==================== keypad_scanner
**keypad_scanner: register map, names as in the netlist**

Scale bar: 20 um. Other sequential cells in the stronger gray, the rest of the logic in the fainter gray.
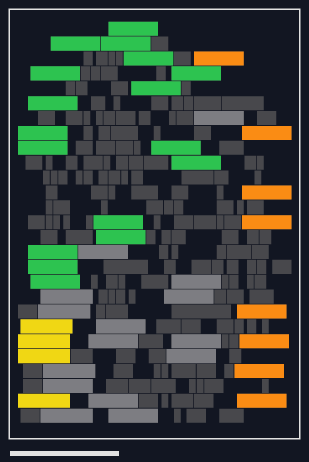

==> config.mk <==
export PLATFORM = sky130hd
export DESIGN_NAME = keypad_scanner
export DESIGN_NICKNAME = d
export VERILOG_FILES = /design/src/rtl/keypad_pkg.sv /design/src/rtl/scan_tick_gen.sv /design/src/rtl/keypad_scanner.sv
export SDC_FILE = /design/constraint.sdc
export NUM_CORES = 1
export LEC_CHECK = 0
export ABC_CLOCK_PERIOD_IN_PS = 3600
export CAP_MARGIN = 0
export CORE_ASPECT_RATIO = 1.5
export CORE_UTILIZATION = 55
export DETAILED_ROUTE_END_ITERATION = 12
export HOLD_SLACK_MARGIN = 0.03
export PLACE_DENSITY_LB_ADDON = 0.15
export RECOVER_POWER = 100
export SYNTH_ARGS = -nofsm -noshare
export SYNTH_HDL_FRONTEND = slang
export SYNTH_SLANG_ARGS = --single-unit
==> constraint.sdc <==
create_clock -name Clk -period 3.6 [get_ports Clk]
set_clock_uncertainty 0.2 [all_clocks]
set_input_delay 0.9 -clock Clk [delete_from_list [all_inputs] [get_ports Clk]]
set_output_delay 0.9 -clock Clk [all_outputs]
set_load 0.02 [all_outputs]
==> src/rtl/keypad_pkg.sv <==
// keypad_pkg: shared types and constants for the 4x4 keypad scanner.
//   state_t     - scanner FSM states
//   key_code_t  - 4-bit key code, {column, row} == 4*column + row
//   COL0..COL3  - active-low one-hot column drive patterns
//   col_drive() - column index -> drive pattern
//   lowest_low()- index of the lowest-numbered low (pressed) row
package keypad_pkg;

  typedef enum logic [1:0] {
    SCAN     = 2'd0,
    DEBOUNCE = 2'd1,
    PRESSED  = 2'd2,
    RELEASE  = 2'd3
  } state_t;

  typedef logic [3:0] key_code_t;

  localparam logic [3:0] COL0 = 4'b1110;
  localparam logic [3:0] COL1 = 4'b1101;
  localparam logic [3:0] COL2 = 4'b1011;
  localparam logic [3:0] COL3 = 4'b0111;

  function automatic logic [3:0] col_drive(input logic [1:0] idx);
    case (idx)
      2'd0:    col_drive = COL0;
      2'd1:    col_drive = COL1;
      2'd2:    col_drive = COL2;
      default: col_drive = COL3;
    endcase
  endfunction

  // Caller guarantees at least one row is low; all-high falls to 3.
  function automatic logic [1:0] lowest_low(input logic [3:0] row);
    if      (!row[0]) lowest_low = 2'd0;
    else if (!row[1]) lowest_low = 2'd1;
    else if (!row[2]) lowest_low = 2'd2;
    else              lowest_low = 2'd3;
  endfunction

endpackage

==> src/rtl/scan_tick_gen.sv <==
// scan_tick_gen: prescaler producing a one-Clk Tick every CLK_HZ/SCAN_HZ
// cycles. The counter only returns to zero by its own explicit clear.
//   Clk   - system clock
//   Reset - asynchronous active-low reset
//   Tick  - one-cycle strobe
module scan_tick_gen #(
  parameter int CLK_HZ  = 100000000,
  parameter int SCAN_HZ = 1000
) (
  input  logic Clk,
  input  logic Reset,
  output logic Tick
);

  localparam int DIV = CLK_HZ / SCAN_HZ;
  localparam int CW  = (DIV > 2) ? $clog2(DIV) : 1;
  localparam logic [CW-1:0] LAST = CW'(DIV - 1);

  if (DIV < 4) begin : g_bad_div
    $error("scan_tick_gen: CLK_HZ/SCAN_HZ must be >= 4");
  end

  logic [CW-1:0] cnt;

  always_ff @(posedge Clk or negedge Reset) begin
    if (!Reset)           cnt <= '0;
    else if (cnt == LAST) cnt <= '0;
    else                  cnt <= cnt + 1'b1;
  end

  assign Tick = (cnt == LAST);

endmodule

==> src/rtl/keypad_scanner.sv <==
// keypad_scanner: 4x4 matrix keypad scanner with debounce.
// Drives one column low at a time, samples the synchronized rows on each
// scan tick, debounces press and release, and reports accepted keys.
//   Clk       - system clock
//   Reset     - asynchronous active-low reset
//   Row       - row sense, active-low (pulled up externally)
//   Col       - column drive, active-low, exactly one bit low
//   Key_Code  - last accepted key, 4*column + row
//   Key_Valid - one-Clk pulse per accepted press (and per repeat)
//   Key_Held  - high while the accepted key stays pressed
// Optional build macro KEYPAD_AUTOREPEAT_EN: while held, re-pulse Key_Valid
// every REPEAT_TICKS ticks after the initial press.
module keypad_scanner
  import keypad_pkg::*;
#(
  parameter int CLK_HZ         = 100000000,
  parameter int SCAN_HZ        = 1000,
  parameter int DEBOUNCE_TICKS = 16,
  parameter int REPEAT_TICKS   = 250
) (
  input  logic      Clk,
  input  logic      Reset,
  input  logic [3:0] Row,
  output logic [3:0] Col,
  output key_code_t Key_Code,
  output logic      Key_Valid,
  output logic      Key_Held
);

  if (DEBOUNCE_TICKS < 2 || DEBOUNCE_TICKS > 255) begin : g_bad_db
    $error("keypad_scanner: DEBOUNCE_TICKS must be 2..255");
  end
  if (REPEAT_TICKS < 1) begin : g_bad_rep
    $error("keypad_scanner: REPEAT_TICKS must be >= 1");
  end

  // The detecting tick counts as the first of the DEBOUNCE_TICKS stable
  // ticks, so the counter finishes one short of DEBOUNCE_TICKS-1.
  localparam logic [7:0] DB_DONE = 8'(DEBOUNCE_TICKS - 2);

  logic [3:0] row_meta, row_sync;
  logic       tick;
  state_t     state, state_nxt;
  logic [1:0] col_idx, col_idx_nxt;
  logic [1:0] cap_row, cap_row_nxt;
  logic [7:0] cnt, cnt_nxt;
  logic       accept;
  logic       rep_fire;
  logic       cap_low;
  key_code_t  key_code;
  logic       key_valid;

  always_ff @(posedge Clk or negedge Reset) begin
    if (!Reset) begin
      row_meta <= 4'hF;
      row_sync <= 4'hF;
    end else begin
      row_meta <= Row;
      row_sync <= row_meta;
    end
  end

  scan_tick_gen #(
    .CLK_HZ (CLK_HZ),
    .SCAN_HZ(SCAN_HZ)
  ) u_tick (
    .Clk  (Clk),
    .Reset(Reset),
    .Tick (tick)
  );

  assign cap_low = ~row_sync[cap_row];

  // State register
  always_ff @(posedge Clk or negedge Reset) begin
    if (!Reset) begin
      state   <= SCAN;
      col_idx <= 2'd0;
      cap_row <= 2'd0;
      cnt     <= 8'd0;
    end else begin
      state   <= state_nxt;
      col_idx <= col_idx_nxt;
      cap_row <= cap_row_nxt;
      cnt     <= cnt_nxt;
    end
  end

  // Next-state logic; column stays frozen from capture until release done.
  always_comb begin
    state_nxt   = state;
    col_idx_nxt = col_idx;
    cap_row_nxt = cap_row;
    cnt_nxt     = cnt;
    accept      = 1'b0;
    if (tick) begin
      case (state)
        SCAN: begin
          if (row_sync == 4'hF) begin
            col_idx_nxt = col_idx + 2'd1;
          end else begin
            cap_row_nxt = lowest_low(row_sync);
            cnt_nxt     = 8'd0;
            state_nxt   = DEBOUNCE;
          end
        end
        DEBOUNCE: begin
          if (!cap_low) begin
            cnt_nxt   = 8'd0;
            state_nxt = SCAN;
          end else if (cnt == DB_DONE) begin
            cnt_nxt   = 8'd0;
            state_nxt = PRESSED;
            accept    = 1'b1;
          end else begin
            cnt_nxt = cnt + 8'd1;
          end
        end
        PRESSED: begin
          if (!cap_low) begin
            cnt_nxt   = 8'd0;
            state_nxt = RELEASE;
          end
        end
        RELEASE: begin
          if (cap_low) begin
            cnt_nxt   = 8'd0;
            state_nxt = PRESSED;
          end else if (cnt == DB_DONE) begin
            cnt_nxt     = 8'd0;
            state_nxt   = SCAN;
            col_idx_nxt = col_idx + 2'd1;
          end else begin
            cnt_nxt = cnt + 8'd1;
          end
        end
        default: state_nxt = SCAN;
      endcase
    end
  end

`ifdef KEYPAD_AUTOREPEAT_EN
  localparam int RW = (REPEAT_TICKS > 1) ? $clog2(REPEAT_TICKS) : 1;
  localparam logic [RW-1:0] REP_LAST = RW'(REPEAT_TICKS - 1);
  logic [RW-1:0] rep_cnt;

  // Counts low ticks spent in PRESSED; the tick that returns from RELEASE
  // is spent in RELEASE, so a bounce restarts the period.
  assign rep_fire = (state == PRESSED) && tick && cap_low && (rep_cnt == REP_LAST);

  always_ff @(posedge Clk or negedge Reset) begin
    if (!Reset)                   rep_cnt <= '0;
    else if (state != PRESSED)    rep_cnt <= '0;
    else if (tick && cap_low)     rep_cnt <= rep_fire ? '0 : rep_cnt + 1'b1;
  end
`else
  assign rep_fire = 1'b0;
`endif

  // Key_Code and Key_Valid update on the same edge that enters PRESSED.
  always_ff @(posedge Clk or negedge Reset) begin
    if (!Reset) begin
      key_code  <= '0;
      key_valid <= 1'b0;
    end else begin
      key_valid <= accept | rep_fire;
      if (accept) key_code <= {col_idx, cap_row};
    end
  end

  // Outputs
  always_comb begin
    Col       = col_drive(col_idx);
    Key_Code  = key_code;
    Key_Valid = key_valid;
    Key_Held  = (state == PRESSED) || (state == RELEASE);
  end

endmodule
==================== stim_gen_flat
## config.mk

```make
export PLATFORM = sky130hd
export DESIGN_NAME = stim_gen_flat
export DESIGN_NICKNAME = d
export VERILOG_FILES = /design/src/rtl/stim_gen_pkg.sv /design/src/rtl/stim_gen_if.sv /design/src/rtl/stim_lfsr.sv /design/src/rtl/stim_gen.sv /design/src/flat_wrapper.sv
export SDC_FILE = /design/constraint.sdc
export NUM_CORES = 1
export LEC_CHECK = 0
export CAP_MARGIN = 5
export CORE_MARGIN = 2
export CORE_UTILIZATION = 40
export DETAILED_ROUTE_END_ITERATION = 16
export HOLD_SLACK_MARGIN = 0.15
export PLACE_DENSITY = 0.62
export SYNTH_ARGS = -nofsm -noshare
export SYNTH_HDL_FRONTEND = slang
export SYNTH_SLANG_ARGS = --single-unit
```

## constraint.sdc

```tcl
create_clock -name clk -period 39.6 [get_ports clk]
set_input_delay 7.92 -clock clk [delete_from_list [all_inputs] [get_ports clk]]
set_output_delay 7.92 -clock clk [all_outputs]
set_load 0.02 [all_outputs]
```

## src/rtl/stim_gen_pkg.sv

```systemverilog
// rtl/stim_gen_pkg.sv - shared types, LFSR constants and helpers for stim_gen
package stim_gen_pkg;

  // Enum literals carry a prefix so they stay visible inside stim_gen,
  // whose WARMUP parameter would otherwise shadow them.
  typedef enum logic {
    ST_WARMUP = 1'b0,
    ST_RUN    = 1'b1
  } state_e;

  localparam logic [63:0] LFSR_TAPS        = 64'hD800_0000_0000_0000;
  localparam logic [63:0] LANE_SEED_STRIDE = 64'h9E37_79B9_7F4A_7C15;

  // An all-zero Galois state is a lock-up point, so it is remapped to 1.
  function automatic logic [63:0] lane_seed(input logic [63:0] base, input int unsigned idx);
    logic [63:0] s;
    s = base ^ (64'(idx) * LANE_SEED_STRIDE);
    return (s == 64'h0) ? 64'h1 : s;
  endfunction

  function automatic logic [63:0] lfsr_step(input logic [63:0] s);
    return (s >> 1) ^ (s[0] ? LFSR_TAPS : 64'h0);
  endfunction

  function automatic logic [31:0] sat_inc(input logic [31:0] v);
    return (v == 32'hFFFF_FFFF) ? v : v + 32'd1;
  endfunction

endpackage

```

## src/rtl/stim_gen_if.sv

```systemverilog
// rtl/stim_gen_if.sv - stimulus/check bundle between stim_gen and its consumers
// Optional load ports appear when STIM_GEN_LOAD_EN is defined.
interface stim_gen_if #(
  parameter int DATAWIDTH = 64,
  parameter int NUM_LANES = 5
);
  logic                           en;
  logic [NUM_LANES*DATAWIDTH-1:0] stim;
  logic                           stim_valid;
  logic                           check_valid;
  logic [31:0]                    vec_count;
`ifdef STIM_GEN_LOAD_EN
  logic                           ld;
  logic [NUM_LANES*DATAWIDTH-1:0] ld_data;
`endif

  modport master (
    input  en,
`ifdef STIM_GEN_LOAD_EN
    input  ld,
    input  ld_data,
`endif
    output stim,
    output stim_valid,
    output check_valid,
    output vec_count
  );

  modport slave (
    output en,
`ifdef STIM_GEN_LOAD_EN
    output ld,
    output ld_data,
`endif
    input  stim,
    input  stim_valid,
    input  check_valid,
    input  vec_count
  );

endinterface

```

## src/rtl/stim_lfsr.sv

```systemverilog
// rtl/stim_lfsr.sv - one 64-bit Galois right-shift LFSR lane, reset to its seed
module stim_lfsr
  import stim_gen_pkg::*;
#(
  parameter logic [63:0] SEED      = 64'h1,
  parameter int          DATAWIDTH = 64
) (
  input  logic                 clk,
  input  logic                 rst,
  input  logic                 step,
  output logic [DATAWIDTH-1:0] next_lo
);

  logic [63:0] state_q;
  logic [63:0] state_d;
  logic [63:0] stepped;

  always_comb begin
    stepped = lfsr_step(state_q);
    state_d = step ? stepped : state_q;
  end

  // The top registers the post-step value, so it sees the successor state.
  assign next_lo = stepped[DATAWIDTH-1:0];

  always_ff @(posedge clk or posedge rst) begin
    if (rst) begin
      state_q <= SEED;
    end else begin
      state_q <= state_d;
    end
  end

endmodule

```

## src/rtl/stim_gen.sv

```systemverilog
// rtl/stim_gen.sv - multi-lane pseudo-random stimulus source with latency-aligned check_valid
// Define STIM_GEN_LOAD_EN to add the ld/ld_data directed-vector path.
module stim_gen
  import stim_gen_pkg::*;
#(
  parameter int          DATAWIDTH = 64,
  parameter int          NUM_LANES = 5,
  parameter int          LATENCY   = 3,
  parameter int          WARMUP    = 2,
  parameter logic [63:0] SEED      = 64'h1
) (
  input  logic      clk,
  input  logic      rst,
  stim_gen_if.master bus
);

  localparam int W = NUM_LANES * DATAWIDTH;

  state_e         state_q, state_d;
  logic [7:0]     cnt_q, cnt_d;
  logic [W-1:0]   stim_q, stim_d;
  logic           stim_valid_q, stim_valid_d;
  logic [31:0]    vec_count_q, vec_count_d;
  logic [W-1:0]   lfsr_next;
  logic           step;

  for (genvar i = 0; i < NUM_LANES; i++) begin : g_lane
    stim_lfsr #(
      .SEED      (lane_seed(SEED, i)),
      .DATAWIDTH (DATAWIDTH)
    ) u_lfsr (
      .clk     (clk),
      .rst     (rst),
      .step    (step),
      .next_lo (lfsr_next[i*DATAWIDTH +: DATAWIDTH])
    );
  end

  always_comb begin
    state_d      = state_q;
    cnt_d        = cnt_q;
    stim_d       = stim_q;
    stim_valid_d = 1'b0;
    vec_count_d  = vec_count_q;
    step         = 1'b0;
    if (state_q == ST_WARMUP) begin
      cnt_d = cnt_q + 8'd1;
      if (cnt_d == 8'(WARMUP)) begin
        state_d = ST_RUN;
      end
    end
`ifdef STIM_GEN_LOAD_EN
    // Directed vectors take priority and leave the LFSRs untouched.
    else if (bus.ld) begin
      stim_d       = bus.ld_data;
      stim_valid_d = 1'b1;
      vec_count_d  = sat_inc(vec_count_q);
    end
`endif
    else if (bus.en) begin
      step         = 1'b1;
      stim_d       = lfsr_next;
      stim_valid_d = 1'b1;
      vec_count_d  = sat_inc(vec_count_q);
    end
  end

  always_ff @(posedge clk or posedge rst) begin
    if (rst) begin
      state_q      <= ST_WARMUP;
      cnt_q        <= 8'd0;
      stim_q       <= '0;
      stim_valid_q <= 1'b0;
      vec_count_q  <= 32'd0;
    end else begin
      state_q      <= state_d;
      cnt_q        <= cnt_d;
      stim_q       <= stim_d;
      stim_valid_q <= stim_valid_d;
      vec_count_q  <= vec_count_d;
    end
  end

  // Delay line runs every cycle so paused tails still drain to the checker.
  if (LATENCY == 0) begin : g_lat0
    assign bus.check_valid = stim_valid_q;
  end else begin : g_lat
    logic [LATENCY-1:0] lat_q, lat_d;

    always_comb begin
      lat_d    = lat_q << 1;
      lat_d[0] = stim_valid_q;
    end

    always_ff @(posedge clk or posedge rst) begin
      if (rst) begin
        lat_q <= '0;
      end else begin
        lat_q <= lat_d;
      end
    end

    assign bus.check_valid = lat_q[LATENCY-1];
  end

  assign bus.stim       = stim_q;
  assign bus.stim_valid = stim_valid_q;
  assign bus.vec_count  = vec_count_q;

endmodule

```

## src/flat_wrapper.sv

```systemverilog
// flat-port wrapper written by rule: the top's interface ports become plain ports
module stim_gen_flat import stim_gen_pkg::*;
#(
  parameter int          DATAWIDTH = 64,
  parameter int          NUM_LANES = 5,
  parameter int          LATENCY   = 3,
  parameter int          WARMUP    = 2,
  parameter logic [63:0] SEED      = 64'h1
)
  (clk, rst, bus_en, bus_stim, bus_stim_valid, bus_check_valid, bus_vec_count);
  stim_gen_if #(.DATAWIDTH(DATAWIDTH), .NUM_LANES(NUM_LANES)) bus_i ();
  input  logic clk;
  input  logic rst;
  input wire logic [$bits(bus_i.en)-1:0] bus_en;
  output wire logic [$bits(bus_i.stim)-1:0] bus_stim;
  output wire logic [$bits(bus_i.stim_valid)-1:0] bus_stim_valid;
  output wire logic [$bits(bus_i.check_valid)-1:0] bus_check_valid;
  output wire logic [$bits(bus_i.vec_count)-1:0] bus_vec_count;
  assign bus_i.en = bus_en;
  assign bus_stim = bus_i.stim;
  assign bus_stim_valid = bus_i.stim_valid;
  assign bus_check_valid = bus_i.check_valid;
  assign bus_vec_count = bus_i.vec_count;
  stim_gen #(.DATAWIDTH(DATAWIDTH), .NUM_LANES(NUM_LANES), .LATENCY(LATENCY), .WARMUP(WARMUP), .SEED(SEED)) u_core (.clk(clk), .rst(rst), .bus(bus_i));
endmodule
```

==================== serial_pattern_tx_flat
--- src/rtl/serial_pattern_tx_if.sv ---
// Handshake and serial-line bundle for serial_pattern_tx.
// master = requester side (drives start/data_in), slave = transmitter side.
interface serial_pattern_tx_if #(
  parameter int WIDTH = 8
);
  // Handshake: a word is accepted on any rising edge where start=1 and ready=1;
  // start is ignored while ready=0, and data_in matters only on the accept edge.
  logic             start;
  logic [WIDTH-1:0] data_in;
  logic             ready;
  logic             x_out;
  logic             frame;
  logic             done;

  modport master (
    output start, data_in,
    input  ready, x_out, frame, done
  );

  modport slave (
    input  start, data_in,
    output ready, x_out, frame, done
  );
endinterface

--- src/rtl/serial_pattern_tx.sv ---
// MSB-first serial frame transmitter with registered frame/done strobes.
// Optional even-parity bit after the LSB when TX_PARITY_EN is defined.
module serial_pattern_tx #(
  parameter int WIDTH = 8,
  parameter int GAP   = 2
) (
  input  logic               clock,
  input  logic               reset,
  serial_pattern_tx_if.slave bus,
  output logic [1:0]         dbg_state
);
  localparam int BW = ($clog2(WIDTH) > 0) ? $clog2(WIDTH) : 1;
  localparam int GW = ($clog2(GAP + 1) > 0) ? $clog2(GAP + 1) : 1;
  localparam logic [BW-1:0] BIT_LOAD = BW'(WIDTH - 1);
  localparam logic [GW-1:0] GAP_LOAD = GW'((GAP > 0) ? GAP - 1 : 0);

  typedef enum logic [1:0] {
    S_IDLE  = 2'd0,
    S_SHIFT = 2'd1,
`ifdef TX_PARITY_EN
    S_PAR   = 2'd2,
`endif
    S_GAP   = 2'd3
  } state_t;

  state_t           state_q, state_d;
  logic [WIDTH-1:0] shreg_q, shreg_d;
  logic [BW-1:0]    bit_cnt_q, bit_cnt_d;
  logic [GW-1:0]    gap_cnt_q, gap_cnt_d;
  logic             x_q, x_d;
  logic             frame_q, frame_d;
  logic             done_q, done_d;
  logic             ready_q, ready_d;
`ifdef TX_PARITY_EN
  logic             par_q, par_d;
`endif

  // Every output is computed one cycle ahead so it can be registered:
  // state_q always describes what the outputs are showing right now.
  always_comb begin
    state_d   = state_q;
    shreg_d   = shreg_q;
    bit_cnt_d = bit_cnt_q;
    gap_cnt_d = gap_cnt_q;
    x_d       = 1'b0;
    frame_d   = 1'b0;
    done_d    = 1'b0;
    ready_d   = 1'b0;
`ifdef TX_PARITY_EN
    par_d     = par_q;
`endif
    case (state_q)
      S_IDLE: begin
        ready_d = 1'b1;
        if (bus.start) begin
          state_d   = S_SHIFT;
          x_d       = bus.data_in[WIDTH-1];
          frame_d   = 1'b1;
          ready_d   = 1'b0;
          shreg_d   = {bus.data_in[WIDTH-2:0], 1'b0};
          bit_cnt_d = BIT_LOAD;
`ifdef TX_PARITY_EN
          par_d     = ^bus.data_in;
`endif
        end
      end
      S_SHIFT: begin
        // bit_cnt_q counts data bits still to come after the one on x_out
        if (bit_cnt_q != '0) begin
          x_d       = shreg_q[WIDTH-1];
          frame_d   = 1'b1;
          shreg_d   = {shreg_q[WIDTH-2:0], 1'b0};
          bit_cnt_d = bit_cnt_q - BW'(1);
`ifndef TX_PARITY_EN
          done_d    = (bit_cnt_q == BW'(1));
`endif
        end else begin
`ifdef TX_PARITY_EN
          state_d = S_PAR;
          x_d     = par_q;
          frame_d = 1'b1;
          done_d  = 1'b1;
`else
          if (GAP == 0) begin
            state_d = S_IDLE;
            ready_d = 1'b1;
          end else begin
            state_d   = S_GAP;
            gap_cnt_d = GAP_LOAD;
          end
`endif
        end
      end
`ifdef TX_PARITY_EN
      S_PAR: begin
        if (GAP == 0) begin
          state_d = S_IDLE;
          ready_d = 1'b1;
        end else begin
          state_d   = S_GAP;
          gap_cnt_d = GAP_LOAD;
        end
      end
`endif
      S_GAP: begin
        if (gap_cnt_q == '0) begin
          state_d = S_IDLE;
          ready_d = 1'b1;
        end else begin
          gap_cnt_d = gap_cnt_q - GW'(1);
        end
      end
      default: begin
        state_d = S_IDLE;
        ready_d = 1'b1;
      end
    endcase
  end

  always_ff @(posedge clock or negedge reset) begin
    if (!reset) begin
      state_q   <= S_IDLE;
      shreg_q   <= '0;
      bit_cnt_q <= '0;
      gap_cnt_q <= '0;
      x_q       <= 1'b0;
      frame_q   <= 1'b0;
      done_q    <= 1'b0;
      ready_q   <= 1'b1;
`ifdef TX_PARITY_EN
      par_q     <= 1'b0;
`endif
    end else begin
      state_q   <= state_d;
      shreg_q   <= shreg_d;
      bit_cnt_q <= bit_cnt_d;
      gap_cnt_q <= gap_cnt_d;
      x_q       <= x_d;
      frame_q   <= frame_d;
      done_q    <= done_d;
      ready_q   <= ready_d;
`ifdef TX_PARITY_EN
      par_q     <= par_d;
`endif
    end
  end

  assign bus.x_out = x_q;
  assign bus.frame = frame_q;
  assign bus.done  = done_q;
  assign bus.ready = ready_q;
  assign dbg_state = state_q;
endmodule

--- src/flat_wrapper.sv ---
// flat-port wrapper written by rule: the top's interface ports become plain ports
module serial_pattern_tx_flat 
#(
  parameter int WIDTH = 8,
  parameter int GAP   = 2
)
  (clock, reset, dbg_state, bus_start, bus_data_in, bus_ready, bus_x_out, bus_frame, bus_done);
  serial_pattern_tx_if #(.WIDTH(WIDTH)) bus_i ();
  input  logic clock;
  input  logic reset;
  output logic [1:0] dbg_state;
  input wire logic [$bits(bus_i.start)-1:0] bus_start;
  input wire logic [$bits(bus_i.data_in)-1:0] bus_data_in;
  output wire logic [$bits(bus_i.ready)-1:0] bus_ready;
  output wire logic [$bits(bus_i.x_out)-1:0] bus_x_out;
  output wire logic [$bits(bus_i.frame)-1:0] bus_frame;
  output wire logic [$bits(bus_i.done)-1:0] bus_done;
  assign bus_i.start = bus_start;
  assign bus_i.data_in = bus_data_in;
  assign bus_ready = bus_i.ready;
  assign bus_x_out = bus_i.x_out;
  assign bus_frame = bus_i.frame;
  assign bus_done = bus_i.done;
  serial_pattern_tx #(.WIDTH(WIDTH), .GAP(GAP)) u_core (.clock(clock), .reset(reset), .bus(bus_i), .dbg_state(dbg_state));
endmodule
--- config.mk ---
export PLATFORM = sky130hd
export DESIGN_NAME = serial_pattern_tx_flat
export DESIGN_NICKNAME = d
export VERILOG_FILES = /design/src/rtl/serial_pattern_tx_if.sv /design/src/rtl/serial_pattern_tx.sv /design/src/flat_wrapper.sv
export SDC_FILE = /design/constraint.sdc
export NUM_CORES = 1
export LEC_CHECK = 0
export ABC_AREA = 0
export CAP_MARGIN = 5
export CORE_MARGIN = 3
export CORE_UTILIZATION = 40
export DETAILED_ROUTE_END_ITERATION = 10
export SYNTH_ARGS = -nofsm -noshare
export SYNTH_HDL_FRONTEND = slang
export SYNTH_SLANG_ARGS = --single-unit
export TNS_END_PERCENT = 10
--- constraint.sdc ---
create_clock -name clock -period 2.25 [get_ports clock]
set_clock_uncertainty 0.2 [all_clocks]
set_input_delay 0.45 -clock clock [delete_from_list [all_inputs] [get_ports clock]]
set_output_delay 0.45 -clock clock [all_outputs]
set_load 0.005 [all_outputs]
==================== load_store_unit
===== src/rtl/load_store_unit.sv =====
`timescale 1ns/1ps
// Load/store unit: turns byte/half/word accesses into word-aligned cycles on a
// byte-enable-less Data_memory, using read-modify-write for sub-word stores.
module load_store_unit #(
    parameter int ADDR_WIDTH = 10,
    parameter int DATA_WIDTH = 32
) (
    input  logic                  clk,
    input  logic                  rst_n,
    input  logic                  req_valid,
    output logic                  req_ready,
    input  logic                  req_we,
    input  logic [1:0]            req_size,
    input  logic                  req_unsigned,
    input  logic [31:0]           req_addr,
    input  logic [DATA_WIDTH-1:0] req_wdata,
    output logic                  resp_valid,
    output logic                  resp_err,
    output logic [DATA_WIDTH-1:0] resp_rdata,
    output logic [31:0]           mem_address,
    output logic [DATA_WIDTH-1:0] mem_write_data,
    output logic                  mem_write,
    output logic                  mem_read,
    input  logic [DATA_WIDTH-1:0] mem_read_data
);

    typedef enum logic [2:0] {IDLE, RD, CAP, WR, RESP} state_t;

    state_t      state_q, state_d;
    logic        we_q, uns_q;
    logic [1:0]  size_q;
    logic [31:0] addr_q, wdata_q, word_q;
    logic        resp_err_q;
    logic [31:0] resp_rdata_q;

    logic        accept, acc_err;
    logic [31:0] word_addr, merged, extracted;
    logic [7:0]  byte_v;
    logic [15:0] half_v;

    assign accept  = req_valid && (state_q == IDLE);
    assign acc_err = (req_size == 2'b11)
                   || (req_size == 2'b01 && req_addr[0])
                   || (req_size == 2'b10 && req_addr[1:0] != 2'b00)
                   || (|req_addr[31:ADDR_WIDTH]);
    assign word_addr = {addr_q[31:2], 2'b00};

    // State register
    always_ff @(posedge clk or negedge rst_n) begin
        if (!rst_n) state_q <= IDLE;
        else        state_q <= state_d;
    end

    // Next-state logic
    always_comb begin
        state_d = state_q;
        case (state_q)
            IDLE: if (accept) begin
                if (acc_err)                          state_d = RESP;
                else if (req_we && req_size == 2'b10) state_d = WR;
                else                                  state_d = RD;
            end
            RD:      state_d = CAP;
            CAP:     state_d = we_q ? WR : RESP;
            WR:      state_d = RESP;
            RESP:    state_d = IDLE;
            default: state_d = IDLE;
        endcase
    end

    // Load lane extraction straight from the memory word at the CAP edge
    always_comb begin
        byte_v = 8'(mem_read_data >> {addr_q[1:0], 3'b000});
        half_v = addr_q[1] ? mem_read_data[31:16] : mem_read_data[15:0];
        case (size_q)
            2'b00:   extracted = {{24{~uns_q & byte_v[7]}}, byte_v};
            2'b01:   extracted = {{16{~uns_q & half_v[15]}}, half_v};
            default: extracted = mem_read_data;
        endcase
    end

    // Little-endian merge of store data into the captured word
    always_comb begin
        merged = word_q;
        case (size_q)
            2'b00: merged[{addr_q[1:0], 3'b000} +: 8] = wdata_q[7:0];
            2'b01: if (addr_q[1]) merged[31:16] = wdata_q[15:0];
                   else           merged[15:0]  = wdata_q[15:0];
            default: merged = wdata_q;
        endcase
    end

    always_ff @(posedge clk or negedge rst_n) begin
        if (!rst_n) begin
            we_q         <= 1'b0;
            uns_q        <= 1'b0;
            size_q       <= 2'b00;
            addr_q       <= '0;
            wdata_q      <= '0;
            word_q       <= '0;
            resp_err_q   <= 1'b0;
            resp_rdata_q <= '0;
        end else begin
            if (accept) begin
                we_q    <= req_we;
                uns_q   <= req_unsigned;
                size_q  <= req_size;
                addr_q  <= req_addr;
                wdata_q <= req_wdata;
                if (acc_err) begin
                    resp_err_q   <= 1'b1;
                    resp_rdata_q <= '0;
                end
            end
            if (state_q == CAP) begin
                word_q <= mem_read_data;
                if (!we_q) begin
                    resp_err_q   <= 1'b0;
                    resp_rdata_q <= extracted;
                end
            end
            if (state_q == WR) begin
                resp_err_q   <= 1'b0;
                resp_rdata_q <= '0;
            end
        end
    end

    // Outputs decode from state only, so they drop as soon as reset asserts
    always_comb begin
        req_ready      = (state_q == IDLE);
        resp_valid     = (state_q == RESP);
        resp_err       = resp_err_q;
        resp_rdata     = resp_rdata_q;
        mem_address    = '0;
        mem_write_data = '0;
        mem_write      = 1'b0;
        mem_read       = 1'b0;
        case (state_q)
            RD, CAP: begin
                mem_read    = 1'b1;
                mem_address = word_addr;
            end
            WR: begin
                mem_write      = 1'b1;
                mem_address    = word_addr;
                mem_write_data = merged;
            end
            default: ;
        endcase
    end

endmodule


===== config.mk =====
export PLATFORM = sky130hd
export DESIGN_NAME = load_store_unit
export DESIGN_NICKNAME = d
export VERILOG_FILES = /design/src/rtl/load_store_unit.sv
export SDC_FILE = /design/constraint.sdc
export NUM_CORES = 1
export LEC_CHECK = 0
export CORE_ASPECT_RATIO = 0.75
export CORE_MARGIN = 5
export CORE_UTILIZATION = 30
export DETAILED_ROUTE_END_ITERATION = 8
export GPL_TIMING_DRIVEN = 0
export PLACE_DENSITY_LB_ADDON = 0.25
export SYNTH_ARGS = -nofsm -noshare
export SYNTH_HDL_FRONTEND = slang
export SYNTH_SLANG_ARGS = --single-unit

===== constraint.sdc =====
create_clock -name clk -period 3.4 [get_ports clk]
set_input_delay 0.34 -clock clk [delete_from_list [all_inputs] [get_ports clk]]
set_output_delay 0.34 -clock clk [all_outputs]
set_load 0.05 [all_outputs]

**stim_gen_flat: metal 1**

Scale bar: 50 um. Supply wires on this layer in gray. Cells faint in the background.
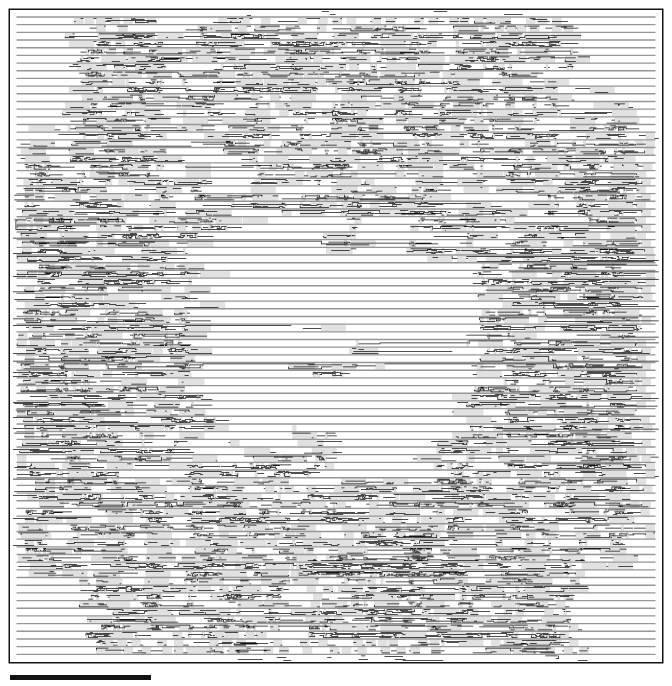
wire length on this layer	20.3 mm
share of all routed wire	44%

==> out/summary.txt, stim_gen_flat <==
worst hold slack: 354 ps
met1 Usage GRT: 0.234
Hold Crit Class: reg -> reg
inverter count: 6
Yosys cell types: 40
busiest grt layer: met2
yosys cell count: 2183
CP required: 40150 ps
first-pass GRT wire length: 75100 um
Clock H-tree levels: 2
I/O pins: 357
final setup TNS: 0 ps
Period minus WS final: 10230 ps
fp_density: 0.403
placed insts: 2968
fin cells: 3069
dpl ws: 28610 ps
WL met2: 21400 um
CP Buf/Inv Count: 4
CP endpoint: u_core.bus.stim[161]
FFs & Latches: 518
reg-to-reg startpoint: u_core.state_q
CP max FO: 177
min-delay src: u_core.g_lat.lat_q[1]
Setup Viol. Count Final: 0
die height: 231 um
Hold Violations, Final: 0
highest metal used: met4
fin nets: 2350
startpoint types: primary input
outcome: finished clean
routed via count: 14100
peak clock frequency supported by timing: 97.7 MHz
EDFF count, synth: 0
Critical Path, Cell by Cell: clkdlybuf4s50_1, inv_8, buf_4, buf_12
Post-CTS Resized: 0
grt total ovfl: 0
hold endpoint: u_core.g_lat.lat_q[2]
max FFs per register: 317
CP Capture Type: asynchronous set/reset pin
CTS tree: done
Post-synth ARST share: 1.00
Metal-1 WL: 20300 um
Log Warnings: 35
largest reg by FF count: u_core.g_lane.u_lfsr.state_q
cell family with most CP delay: buffers and inverters
Final GP Congestion: 0.778
Yosys reg bits: 518
RSZ-0062 raised after global routing: false
delay of the slowest critical-path stage: 840 ps
initial antenna violation count: 0
Worst-path clk slew: 60 ps
clock buffer depth: 3
layout clock buffer count: 77
Power Total: 0.00126 W
Slew HR: 0.284
[stim_gen_flat: logic make-up (layout without fill, tap and decap cells)]
logic type,count (synthesis),after routing,synth area share
AND-OR/OR-AND,40,40,0.0143
XOR/XNOR,50,50,0.0213
adder cells (fa/ha/maj),3,3,0.00182
buffers and inverters,267,473,0.0786
flip-flops,518,518,0.638
multiplexers,3,3,0.00152
AND/OR/NAND/NOR,1302,1302,0.244
[stim_gen_flat: where the power goes]
| group | internal (W) | switching, W |
|---|---|---|
| Sequential | 0.000573 | 0.0000251 |
| Clock | 0.000319 | 0.000209 |
| Combinational | 0.0000537 | 0.0000839 |
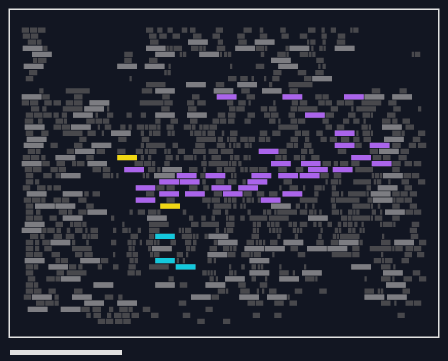
**Above:** load_store_unit (register map, names as in the netlist).
Scale bar: 50 um. Other sequential cells in the stronger gray, the rest of the logic in the fainter gray.
color	netlist name	placed flops
cyan	state_q	3
yellow	size_q	2
purple	word_q	32

==> out/summary.txt, load_store_unit <==
Seq/total area: 0.320
fin crit share: 0.975
Util after Layout: 0.439
Yosys cell types: 53
outcome: finished clean
synthesized cell area: 7440 um2
largest net degree at the start of global routing: 89
Lkg Pwr: 4.42 nW
Final Cell Area: 10600 um2
Root Driver: clkbuf_16
delay of the slowest critical-path stage: 390 ps
top cell category: combinational gates
CP required: 3060 ps
clock buffer count from CTS: 17
I/O pins: 204
P_int: 0.00344 W
placed insts: 1225
Clock H-tree levels: 4
GRT met2 Usage: 0.281
Rows: 49
Sw Ratio: 0.283
crit path kind: reg -> out
reg-to-reg startpoint: state_q[0]
initial detailed-routing violation count: 655
average size of a mapped cell: 10.8 um2
Critical Path, Cell by Cell: clkbuf_4, buf_8, clkinvlp_4, ha_4, nor4bb_1, buf_4, a221oi_1, a211o_1, a21oi_1, buf_2
fin nets: 1024
Non-clock buffers: 263
WL met2: 11600 um
cell taking the most area after synthesis: dfrtp_1
CP Buf/Inv Count: 5
fin cells: 1260
Routed Antenna Nets: 0
first-pass GRT wire length: 41900 um
Non-clock buffering overhead: 0.220
reg2reg setup slack: 1310 ps
cell family with most CP delay: buffers and inverters
Metal-1 WL: 12300 um
routed wire length: 27100 um
stages on the worst setup path: 10
Arr. time, crit path: 2980 ps
Yosys chip area: 7440 um2
routed via count: 6630
DP HPWL: 20500 um
FF-to-FF End: resp_rdata[4]
yosys cell count: 691
RSZ-0062 raised after global routing: true
## load_store_unit: power groups by stage
| stage | clock, W | combinational [W] | sequential (W) |
|---|---|---|---|
| floorplan | 0 | 0.000552 | 0.00183 |
| global placement | 0 | 0.000883 | 0.00187 |
| detailed placement | 0 | 0.000902 | 0.00187 |
| CTS | 0.00206 | 0.000918 | 0.00184 |
| global route | 0.00213 | 0.00102 | 0.00186 |
| finish | 0.00202 | 0.000943 | 0.00184 |
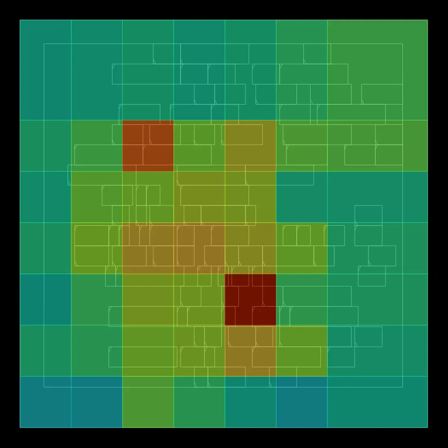
**Above:** serial_pattern_tx_flat (congestion heat map).
wire length per cell: 12.5 um
Util after Layout: 0.525

==> out/summary.txt, serial_pattern_tx_flat <==
outcome: finished clean
WL met2: 714 um
yosys cell count: 77
sw power: 0.000499 W
fin cells: 124
max cap viols: 0
Slowest-stage cell, CP: dfrtp_1
Period minus WS final: 2110 ps
max FFs per register: 7
crit path kind: reg -> out
Adder Area Share: 0.0524
Lkg Pwr: 0.558 nW
clock sink total: 18
CP required: 1600 ps
Log Warnings: 28
synthesized cell area: 956 um2
Post-synth ARST share: 1.00
synth-to-layout area growth: 22.6%
Yosys cell types: 26
Comb area share: 0.382
clock power share: 0.127
placed insts: 120
FF-to-FF End: u_core.shreg_q[4]
Top cells excl fill/tap: dfrtp_1, clkdlybuf4s50_1, inv_1, mux2_4, mux2_2
Filler Cell Count: 198
met3 WL: 57 um
Clock H-tree levels: 1
sequential area share after synthesis: 0.473
Root Driver: clkbuf_4
initial detailed-routing violation count: 10
max-slew violations: 0
Worst-path clk slew: 100 ps
CP Buf/Inv Count: 1
RSZ-0062 raised after global routing: false
area of the die: 3010 um2
sequential power share: 0.366
Yosys reg bits: 18
Non-clock buffers: 18
CP max FO: 11
stages on the worst setup path: 1
inverter count: 7
Routed Antenna Nets: 0
P_int: 0.00103 W
Post-synth top cells: dfrtp_1, inv_1, mux2_4
Tapcell Cnt: 28
EDFF count, synth: 0
dpl cell area: 1140 um2
Sw Ratio: 0.327
DP HPWL: 1210 um
fin nets: 112
busiest grt layer: met2
fp_density: 0.428
Final GP Congestion: 0.756
met3 usage: 0.0300
dpl ws: 139 ps
==> serial_pattern_tx_flat: power by group through the flow <==
| stage | Clock, W | Combinational (W) | Sequential (W) |
|---|---|---|---|
| 5_1_grt | 0.000219 | 0.000858 | 0.000577 |
| 6_report | 0.000195 | 0.000773 | 0.000559 |
| 3_5_place_dp | 0 | 0.000784 | 0.000567 |
| 2_1_floorplan | 0 | 0.000641 | 0.000534 |
| 3_3_place_gp | 0 | 0.000766 | 0.000565 |
| 4_1_cts | 0.000205 | 0.000787 | 0.000560 |
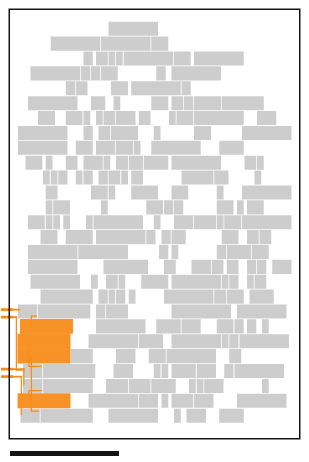
**Above:** keypad_scanner (port wiring).
Scale bar: 20 um.
color	port	direction	edge	end cells	wire
orange	Row	input	left	4	52.0 um

About 'register map, names as in the netlist' of keypad_scanner:
color	netlist name	placed flops
green	u_tick.cnt	17
orange	cnt	8
yellow	row_meta	4
not colored	15

==> out/summary.txt, keypad_scanner <==
Metal-1 WL: 1490 um
Arr. time, crit path: 1740 ps
post-cts hold buffer count: 0
yosys warns: 0
max cap viols: 1
CP endpoint: Col[2]
top cell category: registers
XOR/XNOR Area Share: 0.0652
EDFF count, synth: 0
logic area: 922 um2
failing checks: capacitance limit, slew limit
busiest grt layer: met2
max-slew violations: 45
CP max FO: 4
final setup TNS: 0 ps
outcome: complete, but fails checks
highest metal used: met4
routed wire length: 3750 um
Comb gates: 132
Period minus WS final: 2840 ps
main flop type: dfrtp_1
Port Buf Inserts: 15
yosys cell count: 192
clock buffer count from CTS: 5
keypad_scanner: synthesized netlist by cell type, drive strengths merged (3+ instances only):
cell type  count
o31ai          4
inv            9
nor2          11
xor2           6
nor3           4
o21ai         11
nor2b          3
dfstp          8
nand4          3
ha             7
nand3b         3
nand3         11
and3           4
dfrtp         36
xnor2          9
or3            4
nand2         22
buf            6
a2bb2oi        6
mux2           5
nor4           3
keypad_scanner: power by group:
part           switching, W  internal [W]
sequential       0.00000258      0.000502
clock              0.000168      0.000209
combinational     0.0000113    0.00000522

==> notes/layouts.md <==
Pictures saved along the way, in no particular order.

Signal wires by layer.
Only two layers are drawn.
(a)
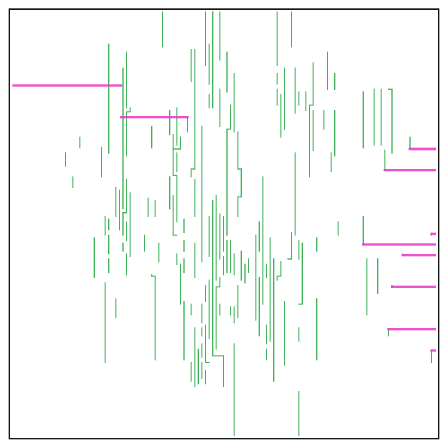
(b)
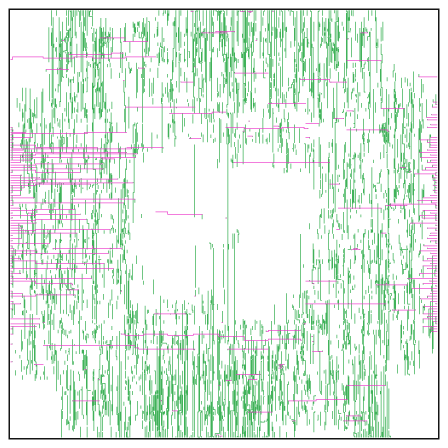
(c)
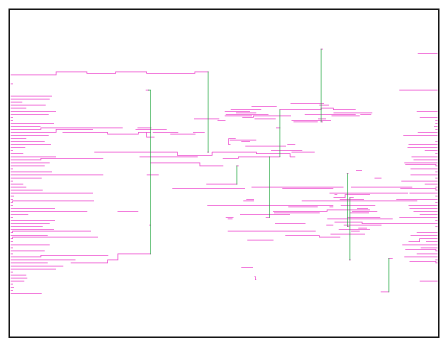
(d)
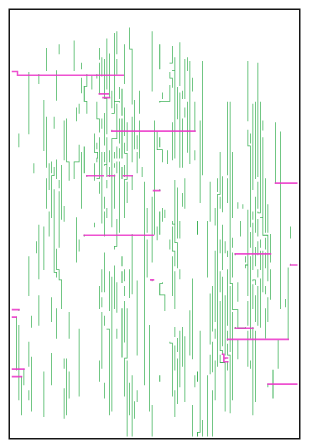
Of these, most wire: (b)
Of these, least wire: (a)
load_store_unit: (c)
serial_pattern_tx_flat: (a)
stim_gen_flat: (b)
keypad_scanner: (d)


==================== amo_sequencer_flat
**amo_sequencer_flat: metal 1**

Scale bar: 100 um. Supply wires on this layer in gray. Cells faint in the background.
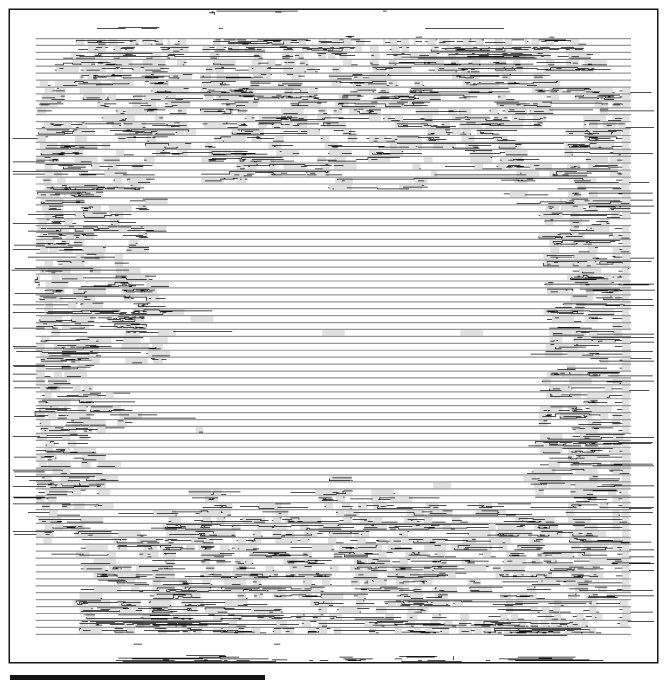

===== src/rtl/amo_sequencer_if.sv =====
// Bundle of the AMO sequencer handshakes: request/response, data-array
// read and write, ALU operands and the lock indication.
interface amo_sequencer_if #(
    parameter int ADDR_W = 40,
    parameter int TAG_W  = 7
);
    logic              io_req_valid;
    logic              io_req_ready;
    logic [ADDR_W-1:0] io_req_addr;
    logic [4:0]        io_req_cmd;
    logic [2:0]        io_req_typ;
    logic [63:0]       io_req_data;
    logic [TAG_W-1:0]  io_req_tag;
    logic              io_kill;

    logic              io_rd_valid;
    logic              io_rd_ready;
    logic [ADDR_W-1:0] io_rd_addr;
    logic              io_rd_resp_valid;
    logic [63:0]       io_rd_resp_data;

    logic [5:0]        io_alu_addr;
    logic [4:0]        io_alu_cmd;
    logic [2:0]        io_alu_typ;
    logic [63:0]       io_alu_lhs;
    logic [63:0]       io_alu_rhs;
    logic [63:0]       io_alu_out;

    logic              io_wr_valid;
    logic              io_wr_ready;
    logic [ADDR_W-1:0] io_wr_addr;
    logic [63:0]       io_wr_data;

    logic              io_resp_valid;
    logic              io_resp_ready;
    logic [TAG_W-1:0]  io_resp_tag;
    logic [63:0]       io_resp_data;

    logic              io_busy;
    logic [ADDR_W-1:0] io_busy_addr;

    // Environment side: pipeline, data array and ALU.
    modport master (
        output io_req_valid, io_req_addr, io_req_cmd, io_req_typ, io_req_data,
               io_req_tag, io_kill, io_rd_ready, io_rd_resp_valid,
               io_rd_resp_data, io_alu_out, io_wr_ready, io_resp_ready,
        input  io_req_ready, io_rd_valid, io_rd_addr, io_alu_addr, io_alu_cmd,
               io_alu_typ, io_alu_lhs, io_alu_rhs, io_wr_valid, io_wr_addr,
               io_wr_data, io_resp_valid, io_resp_tag, io_resp_data,
               io_busy, io_busy_addr
    );

    // Sequencer side.
    modport slave (
        input  io_req_valid, io_req_addr, io_req_cmd, io_req_typ, io_req_data,
               io_req_tag, io_kill, io_rd_ready, io_rd_resp_valid,
               io_rd_resp_data, io_alu_out, io_wr_ready, io_resp_ready,
        output io_req_ready, io_rd_valid, io_rd_addr, io_alu_addr, io_alu_cmd,
               io_alu_typ, io_alu_lhs, io_alu_rhs, io_wr_valid, io_wr_addr,
               io_wr_data, io_resp_valid, io_resp_tag, io_resp_data,
               io_busy, io_busy_addr
    );
endinterface


===== src/rtl/amo_sequencer.sv =====
// Single-outstanding AMO controller: read doubleword, run it through the
// external AMO ALU, write the merged result back, return the old value.
//
// state   | meaning
// IDLE    | ready for a request, busy_addr holds last locked address
// READ    | data-array read requested, kill may abort
// WAIT    | waiting for read data
// CALC    | ALU sees registered operands, result captured at cycle end
// WRITE   | merged doubleword written back
// RESP    | old doubleword returned with the request tag
module amo_sequencer #(
    parameter int ADDR_W = 40,
    parameter int TAG_W  = 7
) (
    input  logic          clk,
    input  logic          rst_n,
    amo_sequencer_if.slave bus
);
    typedef enum logic [2:0] {
        S_IDLE  = 3'd0,
        S_READ  = 3'd1,
        S_WAIT  = 3'd2,
        S_CALC  = 3'd3,
        S_WRITE = 3'd4,
        S_RESP  = 3'd5
    } state_e;

    state_e            state_q, state_d;
    logic [ADDR_W-1:0] addr_q, addr_d;
    logic [4:0]        cmd_q, cmd_d;
    logic [2:0]        typ_q, typ_d;
    logic [63:0]       rhs_q, rhs_d;
    logic [TAG_W-1:0]  tag_q, tag_d;
    logic [63:0]       old_q, old_d;
    logic [63:0]       wdata_q, wdata_d;

    always_ff @(posedge clk or negedge rst_n) begin
        if (!rst_n) begin
            state_q <= S_IDLE;
            addr_q  <= '0;
            cmd_q   <= '0;
            typ_q   <= '0;
            rhs_q   <= '0;
            tag_q   <= '0;
            old_q   <= '0;
            wdata_q <= '0;
        end else begin
            state_q <= state_d;
            addr_q  <= addr_d;
            cmd_q   <= cmd_d;
            typ_q   <= typ_d;
            rhs_q   <= rhs_d;
            tag_q   <= tag_d;
            old_q   <= old_d;
            wdata_q <= wdata_d;
        end
    end

    always_comb begin
        state_d = state_q;
        addr_d  = addr_q;
        cmd_d   = cmd_q;
        typ_d   = typ_q;
        rhs_d   = rhs_q;
        tag_d   = tag_q;
        old_d   = old_q;
        wdata_d = wdata_q;
        case (state_q)
            S_IDLE: begin
                if (bus.io_req_valid) begin
                    addr_d  = bus.io_req_addr;
                    cmd_d   = bus.io_req_cmd;
                    typ_d   = bus.io_req_typ;
                    rhs_d   = bus.io_req_data;
                    tag_d   = bus.io_req_tag;
                    state_d = S_READ;
                end
            end
            S_READ: begin
                // Kill wins over a same-cycle read handshake.
                if (bus.io_kill) begin
                    state_d = S_IDLE;
                end else if (bus.io_rd_ready) begin
                    state_d = S_WAIT;
                end
            end
            S_WAIT: begin
                if (bus.io_rd_resp_valid) begin
                    old_d   = bus.io_rd_resp_data;
                    state_d = S_CALC;
                end
            end
            S_CALC: begin
                wdata_d = bus.io_alu_out;
                state_d = S_WRITE;
            end
            S_WRITE: begin
                if (bus.io_wr_ready) begin
                    state_d = S_RESP;
                end
            end
            S_RESP: begin
                if (bus.io_resp_ready) begin
                    state_d = S_IDLE;
                end
            end
            default: state_d = S_IDLE;
        endcase
    end

    logic [ADDR_W-1:0] line_addr;
    assign line_addr = {addr_q[ADDR_W-1:3], 3'b000};

    assign bus.io_req_ready  = (state_q == S_IDLE);
    // A killed READ never presents a read to the array.
    assign bus.io_rd_valid   = (state_q == S_READ) && !bus.io_kill;
    assign bus.io_rd_addr    = line_addr;

    assign bus.io_alu_addr   = addr_q[5:0];
    assign bus.io_alu_cmd    = cmd_q;
    assign bus.io_alu_typ    = typ_q;
    assign bus.io_alu_lhs    = old_q;
    assign bus.io_alu_rhs    = rhs_q;

    assign bus.io_wr_valid   = (state_q == S_WRITE);
    assign bus.io_wr_addr    = line_addr;
    assign bus.io_wr_data    = wdata_q;

    assign bus.io_resp_valid = (state_q == S_RESP);
    assign bus.io_resp_tag   = tag_q;
    assign bus.io_resp_data  = old_q;

    assign bus.io_busy       = (state_q != S_IDLE);
    assign bus.io_busy_addr  = addr_q;
endmodule


===== src/flat_wrapper.sv =====
// flat-port wrapper written by rule: the top's interface ports become plain ports
module amo_sequencer_flat 
#(
    parameter int ADDR_W = 40,
    parameter int TAG_W  = 7
)
  (clk, rst_n, bus_io_req_valid, bus_io_req_addr, bus_io_req_cmd, bus_io_req_typ, bus_io_req_data, bus_io_req_tag, bus_io_kill, bus_io_rd_ready, bus_io_rd_resp_valid, bus_io_rd_resp_data, bus_io_alu_out, bus_io_wr_ready, bus_io_resp_ready, bus_io_req_ready, bus_io_rd_valid, bus_io_rd_addr, bus_io_alu_addr, bus_io_alu_cmd, bus_io_alu_typ, bus_io_alu_lhs, bus_io_alu_rhs, bus_io_wr_valid, bus_io_wr_addr, bus_io_wr_data, bus_io_resp_valid, bus_io_resp_tag, bus_io_resp_data, bus_io_busy, bus_io_busy_addr);
  amo_sequencer_if #(.ADDR_W(ADDR_W), .TAG_W(TAG_W)) bus_i ();
  input  logic clk;
  input  logic rst_n;
  input wire logic [$bits(bus_i.io_req_valid)-1:0] bus_io_req_valid;
  input wire logic [$bits(bus_i.io_req_addr)-1:0] bus_io_req_addr;
  input wire logic [$bits(bus_i.io_req_cmd)-1:0] bus_io_req_cmd;
  input wire logic [$bits(bus_i.io_req_typ)-1:0] bus_io_req_typ;
  input wire logic [$bits(bus_i.io_req_data)-1:0] bus_io_req_data;
  input wire logic [$bits(bus_i.io_req_tag)-1:0] bus_io_req_tag;
  input wire logic [$bits(bus_i.io_kill)-1:0] bus_io_kill;
  input wire logic [$bits(bus_i.io_rd_ready)-1:0] bus_io_rd_ready;
  input wire logic [$bits(bus_i.io_rd_resp_valid)-1:0] bus_io_rd_resp_valid;
  input wire logic [$bits(bus_i.io_rd_resp_data)-1:0] bus_io_rd_resp_data;
  input wire logic [$bits(bus_i.io_alu_out)-1:0] bus_io_alu_out;
  input wire logic [$bits(bus_i.io_wr_ready)-1:0] bus_io_wr_ready;
  input wire logic [$bits(bus_i.io_resp_ready)-1:0] bus_io_resp_ready;
  output wire logic [$bits(bus_i.io_req_ready)-1:0] bus_io_req_ready;
  output wire logic [$bits(bus_i.io_rd_valid)-1:0] bus_io_rd_valid;
  output wire logic [$bits(bus_i.io_rd_addr)-1:0] bus_io_rd_addr;
  output wire logic [$bits(bus_i.io_alu_addr)-1:0] bus_io_alu_addr;
  output wire logic [$bits(bus_i.io_alu_cmd)-1:0] bus_io_alu_cmd;
  output wire logic [$bits(bus_i.io_alu_typ)-1:0] bus_io_alu_typ;
  output wire logic [$bits(bus_i.io_alu_lhs)-1:0] bus_io_alu_lhs;
  output wire logic [$bits(bus_i.io_alu_rhs)-1:0] bus_io_alu_rhs;
  output wire logic [$bits(bus_i.io_wr_valid)-1:0] bus_io_wr_valid;
  output wire logic [$bits(bus_i.io_wr_addr)-1:0] bus_io_wr_addr;
  output wire logic [$bits(bus_i.io_wr_data)-1:0] bus_io_wr_data;
  output wire logic [$bits(bus_i.io_resp_valid)-1:0] bus_io_resp_valid;
  output wire logic [$bits(bus_i.io_resp_tag)-1:0] bus_io_resp_tag;
  output wire logic [$bits(bus_i.io_resp_data)-1:0] bus_io_resp_data;
  output wire logic [$bits(bus_i.io_busy)-1:0] bus_io_busy;
  output wire logic [$bits(bus_i.io_busy_addr)-1:0] bus_io_busy_addr;
  assign bus_i.io_req_valid = bus_io_req_valid;
  assign bus_i.io_req_addr = bus_io_req_addr;
  assign bus_i.io_req_cmd = bus_io_req_cmd;
  assign bus_i.io_req_typ = bus_io_req_typ;
  assign bus_i.io_req_data = bus_io_req_data;
  assign bus_i.io_req_tag = bus_io_req_tag;
  assign bus_i.io_kill = bus_io_kill;
  assign bus_i.io_rd_ready = bus_io_rd_ready;
  assign bus_i.io_rd_resp_valid = bus_io_rd_resp_valid;
  assign bus_i.io_rd_resp_data = bus_io_rd_resp_data;
  assign bus_i.io_alu_out = bus_io_alu_out;
  assign bus_i.io_wr_ready = bus_io_wr_ready;
  assign bus_i.io_resp_ready = bus_io_resp_ready;
  assign bus_io_req_ready = bus_i.io_req_ready;
  assign bus_io_rd_valid = bus_i.io_rd_valid;
  assign bus_io_rd_addr = bus_i.io_rd_addr;
  assign bus_io_alu_addr = bus_i.io_alu_addr;
  assign bus_io_alu_cmd = bus_i.io_alu_cmd;
  assign bus_io_alu_typ = bus_i.io_alu_typ;
  assign bus_io_alu_lhs = bus_i.io_alu_lhs;
  assign bus_io_alu_rhs = bus_i.io_alu_rhs;
  assign bus_io_wr_valid = bus_i.io_wr_valid;
  assign bus_io_wr_addr = bus_i.io_wr_addr;
  assign bus_io_wr_data = bus_i.io_wr_data;
  assign bus_io_resp_valid = bus_i.io_resp_valid;
  assign bus_io_resp_tag = bus_i.io_resp_tag;
  assign bus_io_resp_data = bus_i.io_resp_data;
  assign bus_io_busy = bus_i.io_busy;
  assign bus_io_busy_addr = bus_i.io_busy_addr;
  amo_sequencer #(.ADDR_W(ADDR_W), .TAG_W(TAG_W)) u_core (.clk(clk), .rst_n(rst_n), .bus(bus_i));
endmodule

===== config.mk =====
export PLATFORM = sky130hd
export DESIGN_NAME = amo_sequencer_flat
export DESIGN_NICKNAME = d
export VERILOG_FILES = /design/src/rtl/amo_sequencer_if.sv /design/src/rtl/amo_sequencer.sv /design/src/flat_wrapper.sv
export SDC_FILE = /design/constraint.sdc
export NUM_CORES = 1
export LEC_CHECK = 0
export CORE_AREA = 10 10 244 246
export CTS_CLUSTER_DIAMETER = 100
export DETAILED_ROUTE_END_ITERATION = 8
export DIE_AREA = 0 0 254 256
export PLACE_DENSITY = 0.5
export SLEW_MARGIN = 20
export SYNTH_ARGS = -nofsm -noshare
export SYNTH_HDL_FRONTEND = slang
export SYNTH_SLANG_ARGS = --single-unit

===== constraint.sdc =====
create_clock -name clk -period 2.3 [get_ports clk]
set_input_delay 0.575 -clock clk [delete_from_list [all_inputs] [get_ports clk]]
set_output_delay 0.575 -clock clk [all_outputs]
set_load 0.03 [all_outputs]

==================== decoder_2to4
File: config.mk
export PLATFORM = sky130hd
export DESIGN_NAME = decoder_2to4
export DESIGN_NICKNAME = d
export VERILOG_FILES = /design/src/rtl/decoder_2to4.sv
export SDC_FILE = /design/constraint.sdc
export NUM_CORES = 1
export LEC_CHECK = 0
export CAP_MARGIN = 20
export CORE_MARGIN = 1
export CORE_UTILIZATION = 28
export DETAILED_ROUTE_END_ITERATION = 10
export PLACE_DENSITY = 0.86
export SETUP_SLACK_MARGIN = 0.4
export SLEW_MARGIN = 15
export SYNTH_ARGS = -nofsm -noshare
export SYNTH_HDL_FRONTEND = slang
export SYNTH_SLANG_ARGS = --single-unit
export TNS_END_PERCENT = 10
File: constraint.sdc
create_clock -name clk -period 1.39 [get_ports clk]
set_input_delay 0.2085 -clock clk [delete_from_list [all_inputs] [get_ports clk]]
set_output_delay 0.2085 -clock clk [all_outputs]
set_load 0.02 [all_outputs]
File: src/rtl/decoder_2to4.sv
// 2-to-4 one-hot decoder with enable, registered copy, change strobe and
// optional per-line saturating hit counters (enabled by DEC2TO4_HIT_CNT_EN).
`ifdef DEC2TO4_HIT_CNT_EN
module dec2to4_hit_cnt #(
  parameter int CNT_W = 8
) (
  input  logic             clk,
  input  logic             rst,
  input  logic             i_hit,
  output logic [CNT_W-1:0] o_cnt
);
  logic [CNT_W-1:0] r_cnt;

  // Saturate at all-ones; a held selection keeps counting until then.
  always_ff @(posedge clk or posedge rst) begin
    if (rst)                        r_cnt <= '0;
    else if (i_hit && (r_cnt != '1)) r_cnt <= r_cnt + 1'b1;
  end

  assign o_cnt = r_cnt;
endmodule
`endif

module decoder_2to4 #(
  parameter int CNT_W = 8
) (
  input  logic               clk,
  input  logic               rst,
  input  logic               en,
  input  logic               a,
  input  logic               b,
  output logic [3:0]         de2to4_result,
  output logic [3:0]         de2to4_q,
  output logic               chg,
  output logic [4*CNT_W-1:0] hit_cnt
);
  logic [1:0] w_code;
  logic [3:0] r_q;
  logic       r_chg;

  assign w_code = {a, b};

  always_comb begin
    de2to4_result = '0;
    if (en) de2to4_result[w_code] = 1'b1;
  end

  // chg compares the incoming decode against the value being replaced.
  always_ff @(posedge clk or posedge rst) begin
    if (rst) begin
      r_q   <= '0;
      r_chg <= 1'b0;
    end else begin
      r_q   <= de2to4_result;
      r_chg <= (de2to4_result != r_q);
    end
  end

  assign de2to4_q = r_q;
  assign chg      = r_chg;

`ifdef DEC2TO4_HIT_CNT_EN
  for (genvar i = 0; i < 4; i++) begin : g_line
    dec2to4_hit_cnt #(.CNT_W(CNT_W)) u_cnt (
      .clk   (clk),
      .rst   (rst),
      .i_hit (de2to4_result[i]),
      .o_cnt (hit_cnt[i*CNT_W +: CNT_W])
    );
  end
`else
  assign hit_cnt = '0;
`endif
endmodule

==================== button_ctrl_flat
### src/rtl/button_ctrl_pkg.sv
// Shared types and default timing for the Pong button front end.
// Holds the repeat FSM encoding and the width helpers used by the top and each channel.
package button_ctrl_pkg;

    typedef enum logic [1:0] {
        IDLE   = 2'd0,
        DELAY  = 2'd1,
        REPEAT = 2'd2
    } rep_state_t;

    localparam int DEF_TICK_DIV     = 60000;
    localparam int DEF_DB_TICKS     = 4;
    localparam int DEF_REPEAT_DELAY = 100;
    localparam int DEF_REPEAT_RATE  = 20;

    // Counter width for values 0..v-1, never narrower than one bit.
    function automatic int clog2_min1(input int v);
        return ($clog2(v) < 1) ? 1 : $clog2(v);
    endfunction

    function automatic int max2(input int a, input int b);
        return (a > b) ? a : b;
    endfunction

endpackage

### src/rtl/button_ctrl_if.sv
// Bundle of the button controller's run enable, raw inputs and pulse outputs.
// All outputs are single-cycle strobes or levels; there is no valid/ready backpressure.
interface button_ctrl_if #(
    parameter int N_BTN = 4
);
    import button_ctrl_pkg::*;

    logic                   i_enable;
    logic [N_BTN-1:0]       i_btn;
    logic                   o_tick;
    logic [N_BTN-1:0]       o_state;
    logic [N_BTN-1:0]       o_press;
    logic [N_BTN-1:0]       o_release;
    logic [N_BTN-1:0]       o_repeat;
    rep_state_t [N_BTN-1:0] o_dbg_state;

    modport slave (
        input  i_enable, i_btn,
        output o_tick, o_state, o_press, o_release, o_repeat, o_dbg_state
    );

    modport master (
        output i_enable, i_btn,
        input  o_tick, o_state, o_press, o_release, o_repeat, o_dbg_state
    );

endinterface

### src/rtl/button_ctrl_btn_channel.sv
// One button: 2-FF synchroniser, tick-based debounce, registered edge pulses
// and the hold-to-repeat FSM.
module btn_channel
    import button_ctrl_pkg::*;
#(
    parameter int DB_TICKS     = DEF_DB_TICKS,
    parameter int REPEAT_DELAY = DEF_REPEAT_DELAY,
    parameter int REPEAT_RATE  = DEF_REPEAT_RATE
) (
    input  logic       clk_i,
    input  logic       rst_n_i,
    input  logic       enable_i,
    input  logic       tick_i,
    input  logic       btn_i,
    output logic       state_o,
    output logic       press_o,
    output logic       release_o,
    output logic       repeat_o,
    output rep_state_t dbg_state_o
);
    localparam int DW = clog2_min1(DB_TICKS + 1);
    localparam int RW = clog2_min1(max2(REPEAT_DELAY, REPEAT_RATE) + 1);
    localparam logic [DW-1:0] DB_LAST    = DW'(DB_TICKS - 1);
    localparam logic [RW-1:0] RCNT_DELAY = RW'(REPEAT_DELAY);
    localparam logic [RW-1:0] RCNT_RATE  = RW'(REPEAT_RATE);
    localparam logic [RW-1:0] RCNT_ONE   = RW'(1);

    logic          sync1_q, sync_q;
    logic          state_q, state_d;
    logic [DW-1:0] db_cnt_q, db_cnt_d;
    logic          press_q, release_q, repeat_q, repeat_d;
    rep_state_t    fsm_q, fsm_d;
    logic [RW-1:0] rcnt_q, rcnt_d;
    logic          differ, rise, fall;

    // The flip tick is the DB_TICKS-th consecutive tick on which s differs from state.
    assign differ = sync_q ^ state_q;
    assign rise   = tick_i && differ && !state_q && (db_cnt_q == DB_LAST);
    assign fall   = tick_i && differ &&  state_q && (db_cnt_q == DB_LAST);

    always_comb begin
        state_d  = state_q;
        db_cnt_d = db_cnt_q;
        if (!enable_i) begin
            db_cnt_d = '0;
        end else if (tick_i) begin
            if (!differ) begin
                db_cnt_d = '0;
            end else if (db_cnt_q == DB_LAST) begin
                state_d  = ~state_q;
                db_cnt_d = '0;
            end else begin
                db_cnt_d = db_cnt_q + DW'(1);
            end
        end
    end

    // A debounced fall overrides any repeat expiry on the same tick.
    always_comb begin
        fsm_d    = fsm_q;
        rcnt_d   = rcnt_q;
        repeat_d = 1'b0;
        if (!enable_i || fall) begin
            fsm_d = IDLE;
        end else begin
            case (fsm_q)
                IDLE: begin
                    if (rise) begin
                        fsm_d  = DELAY;
                        rcnt_d = RCNT_DELAY;
                    end
                end
                DELAY, REPEAT: begin
                    if (tick_i) begin
                        if (rcnt_q == RCNT_ONE) begin
                            repeat_d = 1'b1;
                            fsm_d    = REPEAT;
                            rcnt_d   = RCNT_RATE;
                        end else begin
                            rcnt_d = rcnt_q - RW'(1);
                        end
                    end
                end
                default: fsm_d = IDLE;
            endcase
        end
    end

    always_ff @(posedge clk_i or negedge rst_n_i) begin
        if (!rst_n_i) begin
            sync1_q   <= 1'b0;
            sync_q    <= 1'b0;
            state_q   <= 1'b0;
            db_cnt_q  <= '0;
            press_q   <= 1'b0;
            release_q <= 1'b0;
            repeat_q  <= 1'b0;
            fsm_q     <= IDLE;
            rcnt_q    <= '0;
        end else begin
            sync1_q   <= btn_i;
            sync_q    <= sync1_q;
            state_q   <= state_d;
            db_cnt_q  <= db_cnt_d;
            press_q   <= rise;
            release_q <= fall;
            repeat_q  <= repeat_d;
            fsm_q     <= fsm_d;
            rcnt_q    <= rcnt_d;
        end
    end

    assign state_o     = state_q;
    assign press_o     = press_q;
    assign release_o   = release_q;
    assign repeat_o    = repeat_q;
    assign dbg_state_o = fsm_q;

endmodule

### src/rtl/button_ctrl.sv
// Multi-button controller top: one shared sample-tick prescaler feeding
// N_BTN independent debounce/repeat channels.
module button_ctrl
    import button_ctrl_pkg::*;
#(
    parameter int N_BTN        = 4,
    parameter int TICK_DIV     = DEF_TICK_DIV,
    parameter int DB_TICKS     = DEF_DB_TICKS,
    parameter int REPEAT_DELAY = DEF_REPEAT_DELAY,
    parameter int REPEAT_RATE  = DEF_REPEAT_RATE
) (
    input  logic          i_clk,
    input  logic          i_rst_n,
    button_ctrl_if.slave  bus
);
    localparam int TW = clog2_min1(TICK_DIV);
    localparam logic [TW-1:0] TICK_LAST = TW'(TICK_DIV - 1);

    logic [TW-1:0]          tick_cnt_q, tick_cnt_d;
    logic                   tick;
    logic [N_BTN-1:0]       state_v, press_v, release_v, repeat_v;
    rep_state_t [N_BTN-1:0] dbg_v;

    assign tick = bus.i_enable && (tick_cnt_q == TICK_LAST);

    always_comb begin
        tick_cnt_d = tick_cnt_q + TW'(1);
        if (!bus.i_enable || tick) begin
            tick_cnt_d = '0;
        end
    end

    always_ff @(posedge i_clk or negedge i_rst_n) begin
        if (!i_rst_n) begin
            tick_cnt_q <= '0;
        end else begin
            tick_cnt_q <= tick_cnt_d;
        end
    end

    for (genvar g = 0; g < N_BTN; g++) begin : g_ch
        btn_channel #(
            .DB_TICKS     (DB_TICKS),
            .REPEAT_DELAY (REPEAT_DELAY),
            .REPEAT_RATE  (REPEAT_RATE)
        ) u_ch (
            .clk_i       (i_clk),
            .rst_n_i     (i_rst_n),
            .enable_i    (bus.i_enable),
            .tick_i      (tick),
            .btn_i       (bus.i_btn[g]),
            .state_o     (state_v[g]),
            .press_o     (press_v[g]),
            .release_o   (release_v[g]),
            .repeat_o    (repeat_v[g]),
            .dbg_state_o (dbg_v[g])
        );
    end

    assign bus.o_tick      = tick;
    assign bus.o_state     = state_v;
    assign bus.o_press     = press_v;
    assign bus.o_release   = release_v;
    assign bus.o_repeat    = repeat_v;
    assign bus.o_dbg_state = dbg_v;

endmodule

### src/flat_wrapper.sv
// flat-port wrapper written by rule: the top's interface ports become plain ports
module button_ctrl_flat import button_ctrl_pkg::*;
#(
    parameter int N_BTN        = 4,
    parameter int TICK_DIV     = DEF_TICK_DIV,
    parameter int DB_TICKS     = DEF_DB_TICKS,
    parameter int REPEAT_DELAY = DEF_REPEAT_DELAY,
    parameter int REPEAT_RATE  = DEF_REPEAT_RATE
)
  (i_clk, i_rst_n, bus_i_enable, bus_i_btn, bus_o_tick, bus_o_state, bus_o_press, bus_o_release, bus_o_repeat, bus_o_dbg_state);
  button_ctrl_if #(.N_BTN(N_BTN)) bus_i ();
  input  logic i_clk;
  input  logic i_rst_n;
  input wire logic [$bits(bus_i.i_enable)-1:0] bus_i_enable;
  input wire logic [$bits(bus_i.i_btn)-1:0] bus_i_btn;
  output wire logic [$bits(bus_i.o_tick)-1:0] bus_o_tick;
  output wire logic [$bits(bus_i.o_state)-1:0] bus_o_state;
  output wire logic [$bits(bus_i.o_press)-1:0] bus_o_press;
  output wire logic [$bits(bus_i.o_release)-1:0] bus_o_release;
  output wire logic [$bits(bus_i.o_repeat)-1:0] bus_o_repeat;
  output wire logic [$bits(bus_i.o_dbg_state)-1:0] bus_o_dbg_state;
  assign bus_i.i_enable = bus_i_enable;
  assign bus_i.i_btn = bus_i_btn;
  assign bus_o_tick = bus_i.o_tick;
  assign bus_o_state = bus_i.o_state;
  assign bus_o_press = bus_i.o_press;
  assign bus_o_release = bus_i.o_release;
  assign bus_o_repeat = bus_i.o_repeat;
  assign bus_o_dbg_state = bus_i.o_dbg_state;
  button_ctrl #(.N_BTN(N_BTN), .TICK_DIV(TICK_DIV), .DB_TICKS(DB_TICKS), .REPEAT_DELAY(REPEAT_DELAY), .REPEAT_RATE(REPEAT_RATE)) u_core (.i_clk(i_clk), .i_rst_n(i_rst_n), .bus(bus_i));
endmodule
### config.mk
export PLATFORM = sky130hd
export DESIGN_NAME = button_ctrl_flat
export DESIGN_NICKNAME = d
export VERILOG_FILES = /design/src/rtl/button_ctrl_pkg.sv /design/src/rtl/button_ctrl_if.sv /design/src/rtl/button_ctrl_btn_channel.sv /design/src/rtl/button_ctrl.sv /design/src/flat_wrapper.sv
export SDC_FILE = /design/constraint.sdc
export NUM_CORES = 1
export LEC_CHECK = 0
export ABC_CLOCK_PERIOD_IN_PS = 1900
export CORE_UTILIZATION = 40
export DETAILED_ROUTE_END_ITERATION = 12
export PLACE_DENSITY = 0.68
export SYNTH_ARGS = -nofsm -noshare
export SYNTH_HDL_FRONTEND = slang
export SYNTH_SLANG_ARGS = --single-unit
### constraint.sdc
create_clock -name i_clk -period 1.9 [get_ports i_clk]
set_clock_uncertainty 0.05 [all_clocks]
set_input_delay 0.19 -clock i_clk [delete_from_list [all_inputs] [get_ports i_clk]]
set_output_delay 0.19 -clock i_clk [all_outputs]
set_load 0.02 [all_outputs]

## Gallery

Signal wires by layer.
Only two layers are drawn.
panel A
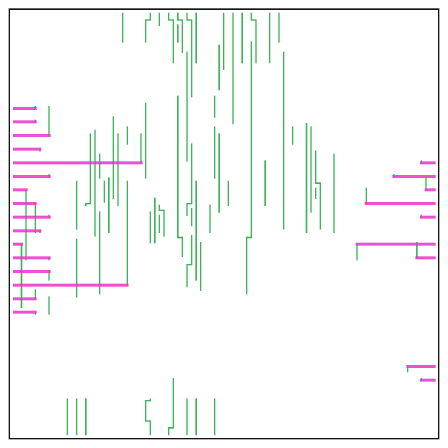
panel B
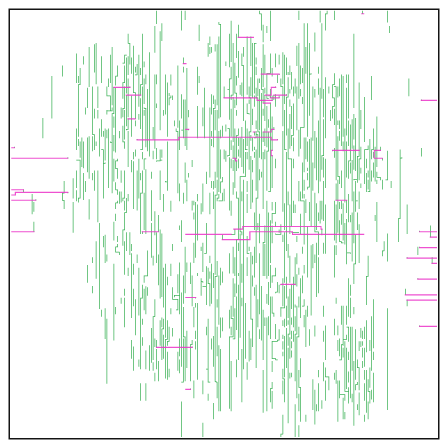
panel C
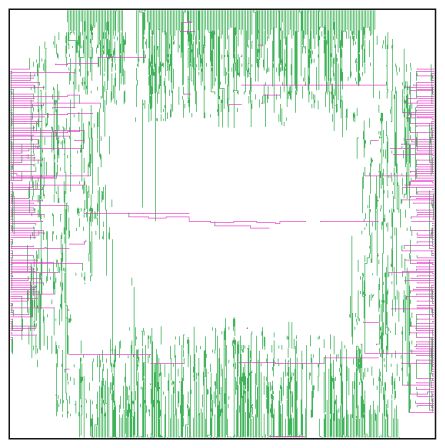
The one with the least wire is panel A.
The one with the most wire is panel C.
Panel A comes from decoder_2to4.
Panel B comes from button_ctrl_flat.
Panel C comes from amo_sequencer_flat.

**decoder_2to4: metal 1**

Scale bar: 10 um. Supply wires on this layer in gray. Cells faint in the background.
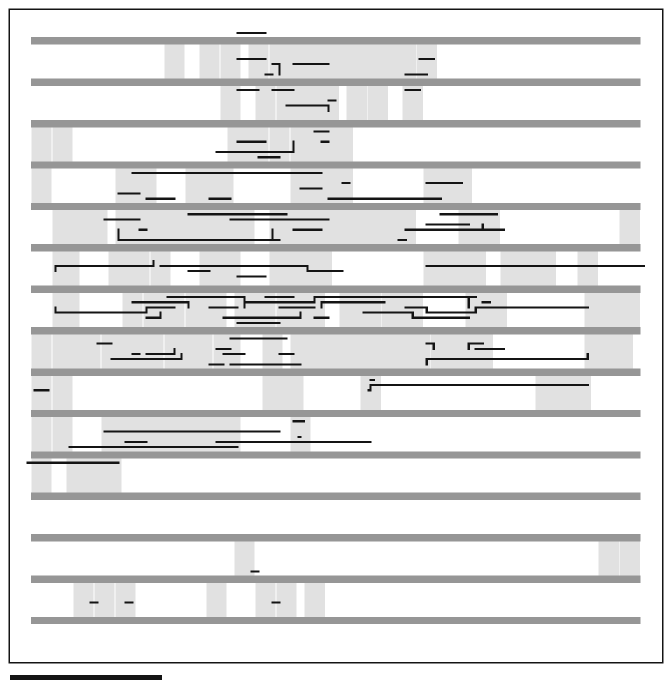
share of all routed wire	39%
longest straight run	14.3 um
nets with wire on the layer	49
wire length on this layer	306 um
main direction	horizontal

==> out/summary.txt, decoder_2to4 <==
outcome: finished clean
Post-synth ARST share: 1.00
Critical Path, Cell by Cell: or3b_4, a21oi_2, o2111ai_1
wire length per cell: 8.64 um
sw power: 0.000183 W
cell family with most CP delay: flip-flops
Adder Area Share: 0
Clk power: 0.000166 W
CP endpoint: chg
CP Buf/Inv Count: 0
CP max FO: 4
Slowest-stage cell, CP: dfrtp_2
Top pwr grp: clock
most frequent cell after synthesis: buf_4
clock sink total: 5
Final WS setup: 204 ps
Post-synth top cells: buf_4, dfrtp_1, nor2_1
yosys cell count: 54
sequential area share after synthesis: 0.268
Log Warnings: 29
main flop type: dfrtp_1
Latency at later pin: 240 ps
I/O pins: 46
DP HPWL: 609 um
die height: 42.8 um
P_int: 0.000306 W
Sw Ratio: 0.375
skew final: 3.93 ps
aoi share: 0.0402
Non-clock buffering overhead: 0.275
logic area: 234 um2
busiest grt layer: met2
cell taking the most area after synthesis: buf_4
fin nets: 81
Lkg Pwr: 0.313 nW
Post CTS Setup Buffer Count: 0
dpl ws: -576 ps
sequential power share: 0.326
decoder_2to4: metrics by stage:
step	total power (W)	setup TNS, ps	utilization
detailed placement	0.000324	-2290	0.350
floorplan	0.000340	0	-
finish	0.000489	0	0.376
global placement	0.000322	-2180	0.350
global route	0.000517	0	0.376
CTS	0.000492	0	0.372
decoder_2to4: flip-flops by register name, indices dropped and copies added, names as in the netlist:
signal and flops:
chg 1, de2to4_q 4
decoder_2to4: cells by family after synthesis:
group | Yosys count
compound gates | 3
buf+inv | 34
xor+xnor | 1
simple gates | 10
flops | 5
other cells | 1
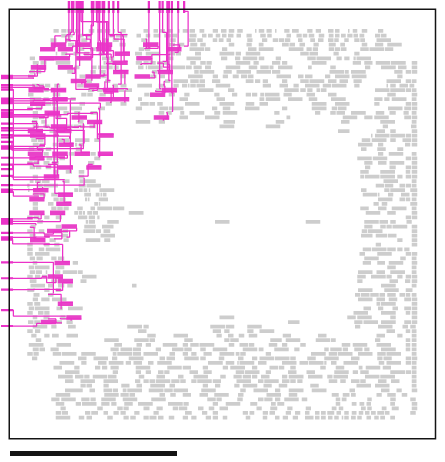
**Above:** amo_sequencer_flat (port wiring).
Scale bar: 100 um.
color	port	direction	edge	end cells	wire
magenta	bus_io_wr_data	output	38 left, 26 top	64	3190 um

About 'metal 1' of amo_sequencer_flat:
longest straight run	66.0 um
share of all routed wire	36%

==> out/summary.txt, amo_sequencer_flat <==
Post-synth top cells: dfrtp_1, mux2_4, buf_4
Post-synth ARST share: 1.00
part of the power in combinational logic: 0.597
Comb power: 0.0198 W
peak clock frequency supported by timing: 446 MHz
Sw Ratio: 0.441
Setup Viol. Count Final: 0
# diodes: 0
GRT met2 Usage: 0.229
XOR/XNOR Area Share: 0
fraction of layout cells with a size suffix above 1: 0.272
clock power share: 0.147
outcome: finished clean
max cap viols: 0
final setup TNS: 0 ps
startpoint types: register
die height: 256 um
Yosys chip area: 11400 um2
CTS tree: done
synthesized instance count: 698
Least-Margin Pin Slew: 552 ps
average size of a mapped cell: 16.3 um2
clock buffer depth: 3
GR Util All Layers: 0.124
area of the die: 65000 um2
CP max FO: 3
Clk power: 0.00488 W
R2R depth: 6
Power Total: 0.0331 W
MUX share of area: 0.297
WL met2: 22200 um
Routed Antenna Nets: 0
Flop area: 6260 um2
CP Capture Type: output pin
Layout clock area frac: 0.0548
logic area: 3560 um2
yosys cell count: 698
sequential area share after synthesis: 0.550
Lkg Pwr: 8.45 nW
routed via count: 7397
Adder Area Share: 0
Top cells excl fill/tap: clkdlybuf4s50_1, dfrtp_1, mux2_4
CP endpoint: bus_io_resp_data[23]
Remaining DRCs: 0
yosys warns: 0
fin cells: 1971
Non-clock buffers: 687
first-pass GRT wire length: 60900 um
reg2reg setup slack: 470 ps
FFs & Latches: 250
Max rail drop VDD: 0.000942 V
most frequent cell after synthesis: dfrtp_1
Log Warnings: 27
Non-clock buffering overhead: 0.372
layout clock buffer count: 50
dpl ws: 83.8 ps
aoi share: 0.00330
number of global-route vias before repair: 8336
clock buffer count from CTS: 31
FF-to-FF End: u_core.bus.io_alu_rhs[60]
sequential power share: 0.256
stages on the worst setup path: 1
Top pwr grp: combinational cells
largest net degree at the start of global routing: 56
wire length per cell: 21.4 um
[amo_sequencer_flat: flip-flops by register name (all words and copies together), names as in the netlist]
signal,count
u_core.bus.io_wr_data,64
u_core.bus.io_alu_lhs,64
u_core.bus.io_alu_rhs,64
u_core.bus.io_alu_cmd,5
u_core.state_q,3
u_core.bus.io_busy_addr,40
u_core.bus.io_alu_typ,3
u_core.bus.io_resp_tag,7
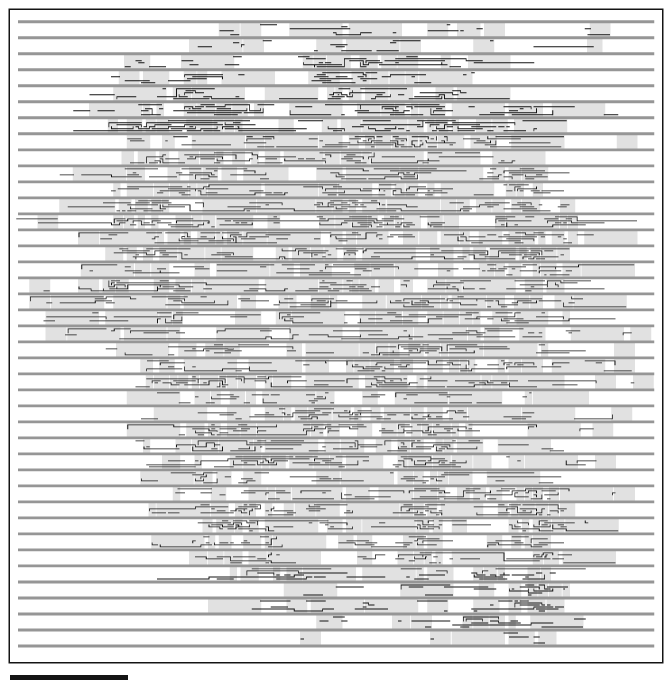
**Above:** button_ctrl_flat (metal 1).
Scale bar: 20 um. Supply wires on this layer in gray. Cells faint in the background.
wire length on this layer	5180 um
share of all routed wire	46%

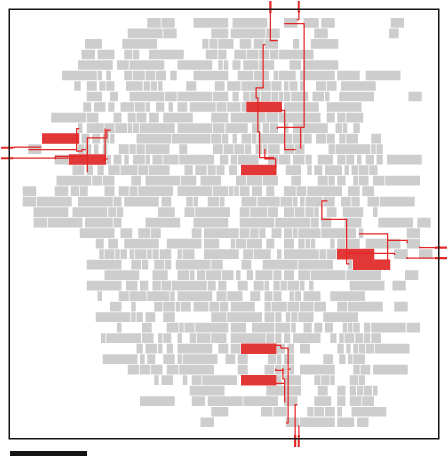
**Above:** button_ctrl_flat (port wiring).
Scale bar: 20 um.
color	port	direction	edge	end cells	wire
red	bus_o_dbg_state	output	2 bottom, 2 left, 2 top, 2 right	8	314 um

==> out/summary.txt, button_ctrl_flat <==
initial detailed-routing violation count: 207
Seq/total area: 0.341
Rows: 39
Cell Pwr Density: 594 nW/um2
Yosys chip area: 4730 um2
Slowest-stage cell, CP: or4b_1
outcome: complete, but fails checks
WHS Path Cells: 1
Top Registers: u_core.g_ch.u_ch.rcnt_q x28, u_core.tick_cnt_q x16, u_core.g_ch.u_ch.db_cnt_q x12
Arr. time, crit path: 2260 ps
Flop area: 2210 um2
Worst-path clk slew: 70 ps
met3 usage: 0.0317
EDFF count, synth: 0
Final WS setup: -180 ps
max FFs per register: 28
Non-clock buffers: 122
Remaining DRCs: 0
failing checks: setup timing
average size of a mapped cell: 9.53 um2
Post-synth top cells: dfrtp_1, nor2_1, nand2_1
CP endpoint: u_core.g_ch[0].u_ch.rcnt_q[3]
Critical Path, Cell by Cell: or4b_1, or4_4, nor3_4, buf_12, nand2_1, a21o_1
crit path from: u_core.tick_cnt_q[10]
GRT met2 Usage: 0.294
Lkg Pwr: 2.86 nW
fraction of layout cells with a size suffix above 1: 0.319
Die W: 111 um
Placeable Area: 11500 um2
Post-CTS Resized: 13
met3 WL: 293 um
crit path kind: reg -> reg
Yosys cell types: 59
Least-Margin Pin Slew: 548 ps
Clk power: 0.00179 W
Setup Viol. Count Final: 24
Latency at later pin: 340 ps
area of the die: 12300 um2
peak clock frequency supported by timing: 481 MHz
MUX share of area: 0.00899
reg-to-reg startpoint: u_core.tick_cnt_q[10]
GR Util All Layers: 0.175
sw power: 0.000873 W
CP required: 2080 ps
delay of the slowest critical-path stage: 520 ps
Cell area leaders: dfrtp_1, ha_1, nor2_1, nand2_1, a21oi_1
I/O pins: 32
busiest grt layer: met2
Hold Crit Class: in -> reg
Top cell area share: 0.465
synthesized cell area: 4730 um2
-- button_ctrl_flat: through the flow --
stage	util	area, um2	instances	setup slack (ps)	setup TNS, ps
3_5_place_dp	0.489	5610	709	-240	-3760
2_1_floorplan	-	4750	497	-95.3	-492
4_1_cts	0.519	5950	726	-175	-1850
3_3_place_gp	0.489	5610	709	-186	-2350
5_1_grt	0.564	6470	745	-270	-5190
6_report	0.564	6470	745	-180	-1910

==================== fetch_unit
**fetch_unit: signal wires by layer**

Only two layers are drawn.
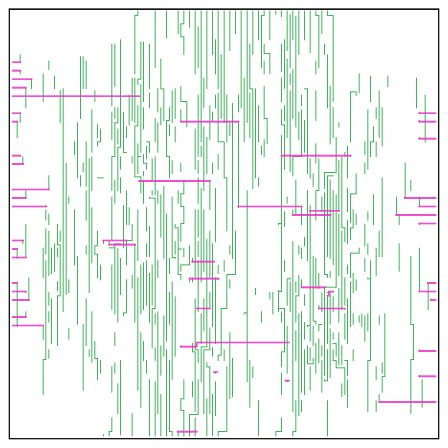

<file path="config.mk">
export PLATFORM = sky130hd
export DESIGN_NAME = fetch_unit
export DESIGN_NICKNAME = d
export VERILOG_FILES = /design/src/rtl/fetch_unit.sv
export SDC_FILE = /design/constraint.sdc
export NUM_CORES = 1
export LEC_CHECK = 0
export CAP_MARGIN = 40
export CORE_MARGIN = 1
export CORE_UTILIZATION = 48
export DETAILED_ROUTE_END_ITERATION = 8
export GPL_ROUTABILITY_DRIVEN = 0
export HOLD_SLACK_MARGIN = 0.15
export PLACE_DENSITY_LB_ADDON = 0.15
export SLEW_MARGIN = 20
export SYNTH_ARGS = -nofsm -noshare
export SYNTH_HDL_FRONTEND = slang
export SYNTH_SLANG_ARGS = --single-unit
</file>
<file path="constraint.sdc">
create_clock -name CLK -period 3.4 [get_ports CLK]
set_clock_uncertainty 0.05 [all_clocks]
set_input_delay 0.34 -clock CLK [delete_from_list [all_inputs] [get_ports CLK]]
set_output_delay 0.34 -clock CLK [all_outputs]
set_load 0.005 [all_outputs]
</file>
<file path="src/rtl/fetch_unit.sv">
// Program counter and fetch sequencer: holds the PC, slices the fetched word,
// resolves branch controls into the next PC and tracks run/halt with a cycle count.
module fetch_unit #(
  parameter int unsigned        PC_W       = 10,
  parameter int unsigned        INSTR_W    = 9,
  parameter logic [INSTR_W-1:0] HALT_INSTR = {INSTR_W{1'b1}},
  parameter int unsigned        CNT_W      = 16
) (
  input  logic               CLK,
  input  logic               RST_N,
  input  logic               START,
  input  logic [PC_W-1:0]    START_ADDR,
  output logic [PC_W-1:0]    instr_addr,
  input  logic [INSTR_W-1:0] instr_data,
  output logic [3:0]         opcode,
  output logic               fcode,
  output logic [3:0]         operand,
  input  logic               br_rel_nz,
  input  logic               br_rel_z,
  input  logic               br_abs,
  input  logic               zero,
  input  logic [PC_W-1:0]    rel_offset,
  input  logic [PC_W-1:0]    abs_target,
  output logic               DONE,
  output logic [CNT_W-1:0]   cycle_count
);

  typedef enum logic [1:0] {
    S_IDLE = 2'd0,
    S_RUN  = 2'd1,
    S_HALT = 2'd2
  } state_t;

  state_t            state_q, state_d;
  logic [PC_W-1:0]   pc_q, pc_d;
  logic [CNT_W-1:0]  cnt_q, cnt_d;
  logic              done_q;
  logic              rel_taken;

  // Field slices are unmasked; the decoder gates them with DONE.
  assign opcode      = instr_data[INSTR_W-1 -: 4];
  assign fcode       = instr_data[4];
  assign operand     = instr_data[3:0];
  assign instr_addr  = pc_q;
  assign DONE        = done_q;
  assign cycle_count = cnt_q;

  // Next-state, next-PC and cycle counter
  always_comb begin
    state_d   = state_q;
    pc_d      = pc_q;
    cnt_d     = cnt_q;
    rel_taken = (br_rel_z & zero) | (br_rel_nz & ~zero);
    case (state_q)
      S_IDLE, S_HALT: begin
        if (START) begin
          state_d = S_RUN;
          pc_d    = START_ADDR;
          cnt_d   = '0;
        end
      end
      S_RUN: begin
        if (cnt_q != '1) cnt_d = cnt_q + CNT_W'(1);
        // The halt word parks the PC on itself and ignores any branch controls
        if (instr_data == HALT_INSTR) begin
          state_d = S_HALT;
        end else if (br_abs) begin
          pc_d = abs_target;
        end else if (rel_taken) begin
          pc_d = pc_q + rel_offset;
        end else begin
          pc_d = pc_q + PC_W'(1);
        end
      end
      default: state_d = S_IDLE;
    endcase
  end

  // DONE is registered from the next state so it tracks the state register exactly
  always_ff @(posedge CLK or negedge RST_N) begin
    if (!RST_N) begin
      state_q <= S_IDLE;
      pc_q    <= '0;
      cnt_q   <= '0;
      done_q  <= 1'b1;
    end else begin
      state_q <= state_d;
      pc_q    <= pc_d;
      cnt_q   <= cnt_d;
      done_q  <= (state_d != S_RUN);
    end
  end

endmodule

</file>
==================== npu_result_reader
`src/rtl/npu_result_reader.sv`:
```
// npu_result_reader
// Sweeps NUM_CH NPU result channels one after another once save_finish is
// seen. Pairs of 16-bit results are packed into 32-bit words and buffered in
// a first-word-fall-through FIFO. The FIFO drives a framed output stream
// (out_sop on the first word of the sweep, out_eop on the last word).
//
// Optional feature: define RD_TIMEOUT_EN to add a per-channel read timeout.
// On expiry the partial word is dropped, a zero eop word closes the frame,
// and the sticky err output is set.
//
// Ports
//   clk, rst_n           clock (rising edge), asynchronous active-low reset
//   save_finish          starts one sweep when idle
//   rd_sop[NUM_CH]       one-cycle read start pulse for the selected channel
//   rd_vld/rd_eop        per-channel result valid / last result
//   rd_data              16 bits per channel, channel i at [16i+15:16i]
//   out_*                output stream; a word transfers on out_vld && out_rdy
//   busy, done           sweep in progress / one-cycle end-of-frame pulse
//   err                  sticky timeout flag (RD_TIMEOUT_EN only)
module npu_result_reader #(
    parameter int NUM_CH       = 8,
    parameter int BEATS_PER_CH = 16,
    parameter int FIFO_DEPTH   = 16,
    parameter int TIMEOUT      = 255
) (
    input  logic                   clk,
    input  logic                   rst_n,
    input  logic                   save_finish,
    output logic [NUM_CH-1:0]      rd_sop,
    input  logic [NUM_CH-1:0]      rd_vld,
    input  logic [NUM_CH-1:0]      rd_eop,
    input  logic [16*NUM_CH-1:0]   rd_data,
    output logic                   out_sop,
    output logic                   out_eop,
    output logic                   out_vld,
    output logic [31:0]            out_data,
    input  logic                   out_rdy,
    output logic                   busy,
    output logic                   done
`ifdef RD_TIMEOUT_EN
    ,
    output logic                   err
`endif
);

    localparam int CH_W = (NUM_CH > 1) ? $clog2(NUM_CH) : 1;
    localparam int BT_W = $clog2(BEATS_PER_CH) + 1;
    localparam int AW   = $clog2(FIFO_DEPTH);
    localparam int CW   = AW + 1;

    localparam logic [CH_W-1:0] LAST_CH   = CH_W'(NUM_CH - 1);
    localparam logic [BT_W-1:0] BEATS     = BT_W'(BEATS_PER_CH);
    localparam logic [BT_W-1:0] BEAT_LAST = BT_W'(BEATS_PER_CH - 1);
    localparam logic [CW-1:0]   HALF      = CW'(BEATS_PER_CH / 2);
    localparam logic [CW-1:0]   DEPTH_C   = CW'(FIFO_DEPTH);

    typedef enum logic [2:0] {
        IDLE    = 3'd0,
        ISSUE   = 3'd1,
        COLLECT = 3'd2,
        NEXT    = 3'd3,
        DRAIN   = 3'd4
    } state_t;

    state_t              state_q, state_d;
    logic [CH_W-1:0]     ch_q, ch_d;
    logic [BT_W-1:0]     beat_q, beat_d;
    logic [31:0]         pack_q, pack_d;
    logic                pend_q, pend_d;   // full word held back awaiting eop
    logic                first_q, first_d; // next pushed word opens the frame
    logic                busy_q, busy_d;
    logic                done_q, done_d;
    logic [NUM_CH-1:0]   rd_sop_q, rd_sop_d;

    // FIFO entry: {sop, eop, data}
    logic [33:0]         mem_q [FIFO_DEPTH];
    logic [AW-1:0]       wr_ptr_q, rd_ptr_q;
    logic [CW-1:0]       cnt_q;
    logic                push_s, pop_s, eop_xfer_s;
    logic [33:0]         push_word_s, head_s;
    logic [CW-1:0]       free_s;

    logic                sel_vld_s, sel_eop_s, last_ch_s;
    logic [15:0]         sel_data_s;

`ifdef RD_TIMEOUT_EN
    localparam int            TW       = $clog2(TIMEOUT + 1);
    localparam logic [TW-1:0] TMO_LAST = TW'(TIMEOUT - 1);
    logic [TW-1:0]       tmo_q, tmo_d;
    logic                err_q, err_d;
    assign err = err_q;
`endif

    // Only the currently selected channel is visible to the collector.
    assign sel_vld_s  = rd_vld[ch_q];
    assign sel_eop_s  = rd_eop[ch_q];
    assign sel_data_s = rd_data[{ch_q, 4'h0} +: 16];
    assign last_ch_s  = (ch_q == LAST_CH);

    assign head_s     = mem_q[rd_ptr_q];
    assign out_vld    = (cnt_q != {CW{1'b0}});
    assign out_data   = out_vld ? head_s[31:0] : 32'h0000_0000;
    assign out_eop    = out_vld & head_s[32];
    assign out_sop    = out_vld & head_s[33];
    assign pop_s      = out_vld & out_rdy;
    assign eop_xfer_s = pop_s & head_s[32];
    assign free_s     = DEPTH_C - cnt_q;

    assign rd_sop = rd_sop_q;
    assign busy   = busy_q;
    assign done   = done_q;

    // Sweep sequencing, beat packing and FIFO push generation.
    always_comb begin
        state_d     = state_q;
        ch_d        = ch_q;
        beat_d      = beat_q;
        pack_d      = pack_q;
        pend_d      = pend_q;
        first_d     = first_q;
        busy_d      = busy_q;
        done_d      = 1'b0;
        rd_sop_d    = {NUM_CH{1'b0}};
        push_s      = 1'b0;
        push_word_s = 34'h0_0000_0000;
`ifdef RD_TIMEOUT_EN
        tmo_d       = tmo_q;
        err_d       = err_q;
`endif
        case (state_q)
            IDLE: begin
                if (save_finish) begin
                    ch_d    = {CH_W{1'b0}};
                    busy_d  = 1'b1;
                    first_d = 1'b1;
`ifdef RD_TIMEOUT_EN
                    err_d   = 1'b0;
`endif
                    state_d = ISSUE;
                end else begin
                    state_d = IDLE;
                end
            end
            ISSUE: begin
                // Room for a full channel guarantees the FIFO never overflows.
                if (free_s >= HALF) begin
                    rd_sop_d = NUM_CH'(1) << ch_q;
                    beat_d   = {BT_W{1'b0}};
                    pack_d   = 32'h0000_0000;
                    pend_d   = 1'b0;
`ifdef RD_TIMEOUT_EN
                    tmo_d    = {TW{1'b0}};
`endif
                    state_d  = COLLECT;
                end else begin
                    state_d  = ISSUE;
                end
            end
            COLLECT: begin
                if (sel_vld_s) begin
`ifdef RD_TIMEOUT_EN
                    tmo_d = {TW{1'b0}};
`endif
                    if (beat_q < BEATS) begin
                        beat_d = beat_q + BT_W'(1);
                        if (!beat_q[0]) begin
                            pack_d = {16'h0000, sel_data_s};
                            push_s = sel_eop_s;
                            push_word_s = {first_q, last_ch_s, 16'h0000, sel_data_s};
                        end else if (sel_eop_s || (beat_q != BEAT_LAST)) begin
                            push_s = 1'b1;
                            push_word_s = {first_q, sel_eop_s & last_ch_s, sel_data_s, pack_q[15:0]};
                        end else begin
                            // Last kept beat without eop: hold the word so the
                            // eop tag can still be attached when eop arrives.
                            pack_d = {sel_data_s, pack_q[15:0]};
                            pend_d = 1'b1;
                        end
                    end else begin
                        // Surplus beat: dropped, but its eop flushes a held word.
                        push_s = sel_eop_s & pend_q;
                        push_word_s = {first_q, last_ch_s, pack_q};
                    end
                    if (sel_eop_s) begin
                        pend_d  = 1'b0;
                        state_d = NEXT;
                    end else begin
                        state_d = COLLECT;
                    end
`ifdef RD_TIMEOUT_EN
                end else if (tmo_q == TMO_LAST) begin
                    err_d       = 1'b1;
                    pack_d      = 32'h0000_0000;
                    pend_d      = 1'b0;
                    push_s      = 1'b1;
                    push_word_s = {first_q, 1'b1, 32'h0000_0000};
                    state_d     = DRAIN;
                end else begin
                    tmo_d = tmo_q + TW'(1);
`else
                end else begin
                    state_d = COLLECT;
`endif
                end
                if (push_s) begin
                    first_d = 1'b0;
                end else begin
                    first_d = first_q;
                end
            end
            NEXT: begin
                if (!last_ch_s) begin
                    ch_d    = ch_q + CH_W'(1);
                    state_d = ISSUE;
                end else if (eop_xfer_s) begin
                    // The eop word can leave the FIFO before DRAIN is reached.
                    done_d  = 1'b1;
                    busy_d  = 1'b0;
                    state_d = IDLE;
                end else begin
                    state_d = DRAIN;
                end
            end
            DRAIN: begin
                if (eop_xfer_s) begin
                    done_d  = 1'b1;
                    busy_d  = 1'b0;
                    state_d = IDLE;
                end else begin
                    state_d = DRAIN;
                end
            end
            default: begin
                state_d = IDLE;
            end
        endcase
    end

    // Control state registers.
    always_ff @(posedge clk or negedge rst_n) begin
        if (!rst_n) begin
            state_q  <= IDLE;
            ch_q     <= {CH_W{1'b0}};
            beat_q   <= {BT_W{1'b0}};
            pack_q   <= 32'h0000_0000;
            pend_q   <= 1'b0;
            first_q  <= 1'b0;
            busy_q   <= 1'b0;
            done_q   <= 1'b0;
            rd_sop_q <= {NUM_CH{1'b0}};
`ifdef RD_TIMEOUT_EN
            tmo_q    <= {TW{1'b0}};
            err_q    <= 1'b0;
`endif
        end else begin
            state_q  <= state_d;
            ch_q     <= ch_d;
            beat_q   <= beat_d;
            pack_q   <= pack_d;
            pend_q   <= pend_d;
            first_q  <= first_d;
            busy_q   <= busy_d;
            done_q   <= done_d;
            rd_sop_q <= rd_sop_d;
`ifdef RD_TIMEOUT_EN
            tmo_q    <= tmo_d;
            err_q    <= err_d;
`endif
        end
    end

    // FIFO pointers and occupancy; push and pop may coincide.
    always_ff @(posedge clk or negedge rst_n) begin
        if (!rst_n) begin
            wr_ptr_q <= {AW{1'b0}};
            rd_ptr_q <= {AW{1'b0}};
            cnt_q    <= {CW{1'b0}};
        end else begin
            wr_ptr_q <= push_s ? wr_ptr_q + AW'(1) : wr_ptr_q;
            rd_ptr_q <= pop_s  ? rd_ptr_q + AW'(1) : rd_ptr_q;
            cnt_q    <= cnt_q + CW'(push_s) - CW'(pop_s);
        end
    end

    // FIFO storage; contents are masked at the output while empty.
    always_ff @(posedge clk) begin
        if (push_s) begin
            mem_q[wr_ptr_q] <= push_word_s;
        end
    end

endmodule

```
`config.mk`:
```
export PLATFORM = sky130hd
export DESIGN_NAME = npu_result_reader
export DESIGN_NICKNAME = d
export VERILOG_FILES = /design/src/rtl/npu_result_reader.sv
export SDC_FILE = /design/constraint.sdc
export NUM_CORES = 1
export LEC_CHECK = 0
export ABC_AREA = 1
export CAP_MARGIN = 0
export CORE_UTILIZATION = 59
export DETAILED_ROUTE_END_ITERATION = 7
export GPL_ROUTABILITY_DRIVEN = 0
export PLACE_DENSITY = 0.86
export SETUP_SLACK_MARGIN = 0.2
export SYNTH_ARGS = -nofsm -noshare
export SYNTH_HDL_FRONTEND = slang
export SYNTH_SLANG_ARGS = --single-unit
```
`constraint.sdc`:
```
create_clock -name clk -period 4.7 [get_ports clk]
set_clock_uncertainty 0.05 [all_clocks]
set_input_delay 0.705 -clock clk [delete_from_list [all_inputs] [get_ports clk]]
set_output_delay 0.705 -clock clk [all_outputs]
set_load 0.02 [all_outputs]
```

==> layout pictures side by side <==
Port wiring.
shot_01.png
Scale bar: 50 um.
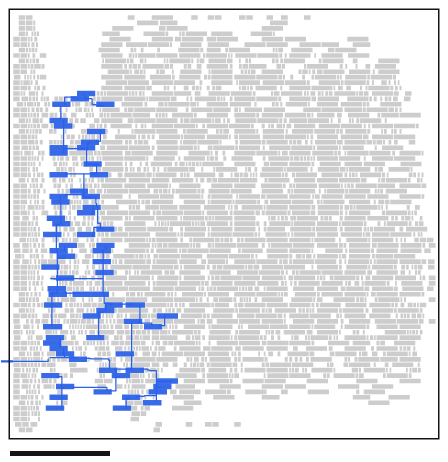
shot_02.png
Scale bar: 20 um.
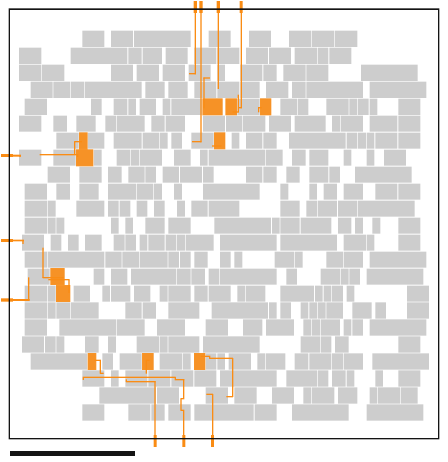
- fetch_unit = shot_02.png
- npu_result_reader = shot_01.png
The one with the most cells is shot_01.png.
The one with the largest die is shot_01.png.

**fetch_unit: register map, names as in the netlist**

Scale bar: 20 um. Other sequential cells in the stronger gray, the rest of the logic in the fainter gray.
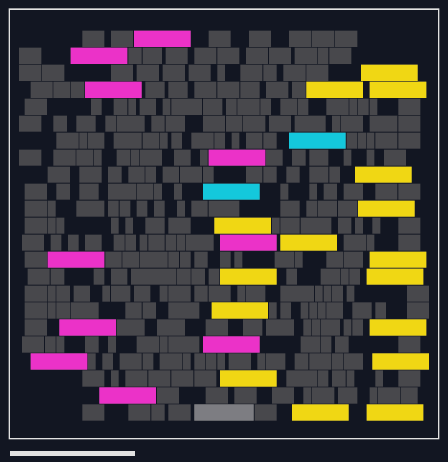
color	netlist name	placed flops
yellow	cycle_count	16
cyan	state_q	2
magenta	instr_addr	10

Notes on 'signal wires by layer' of fetch_unit above:
color	layer	wire length
green	M2	2800 um
magenta	M3	206 um

==> out/summary.txt, fetch_unit <==
average size of a mapped cell: 8.50 um2
Lkg Pwr: 1.26 nW
Least-Margin Pin Slew: 741 ps
Top cell area share: 0.330
Non-clock buffers: 87
Util after Layout: 0.740
Final Cell Area: 3040 um2
Hold Crit Class: in -> async
synthesized cell area: 2120 um2
reg-to-reg startpoint: instr_addr[0]
CP Buf/Inv Count: 1
Tapcell Cnt: 50
WL met2: 2800 um
outcome: finished clean
Flop area: 727 um2
Slew HR: 0.492
area of the die: 4700 um2
Root Driver: clkbuf_8
placed insts: 370
Top cells excl fill/tap: clkdlybuf4s50_1, nor2_1, nand2_1, dfrtp_1
grt total ovfl: 0
-- fetch_unit: routing by layer --
layer / vias up / track usage
li1: 1054 / -
met1: 1000 / 0.312
met2: 61 / 0.435
met3: 9 / 0.0576
met4: 0 / 0.0833
met5: - / 0
-- fetch_unit: power breakdown --
group,internal (W),total (W),switching (W),leakage (nW)
sequential,0.000459,0.000586,0.000127,0.362
clock,0.000183,0.000324,0.000141,0.0542
combinational,0.000524,0.000970,0.000446,0.847
total,0.00117,0.00188,0.000714,1.26
-- fetch_unit: sequential cells by signal, summed over array words and instances, names as in the netlist --
signal	flops
instr_addr	10
state_q	2
cycle_count	16
DONE	1
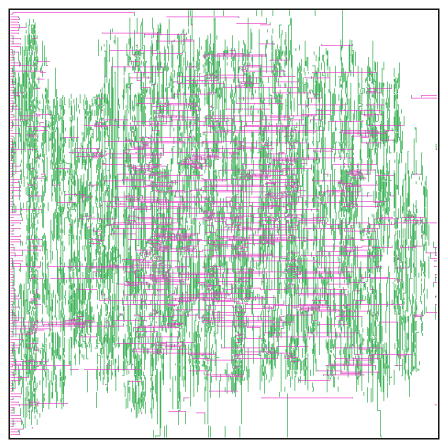
**Above:** npu_result_reader (signal wires by layer).
Only two layers are drawn.
color	layer	wire length
magenta	M3	8830 um
green	M2	34.1 mm

==> out/summary.txt, npu_result_reader <==
I/O pins: 193
placed insts: 2988
fin crit share: 0.947
CP Capture Type: output pin
Sw Ratio: 0.402
Flop area: 18000 um2
Rows: 77
part of the power in combinational logic: 0.421
Cell Pwr Density: 647 nW/um2
Placeable Area: 44400 um2
clock buffer count from CTS: 56
dpl cell area: 29100 um2
Tapcell Cnt: 592
Final WS setup: 248 ps
Comb gates: 1463
CTS tree: done
routed via count: 19900
XOR/XNOR Area Share: 0.00329
Critical Path, Cell by Cell: buf_16, nor2_1, nor2_1, o21ai_0, o211ai_1, o211ai_1, a21oi_1, clkdlybuf4s50_1
delay of the slowest critical-path stage: 720 ps
MUX share of area: 0
synthesized instance count: 2314
sequential power share: 0.354
grt total ovfl: 0
P_int: 0.0120 W
Comb power: 0.00844 W
Power Total: 0.0201 W
EDFF count, synth: 544
Cell area leaders: edfxtp_1, nor2_1, dfrtp_1, o21ai_0, o211ai_1
yosys cell count: 2314
first-pass GRT wire length: 109000 um
crit path kind: reg -> out
DP HPWL: 40900 um
R2R depth: 16
# diodes: 0
CP max FO: 133
initial antenna violation count: 2
Yosys chip area: 26700 um2
CP Buf/Inv Count: 2
main flop type: edfxtp_1
logic area: 7620 um2
aoi share: 0.140
Util after Layout: 0.697
reg2reg setup slack: 1060 ps
outcome: finished clean
die height: 215 um
clock buffer depth: 3
area of the die: 46000 um2
Post-CTS Resized: 0
Die W: 215 um
fp_density: 0.600
==> npu_result_reader: routing by layer <==
layer | up-vias | part of all wire | track usage
met3 | 275 | 0.12 | 0.0580
met1 | 9499 | 0.35 | 0.397
met2 | 1492 | 0.48 | 0.506
met5 | - | 0 | 0
met4 | 0 | 0.051 | 0.157
li1 | 8661 | - | -
==> npu_result_reader: worst reg2reg max path, delay by kind of cell, from the launching register on <==
family	cells	cell delay, ps
compound gates	1	170
xor+xnor	1	160
fa+ha+maj	5	1840
buf+inv	4	450
flops	1	400
simple gates	5	510

==================== lsm_seq
**lsm_seq: port wiring**

Scale bar: 50 um.
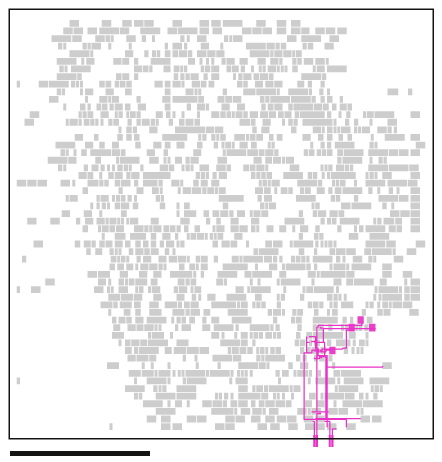

<file path="config.mk">
export PLATFORM = sky130hd
export DESIGN_NAME = lsm_seq
export DESIGN_NICKNAME = d
export VERILOG_FILES = /design/src/rtl/lsm_seq_pkg.sv /design/src/rtl/lsm_prio_enc.sv /design/src/rtl/lsm_seq.sv
export SDC_FILE = /design/constraint.sdc
export NUM_CORES = 1
export LEC_CHECK = 0
export ABC_AREA = 0
export ABC_CLOCK_PERIOD_IN_PS = 12380
export CAP_MARGIN = 20
export CORE_AREA = 2 2 149 151
export CTS_CLUSTER_SIZE = 12
export DETAILED_ROUTE_END_ITERATION = 10
export DIE_AREA = 0 0 151 153
export PLACE_DENSITY = 0.69
export SETUP_SLACK_MARGIN = 0.3
export SLEW_MARGIN = 40
export SYNTH_ARGS = -nofsm -noshare
export SYNTH_HDL_FRONTEND = slang
export SYNTH_HIERARCHICAL = 1
export SYNTH_SLANG_ARGS = --single-unit
</file>
<file path="constraint.sdc">
create_clock -name clk -period 12.38 [get_ports clk]
set_clock_uncertainty 0.2 [all_clocks]
set_input_delay 1.857 -clock clk [delete_from_list [all_inputs] [get_ports clk]]
set_output_delay 1.857 -clock clk [all_outputs]
set_load 0.01 [all_outputs]
</file>
<file path="src/rtl/lsm_seq_pkg.sv">
// lsm_seq_pkg: shared state and addressing-mode encodings for the load/store-multiple sequencer
package lsm_seq_pkg;
  typedef enum logic [1:0] {S_IDLE, S_XFER, S_FIN} state_t;
  typedef enum logic [1:0] {M_DA = 2'b00, M_IA = 2'b01, M_DB = 2'b10, M_IB = 2'b11} mode_t;
  function automatic mode_t mode_of(input logic p, input logic u);
    return mode_t'({p, u});
  endfunction
endpackage

</file>
<file path="src/rtl/lsm_prio_enc.sv">
// lsm_prio_enc: lowest-set-bit encoder giving the next register of a block transfer
module lsm_prio_enc #(
  parameter int N = 16,
  localparam int W = $clog2(N)
) (
  input  logic [N-1:0] req,
  output logic [W-1:0] idx,
  output logic         vld
);
  // scan downwards so the lowest set bit is the last one written
  always_comb begin
    idx = '0;
    for (int i = N - 1; i >= 0; i--) idx = req[i] ? W'(i) : idx;
  end
  assign vld = |req;
endmodule

</file>
<file path="src/rtl/lsm_seq.sv">
// lsm_seq: LDM/STM sequencer with IA/IB/DA/DB addressing and base writeback; LSM_ABORT_EN adds bus abort
module lsm_seq
  import lsm_seq_pkg::*;
#(
  parameter int NREGS = 16,
  parameter int AW = 30,
  parameter int DW = 32,
  localparam int RW = $clog2(NREGS)
) (
  input  logic             clk,
  input  logic             rst,
  input  logic             start,
  input  logic             is_load,
  input  logic             p_bit,
  input  logic             u_bit,
  input  logic             w_bit,
  input  logic [RW-1:0]    rn,
  input  logic [AW-1:0]    base,
  input  logic [NREGS-1:0] reglist,
  output logic             busy,
  output logic             done,
  output logic             dstb,
  output logic             dwe,
  output logic [AW-1:0]    dadr,
  output logic [DW/8-1:0]  dsel,
  output logic [DW-1:0]    ddato,
  input  logic [DW-1:0]    ddati,
  input  logic             dack,
  output logic [RW-1:0]    rd_sel,
  input  logic [DW-1:0]    rd_data,
  output logic             wr_en,
  output logic [RW-1:0]    wr_sel,
  output logic [DW-1:0]    wr_data,
`ifdef LSM_ABORT_EN
  input  logic             dabt,
  output logic             abort,
`endif
  output logic             wb_en,
  output logic [AW-1:0]    wb_data
);
  localparam int CW = $clog2(NREGS + 1);
  state_t state, nxt;
  mode_t mode;
  logic ld, wbr, rn_hit, ab, kill, cur_v;
  logic [NREGS-1:0] rem, rem_nxt;
  logic [RW-1:0] cur;
  logic [AW-1:0] adr, wbv, n_aw, sa;
  logic [CW-1:0] n;
  lsm_prio_enc #(.N(NREGS)) u_enc (.req(rem), .idx(cur), .vld(cur_v));
`ifdef LSM_ABORT_EN
  assign kill = dack & dabt;
`else
  assign kill = 1'b0;
`endif
  // request decode: list size, lowest block address, and the list left after this beat
  always_comb begin
    n = '0;
    for (int i = 0; i < NREGS; i++) n = n + CW'(reglist[i]);
    n_aw = AW'(n);
    mode = mode_of(p_bit, u_bit);
    sa = mode == M_IA ? base : mode == M_IB ? base + 1'b1 : mode == M_DA ? base - n_aw + 1'b1 : base - n_aw;
    rem_nxt = rem & ~(NREGS'(1) << cur);
  end
  // state register
  always_ff @(posedge clk) state <= rst ? S_IDLE : nxt;
  // next state: empty lists skip straight to FIN; last beat or an abort closes XFER
  always_comb begin
    nxt = state == S_IDLE ? (start ? (|reglist ? S_XFER : S_FIN) : S_IDLE) :
          state == S_XFER ? (dack & (kill | ~|rem_nxt) ? S_FIN : S_XFER) : S_IDLE;
  end
  // request latch and per-beat bookkeeping
  always_ff @(posedge clk) begin
    if (rst) begin
      rem <= '0;
      adr <= '0;
      wbv <= '0;
      ld <= 1'b0;
      wbr <= 1'b0;
      rn_hit <= 1'b0;
      ab <= 1'b0;
    end else if (state == S_IDLE && start) begin
      rem <= reglist;
      adr <= sa;
      wbv <= u_bit ? base + n_aw : base - n_aw;
      ld <= is_load;
      wbr <= w_bit;
      rn_hit <= |(reglist & (NREGS'(1) << rn));
      ab <= 1'b0;
    end else if (state == S_XFER && dack) begin
      rem <= kill ? '0 : rem_nxt;
      adr <= adr + 1'b1;
      ab <= kill;
    end
  end
  // outputs: a loaded base register suppresses writeback
  always_comb begin
    busy = state != S_IDLE;
    done = state == S_FIN;
    dstb = state == S_XFER;
    dwe = ~ld;
    dadr = adr;
    dsel = '1;
    ddato = rd_data;
    rd_sel = cur;
    wr_en = dstb & cur_v & dack & ld & ~kill;
    wr_sel = cur;
    wr_data = ddati;
    wb_en = done & wbr & ~(ld & rn_hit) & ~ab;
    wb_data = wbv;
`ifdef LSM_ABORT_EN
    abort = done & ab;
`endif
  end
endmodule

</file>
==================== ro_puf_engine_flat
==> src/rtl/ro_puf_pkg.sv <==
// ro_puf_pkg
//   Shared definitions for the ring-oscillator PUF measurement engine:
//   the measurement FSM state encoding, a width helper that never returns
//   zero, and the elaboration-time parameter legality test.
package ro_puf_pkg;

  // Measurement sequence: ARM clears the race counters, COUNT runs one
  // window, CMP records a vote / writes a bit, DONE publishes the response.
  typedef enum logic [2:0] {
    IDLE  = 3'd0,
    ARM   = 3'd1,
    COUNT = 3'd2,
    CMP   = 3'd3,
    DONE  = 3'd4
  } state_t;

  // Bits needed to index n items; at least 1 so single-entry cases still
  // get a legal vector.
  function automatic int clog2_w(input int n);
    return (n <= 1) ? 1 : $clog2(n);
  endfunction

  function automatic bit is_pow2(input int n);
    return (n > 0) && ((n & (n - 1)) == 0);
  endfunction

  // NUM_RO must be a power of two (pair indices wrap by truncation) and at
  // least 4; VOTES must be odd so the majority is never split; WINDOW >= 2.
  function automatic bit params_ok(input int num_ro, input int votes,
                                   input int window);
    return is_pow2(num_ro) && (num_ro >= 4) && (votes >= 1) &&
           ((votes % 2) == 1) && (window >= 2);
  endfunction

endpackage

==> src/rtl/ro_puf_engine_if.sv <==
// ro_puf_engine_if
//   Control/status bundle between a host (tt_um wrapper, serial front end,
//   testbench) and ro_puf_engine.
//   master : drives ena, start, abort, challenge; observes busy, done,
//            response and the debug state.
//   slave  : the engine.
//
// Handshake: a request is accepted on a rising edge where the engine is
// idle and ena & start & ~abort is high; challenge is captured on that same
// edge. busy is high from the next cycle through the done cycle inclusive,
// and start is ignored whenever busy is high. done is a single-cycle pulse
// during which response already holds the new value; response then stays
// stable until the next done. abort cancels any non-idle activity on the
// next edge without a done pulse and without touching response.
interface ro_puf_engine_if #(
  parameter int CHAL_W = 3,
  parameter int RESP_W = 8
);
  logic                 ena;
  logic                 start;
  logic                 abort;
  logic [CHAL_W-1:0]    challenge;
  logic                 busy;
  logic                 done;
  logic [RESP_W-1:0]    response;
  ro_puf_pkg::state_t   state;     // debug view of the measurement FSM

  modport master (
    output ena, start, abort, challenge,
    input  busy, done, response, state
  );

  modport slave (
    input  ena, start, abort, challenge,
    output busy, done, response, state
  );
endinterface

==> src/rtl/ro_sync_edge.sv <==
// ro_sync_edge
//   Brings one free-running ring-oscillator output into the clk domain with
//   a 2-flop synchroniser and flags each rising edge for one clk cycle.
//   clk    : sampling clock
//   reset  : synchronous, active-high; clears the synchroniser chain
//   ro_i   : raw RO output, asynchronous to clk
//   edge_o : one-cycle pulse per synchronised rising edge of ro_i
module ro_sync_edge (
  input  logic clk,
  input  logic reset,
  input  logic ro_i,
  output logic edge_o
);

  logic s1_q;
  logic s2_q;
  logic s3_q;

  always_ff @(posedge clk) begin
    if (reset) begin
      s1_q <= 1'b0;
      s2_q <= 1'b0;
      s3_q <= 1'b0;
    end else begin
      s1_q <= ro_i;
      s2_q <= s1_q;
      s3_q <= s2_q;
    end
  end

  // s3 is only a delayed copy of the settled s2 for edge detection.
  assign edge_o = s2_q & ~s3_q;

endmodule

==> src/rtl/ro_puf_engine.sv <==
// ro_puf_engine
//   Ring-oscillator PUF measurement engine. For each response bit i it races
//   RO a = (challenge + 2i) mod NUM_RO against RO b = a + 1 over WINDOW clk
//   cycles, repeats VOTES times, and takes a majority of "a counted more
//   edges than b".
//   clk    : sole clock, rising edge
//   reset  : synchronous, active-high; clears all state including response
//   ro_in  : NUM_RO raw RO outputs, asynchronous to clk
//   bus    : control/status bundle (slave side), see ro_puf_engine_if
module ro_puf_engine #(
  parameter int NUM_RO = 8,
  parameter int RESP_W = 8,
  parameter int CNT_W  = 12,
  parameter int WINDOW = 256,
  parameter int VOTES  = 1
) (
  input  logic              clk,
  input  logic              reset,
  input  logic [NUM_RO-1:0] ro_in,
  ro_puf_engine_if.slave    bus
);
  import ro_puf_pkg::*;

  localparam int CHAL_W = clog2_w(NUM_RO);
  localparam int BIDX_W = clog2_w(RESP_W);
  localparam int VIDX_W = clog2_w(VOTES);
  localparam int ONES_W = clog2_w(VOTES + 1);
  localparam int WIN_W  = clog2_w(WINDOW);
  localparam logic [CNT_W-1:0] CNT_MAX = '1;

  if (!params_ok(NUM_RO, VOTES, WINDOW)) begin : g_bad_params
    $error("ro_puf_engine: NUM_RO must be a power of two >= 4, VOTES odd, WINDOW >= 2");
  end

  // ---------------------------------------------------------------------
  // Per-RO synchroniser + edge detector, free-running in every state
  // ---------------------------------------------------------------------
  logic [NUM_RO-1:0] ro_edge;

  for (genvar j = 0; j < NUM_RO; j++) begin : g_sync
    ro_sync_edge u_sync (
      .clk    (clk),
      .reset  (reset),
      .ro_i   (ro_in[j]),
      .edge_o (ro_edge[j])
    );
  end

  // ---------------------------------------------------------------------
  // State and datapath registers
  // ---------------------------------------------------------------------
  state_t              state_q, state_d;
  logic [CHAL_W-1:0]   chal_q, chal_d;
  logic [BIDX_W-1:0]   bit_idx_q, bit_idx_d;
  logic [VIDX_W-1:0]   vote_idx_q, vote_idx_d;
  logic [ONES_W-1:0]   ones_q, ones_d;
  logic [WIN_W-1:0]    win_q, win_d;
  logic [CNT_W-1:0]    cnt_a_q, cnt_a_d;
  logic [CNT_W-1:0]    cnt_b_q, cnt_b_d;
  logic [RESP_W-1:0]   shadow_q, shadow_d;
  logic [RESP_W-1:0]   response_q, response_d;

  // ---------------------------------------------------------------------
  // Decode helpers
  // ---------------------------------------------------------------------
  logic              accept;
  logic [CHAL_W-1:0] sel_a, sel_b;
  logic              win_last, last_vote, last_bit;
  logic              vote_one, bit_val;
  logic [ONES_W-1:0] ones_total;
  logic [RESP_W-1:0] shadow_next;

  assign accept = (state_q == IDLE) & bus.ena & bus.start & ~bus.abort;

  // Pair selection wraps by truncation to CHAL_W bits.
  assign sel_a = chal_q + CHAL_W'({bit_idx_q, 1'b0});
  assign sel_b = sel_a + CHAL_W'(1);

  assign win_last   = (win_q == WIN_W'(WINDOW - 1));
  assign last_vote  = (vote_idx_q == VIDX_W'(VOTES - 1));
  assign last_bit   = (bit_idx_q == BIDX_W'(RESP_W - 1));
  assign vote_one   = (cnt_a_q > cnt_b_q);   // a tie votes 0
  assign ones_total = ones_q + ONES_W'(vote_one);
  assign bit_val    = (ones_total > ONES_W'(VOTES / 2));

  always_comb begin
    shadow_next            = shadow_q;
    shadow_next[bit_idx_q] = bit_val;
  end

  // ---------------------------------------------------------------------
  // FSM: state register
  // ---------------------------------------------------------------------
  always_ff @(posedge clk) begin
    if (reset) state_q <= IDLE;
    else       state_q <= state_d;
  end

  // ---------------------------------------------------------------------
  // FSM: next state (abort overrides every transition)
  // ---------------------------------------------------------------------
  always_comb begin
    state_d = state_q;
    unique case (state_q)
      IDLE:    if (accept) state_d = ARM;
      ARM:     state_d = COUNT;
      COUNT:   if (win_last) state_d = CMP;
      CMP:     state_d = (last_vote && last_bit) ? DONE : ARM;
      DONE:    state_d = IDLE;
      default: state_d = IDLE;
    endcase
    if (bus.abort) state_d = IDLE;
  end

  // ---------------------------------------------------------------------
  // FSM: outputs
  // ---------------------------------------------------------------------
  always_comb begin
    bus.busy = (state_q != IDLE);
    bus.done = (state_q == DONE);
  end

  assign bus.response = response_q;
  assign bus.state    = state_q;

  // ---------------------------------------------------------------------
  // Datapath next-state
  // ---------------------------------------------------------------------
  always_comb begin
    chal_d     = chal_q;
    bit_idx_d  = bit_idx_q;
    vote_idx_d = vote_idx_q;
    ones_d     = ones_q;
    win_d      = win_q;
    cnt_a_d    = cnt_a_q;
    cnt_b_d    = cnt_b_q;
    shadow_d   = shadow_q;
    response_d = response_q;

    case (state_q)
      IDLE: begin
        if (accept) begin
          chal_d     = bus.challenge;
          bit_idx_d  = '0;
          vote_idx_d = '0;
          ones_d     = '0;
          shadow_d   = '0;
        end
      end
      ARM: begin
        // Edges seen here (including late ones from the previous window
        // still in the synchroniser) are discarded.
        win_d   = '0;
        cnt_a_d = '0;
        cnt_b_d = '0;
      end
      COUNT: begin
        win_d = win_q + WIN_W'(1);
        if (ro_edge[sel_a] && (cnt_a_q != CNT_MAX)) cnt_a_d = cnt_a_q + CNT_W'(1);
        if (ro_edge[sel_b] && (cnt_b_q != CNT_MAX)) cnt_b_d = cnt_b_q + CNT_W'(1);
      end
      CMP: begin
        if (!last_vote) begin
          vote_idx_d = vote_idx_q + VIDX_W'(1);
          ones_d     = ones_total;
        end else begin
          vote_idx_d = '0;
          ones_d     = '0;
          shadow_d   = shadow_next;
          if (!last_bit) begin
            bit_idx_d = bit_idx_q + BIDX_W'(1);
          end else if (!bus.abort) begin
            // Published on the edge into DONE so response is already valid
            // while done is high.
            response_d = shadow_next;
          end
        end
      end
      default: ;
    endcase
  end

  always_ff @(posedge clk) begin
    if (reset) begin
      chal_q     <= '0;
      bit_idx_q  <= '0;
      vote_idx_q <= '0;
      ones_q     <= '0;
      win_q      <= '0;
      cnt_a_q    <= '0;
      cnt_b_q    <= '0;
      shadow_q   <= '0;
      response_q <= '0;
    end else begin
      chal_q     <= chal_d;
      bit_idx_q  <= bit_idx_d;
      vote_idx_q <= vote_idx_d;
      ones_q     <= ones_d;
      win_q      <= win_d;
      cnt_a_q    <= cnt_a_d;
      cnt_b_q    <= cnt_b_d;
      shadow_q   <= shadow_d;
      response_q <= response_d;
    end
  end

endmodule
==> src/flat_wrapper.sv <==
// flat-port wrapper written by rule: the top's interface ports become plain ports
module ro_puf_engine_flat import ro_puf_pkg::*;
#(
  parameter int NUM_RO = 8,
  parameter int RESP_W = 8,
  parameter int CNT_W  = 12,
  parameter int WINDOW = 256,
  parameter int VOTES  = 1
)
  (clk, reset, ro_in, bus_ena, bus_start, bus_abort, bus_challenge, bus_busy, bus_done, bus_response, bus_state);
  ro_puf_engine_if #(.RESP_W(RESP_W)) bus_i ();
  input  logic clk;
  input  logic reset;
  input  logic [NUM_RO-1:0] ro_in;
  input wire logic [$bits(bus_i.ena)-1:0] bus_ena;
  input wire logic [$bits(bus_i.start)-1:0] bus_start;
  input wire logic [$bits(bus_i.abort)-1:0] bus_abort;
  input wire logic [$bits(bus_i.challenge)-1:0] bus_challenge;
  output wire logic [$bits(bus_i.busy)-1:0] bus_busy;
  output wire logic [$bits(bus_i.done)-1:0] bus_done;
  output wire logic [$bits(bus_i.response)-1:0] bus_response;
  output wire logic [$bits(bus_i.state)-1:0] bus_state;
  assign bus_i.ena = bus_ena;
  assign bus_i.start = bus_start;
  assign bus_i.abort = bus_abort;
  assign bus_i.challenge = bus_challenge;
  assign bus_busy = bus_i.busy;
  assign bus_done = bus_i.done;
  assign bus_response = bus_i.response;
  assign bus_state = bus_i.state;
  ro_puf_engine #(.NUM_RO(NUM_RO), .RESP_W(RESP_W), .CNT_W(CNT_W), .WINDOW(WINDOW), .VOTES(VOTES)) u_core (.clk(clk), .reset(reset), .ro_in(ro_in), .bus(bus_i));
endmodule
==> config.mk <==
export PLATFORM = sky130hd
export DESIGN_NAME = ro_puf_engine_flat
export DESIGN_NICKNAME = d
export VERILOG_FILES = /design/src/rtl/ro_puf_pkg.sv /design/src/rtl/ro_puf_engine_if.sv /design/src/rtl/ro_sync_edge.sv /design/src/rtl/ro_puf_engine.sv /design/src/flat_wrapper.sv
export SDC_FILE = /design/constraint.sdc
export NUM_CORES = 1
export LEC_CHECK = 0
export CORE_UTILIZATION = 55
export DETAILED_ROUTE_END_ITERATION = 8
export GPL_TIMING_DRIVEN = 0
export PLACE_DENSITY_LB_ADDON = 0.3
export SYNTH_ARGS = -nofsm -noshare
export SYNTH_HDL_FRONTEND = slang
export SYNTH_HIERARCHICAL = 1
export SYNTH_SLANG_ARGS = --single-unit
==> constraint.sdc <==
create_clock -name clk -period 6.7 [get_ports clk]
set_clock_uncertainty 0.1 [all_clocks]
set_input_delay 0.67 -clock clk [delete_from_list [all_inputs] [get_ports clk]]
set_output_delay 0.67 -clock clk [all_outputs]
set_load 0.02 [all_outputs]
==================== mem_access_ctrl
<file path="src/rtl/rv32i_types.sv">
// Shared RV32I types for the memory stage: data word, load/store encodings, controller states.
package rv32i_types;

    typedef logic [31:0] rv32i_word;

    typedef enum logic [2:0] {
        Lb  = 3'b000,
        Lh  = 3'b001,
        Lw  = 3'b010,
        Lbu = 3'b100,
        Lhu = 3'b101
    } load_funct3_t;

    typedef enum logic [2:0] {
        Sb = 3'b000,
        Sh = 3'b001,
        Sw = 3'b010
    } store_funct3_t;

    typedef enum logic [1:0] {
        StIdle,
        StAccess,
        StDone
    } mem_ctrl_state_t;

endpackage

</file>
<file path="src/rtl/mem_align.sv">
// Combinational byte-lane helper: legality check, store mask/shift, load extract/extend.
module mem_align
    import rv32i_types::*;
(
    input  logic       is_load_i,
    input  logic       is_store_i,
    input  logic [2:0] funct3_i,
    input  logic [1:0] offset_i,
    input  rv32i_word  wdata_i,
    input  rv32i_word  rdata_i,
    output logic       legal_o,
    output logic [3:0] byte_en_o,
    output rv32i_word  wdata_o,
    output rv32i_word  rdata_o
);

    rv32i_word rdata_shifted;

    assign wdata_o       = wdata_i << {offset_i, 3'b000};
    assign rdata_shifted = rdata_i >> {offset_i, 3'b000};

    // Legality: known funct3 for the access kind, and natural alignment for halves/words.
    always_comb begin
        legal_o = 1'b0;
        if (is_load_i) begin
            case (load_funct3_t'(funct3_i))
                Lb, Lbu:  legal_o = 1'b1;
                Lh, Lhu:  legal_o = ~offset_i[0];
                Lw:       legal_o = (offset_i == 2'b00);
                default:  legal_o = 1'b0;
            endcase
        end else if (is_store_i) begin
            case (store_funct3_t'(funct3_i))
                Sb:       legal_o = 1'b1;
                Sh:       legal_o = ~offset_i[0];
                Sw:       legal_o = (offset_i == 2'b00);
                default:  legal_o = 1'b0;
            endcase
        end
    end

    // Store byte mask; loads never enable write lanes.
    always_comb begin
        byte_en_o = 4'b0000;
        if (is_store_i) begin
            case (store_funct3_t'(funct3_i))
                Sb:       byte_en_o = 4'b0001 << offset_i;
                Sh:       byte_en_o = 4'b0011 << offset_i;
                Sw:       byte_en_o = 4'b1111;
                default:  byte_en_o = 4'b0000;
            endcase
        end
    end

    // Load extraction with sign or zero extension.
    always_comb begin
        rdata_o = rdata_i;
        case (load_funct3_t'(funct3_i))
            Lb:       rdata_o = {{24{rdata_shifted[7]}}, rdata_shifted[7:0]};
            Lbu:      rdata_o = {24'h000000, rdata_shifted[7:0]};
            Lh:       rdata_o = {{16{rdata_shifted[15]}}, rdata_shifted[15:0]};
            Lhu:      rdata_o = {16'h0000, rdata_shifted[15:0]};
            default:  rdata_o = rdata_i;
        endcase
    end

endmodule

</file>
<file path="src/rtl/mem_access_ctrl.sv">
// MEM-stage data access controller: one cache transaction per load/store, stalling until resp.
module mem_access_ctrl
    import rv32i_types::*;
(
    input  logic       clk,
    input  logic       rst_n,
    input  logic       req_valid,
    input  logic       req_load,
    input  logic       req_store,
    input  logic [2:0] req_funct3,
    input  rv32i_word  req_addr,
    input  rv32i_word  req_wdata,
    output logic       mem_read,
    output logic       mem_write,
    output rv32i_word  mem_address,
    output rv32i_word  mem_wdata,
    output logic [3:0] mem_byte_enable,
    input  logic       mem_resp,
    input  rv32i_word  mem_rdata,
    output logic       stall,
    output rv32i_word  rdata,
    output logic       access_fault
);

    mem_ctrl_state_t state_q, state_d;
    logic            load_q, store_q;
    logic [2:0]      funct3_q;
    rv32i_word       addr_q, wdata_q, rdata_q;
    logic [3:0]      be_q;

    logic            req_any, req_legal, accept;
    logic [3:0]      req_be;
    rv32i_word       req_wdata_lane, rsp_rdata;
    logic            rsp_legal_unused;
    logic [3:0]      rsp_be_unused;
    rv32i_word       req_rdata_unused, rsp_wdata_unused;

    mem_align u_req_align (
        .is_load_i  (req_load),
        .is_store_i (req_store),
        .funct3_i   (req_funct3),
        .offset_i   (req_addr[1:0]),
        .wdata_i    (req_wdata),
        .rdata_i    (32'h0000_0000),
        .legal_o    (req_legal),
        .byte_en_o  (req_be),
        .wdata_o    (req_wdata_lane),
        .rdata_o    (req_rdata_unused)
    );

    mem_align u_rsp_align (
        .is_load_i  (load_q),
        .is_store_i (store_q),
        .funct3_i   (funct3_q),
        .offset_i   (addr_q[1:0]),
        .wdata_i    (wdata_q),
        .rdata_i    (mem_rdata),
        .legal_o    (rsp_legal_unused),
        .byte_en_o  (rsp_be_unused),
        .wdata_o    (rsp_wdata_unused),
        .rdata_o    (rsp_rdata)
    );

    assign req_any = req_valid & (req_load | req_store);
    assign accept  = (state_q == StIdle) & req_any & req_legal;

    // Next-state logic; DONE always falls back to IDLE so the serviced instruction is ignored.
    always_comb begin
        state_d = state_q;
        case (state_q)
            StIdle:   if (accept) state_d = StAccess;
            StAccess: if (mem_resp) state_d = StDone;
            StDone:   state_d = StIdle;
            default:  state_d = StIdle;
        endcase
    end

    // Outputs; combinational terms are gated by rst_n so everything reads 0 during reset.
    always_comb begin
        mem_read        = (state_q == StAccess) & load_q;
        mem_write       = (state_q == StAccess) & store_q;
        mem_address     = {addr_q[31:2], 2'b00};
        mem_wdata       = wdata_q;
        mem_byte_enable = be_q;
        rdata           = rdata_q;
        stall           = rst_n & (accept | (state_q == StAccess));
        access_fault    = rst_n & (state_q == StIdle) & req_any & ~req_legal;
    end

    // State register.
    always_ff @(posedge clk or negedge rst_n) begin
        if (!rst_n) begin
            state_q <= StIdle;
        end else begin
            state_q <= state_d;
        end
    end

    // Request capture on accept; held stable through ACCESS.
    always_ff @(posedge clk or negedge rst_n) begin
        if (!rst_n) begin
            load_q   <= 1'b0;
            store_q  <= 1'b0;
            funct3_q <= 3'b000;
            addr_q   <= '0;
            wdata_q  <= '0;
            be_q     <= 4'b0000;
        end else if (accept) begin
            load_q   <= req_load;
            store_q  <= req_store;
            funct3_q <= req_funct3;
            addr_q   <= req_addr;
            wdata_q  <= req_wdata_lane;
            be_q     <= req_be;
        end
    end

    // Load result capture; stores and stray responses leave it unchanged.
    always_ff @(posedge clk or negedge rst_n) begin
        if (!rst_n) begin
            rdata_q <= '0;
        end else if ((state_q == StAccess) && mem_resp && load_q) begin
            rdata_q <= rsp_rdata;
        end
    end

endmodule

</file>
<file path="config.mk">
export PLATFORM = sky130hd
export DESIGN_NAME = mem_access_ctrl
export DESIGN_NICKNAME = d
export VERILOG_FILES = /design/src/rtl/rv32i_types.sv /design/src/rtl/mem_align.sv /design/src/rtl/mem_access_ctrl.sv
export SDC_FILE = /design/constraint.sdc
export NUM_CORES = 1
export LEC_CHECK = 0
export ABC_CLOCK_PERIOD_IN_PS = 3400
export CELL_PAD_IN_SITES_DETAIL_PLACEMENT = 1
export CELL_PAD_IN_SITES_GLOBAL_PLACEMENT = 1
export CORE_MARGIN = 2
export CORE_UTILIZATION = 36
export CTS_CLUSTER_SIZE = 40
export DETAILED_ROUTE_END_ITERATION = 7
export HOLD_SLACK_MARGIN = 0.06
export PLACE_DENSITY = 0.95
export SYNTH_ARGS = -nofsm -noshare
export SYNTH_HDL_FRONTEND = slang
export SYNTH_SLANG_ARGS = --single-unit
</file>
<file path="constraint.sdc">
create_clock -name clk -period 3.4 [get_ports clk]
set_clock_uncertainty 0.2 [all_clocks]
set_input_delay 0.68 -clock clk [delete_from_list [all_inputs] [get_ports clk]]
set_output_delay 0.68 -clock clk [all_outputs]
set_load 0.02 [all_outputs]
</file>
==================== pulse_train_generator_flat
## config.mk

```make
export PLATFORM = sky130hd
export DESIGN_NAME = pulse_train_generator_flat
export DESIGN_NICKNAME = d
export VERILOG_FILES = /design/src/rtl/pulse_train_generator_if.sv /design/src/rtl/pulse_train_generator.sv /design/src/flat_wrapper.sv
export SDC_FILE = /design/constraint.sdc
export NUM_CORES = 1
export LEC_CHECK = 0
export ABC_AREA = 0
export CAP_MARGIN = 25
export CORE_MARGIN = 10
export CORE_UTILIZATION = 28
export DETAILED_ROUTE_END_ITERATION = 12
export PLACE_DENSITY = 0.57
export SLEW_MARGIN = 20
export SYNTH_ARGS = -nofsm -noshare
export SYNTH_HDL_FRONTEND = slang
export SYNTH_SLANG_ARGS = --single-unit
export TNS_END_PERCENT = 5
```

## constraint.sdc

```tcl
create_clock -name i_clk -period 3.7 [get_ports i_clk]
set_input_delay 0.74 -clock i_clk [delete_from_list [all_inputs] [get_ports i_clk]]
set_output_delay 0.74 -clock i_clk [all_outputs]
set_load 0.03 [all_outputs]
```

## src/rtl/pulse_train_generator_if.sv

```systemverilog
// Start/count request and pulse-train status bundle for pulse_train_generator.
// The master side issues bursts; the slave side (the generator) drives o_sig/o_busy/o_done.
interface pulse_train_generator_if #(
    parameter int CNT_W = 8
);
    logic             i_start;
    logic [CNT_W-1:0] i_count;
    logic             o_sig;
    logic             o_busy;
    logic             o_done;

    modport master (
        output i_start,
        output i_count,
        input  o_sig,
        input  o_busy,
        input  o_done
    );

    modport slave (
        input  i_start,
        input  i_count,
        output o_sig,
        output o_busy,
        output o_done
    );
endinterface

```

## src/rtl/pulse_train_generator.sv

```systemverilog
// Registered burst generator: N pulses of HIGH_CYCLES high / LOW_CYCLES low per start strobe.
// Define PULSE_GEN_RETRIGGER_EN to queue one start request received while a burst is running.
module pulse_train_generator #(
    parameter int HIGH_CYCLES = 4,
    parameter int LOW_CYCLES  = 4,
    parameter int CNT_W       = 8
) (
    input  logic                    i_clk,
    input  logic                    i_rst,
    pulse_train_generator_if.slave  bus
);

    localparam int PH_MAX = (HIGH_CYCLES > LOW_CYCLES) ? HIGH_CYCLES : LOW_CYCLES;
    localparam int PH_W   = $clog2(PH_MAX + 1);

    localparam logic [PH_W-1:0]  PH_HIGH = PH_W'(HIGH_CYCLES);
    localparam logic [PH_W-1:0]  PH_LOW  = PH_W'(LOW_CYCLES);
    localparam logic [PH_W-1:0]  PH_ONE  = PH_W'(1);
    localparam logic [CNT_W-1:0] CNT_ONE = CNT_W'(1);

    typedef enum logic [1:0] {
        IDLE = 2'd0,
        HIGH = 2'd1,
        LOW  = 2'd2
    } state_t;

    state_t           state_q, state_d;
    logic [PH_W-1:0]  phase_q, phase_d;
    logic [CNT_W-1:0] remaining_q, remaining_d;
    logic             sig_q, sig_d;
    logic             busy_q, busy_d;
    logic             done_q, done_d;

    // Request actually presented to the FSM while it sits in IDLE.
    logic             req_valid;
    logic [CNT_W-1:0] req_count;

`ifdef PULSE_GEN_RETRIGGER_EN
    logic             pend_valid_q, pend_valid_d;
    logic [CNT_W-1:0] pend_count_q, pend_count_d;

    // A fresh strobe in IDLE beats a stored one since it is the later request.
    always_comb begin
        pend_valid_d = pend_valid_q;
        pend_count_d = pend_count_q;
        req_valid    = 1'b0;
        req_count    = '0;
        if (state_q == IDLE) begin
            if (bus.i_start) begin
                req_valid = 1'b1;
                req_count = bus.i_count;
            end else if (pend_valid_q) begin
                req_valid = 1'b1;
                req_count = pend_count_q;
            end
            pend_valid_d = 1'b0;
        end else if (bus.i_start) begin
            pend_valid_d = 1'b1;
            pend_count_d = bus.i_count;
        end
    end

    always_ff @(posedge i_clk) begin
        if (i_rst) begin
            pend_valid_q <= 1'b0;
            pend_count_q <= '0;
        end else begin
            pend_valid_q <= pend_valid_d;
            pend_count_q <= pend_count_d;
        end
    end
`else
    assign req_valid = bus.i_start;
    assign req_count = bus.i_count;
`endif

    // Outputs are computed one cycle ahead so o_sig/o_busy/o_done come straight from flops.
    always_comb begin
        state_d     = state_q;
        phase_d     = phase_q;
        remaining_d = remaining_q;
        sig_d       = 1'b0;
        busy_d      = 1'b0;
        done_d      = 1'b0;

        case (state_q)
            IDLE: begin
                if (req_valid) begin
                    if (req_count != '0) begin
                        state_d     = HIGH;
                        phase_d     = PH_HIGH;
                        remaining_d = req_count - CNT_ONE;
                        sig_d       = 1'b1;
                        busy_d      = 1'b1;
                    end else begin
                        done_d = 1'b1;
                    end
                end
            end

            HIGH: begin
                busy_d = 1'b1;
                if (phase_q == PH_ONE) begin
                    state_d = LOW;
                    phase_d = PH_LOW;
                end else begin
                    phase_d = phase_q - PH_ONE;
                    sig_d   = 1'b1;
                end
            end

            LOW: begin
                if (phase_q == PH_ONE) begin
                    if (remaining_q != '0) begin
                        state_d     = HIGH;
                        phase_d     = PH_HIGH;
                        remaining_d = remaining_q - CNT_ONE;
                        sig_d       = 1'b1;
                        busy_d      = 1'b1;
                    end else begin
                        state_d = IDLE;
                        phase_d = '0;
                        done_d  = 1'b1;
                    end
                end else begin
                    phase_d = phase_q - PH_ONE;
                    busy_d  = 1'b1;
                end
            end

            default: begin
                state_d     = IDLE;
                phase_d     = '0;
                remaining_d = '0;
            end
        endcase
    end

    always_ff @(posedge i_clk) begin
        if (i_rst) begin
            state_q     <= IDLE;
            phase_q     <= '0;
            remaining_q <= '0;
            sig_q       <= 1'b0;
            busy_q      <= 1'b0;
            done_q      <= 1'b0;
        end else begin
            state_q     <= state_d;
            phase_q     <= phase_d;
            remaining_q <= remaining_d;
            sig_q       <= sig_d;
            busy_q      <= busy_d;
            done_q      <= done_d;
        end
    end

    assign bus.o_sig  = sig_q;
    assign bus.o_busy = busy_q;
    assign bus.o_done = done_q;

endmodule

```

## src/flat_wrapper.sv

```systemverilog
// flat-port wrapper written by rule: the top's interface ports become plain ports
module pulse_train_generator_flat 
#(
    parameter int HIGH_CYCLES = 4,
    parameter int LOW_CYCLES  = 4,
    parameter int CNT_W       = 8
)
  (i_clk, i_rst, bus_i_start, bus_i_count, bus_o_sig, bus_o_busy, bus_o_done);
  pulse_train_generator_if #(.CNT_W(CNT_W)) bus_i ();
  input  logic i_clk;
  input  logic i_rst;
  input wire logic [$bits(bus_i.i_start)-1:0] bus_i_start;
  input wire logic [$bits(bus_i.i_count)-1:0] bus_i_count;
  output wire logic [$bits(bus_i.o_sig)-1:0] bus_o_sig;
  output wire logic [$bits(bus_i.o_busy)-1:0] bus_o_busy;
  output wire logic [$bits(bus_i.o_done)-1:0] bus_o_done;
  assign bus_i.i_start = bus_i_start;
  assign bus_i.i_count = bus_i_count;
  assign bus_o_sig = bus_i.o_sig;
  assign bus_o_busy = bus_i.o_busy;
  assign bus_o_done = bus_i.o_done;
  pulse_train_generator #(.HIGH_CYCLES(HIGH_CYCLES), .LOW_CYCLES(LOW_CYCLES), .CNT_W(CNT_W)) u_core (.i_clk(i_clk), .i_rst(i_rst), .bus(bus_i));
endmodule
```

**lsm_seq: register map, names as in the netlist**

Scale bar: 50 um. Other sequential cells in the stronger gray, the rest of the logic in the fainter gray.
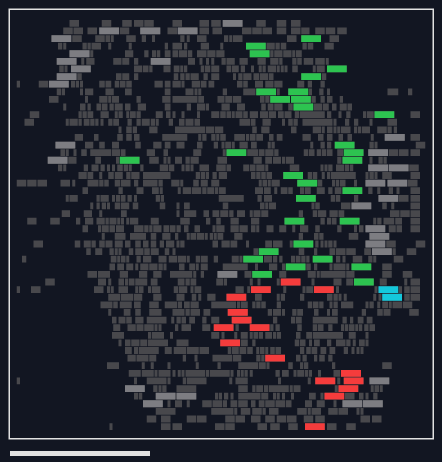
color	netlist name	placed flops
green	dadr	30
red	rem	16
cyan	state	2
not colored	33

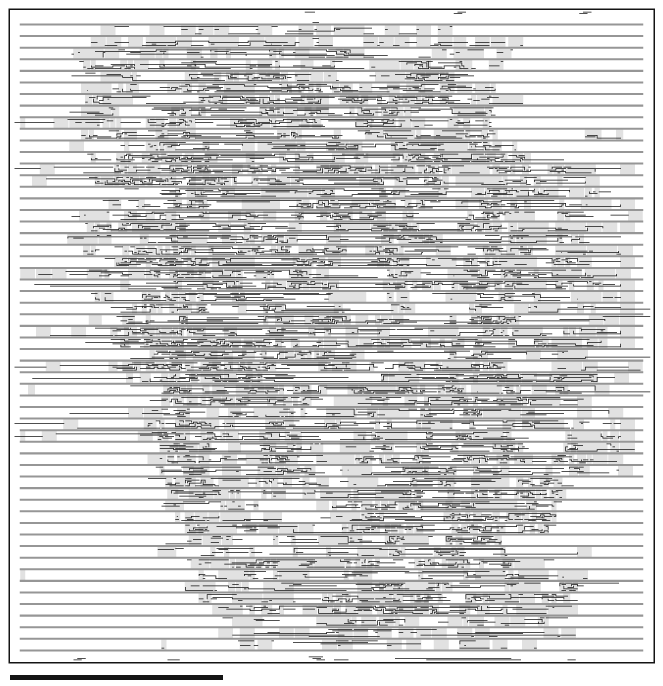
**Above:** lsm_seq (metal 1).
Scale bar: 50 um. Supply wires on this layer in gray. Cells faint in the background.
share of all routed wire	46%
wire length on this layer	13400 um
longest straight run	46.9 um
main direction	horizontal

Notes on 'port wiring' of lsm_seq above:
color	port	direction	edge	end cells	wire
magenta	rd_sel	output	bottom	4	304 um

==> out/summary.txt, lsm_seq <==
dpl cell area: 9370 um2
Least-Margin Pin Slew: 823 ps
highest metal used: met4
cell family with most CP delay: adder cells
# diodes: 0
Layout clock area frac: 0.0352
fin cells: 1493
post-cts hold buffer count: 0
min-delay src: wb_data[13]
reg-to-reg startpoint: state[0]
Final WS setup: 3650 ps
Root Driver: clkbuf_16
met3 usage: 0.0448
yosys warns: 6
XOR/XNOR Area Share: 0.0991
met3 WL: 2750 um
CP Buf/Inv Count: 4
Non-clock buffering overhead: 0.141
outcome: finished clean
Non-clock buffers: 139
clock buffer count from CTS: 9
Post-CTS Resized: 0
MUX share of area: 0.0211
grt total ovfl: 0
Metal-1 WL: 13400 um
average size of a mapped cell: 7.02 um2
Hold Violations, Final: 0
CP max FO: 13
reg2reg setup slack: 9190 ps
Top cell area share: 0.191
Adder Area Share: 0.0578
Post CTS Setup Buffer Count: 0
initial antenna violation count: 0
fp_density: 0.395
sequential area share after synthesis: 0.191
routed via count: 8859
Flop area: 1620 um2
Critical Path, Cell by Cell: clkdlybuf4s50_1, inv_1, fa_1, fa_1, fa_1, fa_1, inv_1, ha_1, fa_1, a21o_1, and2_1, ha_1, nor2_1, o311ai_1, buf_4, nand2_1, a41oi_2, nor4_1, a21oi_1, o31ai_1, xor2_1, a211oi_1
dpl ws: 3360 ps
DP HPWL: 22000 um
lsm_seq: registers in the layout, summed over array words and instances, names as in the netlist:
signal and flops:
wbr 1, rn_hit 1, rem 16, ld 1
wb_data 30, dadr 30, state 2
lsm_seq: power breakdown:
part           leakage (nW)  switching [W]  internal (W)
Clock                 0.166       0.000118      0.000197
Sequential            0.668      0.0000317      0.000290
Combinational          2.61       0.000473      0.000325
Total                  3.44       0.000623      0.000813
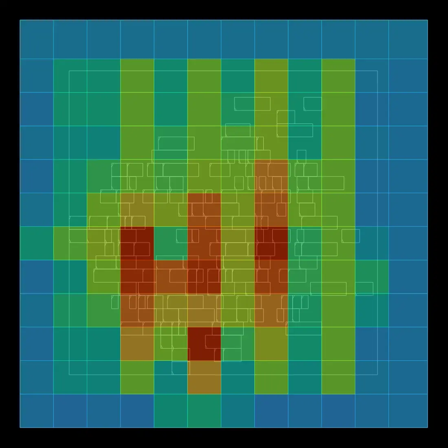
**Above:** pulse_train_generator_flat (congestion heat map).
met1 Usage GRT: 0.0978
busiest grt layer: met2
GR Util All Layers: 0.0790
met3 usage: 0.0156

==> out/summary.txt, pulse_train_generator_flat <==
fin nets: 155
main flop type: dfxtp_1
Slowest-stage cell, CP: or4_4
Power Total: 0.000482 W
Adder Area Share: 0.0328
yosys warns: 0
Port Buf Inserts: 13
Seq/total area: 0.238
I/O pins: 14
clock sink total: 16
post-cts hold buffer count: 0
delay of the slowest critical-path stage: 580 ps
Filler Cell Count: 422
aoi share: 0.243
outcome: finished clean
DP HPWL: 2130 um
FFs & Latches: 16
initial detailed-routing violation count: 109
Rows: 23
Top cells excl fill/tap: dfxtp_1, nor2_1, clkdlybuf4s50_1
RSZ-0062 raised after global routing: false
reg2reg setup slack: 1050 ps
P_int: 0.000336 W
largest net degree at the start of global routing: 20
Yosys cell types: 44
CP max FO: 12
# diodes: 0
-- pulse_train_generator_flat: state kept, by name, summed over array words and instances (netlist names) --
register / cells
u_core.bus.o_busy: 1
u_core.bus.o_done: 1
u_core.bus.o_sig: 1
u_core.phase_q: 3
u_core.remaining_q: 8
u_core.state_q: 2
-- pulse_train_generator_flat: per-layer routing --
layer | wire [um] | up-vias | track usage
met4 | 83 | 0 | 0.0609
met3 | 131 | 7 | 0.0156
li1 | - | 495 | -
met2 | 1270 | 27 | 0.116
met1 | 1310 | 463 | 0.0978
met5 | 0 | - | 0
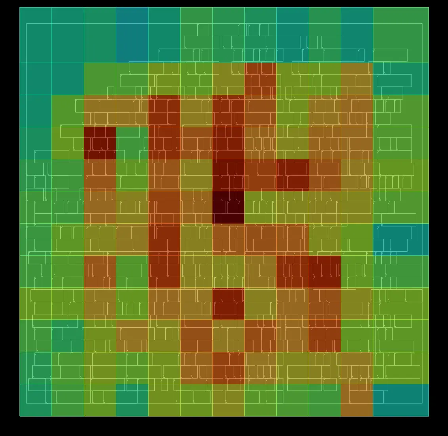
**Above:** ro_puf_engine_flat (congestion heat map).
met1 Usage GRT: 0.298
GRT met2 Usage: 0.433
busiest grt layer: met2
Util after Layout: 0.668
GR Util All Layers: 0.254

==> out/summary.txt, ro_puf_engine_flat <==
delay of the slowest critical-path stage: 980 ps
Top pwr grp: registers
post-cts hold buffer count: 0
final setup TNS: 0 ps
worst hold slack: 342 ps
fraction of layout cells with a size suffix above 1: 0.0827
Clock H-tree levels: 3
max cap viols: 0
Routed Antenna Nets: 0
Hold Crit Class: reg -> reg
Slowest-stage cell, CP: clkdlybuf4s50_1
yosys cell count: 476
Comb power: 0.0000412 W
crit path kind: in -> reg
Seq. pwr: 0.000490 W
Yosys chip area: 4050 um2
synthesized cell area: 4050 um2
WL met2: 4360 um
CP endpoint: u_core/win_q[2]
I/O pins: 29
startpoint types: primary input
Layout clock area frac: 0.0402
highest metal used: met4
max-slew violations: 0
clock buffer depth: 2
synth-to-layout area growth: 14.5%
area of the die: 7720 um2
inverter count: 21
yosys warns: 6
fin nets: 550
Root Driver: clkbuf_8
Cell area leaders: dfxtp_1, ha_1, nor2_1, nor2b_1, o21ai_0
fp_density: 0.584
average size of a mapped cell: 8.51 um2
Arr. time, crit path: 3090 ps
Adder Area Share: 0.0587
outcome: finished clean
dpl ws: 3310 ps
Sw Ratio: 0.254
Slew HR: 0.267
hold endpoint: u_core/g_sync[3].u_sync/s2_q
CP max FO: 25
CP required: 6820 ps
Final WS setup: 3730 ps
fin crit share: 0.443
CP Buf/Inv Count: 4
CTS tree: done
aoi share: 0.131
vias per cell: 5.77
initial detailed-routing violation count: 321
Critical Path, Cell by Cell: clkdlybuf4s50_1, clkbuf_1, clkbuf_1, clkbuf_1, a21oi_1
Seq/total area: 0.350
Comb area share: 0.485
sequential power share: 0.563
XOR/XNOR Area Share: 0.0333
Flop area: 1620 um2
EDFF count, synth: 0
Rows: 30
reg-to-reg startpoint: u_core/cnt_b_q[5]
Tapcell Cnt: 96
Port Buf Inserts: 28
met3 WL: 496 um
# diodes: 0
part of the power in combinational logic: 0.047
initial antenna violation count: 0
P_int: 0.000650 W
ro_puf_engine_flat: flip-flops by register name, indices dropped and copies added (netlist names):
name and flops:
u_core/cnt_a_q 12, u_core/cnt_b_q 12, u_core/bus.response 8, u_core/g_sync.u_sync/s1_q 8
u_core/g_sync.u_sync/s2_q 8, u_core/g_sync.u_sync/s3_q 8, u_core/shadow_q 8, u_core/win_q 8
u_core/bit_idx_q 3, u_core/bus.state 3, u_core/chal_q 3
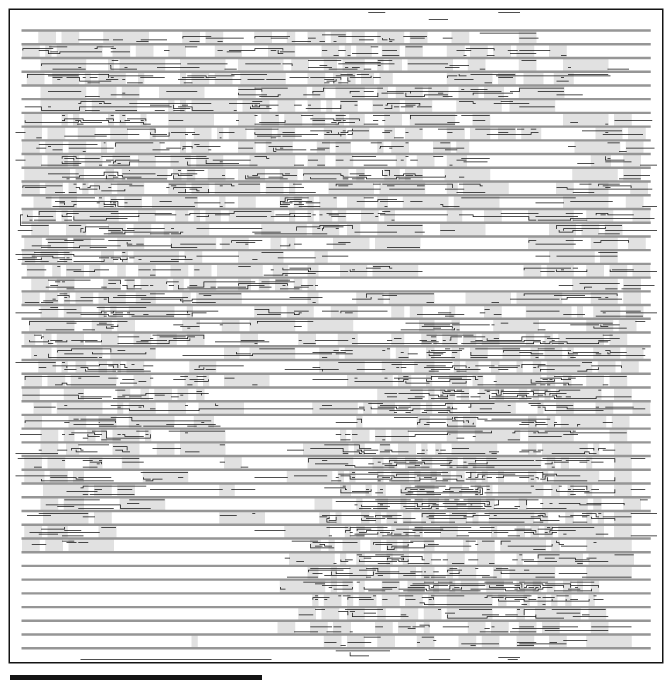
**Above:** mem_access_ctrl (metal 1).
Scale bar: 50 um. Supply wires on this layer in gray. Cells faint in the background.
longest straight run	37.7 um
wire length on this layer	6950 um
main direction	horizontal
share of all routed wire	38%
nets with wire on the layer	711

==> out/summary.txt, mem_access_ctrl <==
Yosys reg bits: 107
fp_density: 0.370
clock power share: 0.193
max cap viols: 0
RSZ-0062 raised after global routing: false
Hold Crit Class: in -> async
P_int: 0.00356 W
Setup Viol. Count Final: 0
DRT Pass-1 Iters: 4
Util after Layout: 0.522
Filler Cell Count: 1612
first-pass GRT wire length: 28500 um
initial detailed-routing violation count: 181
Final GP Congestion: 0.893
Placeable Area: 15300 um2
EDFF count, synth: 0
outcome: finished clean
Post-synth ARST share: 1.00
CP Capture Type: output pin
FFs & Latches: 107
die height: 129 um
vias per cell: 5.15
cell family with most CP delay: buffers and inverters
reg2reg setup slack: 1070 ps
Final Cell Area: 7960 um2
DP HPWL: 13500 um
worst hold slack: 267 ps
Latency at later pin: 350 ps
FF-to-FF End: rdata[11]
placed insts: 896
Tapcell Cnt: 211
Hold Violations, Final: 0
cell taking the most area after synthesis: dfrtp_1
synth-to-layout area growth: 41.2%
Yosys chip area: 5640 um2
Post CTS Setup Buffer Count: 0
average size of a mapped cell: 10.6 um2
Adder Area Share: 0
Top cells excl fill/tap: clkdlybuf4s50_1, dfrtp_1, nand2_1
top cell category: registers
synthesized instance count: 530
aoi share: 0.0838
CP Buf/Inv Count: 2
I/O pins: 209
Seq. pwr: 0.00204 W
dpl cell area: 7660 um2
initial antenna violation count: 0
post-cts hold buffer count: 0
Sw Ratio: 0.366
Post-CTS Resized: 4
Worst-path clk slew: 70 ps
Clock H-tree levels: 3
Non-clock buffers: 222
fin crit share: 0.933
Largest logic family: multiplexers
fraction of layout cells with a size suffix above 1: 0.143
GR Util All Layers: 0.220
Comb gates: 343
dpl ws: -92.9 ps
Log Warnings: 26
main flop type: dfrtp_1
largest net degree at the start of global routing: 60
inverter count: 13
Slew HR: 0.464
mem_access_ctrl: routing by layer:
layer	up-vias	global-route usage	wire, um
met2	183	0.379	9090
met3	55	0.0706	1240
met1	2346	0.246	6950
li1	2117	-	-
met5	-	0	0
met4	0	0.109	817
mem_access_ctrl: state kept, by name, summed over array words and instances (netlist names):
| signal | count |
|---|---|
| addr_q | 32 |
| mem_wdata | 32 |
| rdata | 32 |
| mem_byte_enable | 4 |
| funct3_q | 3 |
| state_q | 2 |
| load_q | 1 |
| store_q | 1 |

==> gallery <==
Signal wires by layer.
Only two layers are drawn.
Plate I
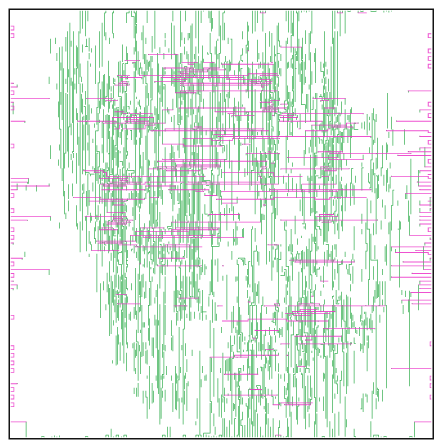
Plate II
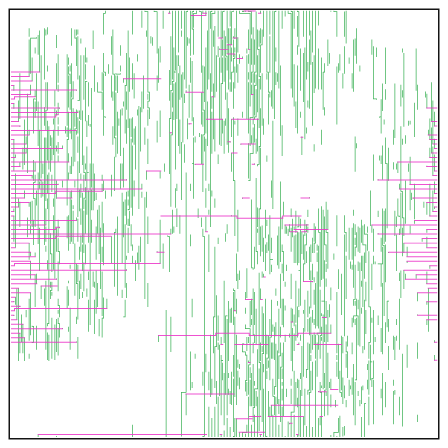
Plate III
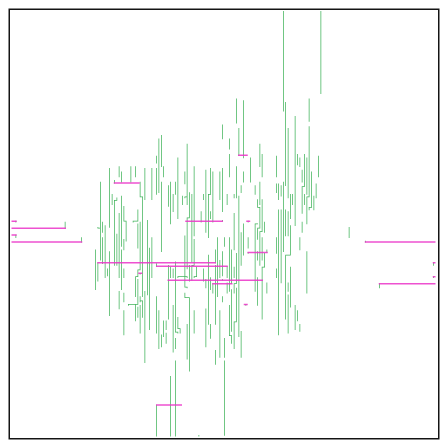
Plate IV
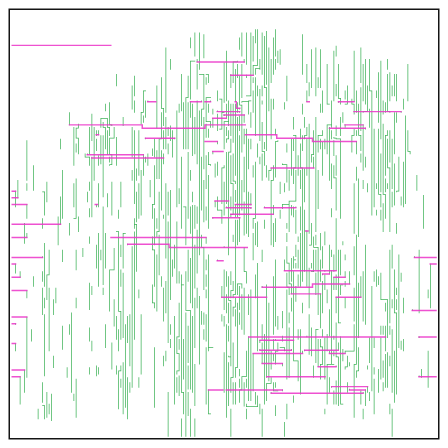
| from | picture |
|---|---|
| lsm_seq | Plate I |
| ro_puf_engine_flat | Plate IV |
| mem_access_ctrl | Plate II |
| pulse_train_generator_flat | Plate III |
Of these, most wire: Plate I
Of these, least wire: Plate III


==================== cu_sequencer
**cu_sequencer: signal wires by layer**

Only two layers are drawn.
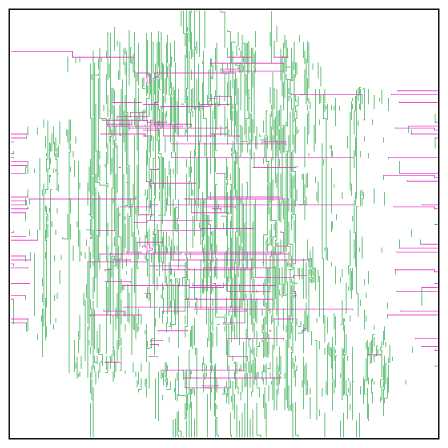

File: config.mk
export PLATFORM = sky130hd
export DESIGN_NAME = cu_sequencer
export DESIGN_NICKNAME = d
export VERILOG_FILES = /design/src/rtl/cu_pkg.sv /design/src/rtl/cu_regfile.sv /design/src/rtl/cu_sequencer.sv
export SDC_FILE = /design/constraint.sdc
export NUM_CORES = 1
export LEC_CHECK = 0
export CAP_MARGIN = 20
export CELL_PAD_IN_SITES_DETAIL_PLACEMENT = 0
export CELL_PAD_IN_SITES_GLOBAL_PLACEMENT = 1
export CORE_MARGIN = 5
export CORE_UTILIZATION = 41
export DETAILED_ROUTE_END_ITERATION = 10
export HOLD_SLACK_MARGIN = 0.12
export PLACE_DENSITY_LB_ADDON = 0.3
export SYNTH_ARGS = -nofsm -noshare
export SYNTH_HDL_FRONTEND = slang
export SYNTH_SLANG_ARGS = --single-unit
File: constraint.sdc
create_clock -name clk -period 2.45 [get_ports clk]
set_clock_uncertainty 0.15 [all_clocks]
set_input_delay 0.245 -clock clk [delete_from_list [all_inputs] [get_ports clk]]
set_output_delay 0.245 -clock clk [all_outputs]
set_load 0.05 [all_outputs]
File: src/rtl/cu_pkg.sv
// Shared definitions for the cu_sequencer control unit: opcodes, HALT word,
// FSM state encoding and instruction field positions.
package cu_pkg;

  localparam int unsigned XLEN   = 12;
  localparam int unsigned RA_W   = 3;
  localparam int unsigned NREGS  = 8;
  localparam int unsigned OPC_W  = 3;

  localparam int unsigned OPC_LSB = 9;
  localparam int unsigned RD_LSB  = 6;
  localparam int unsigned RS1_LSB = 3;
  localparam int unsigned RS2_LSB = 0;

  localparam logic [XLEN-1:0] HALT_WORD = 12'h000;

  typedef enum logic [OPC_W-1:0] {
    OP_NOP  = 3'b000,
    OP_ADD  = 3'b001,
    OP_SUB  = 3'b010,
    OP_UMUL = 3'b011,
    OP_SMUL = 3'b100,
    OP_FADD = 3'b101,
    OP_FMUL = 3'b110,
    OP_CMP  = 3'b111
  } cu_op_e;

  typedef enum logic [2:0] {
    S_IDLE   = 3'd0,
    S_FETCH  = 3'd1,
    S_DECODE = 3'd2,
    S_EXEC   = 3'd3,
    S_WB     = 3'd4,
    S_DONE   = 3'd5
  } cu_state_e;

  function automatic logic [OPC_W-1:0] f_opc(input logic [XLEN-1:0] w);
    return w[OPC_LSB +: OPC_W];
  endfunction

  function automatic logic [RA_W-1:0] f_rd(input logic [XLEN-1:0] w);
    return w[RD_LSB +: RA_W];
  endfunction

  function automatic logic [RA_W-1:0] f_rs1(input logic [XLEN-1:0] w);
    return w[RS1_LSB +: RA_W];
  endfunction

  function automatic logic [RA_W-1:0] f_rs2(input logic [XLEN-1:0] w);
    return w[RS2_LSB +: RA_W];
  endfunction

endpackage

File: src/rtl/cu_regfile.sv
// 8x12 register file: one synchronous write port, two operand read ports
// and one debug read port, all reads combinational.
module cu_regfile
  import cu_pkg::*;
(
  input  logic            clk,
  input  logic            rst,
  input  logic            we,
  input  logic [RA_W-1:0] waddr,
  input  logic [XLEN-1:0] wdata,
  input  logic [RA_W-1:0] ra1,
  output logic [XLEN-1:0] rd1,
  input  logic [RA_W-1:0] ra2,
  output logic [XLEN-1:0] rd2,
  input  logic [RA_W-1:0] ra3,
  output logic [XLEN-1:0] rd3
);

  logic [XLEN-1:0] regs_q [NREGS];

  always_ff @(posedge clk) begin
    if (rst) begin
      for (int unsigned i = 0; i < NREGS; i++) begin
        regs_q[i] <= '0;
      end
    end else if (we) begin
      regs_q[waddr] <= wdata;
    end
  end

  assign rd1 = regs_q[ra1];
  assign rd2 = regs_q[ra2];
  assign rd3 = regs_q[ra3];

endmodule

File: src/rtl/cu_sequencer.sv
// Multi-cycle fetch/decode/execute/writeback sequencer feeding a 12-bit ALU.
// Optional retired-instruction counter enabled by defining CU_RETIRE_CNT_EN.
module cu_sequencer
  import cu_pkg::*;
#(
  parameter int unsigned ALU_LAT = 1,
  parameter int unsigned PC_W    = 8
) (
  input  logic             clk,
  input  logic             rst,
  input  logic             start,
  output logic             busy,
  output logic             done,
  output logic [PC_W-1:0]  imem_addr,
  input  logic [XLEN-1:0]  imem_data,
  input  logic             ld_en,
  input  logic [RA_W-1:0]  ld_addr,
  input  logic [XLEN-1:0]  ld_data,
  input  logic [RA_W-1:0]  rd_addr,
  output logic [XLEN-1:0]  rd_data,
  output logic [OPC_W-1:0] alu_opcode,
  output logic [XLEN-1:0]  alu_op1,
  output logic [XLEN-1:0]  alu_op2,
  input  logic [XLEN-1:0]  alu_result
`ifdef CU_RETIRE_CNT_EN
  ,
  output logic [15:0]      retired
`endif
);

  localparam int unsigned CNT_W = (ALU_LAT > 1) ? $clog2(ALU_LAT) : 1;

  cu_state_e        state_q;
  logic [PC_W-1:0]  pc_q;
  logic [RA_W-1:0]  rd_q;
  logic [XLEN-1:0]  res_q;
  logic [CNT_W-1:0] cnt_q;

  logic             rf_we;
  logic [RA_W-1:0]  rf_waddr;
  logic [XLEN-1:0]  rf_wdata;
  logic [XLEN-1:0]  rf_rd1;
  logic [XLEN-1:0]  rf_rd2;

  // Host loads only land in IDLE; WB owns the write port otherwise.
  assign rf_we    = ((state_q == S_IDLE) && ld_en) || (state_q == S_WB);
  assign rf_waddr = (state_q == S_WB) ? rd_q  : ld_addr;
  assign rf_wdata = (state_q == S_WB) ? res_q : ld_data;

  cu_regfile u_regfile (
    .clk   (clk),
    .rst   (rst),
    .we    (rf_we),
    .waddr (rf_waddr),
    .wdata (rf_wdata),
    .ra1   (f_rs1(imem_data)),
    .rd1   (rf_rd1),
    .ra2   (f_rs2(imem_data)),
    .rd2   (rf_rd2),
    .ra3   (rd_addr),
    .rd3   (rd_data)
  );

  // imem_addr is loaded on every transition into FETCH so the ROM word is
  // valid throughout DECODE.
  always_ff @(posedge clk) begin
    if (rst) begin
      state_q    <= S_IDLE;
      pc_q       <= '0;
      rd_q       <= '0;
      res_q      <= '0;
      cnt_q      <= '0;
      busy       <= 1'b0;
      done       <= 1'b0;
      imem_addr  <= '0;
      alu_opcode <= '0;
      alu_op1    <= '0;
      alu_op2    <= '0;
`ifdef CU_RETIRE_CNT_EN
      retired    <= '0;
`endif
    end else begin
      done <= 1'b0;
      case (state_q)
        S_IDLE: begin
          if (start) begin
            pc_q      <= '0;
            imem_addr <= '0;
            busy      <= 1'b1;
            state_q   <= S_FETCH;
`ifdef CU_RETIRE_CNT_EN
            retired   <= '0;
`endif
          end
        end
        S_FETCH: begin
          state_q <= S_DECODE;
        end
        S_DECODE: begin
          if (imem_data == HALT_WORD) begin
            done    <= 1'b1;
            state_q <= S_DONE;
          end else if (f_opc(imem_data) == OP_NOP) begin
            pc_q      <= pc_q + PC_W'(1);
            imem_addr <= pc_q + PC_W'(1);
            state_q   <= S_FETCH;
`ifdef CU_RETIRE_CNT_EN
            if (retired != 16'hFFFF) retired <= retired + 16'd1;
`endif
          end else begin
            alu_opcode <= f_opc(imem_data);
            alu_op1    <= rf_rd1;
            alu_op2    <= rf_rd2;
            rd_q       <= f_rd(imem_data);
            cnt_q      <= '0;
            state_q    <= S_EXEC;
          end
        end
        S_EXEC: begin
          if (cnt_q == CNT_W'(ALU_LAT - 1)) begin
            res_q   <= alu_result;
            state_q <= S_WB;
          end else begin
            cnt_q <= cnt_q + CNT_W'(1);
          end
        end
        S_WB: begin
          pc_q      <= pc_q + PC_W'(1);
          imem_addr <= pc_q + PC_W'(1);
          state_q   <= S_FETCH;
`ifdef CU_RETIRE_CNT_EN
          if (retired != 16'hFFFF) retired <= retired + 16'd1;
`endif
        end
        S_DONE: begin
          busy    <= 1'b0;
          state_q <= S_IDLE;
        end
        default: begin
          busy    <= 1'b0;
          state_q <= S_IDLE;
        end
      endcase
    end
  end

endmodule

==================== grand_decode_ctrl
$ cat src/rtl/grand_decode_ctrl.sv
// GRAND hard-decision search scheduler: walks error patterns in weight order against the codebook.
// Optional build macro GRAND_ABANDON_EN caps the search at MAX_QUERIES queries.
module grand_decode_ctrl #(
    parameter int WIDTH       = 8,
    parameter int MAX_QUERIES = 2**WIDTH
) (
    input  logic                           clk,
    input  logic                           rst,
    input  logic                           in_valid,
    output logic                           in_ready,
    input  logic [0:WIDTH-1]               chat,
    output logic                           out_valid,
    input  logic                           out_ready,
    output logic [0:WIDTH-1]               c_out,
    output logic                           found,
    output logic [$clog2(2**WIDTH+1)-1:0]  query_count,
    output logic                           busy
);
    localparam int QW = $clog2(2**WIDTH+1);
`ifdef GRAND_ABANDON_EN
    localparam int LIMIT = MAX_QUERIES;
`else
    localparam int LIMIT = 2**WIDTH;
`endif
    localparam logic [QW-1:0] LIMIT_Q = QW'(LIMIT);

    if (WIDTH != 7 && WIDTH != 8) begin : g_bad_width
        $error("grand_decode_ctrl: WIDTH must be 7 or 8");
    end
    if (MAX_QUERIES < 1 || MAX_QUERIES > 2**WIDTH) begin : g_bad_limit
        $error("grand_decode_ctrl: MAX_QUERIES out of range 1..2**WIDTH");
    end

    typedef enum logic [1:0] {ST_IDLE, ST_SEARCH, ST_DONE} state_t;

    state_t            state_reg, state_next;
    logic [0:WIDTH-1]  chat_reg, chat_next;
    logic [0:WIDTH-1]  w_reg, w_next;
    logic [QW-1:0]     qcnt_reg, qcnt_next, qcnt_inc;
    logic              in_ready_reg, in_ready_next;
    logic              out_valid_reg, out_valid_next;
    logic [0:WIDTH-1]  c_out_reg, c_out_next;
    logic              found_reg, found_next;
    logic [QW-1:0]     query_count_reg, query_count_next;
    logic              busy_reg, busy_next;
    logic [0:WIDTH-1]  cand;
    logic              cmc_match;

    genvar gi;
    for (gi = 0; gi < WIDTH; gi++) begin : g_cand
        assign cand[gi] = w_reg[gi] ^ chat_reg[gi];
    end

    // Codebook membership: data in bits 0..3, parity in the remaining bits.
    if (WIDTH == 8) begin : g_cmc8
        assign cmc_match = (cand[4] == (cand[1] ^ cand[2] ^ cand[3])) &&
                           (cand[5] == (cand[0] ^ cand[1] ^ cand[3])) &&
                           (cand[6] == (cand[0] ^ cand[2] ^ cand[3])) &&
                           (cand[7] == (cand[0] ^ cand[1] ^ cand[2]));
    end else begin : g_cmc7
        assign cmc_match = (cand[4] == (cand[0] ^ cand[1] ^ cand[2])) &&
                           (cand[5] == (cand[0] ^ cand[2] ^ cand[3])) &&
                           (cand[6] == (cand[1] ^ cand[2] ^ cand[3]));
    end

    // Next error pattern: within a weight, step to the next-smaller value (index 0 is MSB);
    // once the ones are packed at the right end, jump to the left-packed pattern of the next weight.
    function automatic logic [0:WIDTH-1] nep_next(input logic [0:WIDTH-1] pat);
        logic [0:WIDTH-1] nxt;
        int piv, tail, ones;
        piv  = -1;
        tail = 0;
        ones = 0;
        for (int i = 0; i < WIDTH - 1; i++) begin
            if (pat[i] && !pat[i+1]) piv = i;
        end
        for (int i = 0; i < WIDTH; i++) begin
            ones = ones + int'(pat[i]);
            if (i > piv + 1) tail = tail + int'(pat[i]);
        end
        for (int i = 0; i < WIDTH; i++) begin
            if (piv < 0)               nxt[i] = (i <= ones);
            else if (i == piv)         nxt[i] = 1'b0;
            else if (i == piv + 1)     nxt[i] = 1'b1;
            else if (i > piv + 1)      nxt[i] = (i <= piv + 1 + tail);
            else                       nxt[i] = pat[i];
        end
        return nxt;
    endfunction

    assign qcnt_inc = qcnt_reg + QW'(1);

    always_comb begin
        state_next       = state_reg;
        chat_next        = chat_reg;
        w_next           = w_reg;
        qcnt_next        = qcnt_reg;
        in_ready_next    = in_ready_reg;
        out_valid_next   = out_valid_reg;
        c_out_next       = c_out_reg;
        found_next       = found_reg;
        query_count_next = query_count_reg;
        busy_next        = busy_reg;
        case (state_reg)
            ST_IDLE: begin
                if (in_valid && in_ready_reg) begin
                    chat_next     = chat;
                    w_next        = '0;
                    qcnt_next     = '0;
                    in_ready_next = 1'b0;
                    busy_next     = 1'b1;
                    state_next    = ST_SEARCH;
                end
            end
            ST_SEARCH: begin
                qcnt_next = qcnt_inc;
                if (cmc_match) begin
                    c_out_next       = cand;
                    found_next       = 1'b1;
                    query_count_next = qcnt_inc;
                    out_valid_next   = 1'b1;
                    busy_next        = 1'b0;
                    state_next       = ST_DONE;
                end else if (qcnt_inc == LIMIT_Q) begin
                    c_out_next       = chat_reg;
                    found_next       = 1'b0;
                    query_count_next = LIMIT_Q;
                    out_valid_next   = 1'b1;
                    busy_next        = 1'b0;
                    state_next       = ST_DONE;
                end else begin
                    w_next = nep_next(w_reg);
                end
            end
            ST_DONE: begin
                if (out_ready) begin
                    out_valid_next = 1'b0;
                    in_ready_next  = 1'b1;
                    state_next     = ST_IDLE;
                end
            end
            default: state_next = ST_IDLE;
        endcase
    end

    always_ff @(posedge clk) begin
        if (rst) begin
            state_reg       <= ST_IDLE;
            chat_reg        <= '0;
            w_reg           <= '0;
            qcnt_reg        <= '0;
            in_ready_reg    <= 1'b1;
            out_valid_reg   <= 1'b0;
            c_out_reg       <= '0;
            found_reg       <= 1'b0;
            query_count_reg <= '0;
            busy_reg        <= 1'b0;
        end else begin
            state_reg       <= state_next;
            chat_reg        <= chat_next;
            w_reg           <= w_next;
            qcnt_reg        <= qcnt_next;
            in_ready_reg    <= in_ready_next;
            out_valid_reg   <= out_valid_next;
            c_out_reg       <= c_out_next;
            found_reg       <= found_next;
            query_count_reg <= query_count_next;
            busy_reg        <= busy_next;
        end
    end

    assign in_ready    = in_ready_reg;
    assign out_valid   = out_valid_reg;
    assign c_out       = c_out_reg;
    assign found       = found_reg;
    assign query_count = query_count_reg;
    assign busy        = busy_reg;
endmodule

$ cat config.mk
export PLATFORM = sky130hd
export DESIGN_NAME = grand_decode_ctrl
export DESIGN_NICKNAME = d
export VERILOG_FILES = /design/src/rtl/grand_decode_ctrl.sv
export SDC_FILE = /design/constraint.sdc
export NUM_CORES = 1
export LEC_CHECK = 0
export ABC_AREA = 1
export ABC_CLOCK_PERIOD_IN_PS = 8320
export CAP_MARGIN = 5
export CORE_UTILIZATION = 39
export CTS_CLUSTER_SIZE = 25
export DETAILED_ROUTE_END_ITERATION = 8
export PLACE_DENSITY = 0.56
export SYNTH_ARGS = -nofsm -noshare
export SYNTH_HDL_FRONTEND = slang
export SYNTH_SLANG_ARGS = --single-unit
$ cat constraint.sdc
create_clock -name clk -period 8.32 [get_ports clk]
set_clock_uncertainty 0.1 [all_clocks]
set_input_delay 2.08 -clock clk [delete_from_list [all_inputs] [get_ports clk]]
set_output_delay 2.08 -clock clk [all_outputs]
set_load 0.01 [all_outputs]
==================== tao_co_kiemtra_flat
**src/rtl/tao_co_kiemtra_if.sv**
```systemverilog
// tao_co_kiemtra_if: frame-checker handshake bundle
// master drives start_i/valid_i/data_i; slave (the checker) drives busy_o,
// fl_check_o (end-of-frame strobe), fl_ref_o (pass flag), err_cnt_o (mismatches)
interface tao_co_kiemtra_if #(
    parameter int WIDTH = 8,
    parameter int LEN   = 16
);
    localparam int CW = $clog2(LEN + 1);
    logic             start_i;
    logic             valid_i;
    logic [WIDTH-1:0] data_i;
    logic             busy_o;
    logic             fl_check_o;
    logic             fl_ref_o;
    logic [CW-1:0]    err_cnt_o;
    modport master (output start_i, valid_i, data_i, input busy_o, fl_check_o, fl_ref_o, err_cnt_o);
    modport slave  (input start_i, valid_i, data_i, output busy_o, fl_check_o, fl_ref_o, err_cnt_o);
endinterface

```
**src/rtl/tao_co_kiemtra.sv**
```systemverilog
// tao_co_kiemtra: frame checker comparing LEN words against a Galois-LFSR reference
// clk_i/rst_i: clock and synchronous active-high reset
// bus: start_i/valid_i/data_i in; busy_o, fl_check_o, fl_ref_o, err_cnt_o out
module tao_co_kiemtra #(
    parameter int               WIDTH = 8,
    parameter int               LEN   = 16,
    parameter logic [WIDTH-1:0] TAPS  = 8'hB8,
    parameter logic [WIDTH-1:0] SEED  = 8'h01
) (
    input logic              clk_i,
    input logic              rst_i,
    tao_co_kiemtra_if.slave  bus
);
    localparam int CW = $clog2(LEN + 1);
    localparam logic [CW-1:0] LAST = CW'(LEN - 1);
    typedef enum logic [1:0] {IDLE, RUN, DONE} state_t;
    state_t           state, state_n;
    logic [WIDTH-1:0] exp_q, exp_n;
    logic [CW-1:0]    word_q, word_n, err_q, err_n;
    logic             ref_q, ref_n, check_q;
    logic             take, miss, load, last;
    always_comb begin
        take    = state == RUN && bus.valid_i;
        miss    = take && bus.data_i != exp_q;
        load    = bus.start_i && state != RUN;
        last    = take && word_q == LAST;
        state_n = last ? DONE : load ? RUN : state == DONE ? IDLE : state;
        exp_n   = take ? (exp_q >> 1) ^ (exp_q[0] ? TAPS : '0) : load ? SEED : exp_q;
        word_n  = take ? word_q + CW'(1) : load ? '0 : word_q;
        err_n   = take ? err_q + CW'(miss) : load ? '0 : err_q;
        // pass flag is settled together with the strobe so both are final in DONE
        ref_n   = last ? err_n == '0 : load ? 1'b0 : ref_q;
    end
    always_ff @(posedge clk_i) begin
        if (rst_i) begin
            state   <= IDLE;
            exp_q   <= SEED;
            word_q  <= '0;
            err_q   <= '0;
            ref_q   <= 1'b0;
            check_q <= 1'b0;
        end else begin
            state   <= state_n;
            exp_q   <= exp_n;
            word_q  <= word_n;
            err_q   <= err_n;
            ref_q   <= ref_n;
            check_q <= state_n == DONE;
        end
    end
    assign bus.busy_o     = state == RUN;
    assign bus.fl_check_o = check_q;
    assign bus.fl_ref_o   = ref_q;
    assign bus.err_cnt_o  = err_q;
endmodule
```
**src/flat_wrapper.sv**
```systemverilog
// flat-port wrapper written by rule: the top's interface ports become plain ports
module tao_co_kiemtra_flat 
#(
    parameter int               WIDTH = 8,
    parameter int               LEN   = 16,
    parameter logic [WIDTH-1:0] TAPS  = 8'hB8,
    parameter logic [WIDTH-1:0] SEED  = 8'h01
)
  (clk_i, rst_i, bus_start_i, bus_valid_i, bus_data_i, bus_busy_o, bus_fl_check_o, bus_fl_ref_o, bus_err_cnt_o);
  tao_co_kiemtra_if #(.WIDTH(WIDTH), .LEN(LEN)) bus_i ();
  input logic clk_i;
  input logic rst_i;
  input wire logic [$bits(bus_i.start_i)-1:0] bus_start_i;
  input wire logic [$bits(bus_i.valid_i)-1:0] bus_valid_i;
  input wire logic [$bits(bus_i.data_i)-1:0] bus_data_i;
  output wire logic [$bits(bus_i.busy_o)-1:0] bus_busy_o;
  output wire logic [$bits(bus_i.fl_check_o)-1:0] bus_fl_check_o;
  output wire logic [$bits(bus_i.fl_ref_o)-1:0] bus_fl_ref_o;
  output wire logic [$bits(bus_i.err_cnt_o)-1:0] bus_err_cnt_o;
  assign bus_i.start_i = bus_start_i;
  assign bus_i.valid_i = bus_valid_i;
  assign bus_i.data_i = bus_data_i;
  assign bus_busy_o = bus_i.busy_o;
  assign bus_fl_check_o = bus_i.fl_check_o;
  assign bus_fl_ref_o = bus_i.fl_ref_o;
  assign bus_err_cnt_o = bus_i.err_cnt_o;
  tao_co_kiemtra #(.WIDTH(WIDTH), .LEN(LEN), .TAPS(TAPS), .SEED(SEED)) u_core (.clk_i(clk_i), .rst_i(rst_i), .bus(bus_i));
endmodule
```
**config.mk**
```make
export PLATFORM = sky130hd
export DESIGN_NAME = tao_co_kiemtra_flat
export DESIGN_NICKNAME = d
export VERILOG_FILES = /design/src/rtl/tao_co_kiemtra_if.sv /design/src/rtl/tao_co_kiemtra.sv /design/src/flat_wrapper.sv
export SDC_FILE = /design/constraint.sdc
export NUM_CORES = 1
export LEC_CHECK = 0
export CAP_MARGIN = 20
export CORE_AREA = 2 2 59 61
export CTS_CLUSTER_SIZE = 20
export DETAILED_ROUTE_END_ITERATION = 12
export DIE_AREA = 0 0 61 63
export GPL_TIMING_DRIVEN = 0
export PLACE_DENSITY = 0.57
export SETUP_SLACK_MARGIN = 0.2
export SLEW_MARGIN = 20
export SYNTH_ARGS = -nofsm -noshare
export SYNTH_HDL_FRONTEND = slang
export SYNTH_SLANG_ARGS = --single-unit
```
**constraint.sdc**
```tcl
create_clock -name clk_i -period 5.5 [get_ports clk_i]
set_input_delay 1.1 -clock clk_i [delete_from_list [all_inputs] [get_ports clk_i]]
set_output_delay 1.1 -clock clk_i [all_outputs]
set_load 0.02 [all_outputs]
```
==================== loop_address_generator_flat
## src/rtl/loop_address_generator_if.sv

```systemverilog
// Address stream channel: producer drives valid/addr/last, consumer drives ready.
// A beat transfers on a rising edge where valid and ready are both high.
interface loop_address_generator_if #(
    parameter int unsigned AddrWidth = 16
) ();
    logic                 valid;
    logic                 ready;
    logic [AddrWidth-1:0] addr;
    logic                 last;

    modport master (output valid, output addr, output last, input ready);
    modport slave  (input valid, input addr, input last, output ready);
endinterface

```

## src/rtl/loop_address_generator.sv

```systemverilog
// Two-level nested-loop address generator: walks columns 0..InnerMax inside rows 0..OuterMax
// and streams RowBase + i over a valid/ready channel, ending each run with a one-cycle Done.
module loop_address_generator #(
    parameter int unsigned CounterWidth = 4,
    parameter int unsigned AddrWidth    = 16
) (
    input  logic                    clk_i,
    input  logic                    rst_ni,
    input  logic                    clear_i,
    input  logic                    start_i,
    input  logic [CounterWidth-1:0] inner_max_i,
    input  logic [CounterWidth-1:0] outer_max_i,
    input  logic [AddrWidth-1:0]    base_addr_i,
    input  logic [AddrWidth-1:0]    row_stride_i,
    output logic                    busy_o,
    output logic                    done_o,
    loop_address_generator_if.master addr_if
);

    typedef enum logic [1:0] {StIdle, StRun, StDone} state_e;

    state_e                  state_q, state_d;
    logic [CounterWidth-1:0] i_q, i_d, j_q, j_d;
    logic [CounterWidth-1:0] inner_max_q, inner_max_d, outer_max_q, outer_max_d;
    logic [AddrWidth-1:0]    row_base_q, row_base_d, row_stride_q, row_stride_d;
    logic [AddrWidth-1:0]    addr_q, addr_d;
    logic                    valid_q, valid_d, last_q, last_d;
    logic                    busy_q, busy_d, done_q, done_d;

    logic                    xfer;
    logic [CounterWidth-1:0] i_inc, j_inc;
    logic [AddrWidth-1:0]    next_row_base;

    assign xfer          = valid_q && addr_if.ready;
    assign i_inc         = i_q + 1'b1;
    assign j_inc         = j_q + 1'b1;
    assign next_row_base = row_base_q + row_stride_q;

    always_comb begin
        state_d      = state_q;
        i_d          = i_q;
        j_d          = j_q;
        inner_max_d  = inner_max_q;
        outer_max_d  = outer_max_q;
        row_base_d   = row_base_q;
        row_stride_d = row_stride_q;
        addr_d       = addr_q;
        valid_d      = valid_q;
        last_d       = last_q;
        busy_d       = busy_q;
        done_d       = 1'b0;

        if (clear_i) begin
            state_d = StIdle;
            valid_d = 1'b0;
            last_d  = 1'b0;
            busy_d  = 1'b0;
        end else begin
            unique case (state_q)
                StIdle: begin
                    if (start_i) begin
                        state_d      = StRun;
                        inner_max_d  = inner_max_i;
                        outer_max_d  = outer_max_i;
                        row_stride_d = row_stride_i;
                        row_base_d   = base_addr_i;
                        addr_d       = base_addr_i;
                        i_d          = '0;
                        j_d          = '0;
                        valid_d      = 1'b1;
                        busy_d       = 1'b1;
                        last_d       = (inner_max_i == '0) && (outer_max_i == '0);
                    end
                end
                StRun: begin
                    if (xfer) begin
                        if (last_q) begin
                            state_d = StDone;
                            valid_d = 1'b0;
                            last_d  = 1'b0;
                            done_d  = 1'b1;
                        end else if (i_q == inner_max_q) begin
                            // Row wrap: the next address is the freshly accumulated row base.
                            i_d        = '0;
                            j_d        = j_inc;
                            row_base_d = next_row_base;
                            addr_d     = next_row_base;
                            last_d     = (inner_max_q == '0) && (j_inc == outer_max_q);
                        end else begin
                            i_d    = i_inc;
                            addr_d = addr_q + 1'b1;
                            last_d = (i_inc == inner_max_q) && (j_q == outer_max_q);
                        end
                    end
                end
                StDone: begin
                    state_d = StIdle;
                    busy_d  = 1'b0;
                end
                default: begin
                    state_d = StIdle;
                    valid_d = 1'b0;
                    last_d  = 1'b0;
                    busy_d  = 1'b0;
                end
            endcase
        end
    end

    always_ff @(posedge clk_i or negedge rst_ni) begin
        if (!rst_ni) begin
            state_q      <= StIdle;
            i_q          <= '0;
            j_q          <= '0;
            inner_max_q  <= '0;
            outer_max_q  <= '0;
            row_base_q   <= '0;
            row_stride_q <= '0;
            addr_q       <= '0;
            valid_q      <= 1'b0;
            last_q       <= 1'b0;
            busy_q       <= 1'b0;
            done_q       <= 1'b0;
        end else begin
            state_q      <= state_d;
            i_q          <= i_d;
            j_q          <= j_d;
            inner_max_q  <= inner_max_d;
            outer_max_q  <= outer_max_d;
            row_base_q   <= row_base_d;
            row_stride_q <= row_stride_d;
            addr_q       <= addr_d;
            valid_q      <= valid_d;
            last_q       <= last_d;
            busy_q       <= busy_d;
            done_q       <= done_d;
        end
    end

    assign addr_if.valid = valid_q;
    assign addr_if.addr  = addr_q;
    assign addr_if.last  = last_q;
    assign busy_o        = busy_q;
    assign done_o        = done_q;

endmodule

```

## src/flat_wrapper.sv

```systemverilog
// flat-port wrapper written by rule: the top's interface ports become plain ports
module loop_address_generator_flat 
#(
    parameter int unsigned CounterWidth = 4,
    parameter int unsigned AddrWidth    = 16
)
  (clk_i, rst_ni, clear_i, start_i, inner_max_i, outer_max_i, base_addr_i, row_stride_i, busy_o, done_o, addr_if_valid, addr_if_addr, addr_if_last, addr_if_ready);
  loop_address_generator_if #(.AddrWidth(AddrWidth)) addr_if_i ();
  input  logic clk_i;
  input  logic rst_ni;
  input  logic clear_i;
  input  logic start_i;
  input  logic [CounterWidth-1:0] inner_max_i;
  input  logic [CounterWidth-1:0] outer_max_i;
  input  logic [AddrWidth-1:0] base_addr_i;
  input  logic [AddrWidth-1:0] row_stride_i;
  output logic busy_o;
  output logic done_o;
  output wire logic [$bits(addr_if_i.valid)-1:0] addr_if_valid;
  output wire logic [$bits(addr_if_i.addr)-1:0] addr_if_addr;
  output wire logic [$bits(addr_if_i.last)-1:0] addr_if_last;
  input wire logic [$bits(addr_if_i.ready)-1:0] addr_if_ready;
  assign addr_if_valid = addr_if_i.valid;
  assign addr_if_addr = addr_if_i.addr;
  assign addr_if_last = addr_if_i.last;
  assign addr_if_i.ready = addr_if_ready;
  loop_address_generator #(.CounterWidth(CounterWidth), .AddrWidth(AddrWidth)) u_core (.clk_i(clk_i), .rst_ni(rst_ni), .clear_i(clear_i), .start_i(start_i), .inner_max_i(inner_max_i), .outer_max_i(outer_max_i), .base_addr_i(base_addr_i), .row_stride_i(row_stride_i), .busy_o(busy_o), .done_o(done_o), .addr_if(addr_if_i));
endmodule
```

## config.mk

```make
export PLATFORM = sky130hd
export DESIGN_NAME = loop_address_generator_flat
export DESIGN_NICKNAME = d
export VERILOG_FILES = /design/src/rtl/loop_address_generator_if.sv /design/src/rtl/loop_address_generator.sv /design/src/flat_wrapper.sv
export SDC_FILE = /design/constraint.sdc
export NUM_CORES = 1
export LEC_CHECK = 0
export CAP_MARGIN = 10
export CORE_MARGIN = 3
export CORE_UTILIZATION = 42
export DETAILED_ROUTE_END_ITERATION = 6
export PLACE_DENSITY = 0.67
export SYNTH_ARGS = -nofsm -noshare
export SYNTH_HDL_FRONTEND = slang
export SYNTH_SLANG_ARGS = --single-unit
```

## constraint.sdc

```tcl
create_clock -name clk_i -period 2.1 [get_ports clk_i]
set_input_delay 0.42 -clock clk_i [delete_from_list [all_inputs] [get_ports clk_i]]
set_output_delay 0.42 -clock clk_i [all_outputs]
set_load 0.05 [all_outputs]
```


==> gallery <==
Signal wires by layer.
Only two layers are drawn.
picture 1
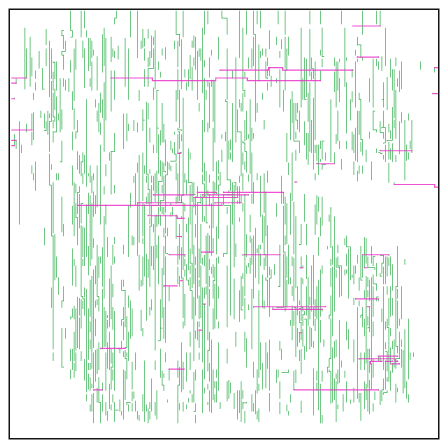
picture 2
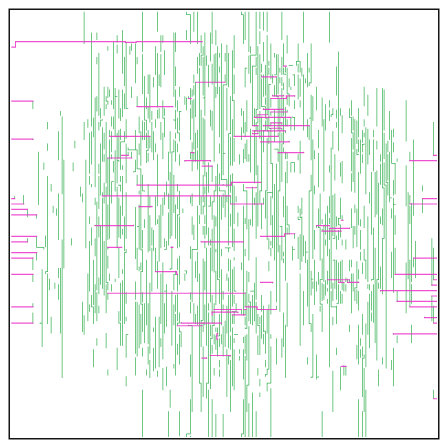
picture 3
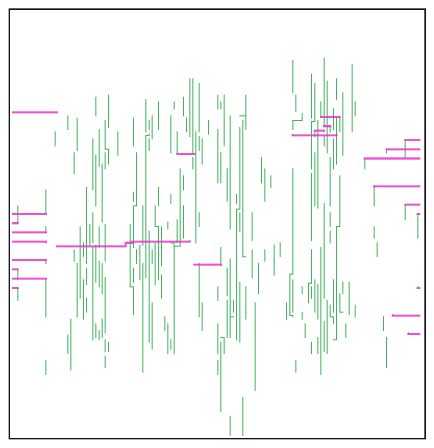
- loop_address_generator_flat = picture 2
- grand_decode_ctrl = picture 1
- tao_co_kiemtra_flat = picture 3
The one with the least wire is picture 3.

Key to picture 2:
color	layer	wire length
magenta	M3	555 um
green	M2	6190 um

**loop_address_generator_flat: port wiring**

Scale bar: 20 um.
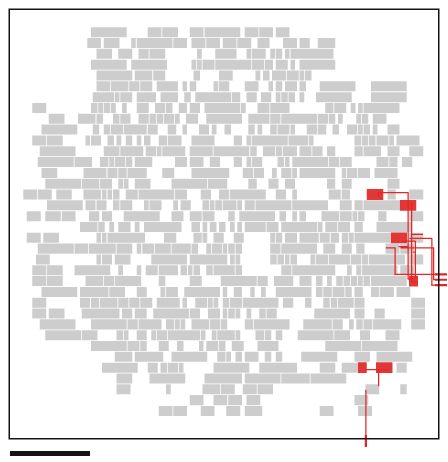
color	port	direction	edge	end cells	wire
red	inner_max_i	input	3 right, 1 bottom	6	147 um

==> out/summary.txt, loop_address_generator_flat <==
Post-synth ARST share: 1.00
main flop type: dfrtp_1
area of the die: 11600 um2
initial antenna violation count: 0
Adder Area Share: 0.0566
sequential area share after synthesis: 0.404
EDFF count, synth: 0
vias per cell: 5.67
Filler Cell Count: 847
Slew HR: 0.650
post-cts hold buffer count: 0
Top cell excl fill/tap: dfrtp_1
Metal-1 WL: 5590 um
routed via count: 4082
number of global-route vias before repair: 4020
Hold Violations, Final: 0
grt total ovfl: 0
Setup Viol. Count Final: 13
WL met2: 6190 um
outcome: complete, but fails checks
failing checks: setup timing
Largest logic family: AND-OR/OR-AND gates
cell family with most CP delay: AND-OR/OR-AND gates
Simple Share, Synth: 0.165
Period minus WS final: 2250 ps
CP endpoint: u_core.addr_if.addr[12]
reg2reg setup slack: -150 ps
GRT met2 Usage: 0.377
CP Buf/Inv Count: 4
# diodes: 0
R2R depth: 12
crit path kind: reg -> reg
CP Capture Type: register
Cell area leaders: dfrtp_1, mux2_2, ha_1, nand2_1, a21oi_1
synthesized cell area: 4330 um2
GR Util All Layers: 0.225
yosys warns: 0
Port Buf Inserts: 64
CTS tree: done
largest net degree at the start of global routing: 28
clock buffer count from CTS: 9
Final WS setup: -148 ps
first-pass GRT wire length: 20600 um
DP HPWL: 9310 um
DRT Pass-1 Iters: 4
routed wire length: 12500 um
met3 WL: 554 um
[loop_address_generator_flat: final cells by class]
type	count	share of cell area
Clock buffer	9	0.0206
Clock inverter	7	0.0166
Inverter	8	0.00498
Multi-Input combinational cell	364	0.443
Sequential cell	70	0.292
Tap cell	133	0.0276
Timing Repair Buffer	129	0.196
[loop_address_generator_flat: metrics by stage]
stage / instance area, um2 / setup WS (ps)
CTS: 5870 / -124
floorplan: 4360 / -16.1
global placement: 5520 / -185
detailed placement: 5520 / -267
global route: 6030 / -228
finish: 6030 / -148
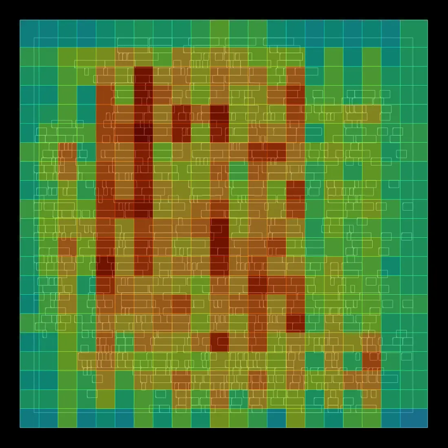
**Above:** cu_sequencer (congestion heat map).
busiest grt layer: met2
GRT met2 Usage: 0.336

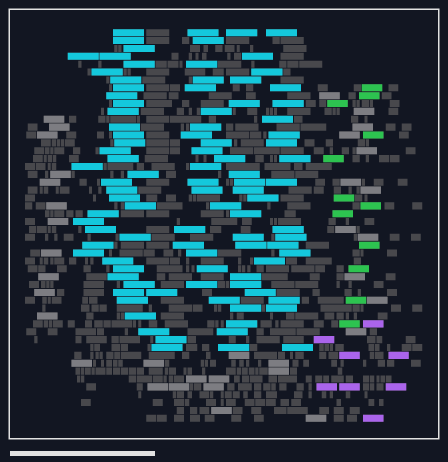
**Above:** cu_sequencer (register map, names as in the netlist).
Scale bar: 50 um. Other sequential cells in the stronger gray, the rest of the logic in the fainter gray.
color	netlist name	placed flops
cyan	u_regfile.regs_q	96
green	alu_op2	12
purple	pc_q	8
not colored	35

About 'signal wires by layer' of cu_sequencer:
color	layer	wire length
magenta	M3	1910 um
green	M2	10800 um

==> out/summary.txt, cu_sequencer <==
max FFs per register: 96
number of global-route vias before repair: 5833
max-slew violations: 0
largest reg by FF count: u_regfile.regs_q
Period minus WS final: 2390 ps
cell taking the most area after synthesis: edfxtp_1
MUX share of area: 0.275
R2R depth: 6
area of the die: 21900 um2
fraction of layout cells with a size suffix above 1: 0.273
Root Driver: clkbuf_16
reg2reg setup slack: 130 ps
Remaining DRCs: 0
Yosys reg bits: 151
cell family with most CP delay: buffers and inverters
synthesized instance count: 615
sequential area share after synthesis: 0.511
Top cells excl fill/tap: nor2_1, edfxtp_1, clkdlybuf4s50_1
Post-synth top cells: nor2_1, edfxtp_1, mux4_2
average size of a mapped cell: 12.7 um2
highest metal used: met4
Final GP Congestion: 0.843
wire length per cell: 22.3 um
CP Buf/Inv Count: 3
Cell area leaders: edfxtp_1, mux4_2, dfxtp_1, nor2_1, mux2i_1
initial detailed-routing violation count: 605
outcome: finished clean
fin crit share: 0.976
RSZ-0062 raised after global routing: true
XOR/XNOR Area Share: 0.00112
Routed Antenna Nets: 0
Critical Path, Cell by Cell: dlygate4sd2_1, bufbuf_16, mux4_2, mux2_2, buf_4
hold endpoint: res_q[7]
largest net degree at the start of global routing: 52
Arr. time, crit path: 2000 ps
Yosys cell types: 42
met3 WL: 1910 um
max cap viols: 0
main flop type: edfxtp_1
Post CTS Setup Buffer Count: 0
CP max FO: 12
dpl cell area: 9360 um2
met1 Usage GRT: 0.270
grt total ovfl: 0
Log Warnings: 27
first-pass GRT wire length: 33800 um
Slew HR: 0.322
Hold Violations, Final: 0
worst hold slack: 212 ps
WHS Path Cells: 3
met3 usage: 0.0512
FF-to-FF End: pc_q[5]
CTS tree: done
routed wire length: 22100 um
Setup Viol. Count Final: 0
min-delay src: alu_result[7]
-- cu_sequencer: final cells by class --
| class | count | area (um2) | area share |
|---|---|---|---|
| Timing Repair Buffer | 159 | 1550 | 0.155 |
| Clock buffer | 19 | 433 | 0.0433 |
| Sequential cell | 151 | 3980 | 0.398 |
| Multi-Input combinational cell | 411 | 3590 | 0.359 |
| Inverter | 2 | 7.51 | 0.000750 |
| Tap cell | 234 | 293 | 0.0293 |
| Clock inverter | 13 | 148 | 0.0148 |
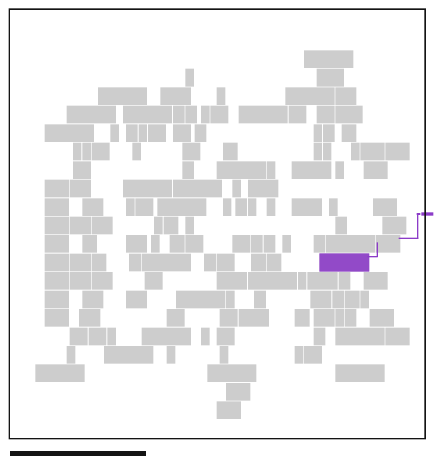
**Above:** tao_co_kiemtra_flat (port wiring).
Scale bar: 20 um.
color	port	direction	edge	end cells	wire
purple	bus_fl_check_o	output	right	1	10.0 um

==> out/summary.txt, tao_co_kiemtra_flat <==
cell mode on critical path: ha_1
Util after Layout: 0.417
max cap viols: 0
MUX share of area: 0.0105
DRT Pass-1 Iters: 4
Largest logic family: simple AND/OR/NAND/NOR gates
delay of the slowest critical-path stage: 410 ps
Worst-path clk slew: 120 ps
synthesized cell area: 1080 um2
startpoint types: primary input
FF-to-FF End: u_core.bus.fl_ref_o
Seq/total area: 0.327
synthesized instance count: 123
die height: 63 um
# diodes: 0
CP Capture Type: register
Post CTS Setup Buffer Count: 0
synth-to-layout area growth: 25.1%
Placeable Area: 3230 um2
fraction of layout cells with a size suffix above 1: 0.0759
Final GP Congestion: 0.755
crit path kind: in -> reg
wire length per cell: 11.6 um
outcome: finished clean
Metal-1 WL: 1060 um
reg-to-reg startpoint: u_core.exp_q[0]
met3 WL: 100 um
Critical Path, Cell by Cell: clkdlybuf4s50_1, xor2_1, nor4_1, a21oi_1, ha_1, ha_1, a211o_1, o211ai_2, o2111ai_1, o21ai_1
inverter count: 4
top cell category: combinational gates
main flop type: dfxtp_1
fp_density: 0.333
skew final: 7.18 ps
Rows: 21
yosys cell count: 123
hold endpoint: u_core.bus.fl_ref_o
Layout clock area frac: 0.0167
grt total ovfl: 0
Filler Cell Count: 349
Slew HR: 0.686
clock buffer count from CTS: 3
peak clock frequency supported by timing: 349 MHz
yosys warns: 0
met3 usage: 0.0248
aoi share: 0.184
CP Buf/Inv Count: 1
worst hold slack: 468 ps
Remaining DRCs: 0
Top cell area share: 0.409
dpl ws: 2320 ps
Final WS setup: 2640 ps
CP required: 5750 ps
busiest grt layer: met2
cell taking the most area after synthesis: dfxtp_1
routed via count: 941
Root Driver: clkbuf_4
reg2reg setup slack: 3350 ps
number of global-route vias before repair: 938
Latency at later pin: 300 ps
R2R depth: 10
==> tao_co_kiemtra_flat: layout by cell type (no fill, tap or decap), types with 4 or more instances in the layout <==
cell             netlist  routed
a21oi_1                7       7
a22oi_1               10      10
nand3_1                5       5
nor2_1                22      22
nand2_1                5       5
clkdlybuf4s50_1        0      19
dfxtp_1               22      22
xor2_1                11      11
ha_1                   4       4
==> tao_co_kiemtra_flat: flip-flops by register name, summed over array words and instances, names as in the netlist <==
register / flops
u_core.state: 2
u_core.bus.err_cnt_o: 5
u_core.bus.fl_ref_o: 1
u_core.bus.fl_check_o: 1
u_core.exp_q: 8
u_core.word_q: 5
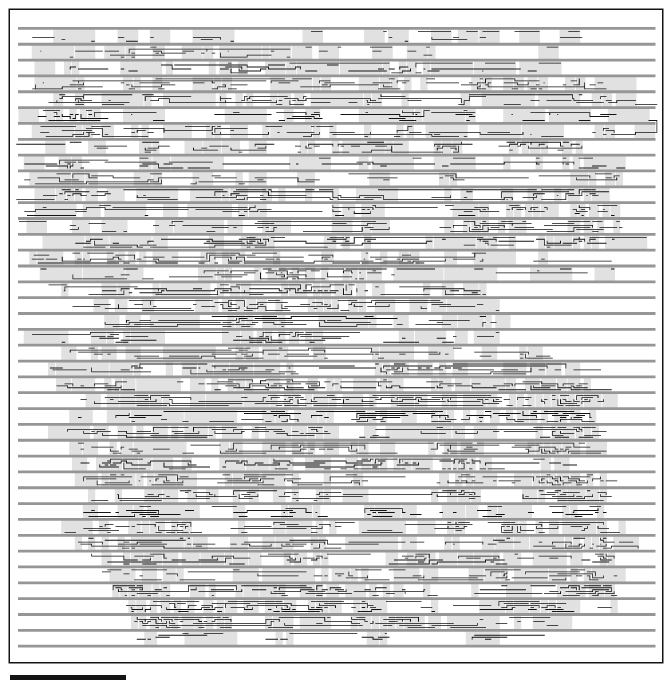
**Above:** grand_decode_ctrl (metal 1).
Scale bar: 20 um. Supply wires on this layer in gray. Cells faint in the background.
share of all routed wire	48%
main direction	horizontal
wire length on this layer	6520 um
longest straight run	34.5 um
nets with wire on the layer	851

==> out/summary.txt, grand_decode_ctrl <==
fp_density: 0.406
Util after Layout: 0.553
Remaining DRCs: 1
Top cell area share: 0.204
CP Capture Type: register
CP required: 8360 ps
number of global-route vias before repair: 4851
initial antenna violation count: 0
Worst-path clk slew: 60 ps
most frequent cell after synthesis: nand2_1
cell family with most CP delay: simple AND/OR/NAND/NOR gates
Slew HR: 0.436
initial detailed-routing violation count: 275
Yosys reg bits: 48
clock sink total: 48
WHS Path Cells: 2
crit path kind: reg -> reg
WL met2: 6430 um
Least-Margin Pin Slew: 846 ps
met3 WL: 395 um
Placeable Area: 11600 um2
CP Buf/Inv Count: 10
dpl cell area: 5750 um2
synthesized instance count: 739
FF-to-FF End: w_reg[2]
met3 usage: 0.0321
Hold Crit Class: reg -> reg
Metal-1 WL: 6520 um
average size of a mapped cell: 6.38 um2
Final GP Congestion: 0.882
cell mode on critical path: nand2_1
Slowest-stage cell, CP: dfxtp_4
routed via count: 5054
stages on the worst setup path: 64
GR Util All Layers: 0.216
outcome: complete, but fails checks
Cell area leaders: dfxtp_1, nand2_1, ha_1, inv_1, nor2_1
fin cells: 990
Log Warnings: 37
# diodes: 0
Post-CTS Resized: 24
Non-clock buffering overhead: 0.143
failing checks: DRC
largest net degree at the start of global routing: 32
DP HPWL: 10600 um
==> grand_decode_ctrl: kinds of logic after synthesis <==
kind of cell,after synthesis
buffers and inverters,112
adders and majority gates,43
DFF,48
AOI/OAI and AO/OA,104
muxes,1
and+or+nand+nor,399
other,1
xor gates and xnor gates,31
==> grand_decode_ctrl: how the worst max path moves through the flow <==
stage	from	end	slack (ps)
after floorplan	w_reg[6]	w_reg[1]	6
after global placement	w_reg[6]	w_reg[1]	-140
after detailed placement	w_reg[6]	w_reg[4]	-280
after CTS	w_reg[6]	w_reg[4]	-20
after global routing	w_reg[3]	w_reg[4]	-210
final	w_reg[6]	w_reg[2]	250


## Gallery

Metal 1.
image #1
Scale bar: 20 um. Supply wires on this layer in gray. Cells faint in the background.
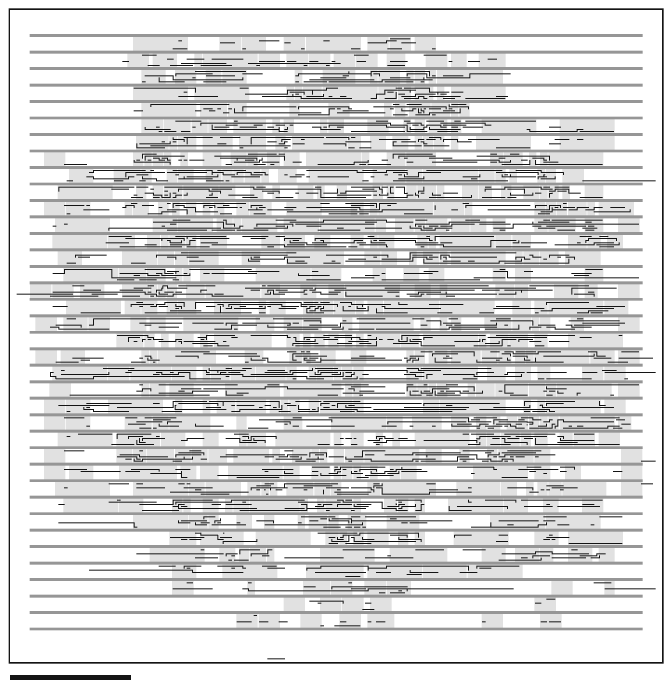
image #2
Scale bar: 50 um. Supply wires on this layer in gray. Cells faint in the background.
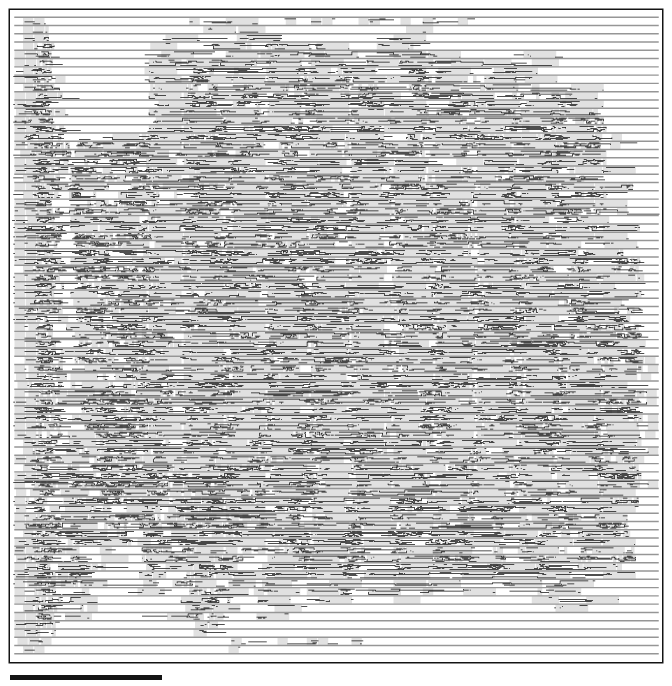
image #3
Scale bar: 20 um. Supply wires on this layer in gray. Cells faint in the background.
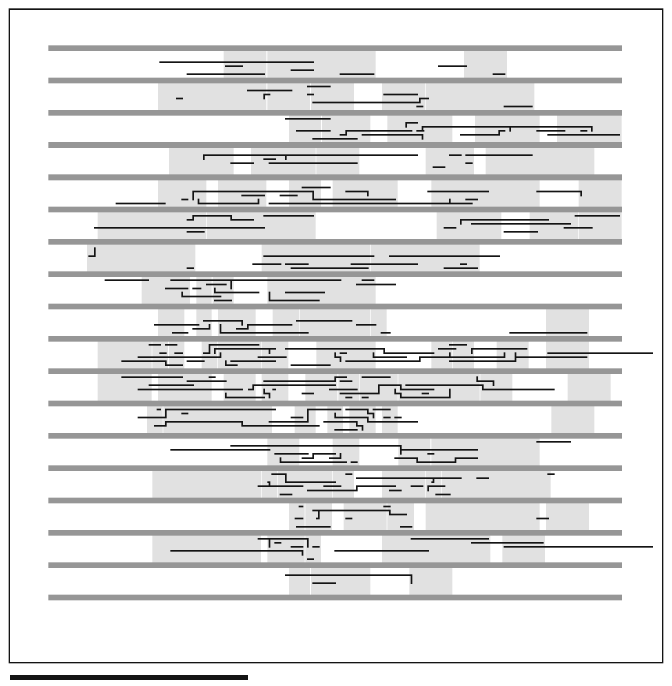
image #4
Scale bar: 20 um. Supply wires on this layer in gray. Cells faint in the background.
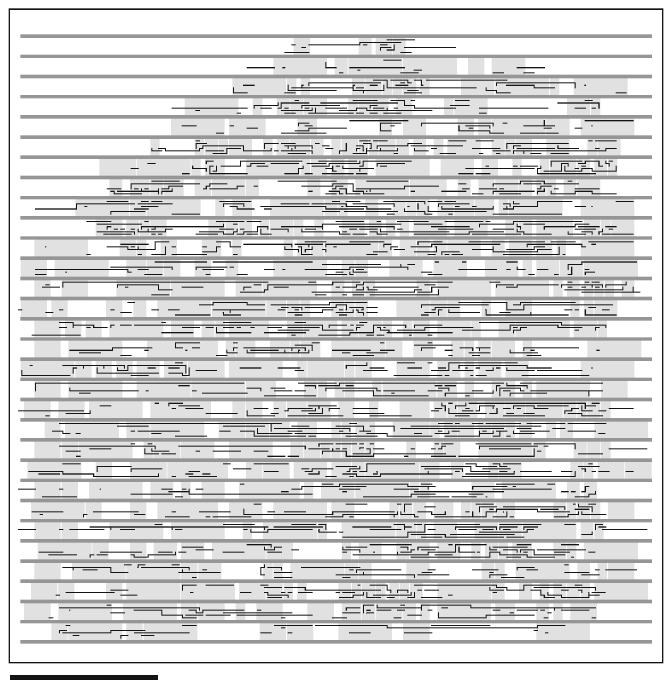
image #5
Scale bar: 20 um. Supply wires on this layer in gray. Cells faint in the background.
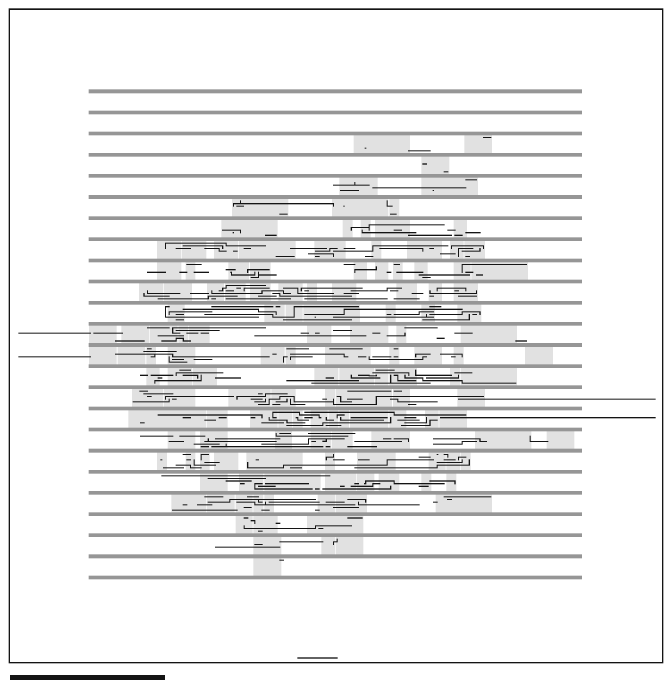
image #6
Scale bar: 50 um. Supply wires on this layer in gray. Cells faint in the background.
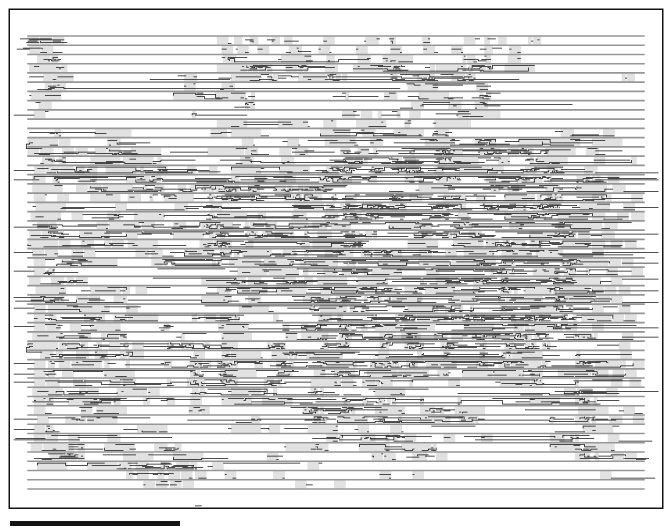
The one with the largest die is image #2.
The one with the smallest die is image #3.
image #2 -> npu_result_reader
image #3 -> serial_pattern_tx_flat
image #4 -> ro_puf_engine_flat
image #6 -> load_store_unit
image #5 -> pulse_train_generator_flat
image #1 -> loop_address_generator_flat


==> gallery <==
Congestion heat map.
image #1
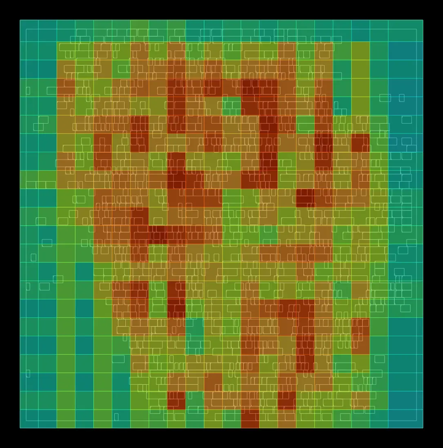
image #2
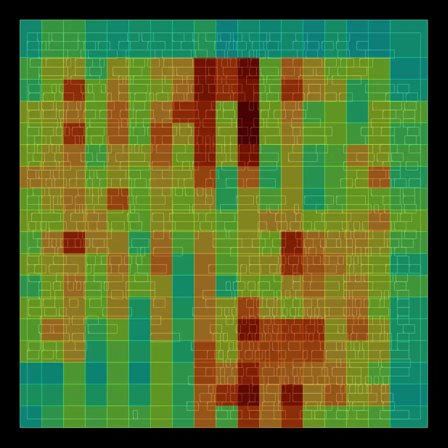
image #3
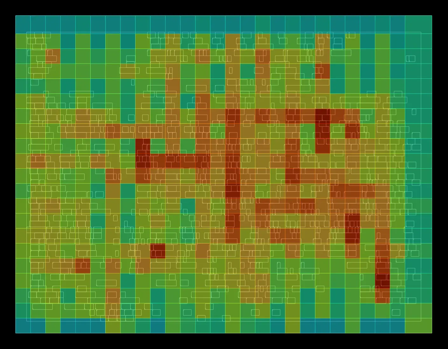
image #4
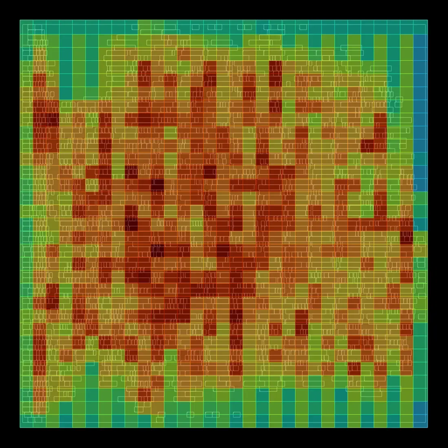
image #5
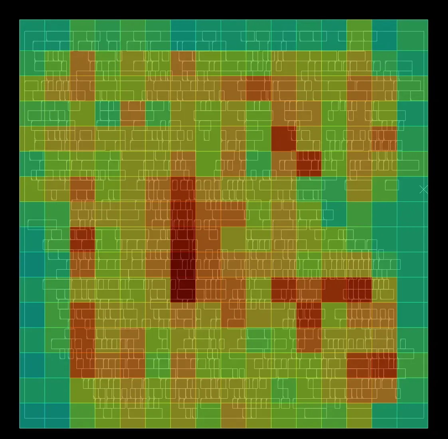
image #6
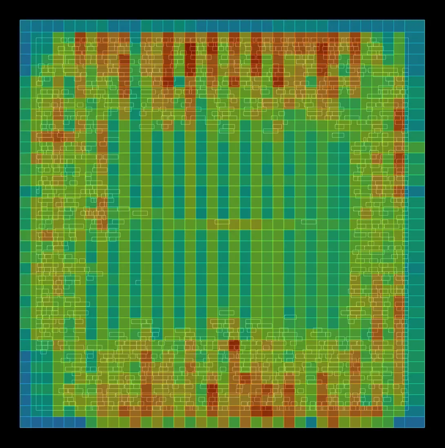
- image #2 = mem_access_ctrl
- image #5 = grand_decode_ctrl
- image #6 = amo_sequencer_flat
- image #3 = load_store_unit
- image #4 = npu_result_reader
- image #1 = lsm_seq
Of these, least wire per cell: image #5

Power and IR drop assume default switching activity.
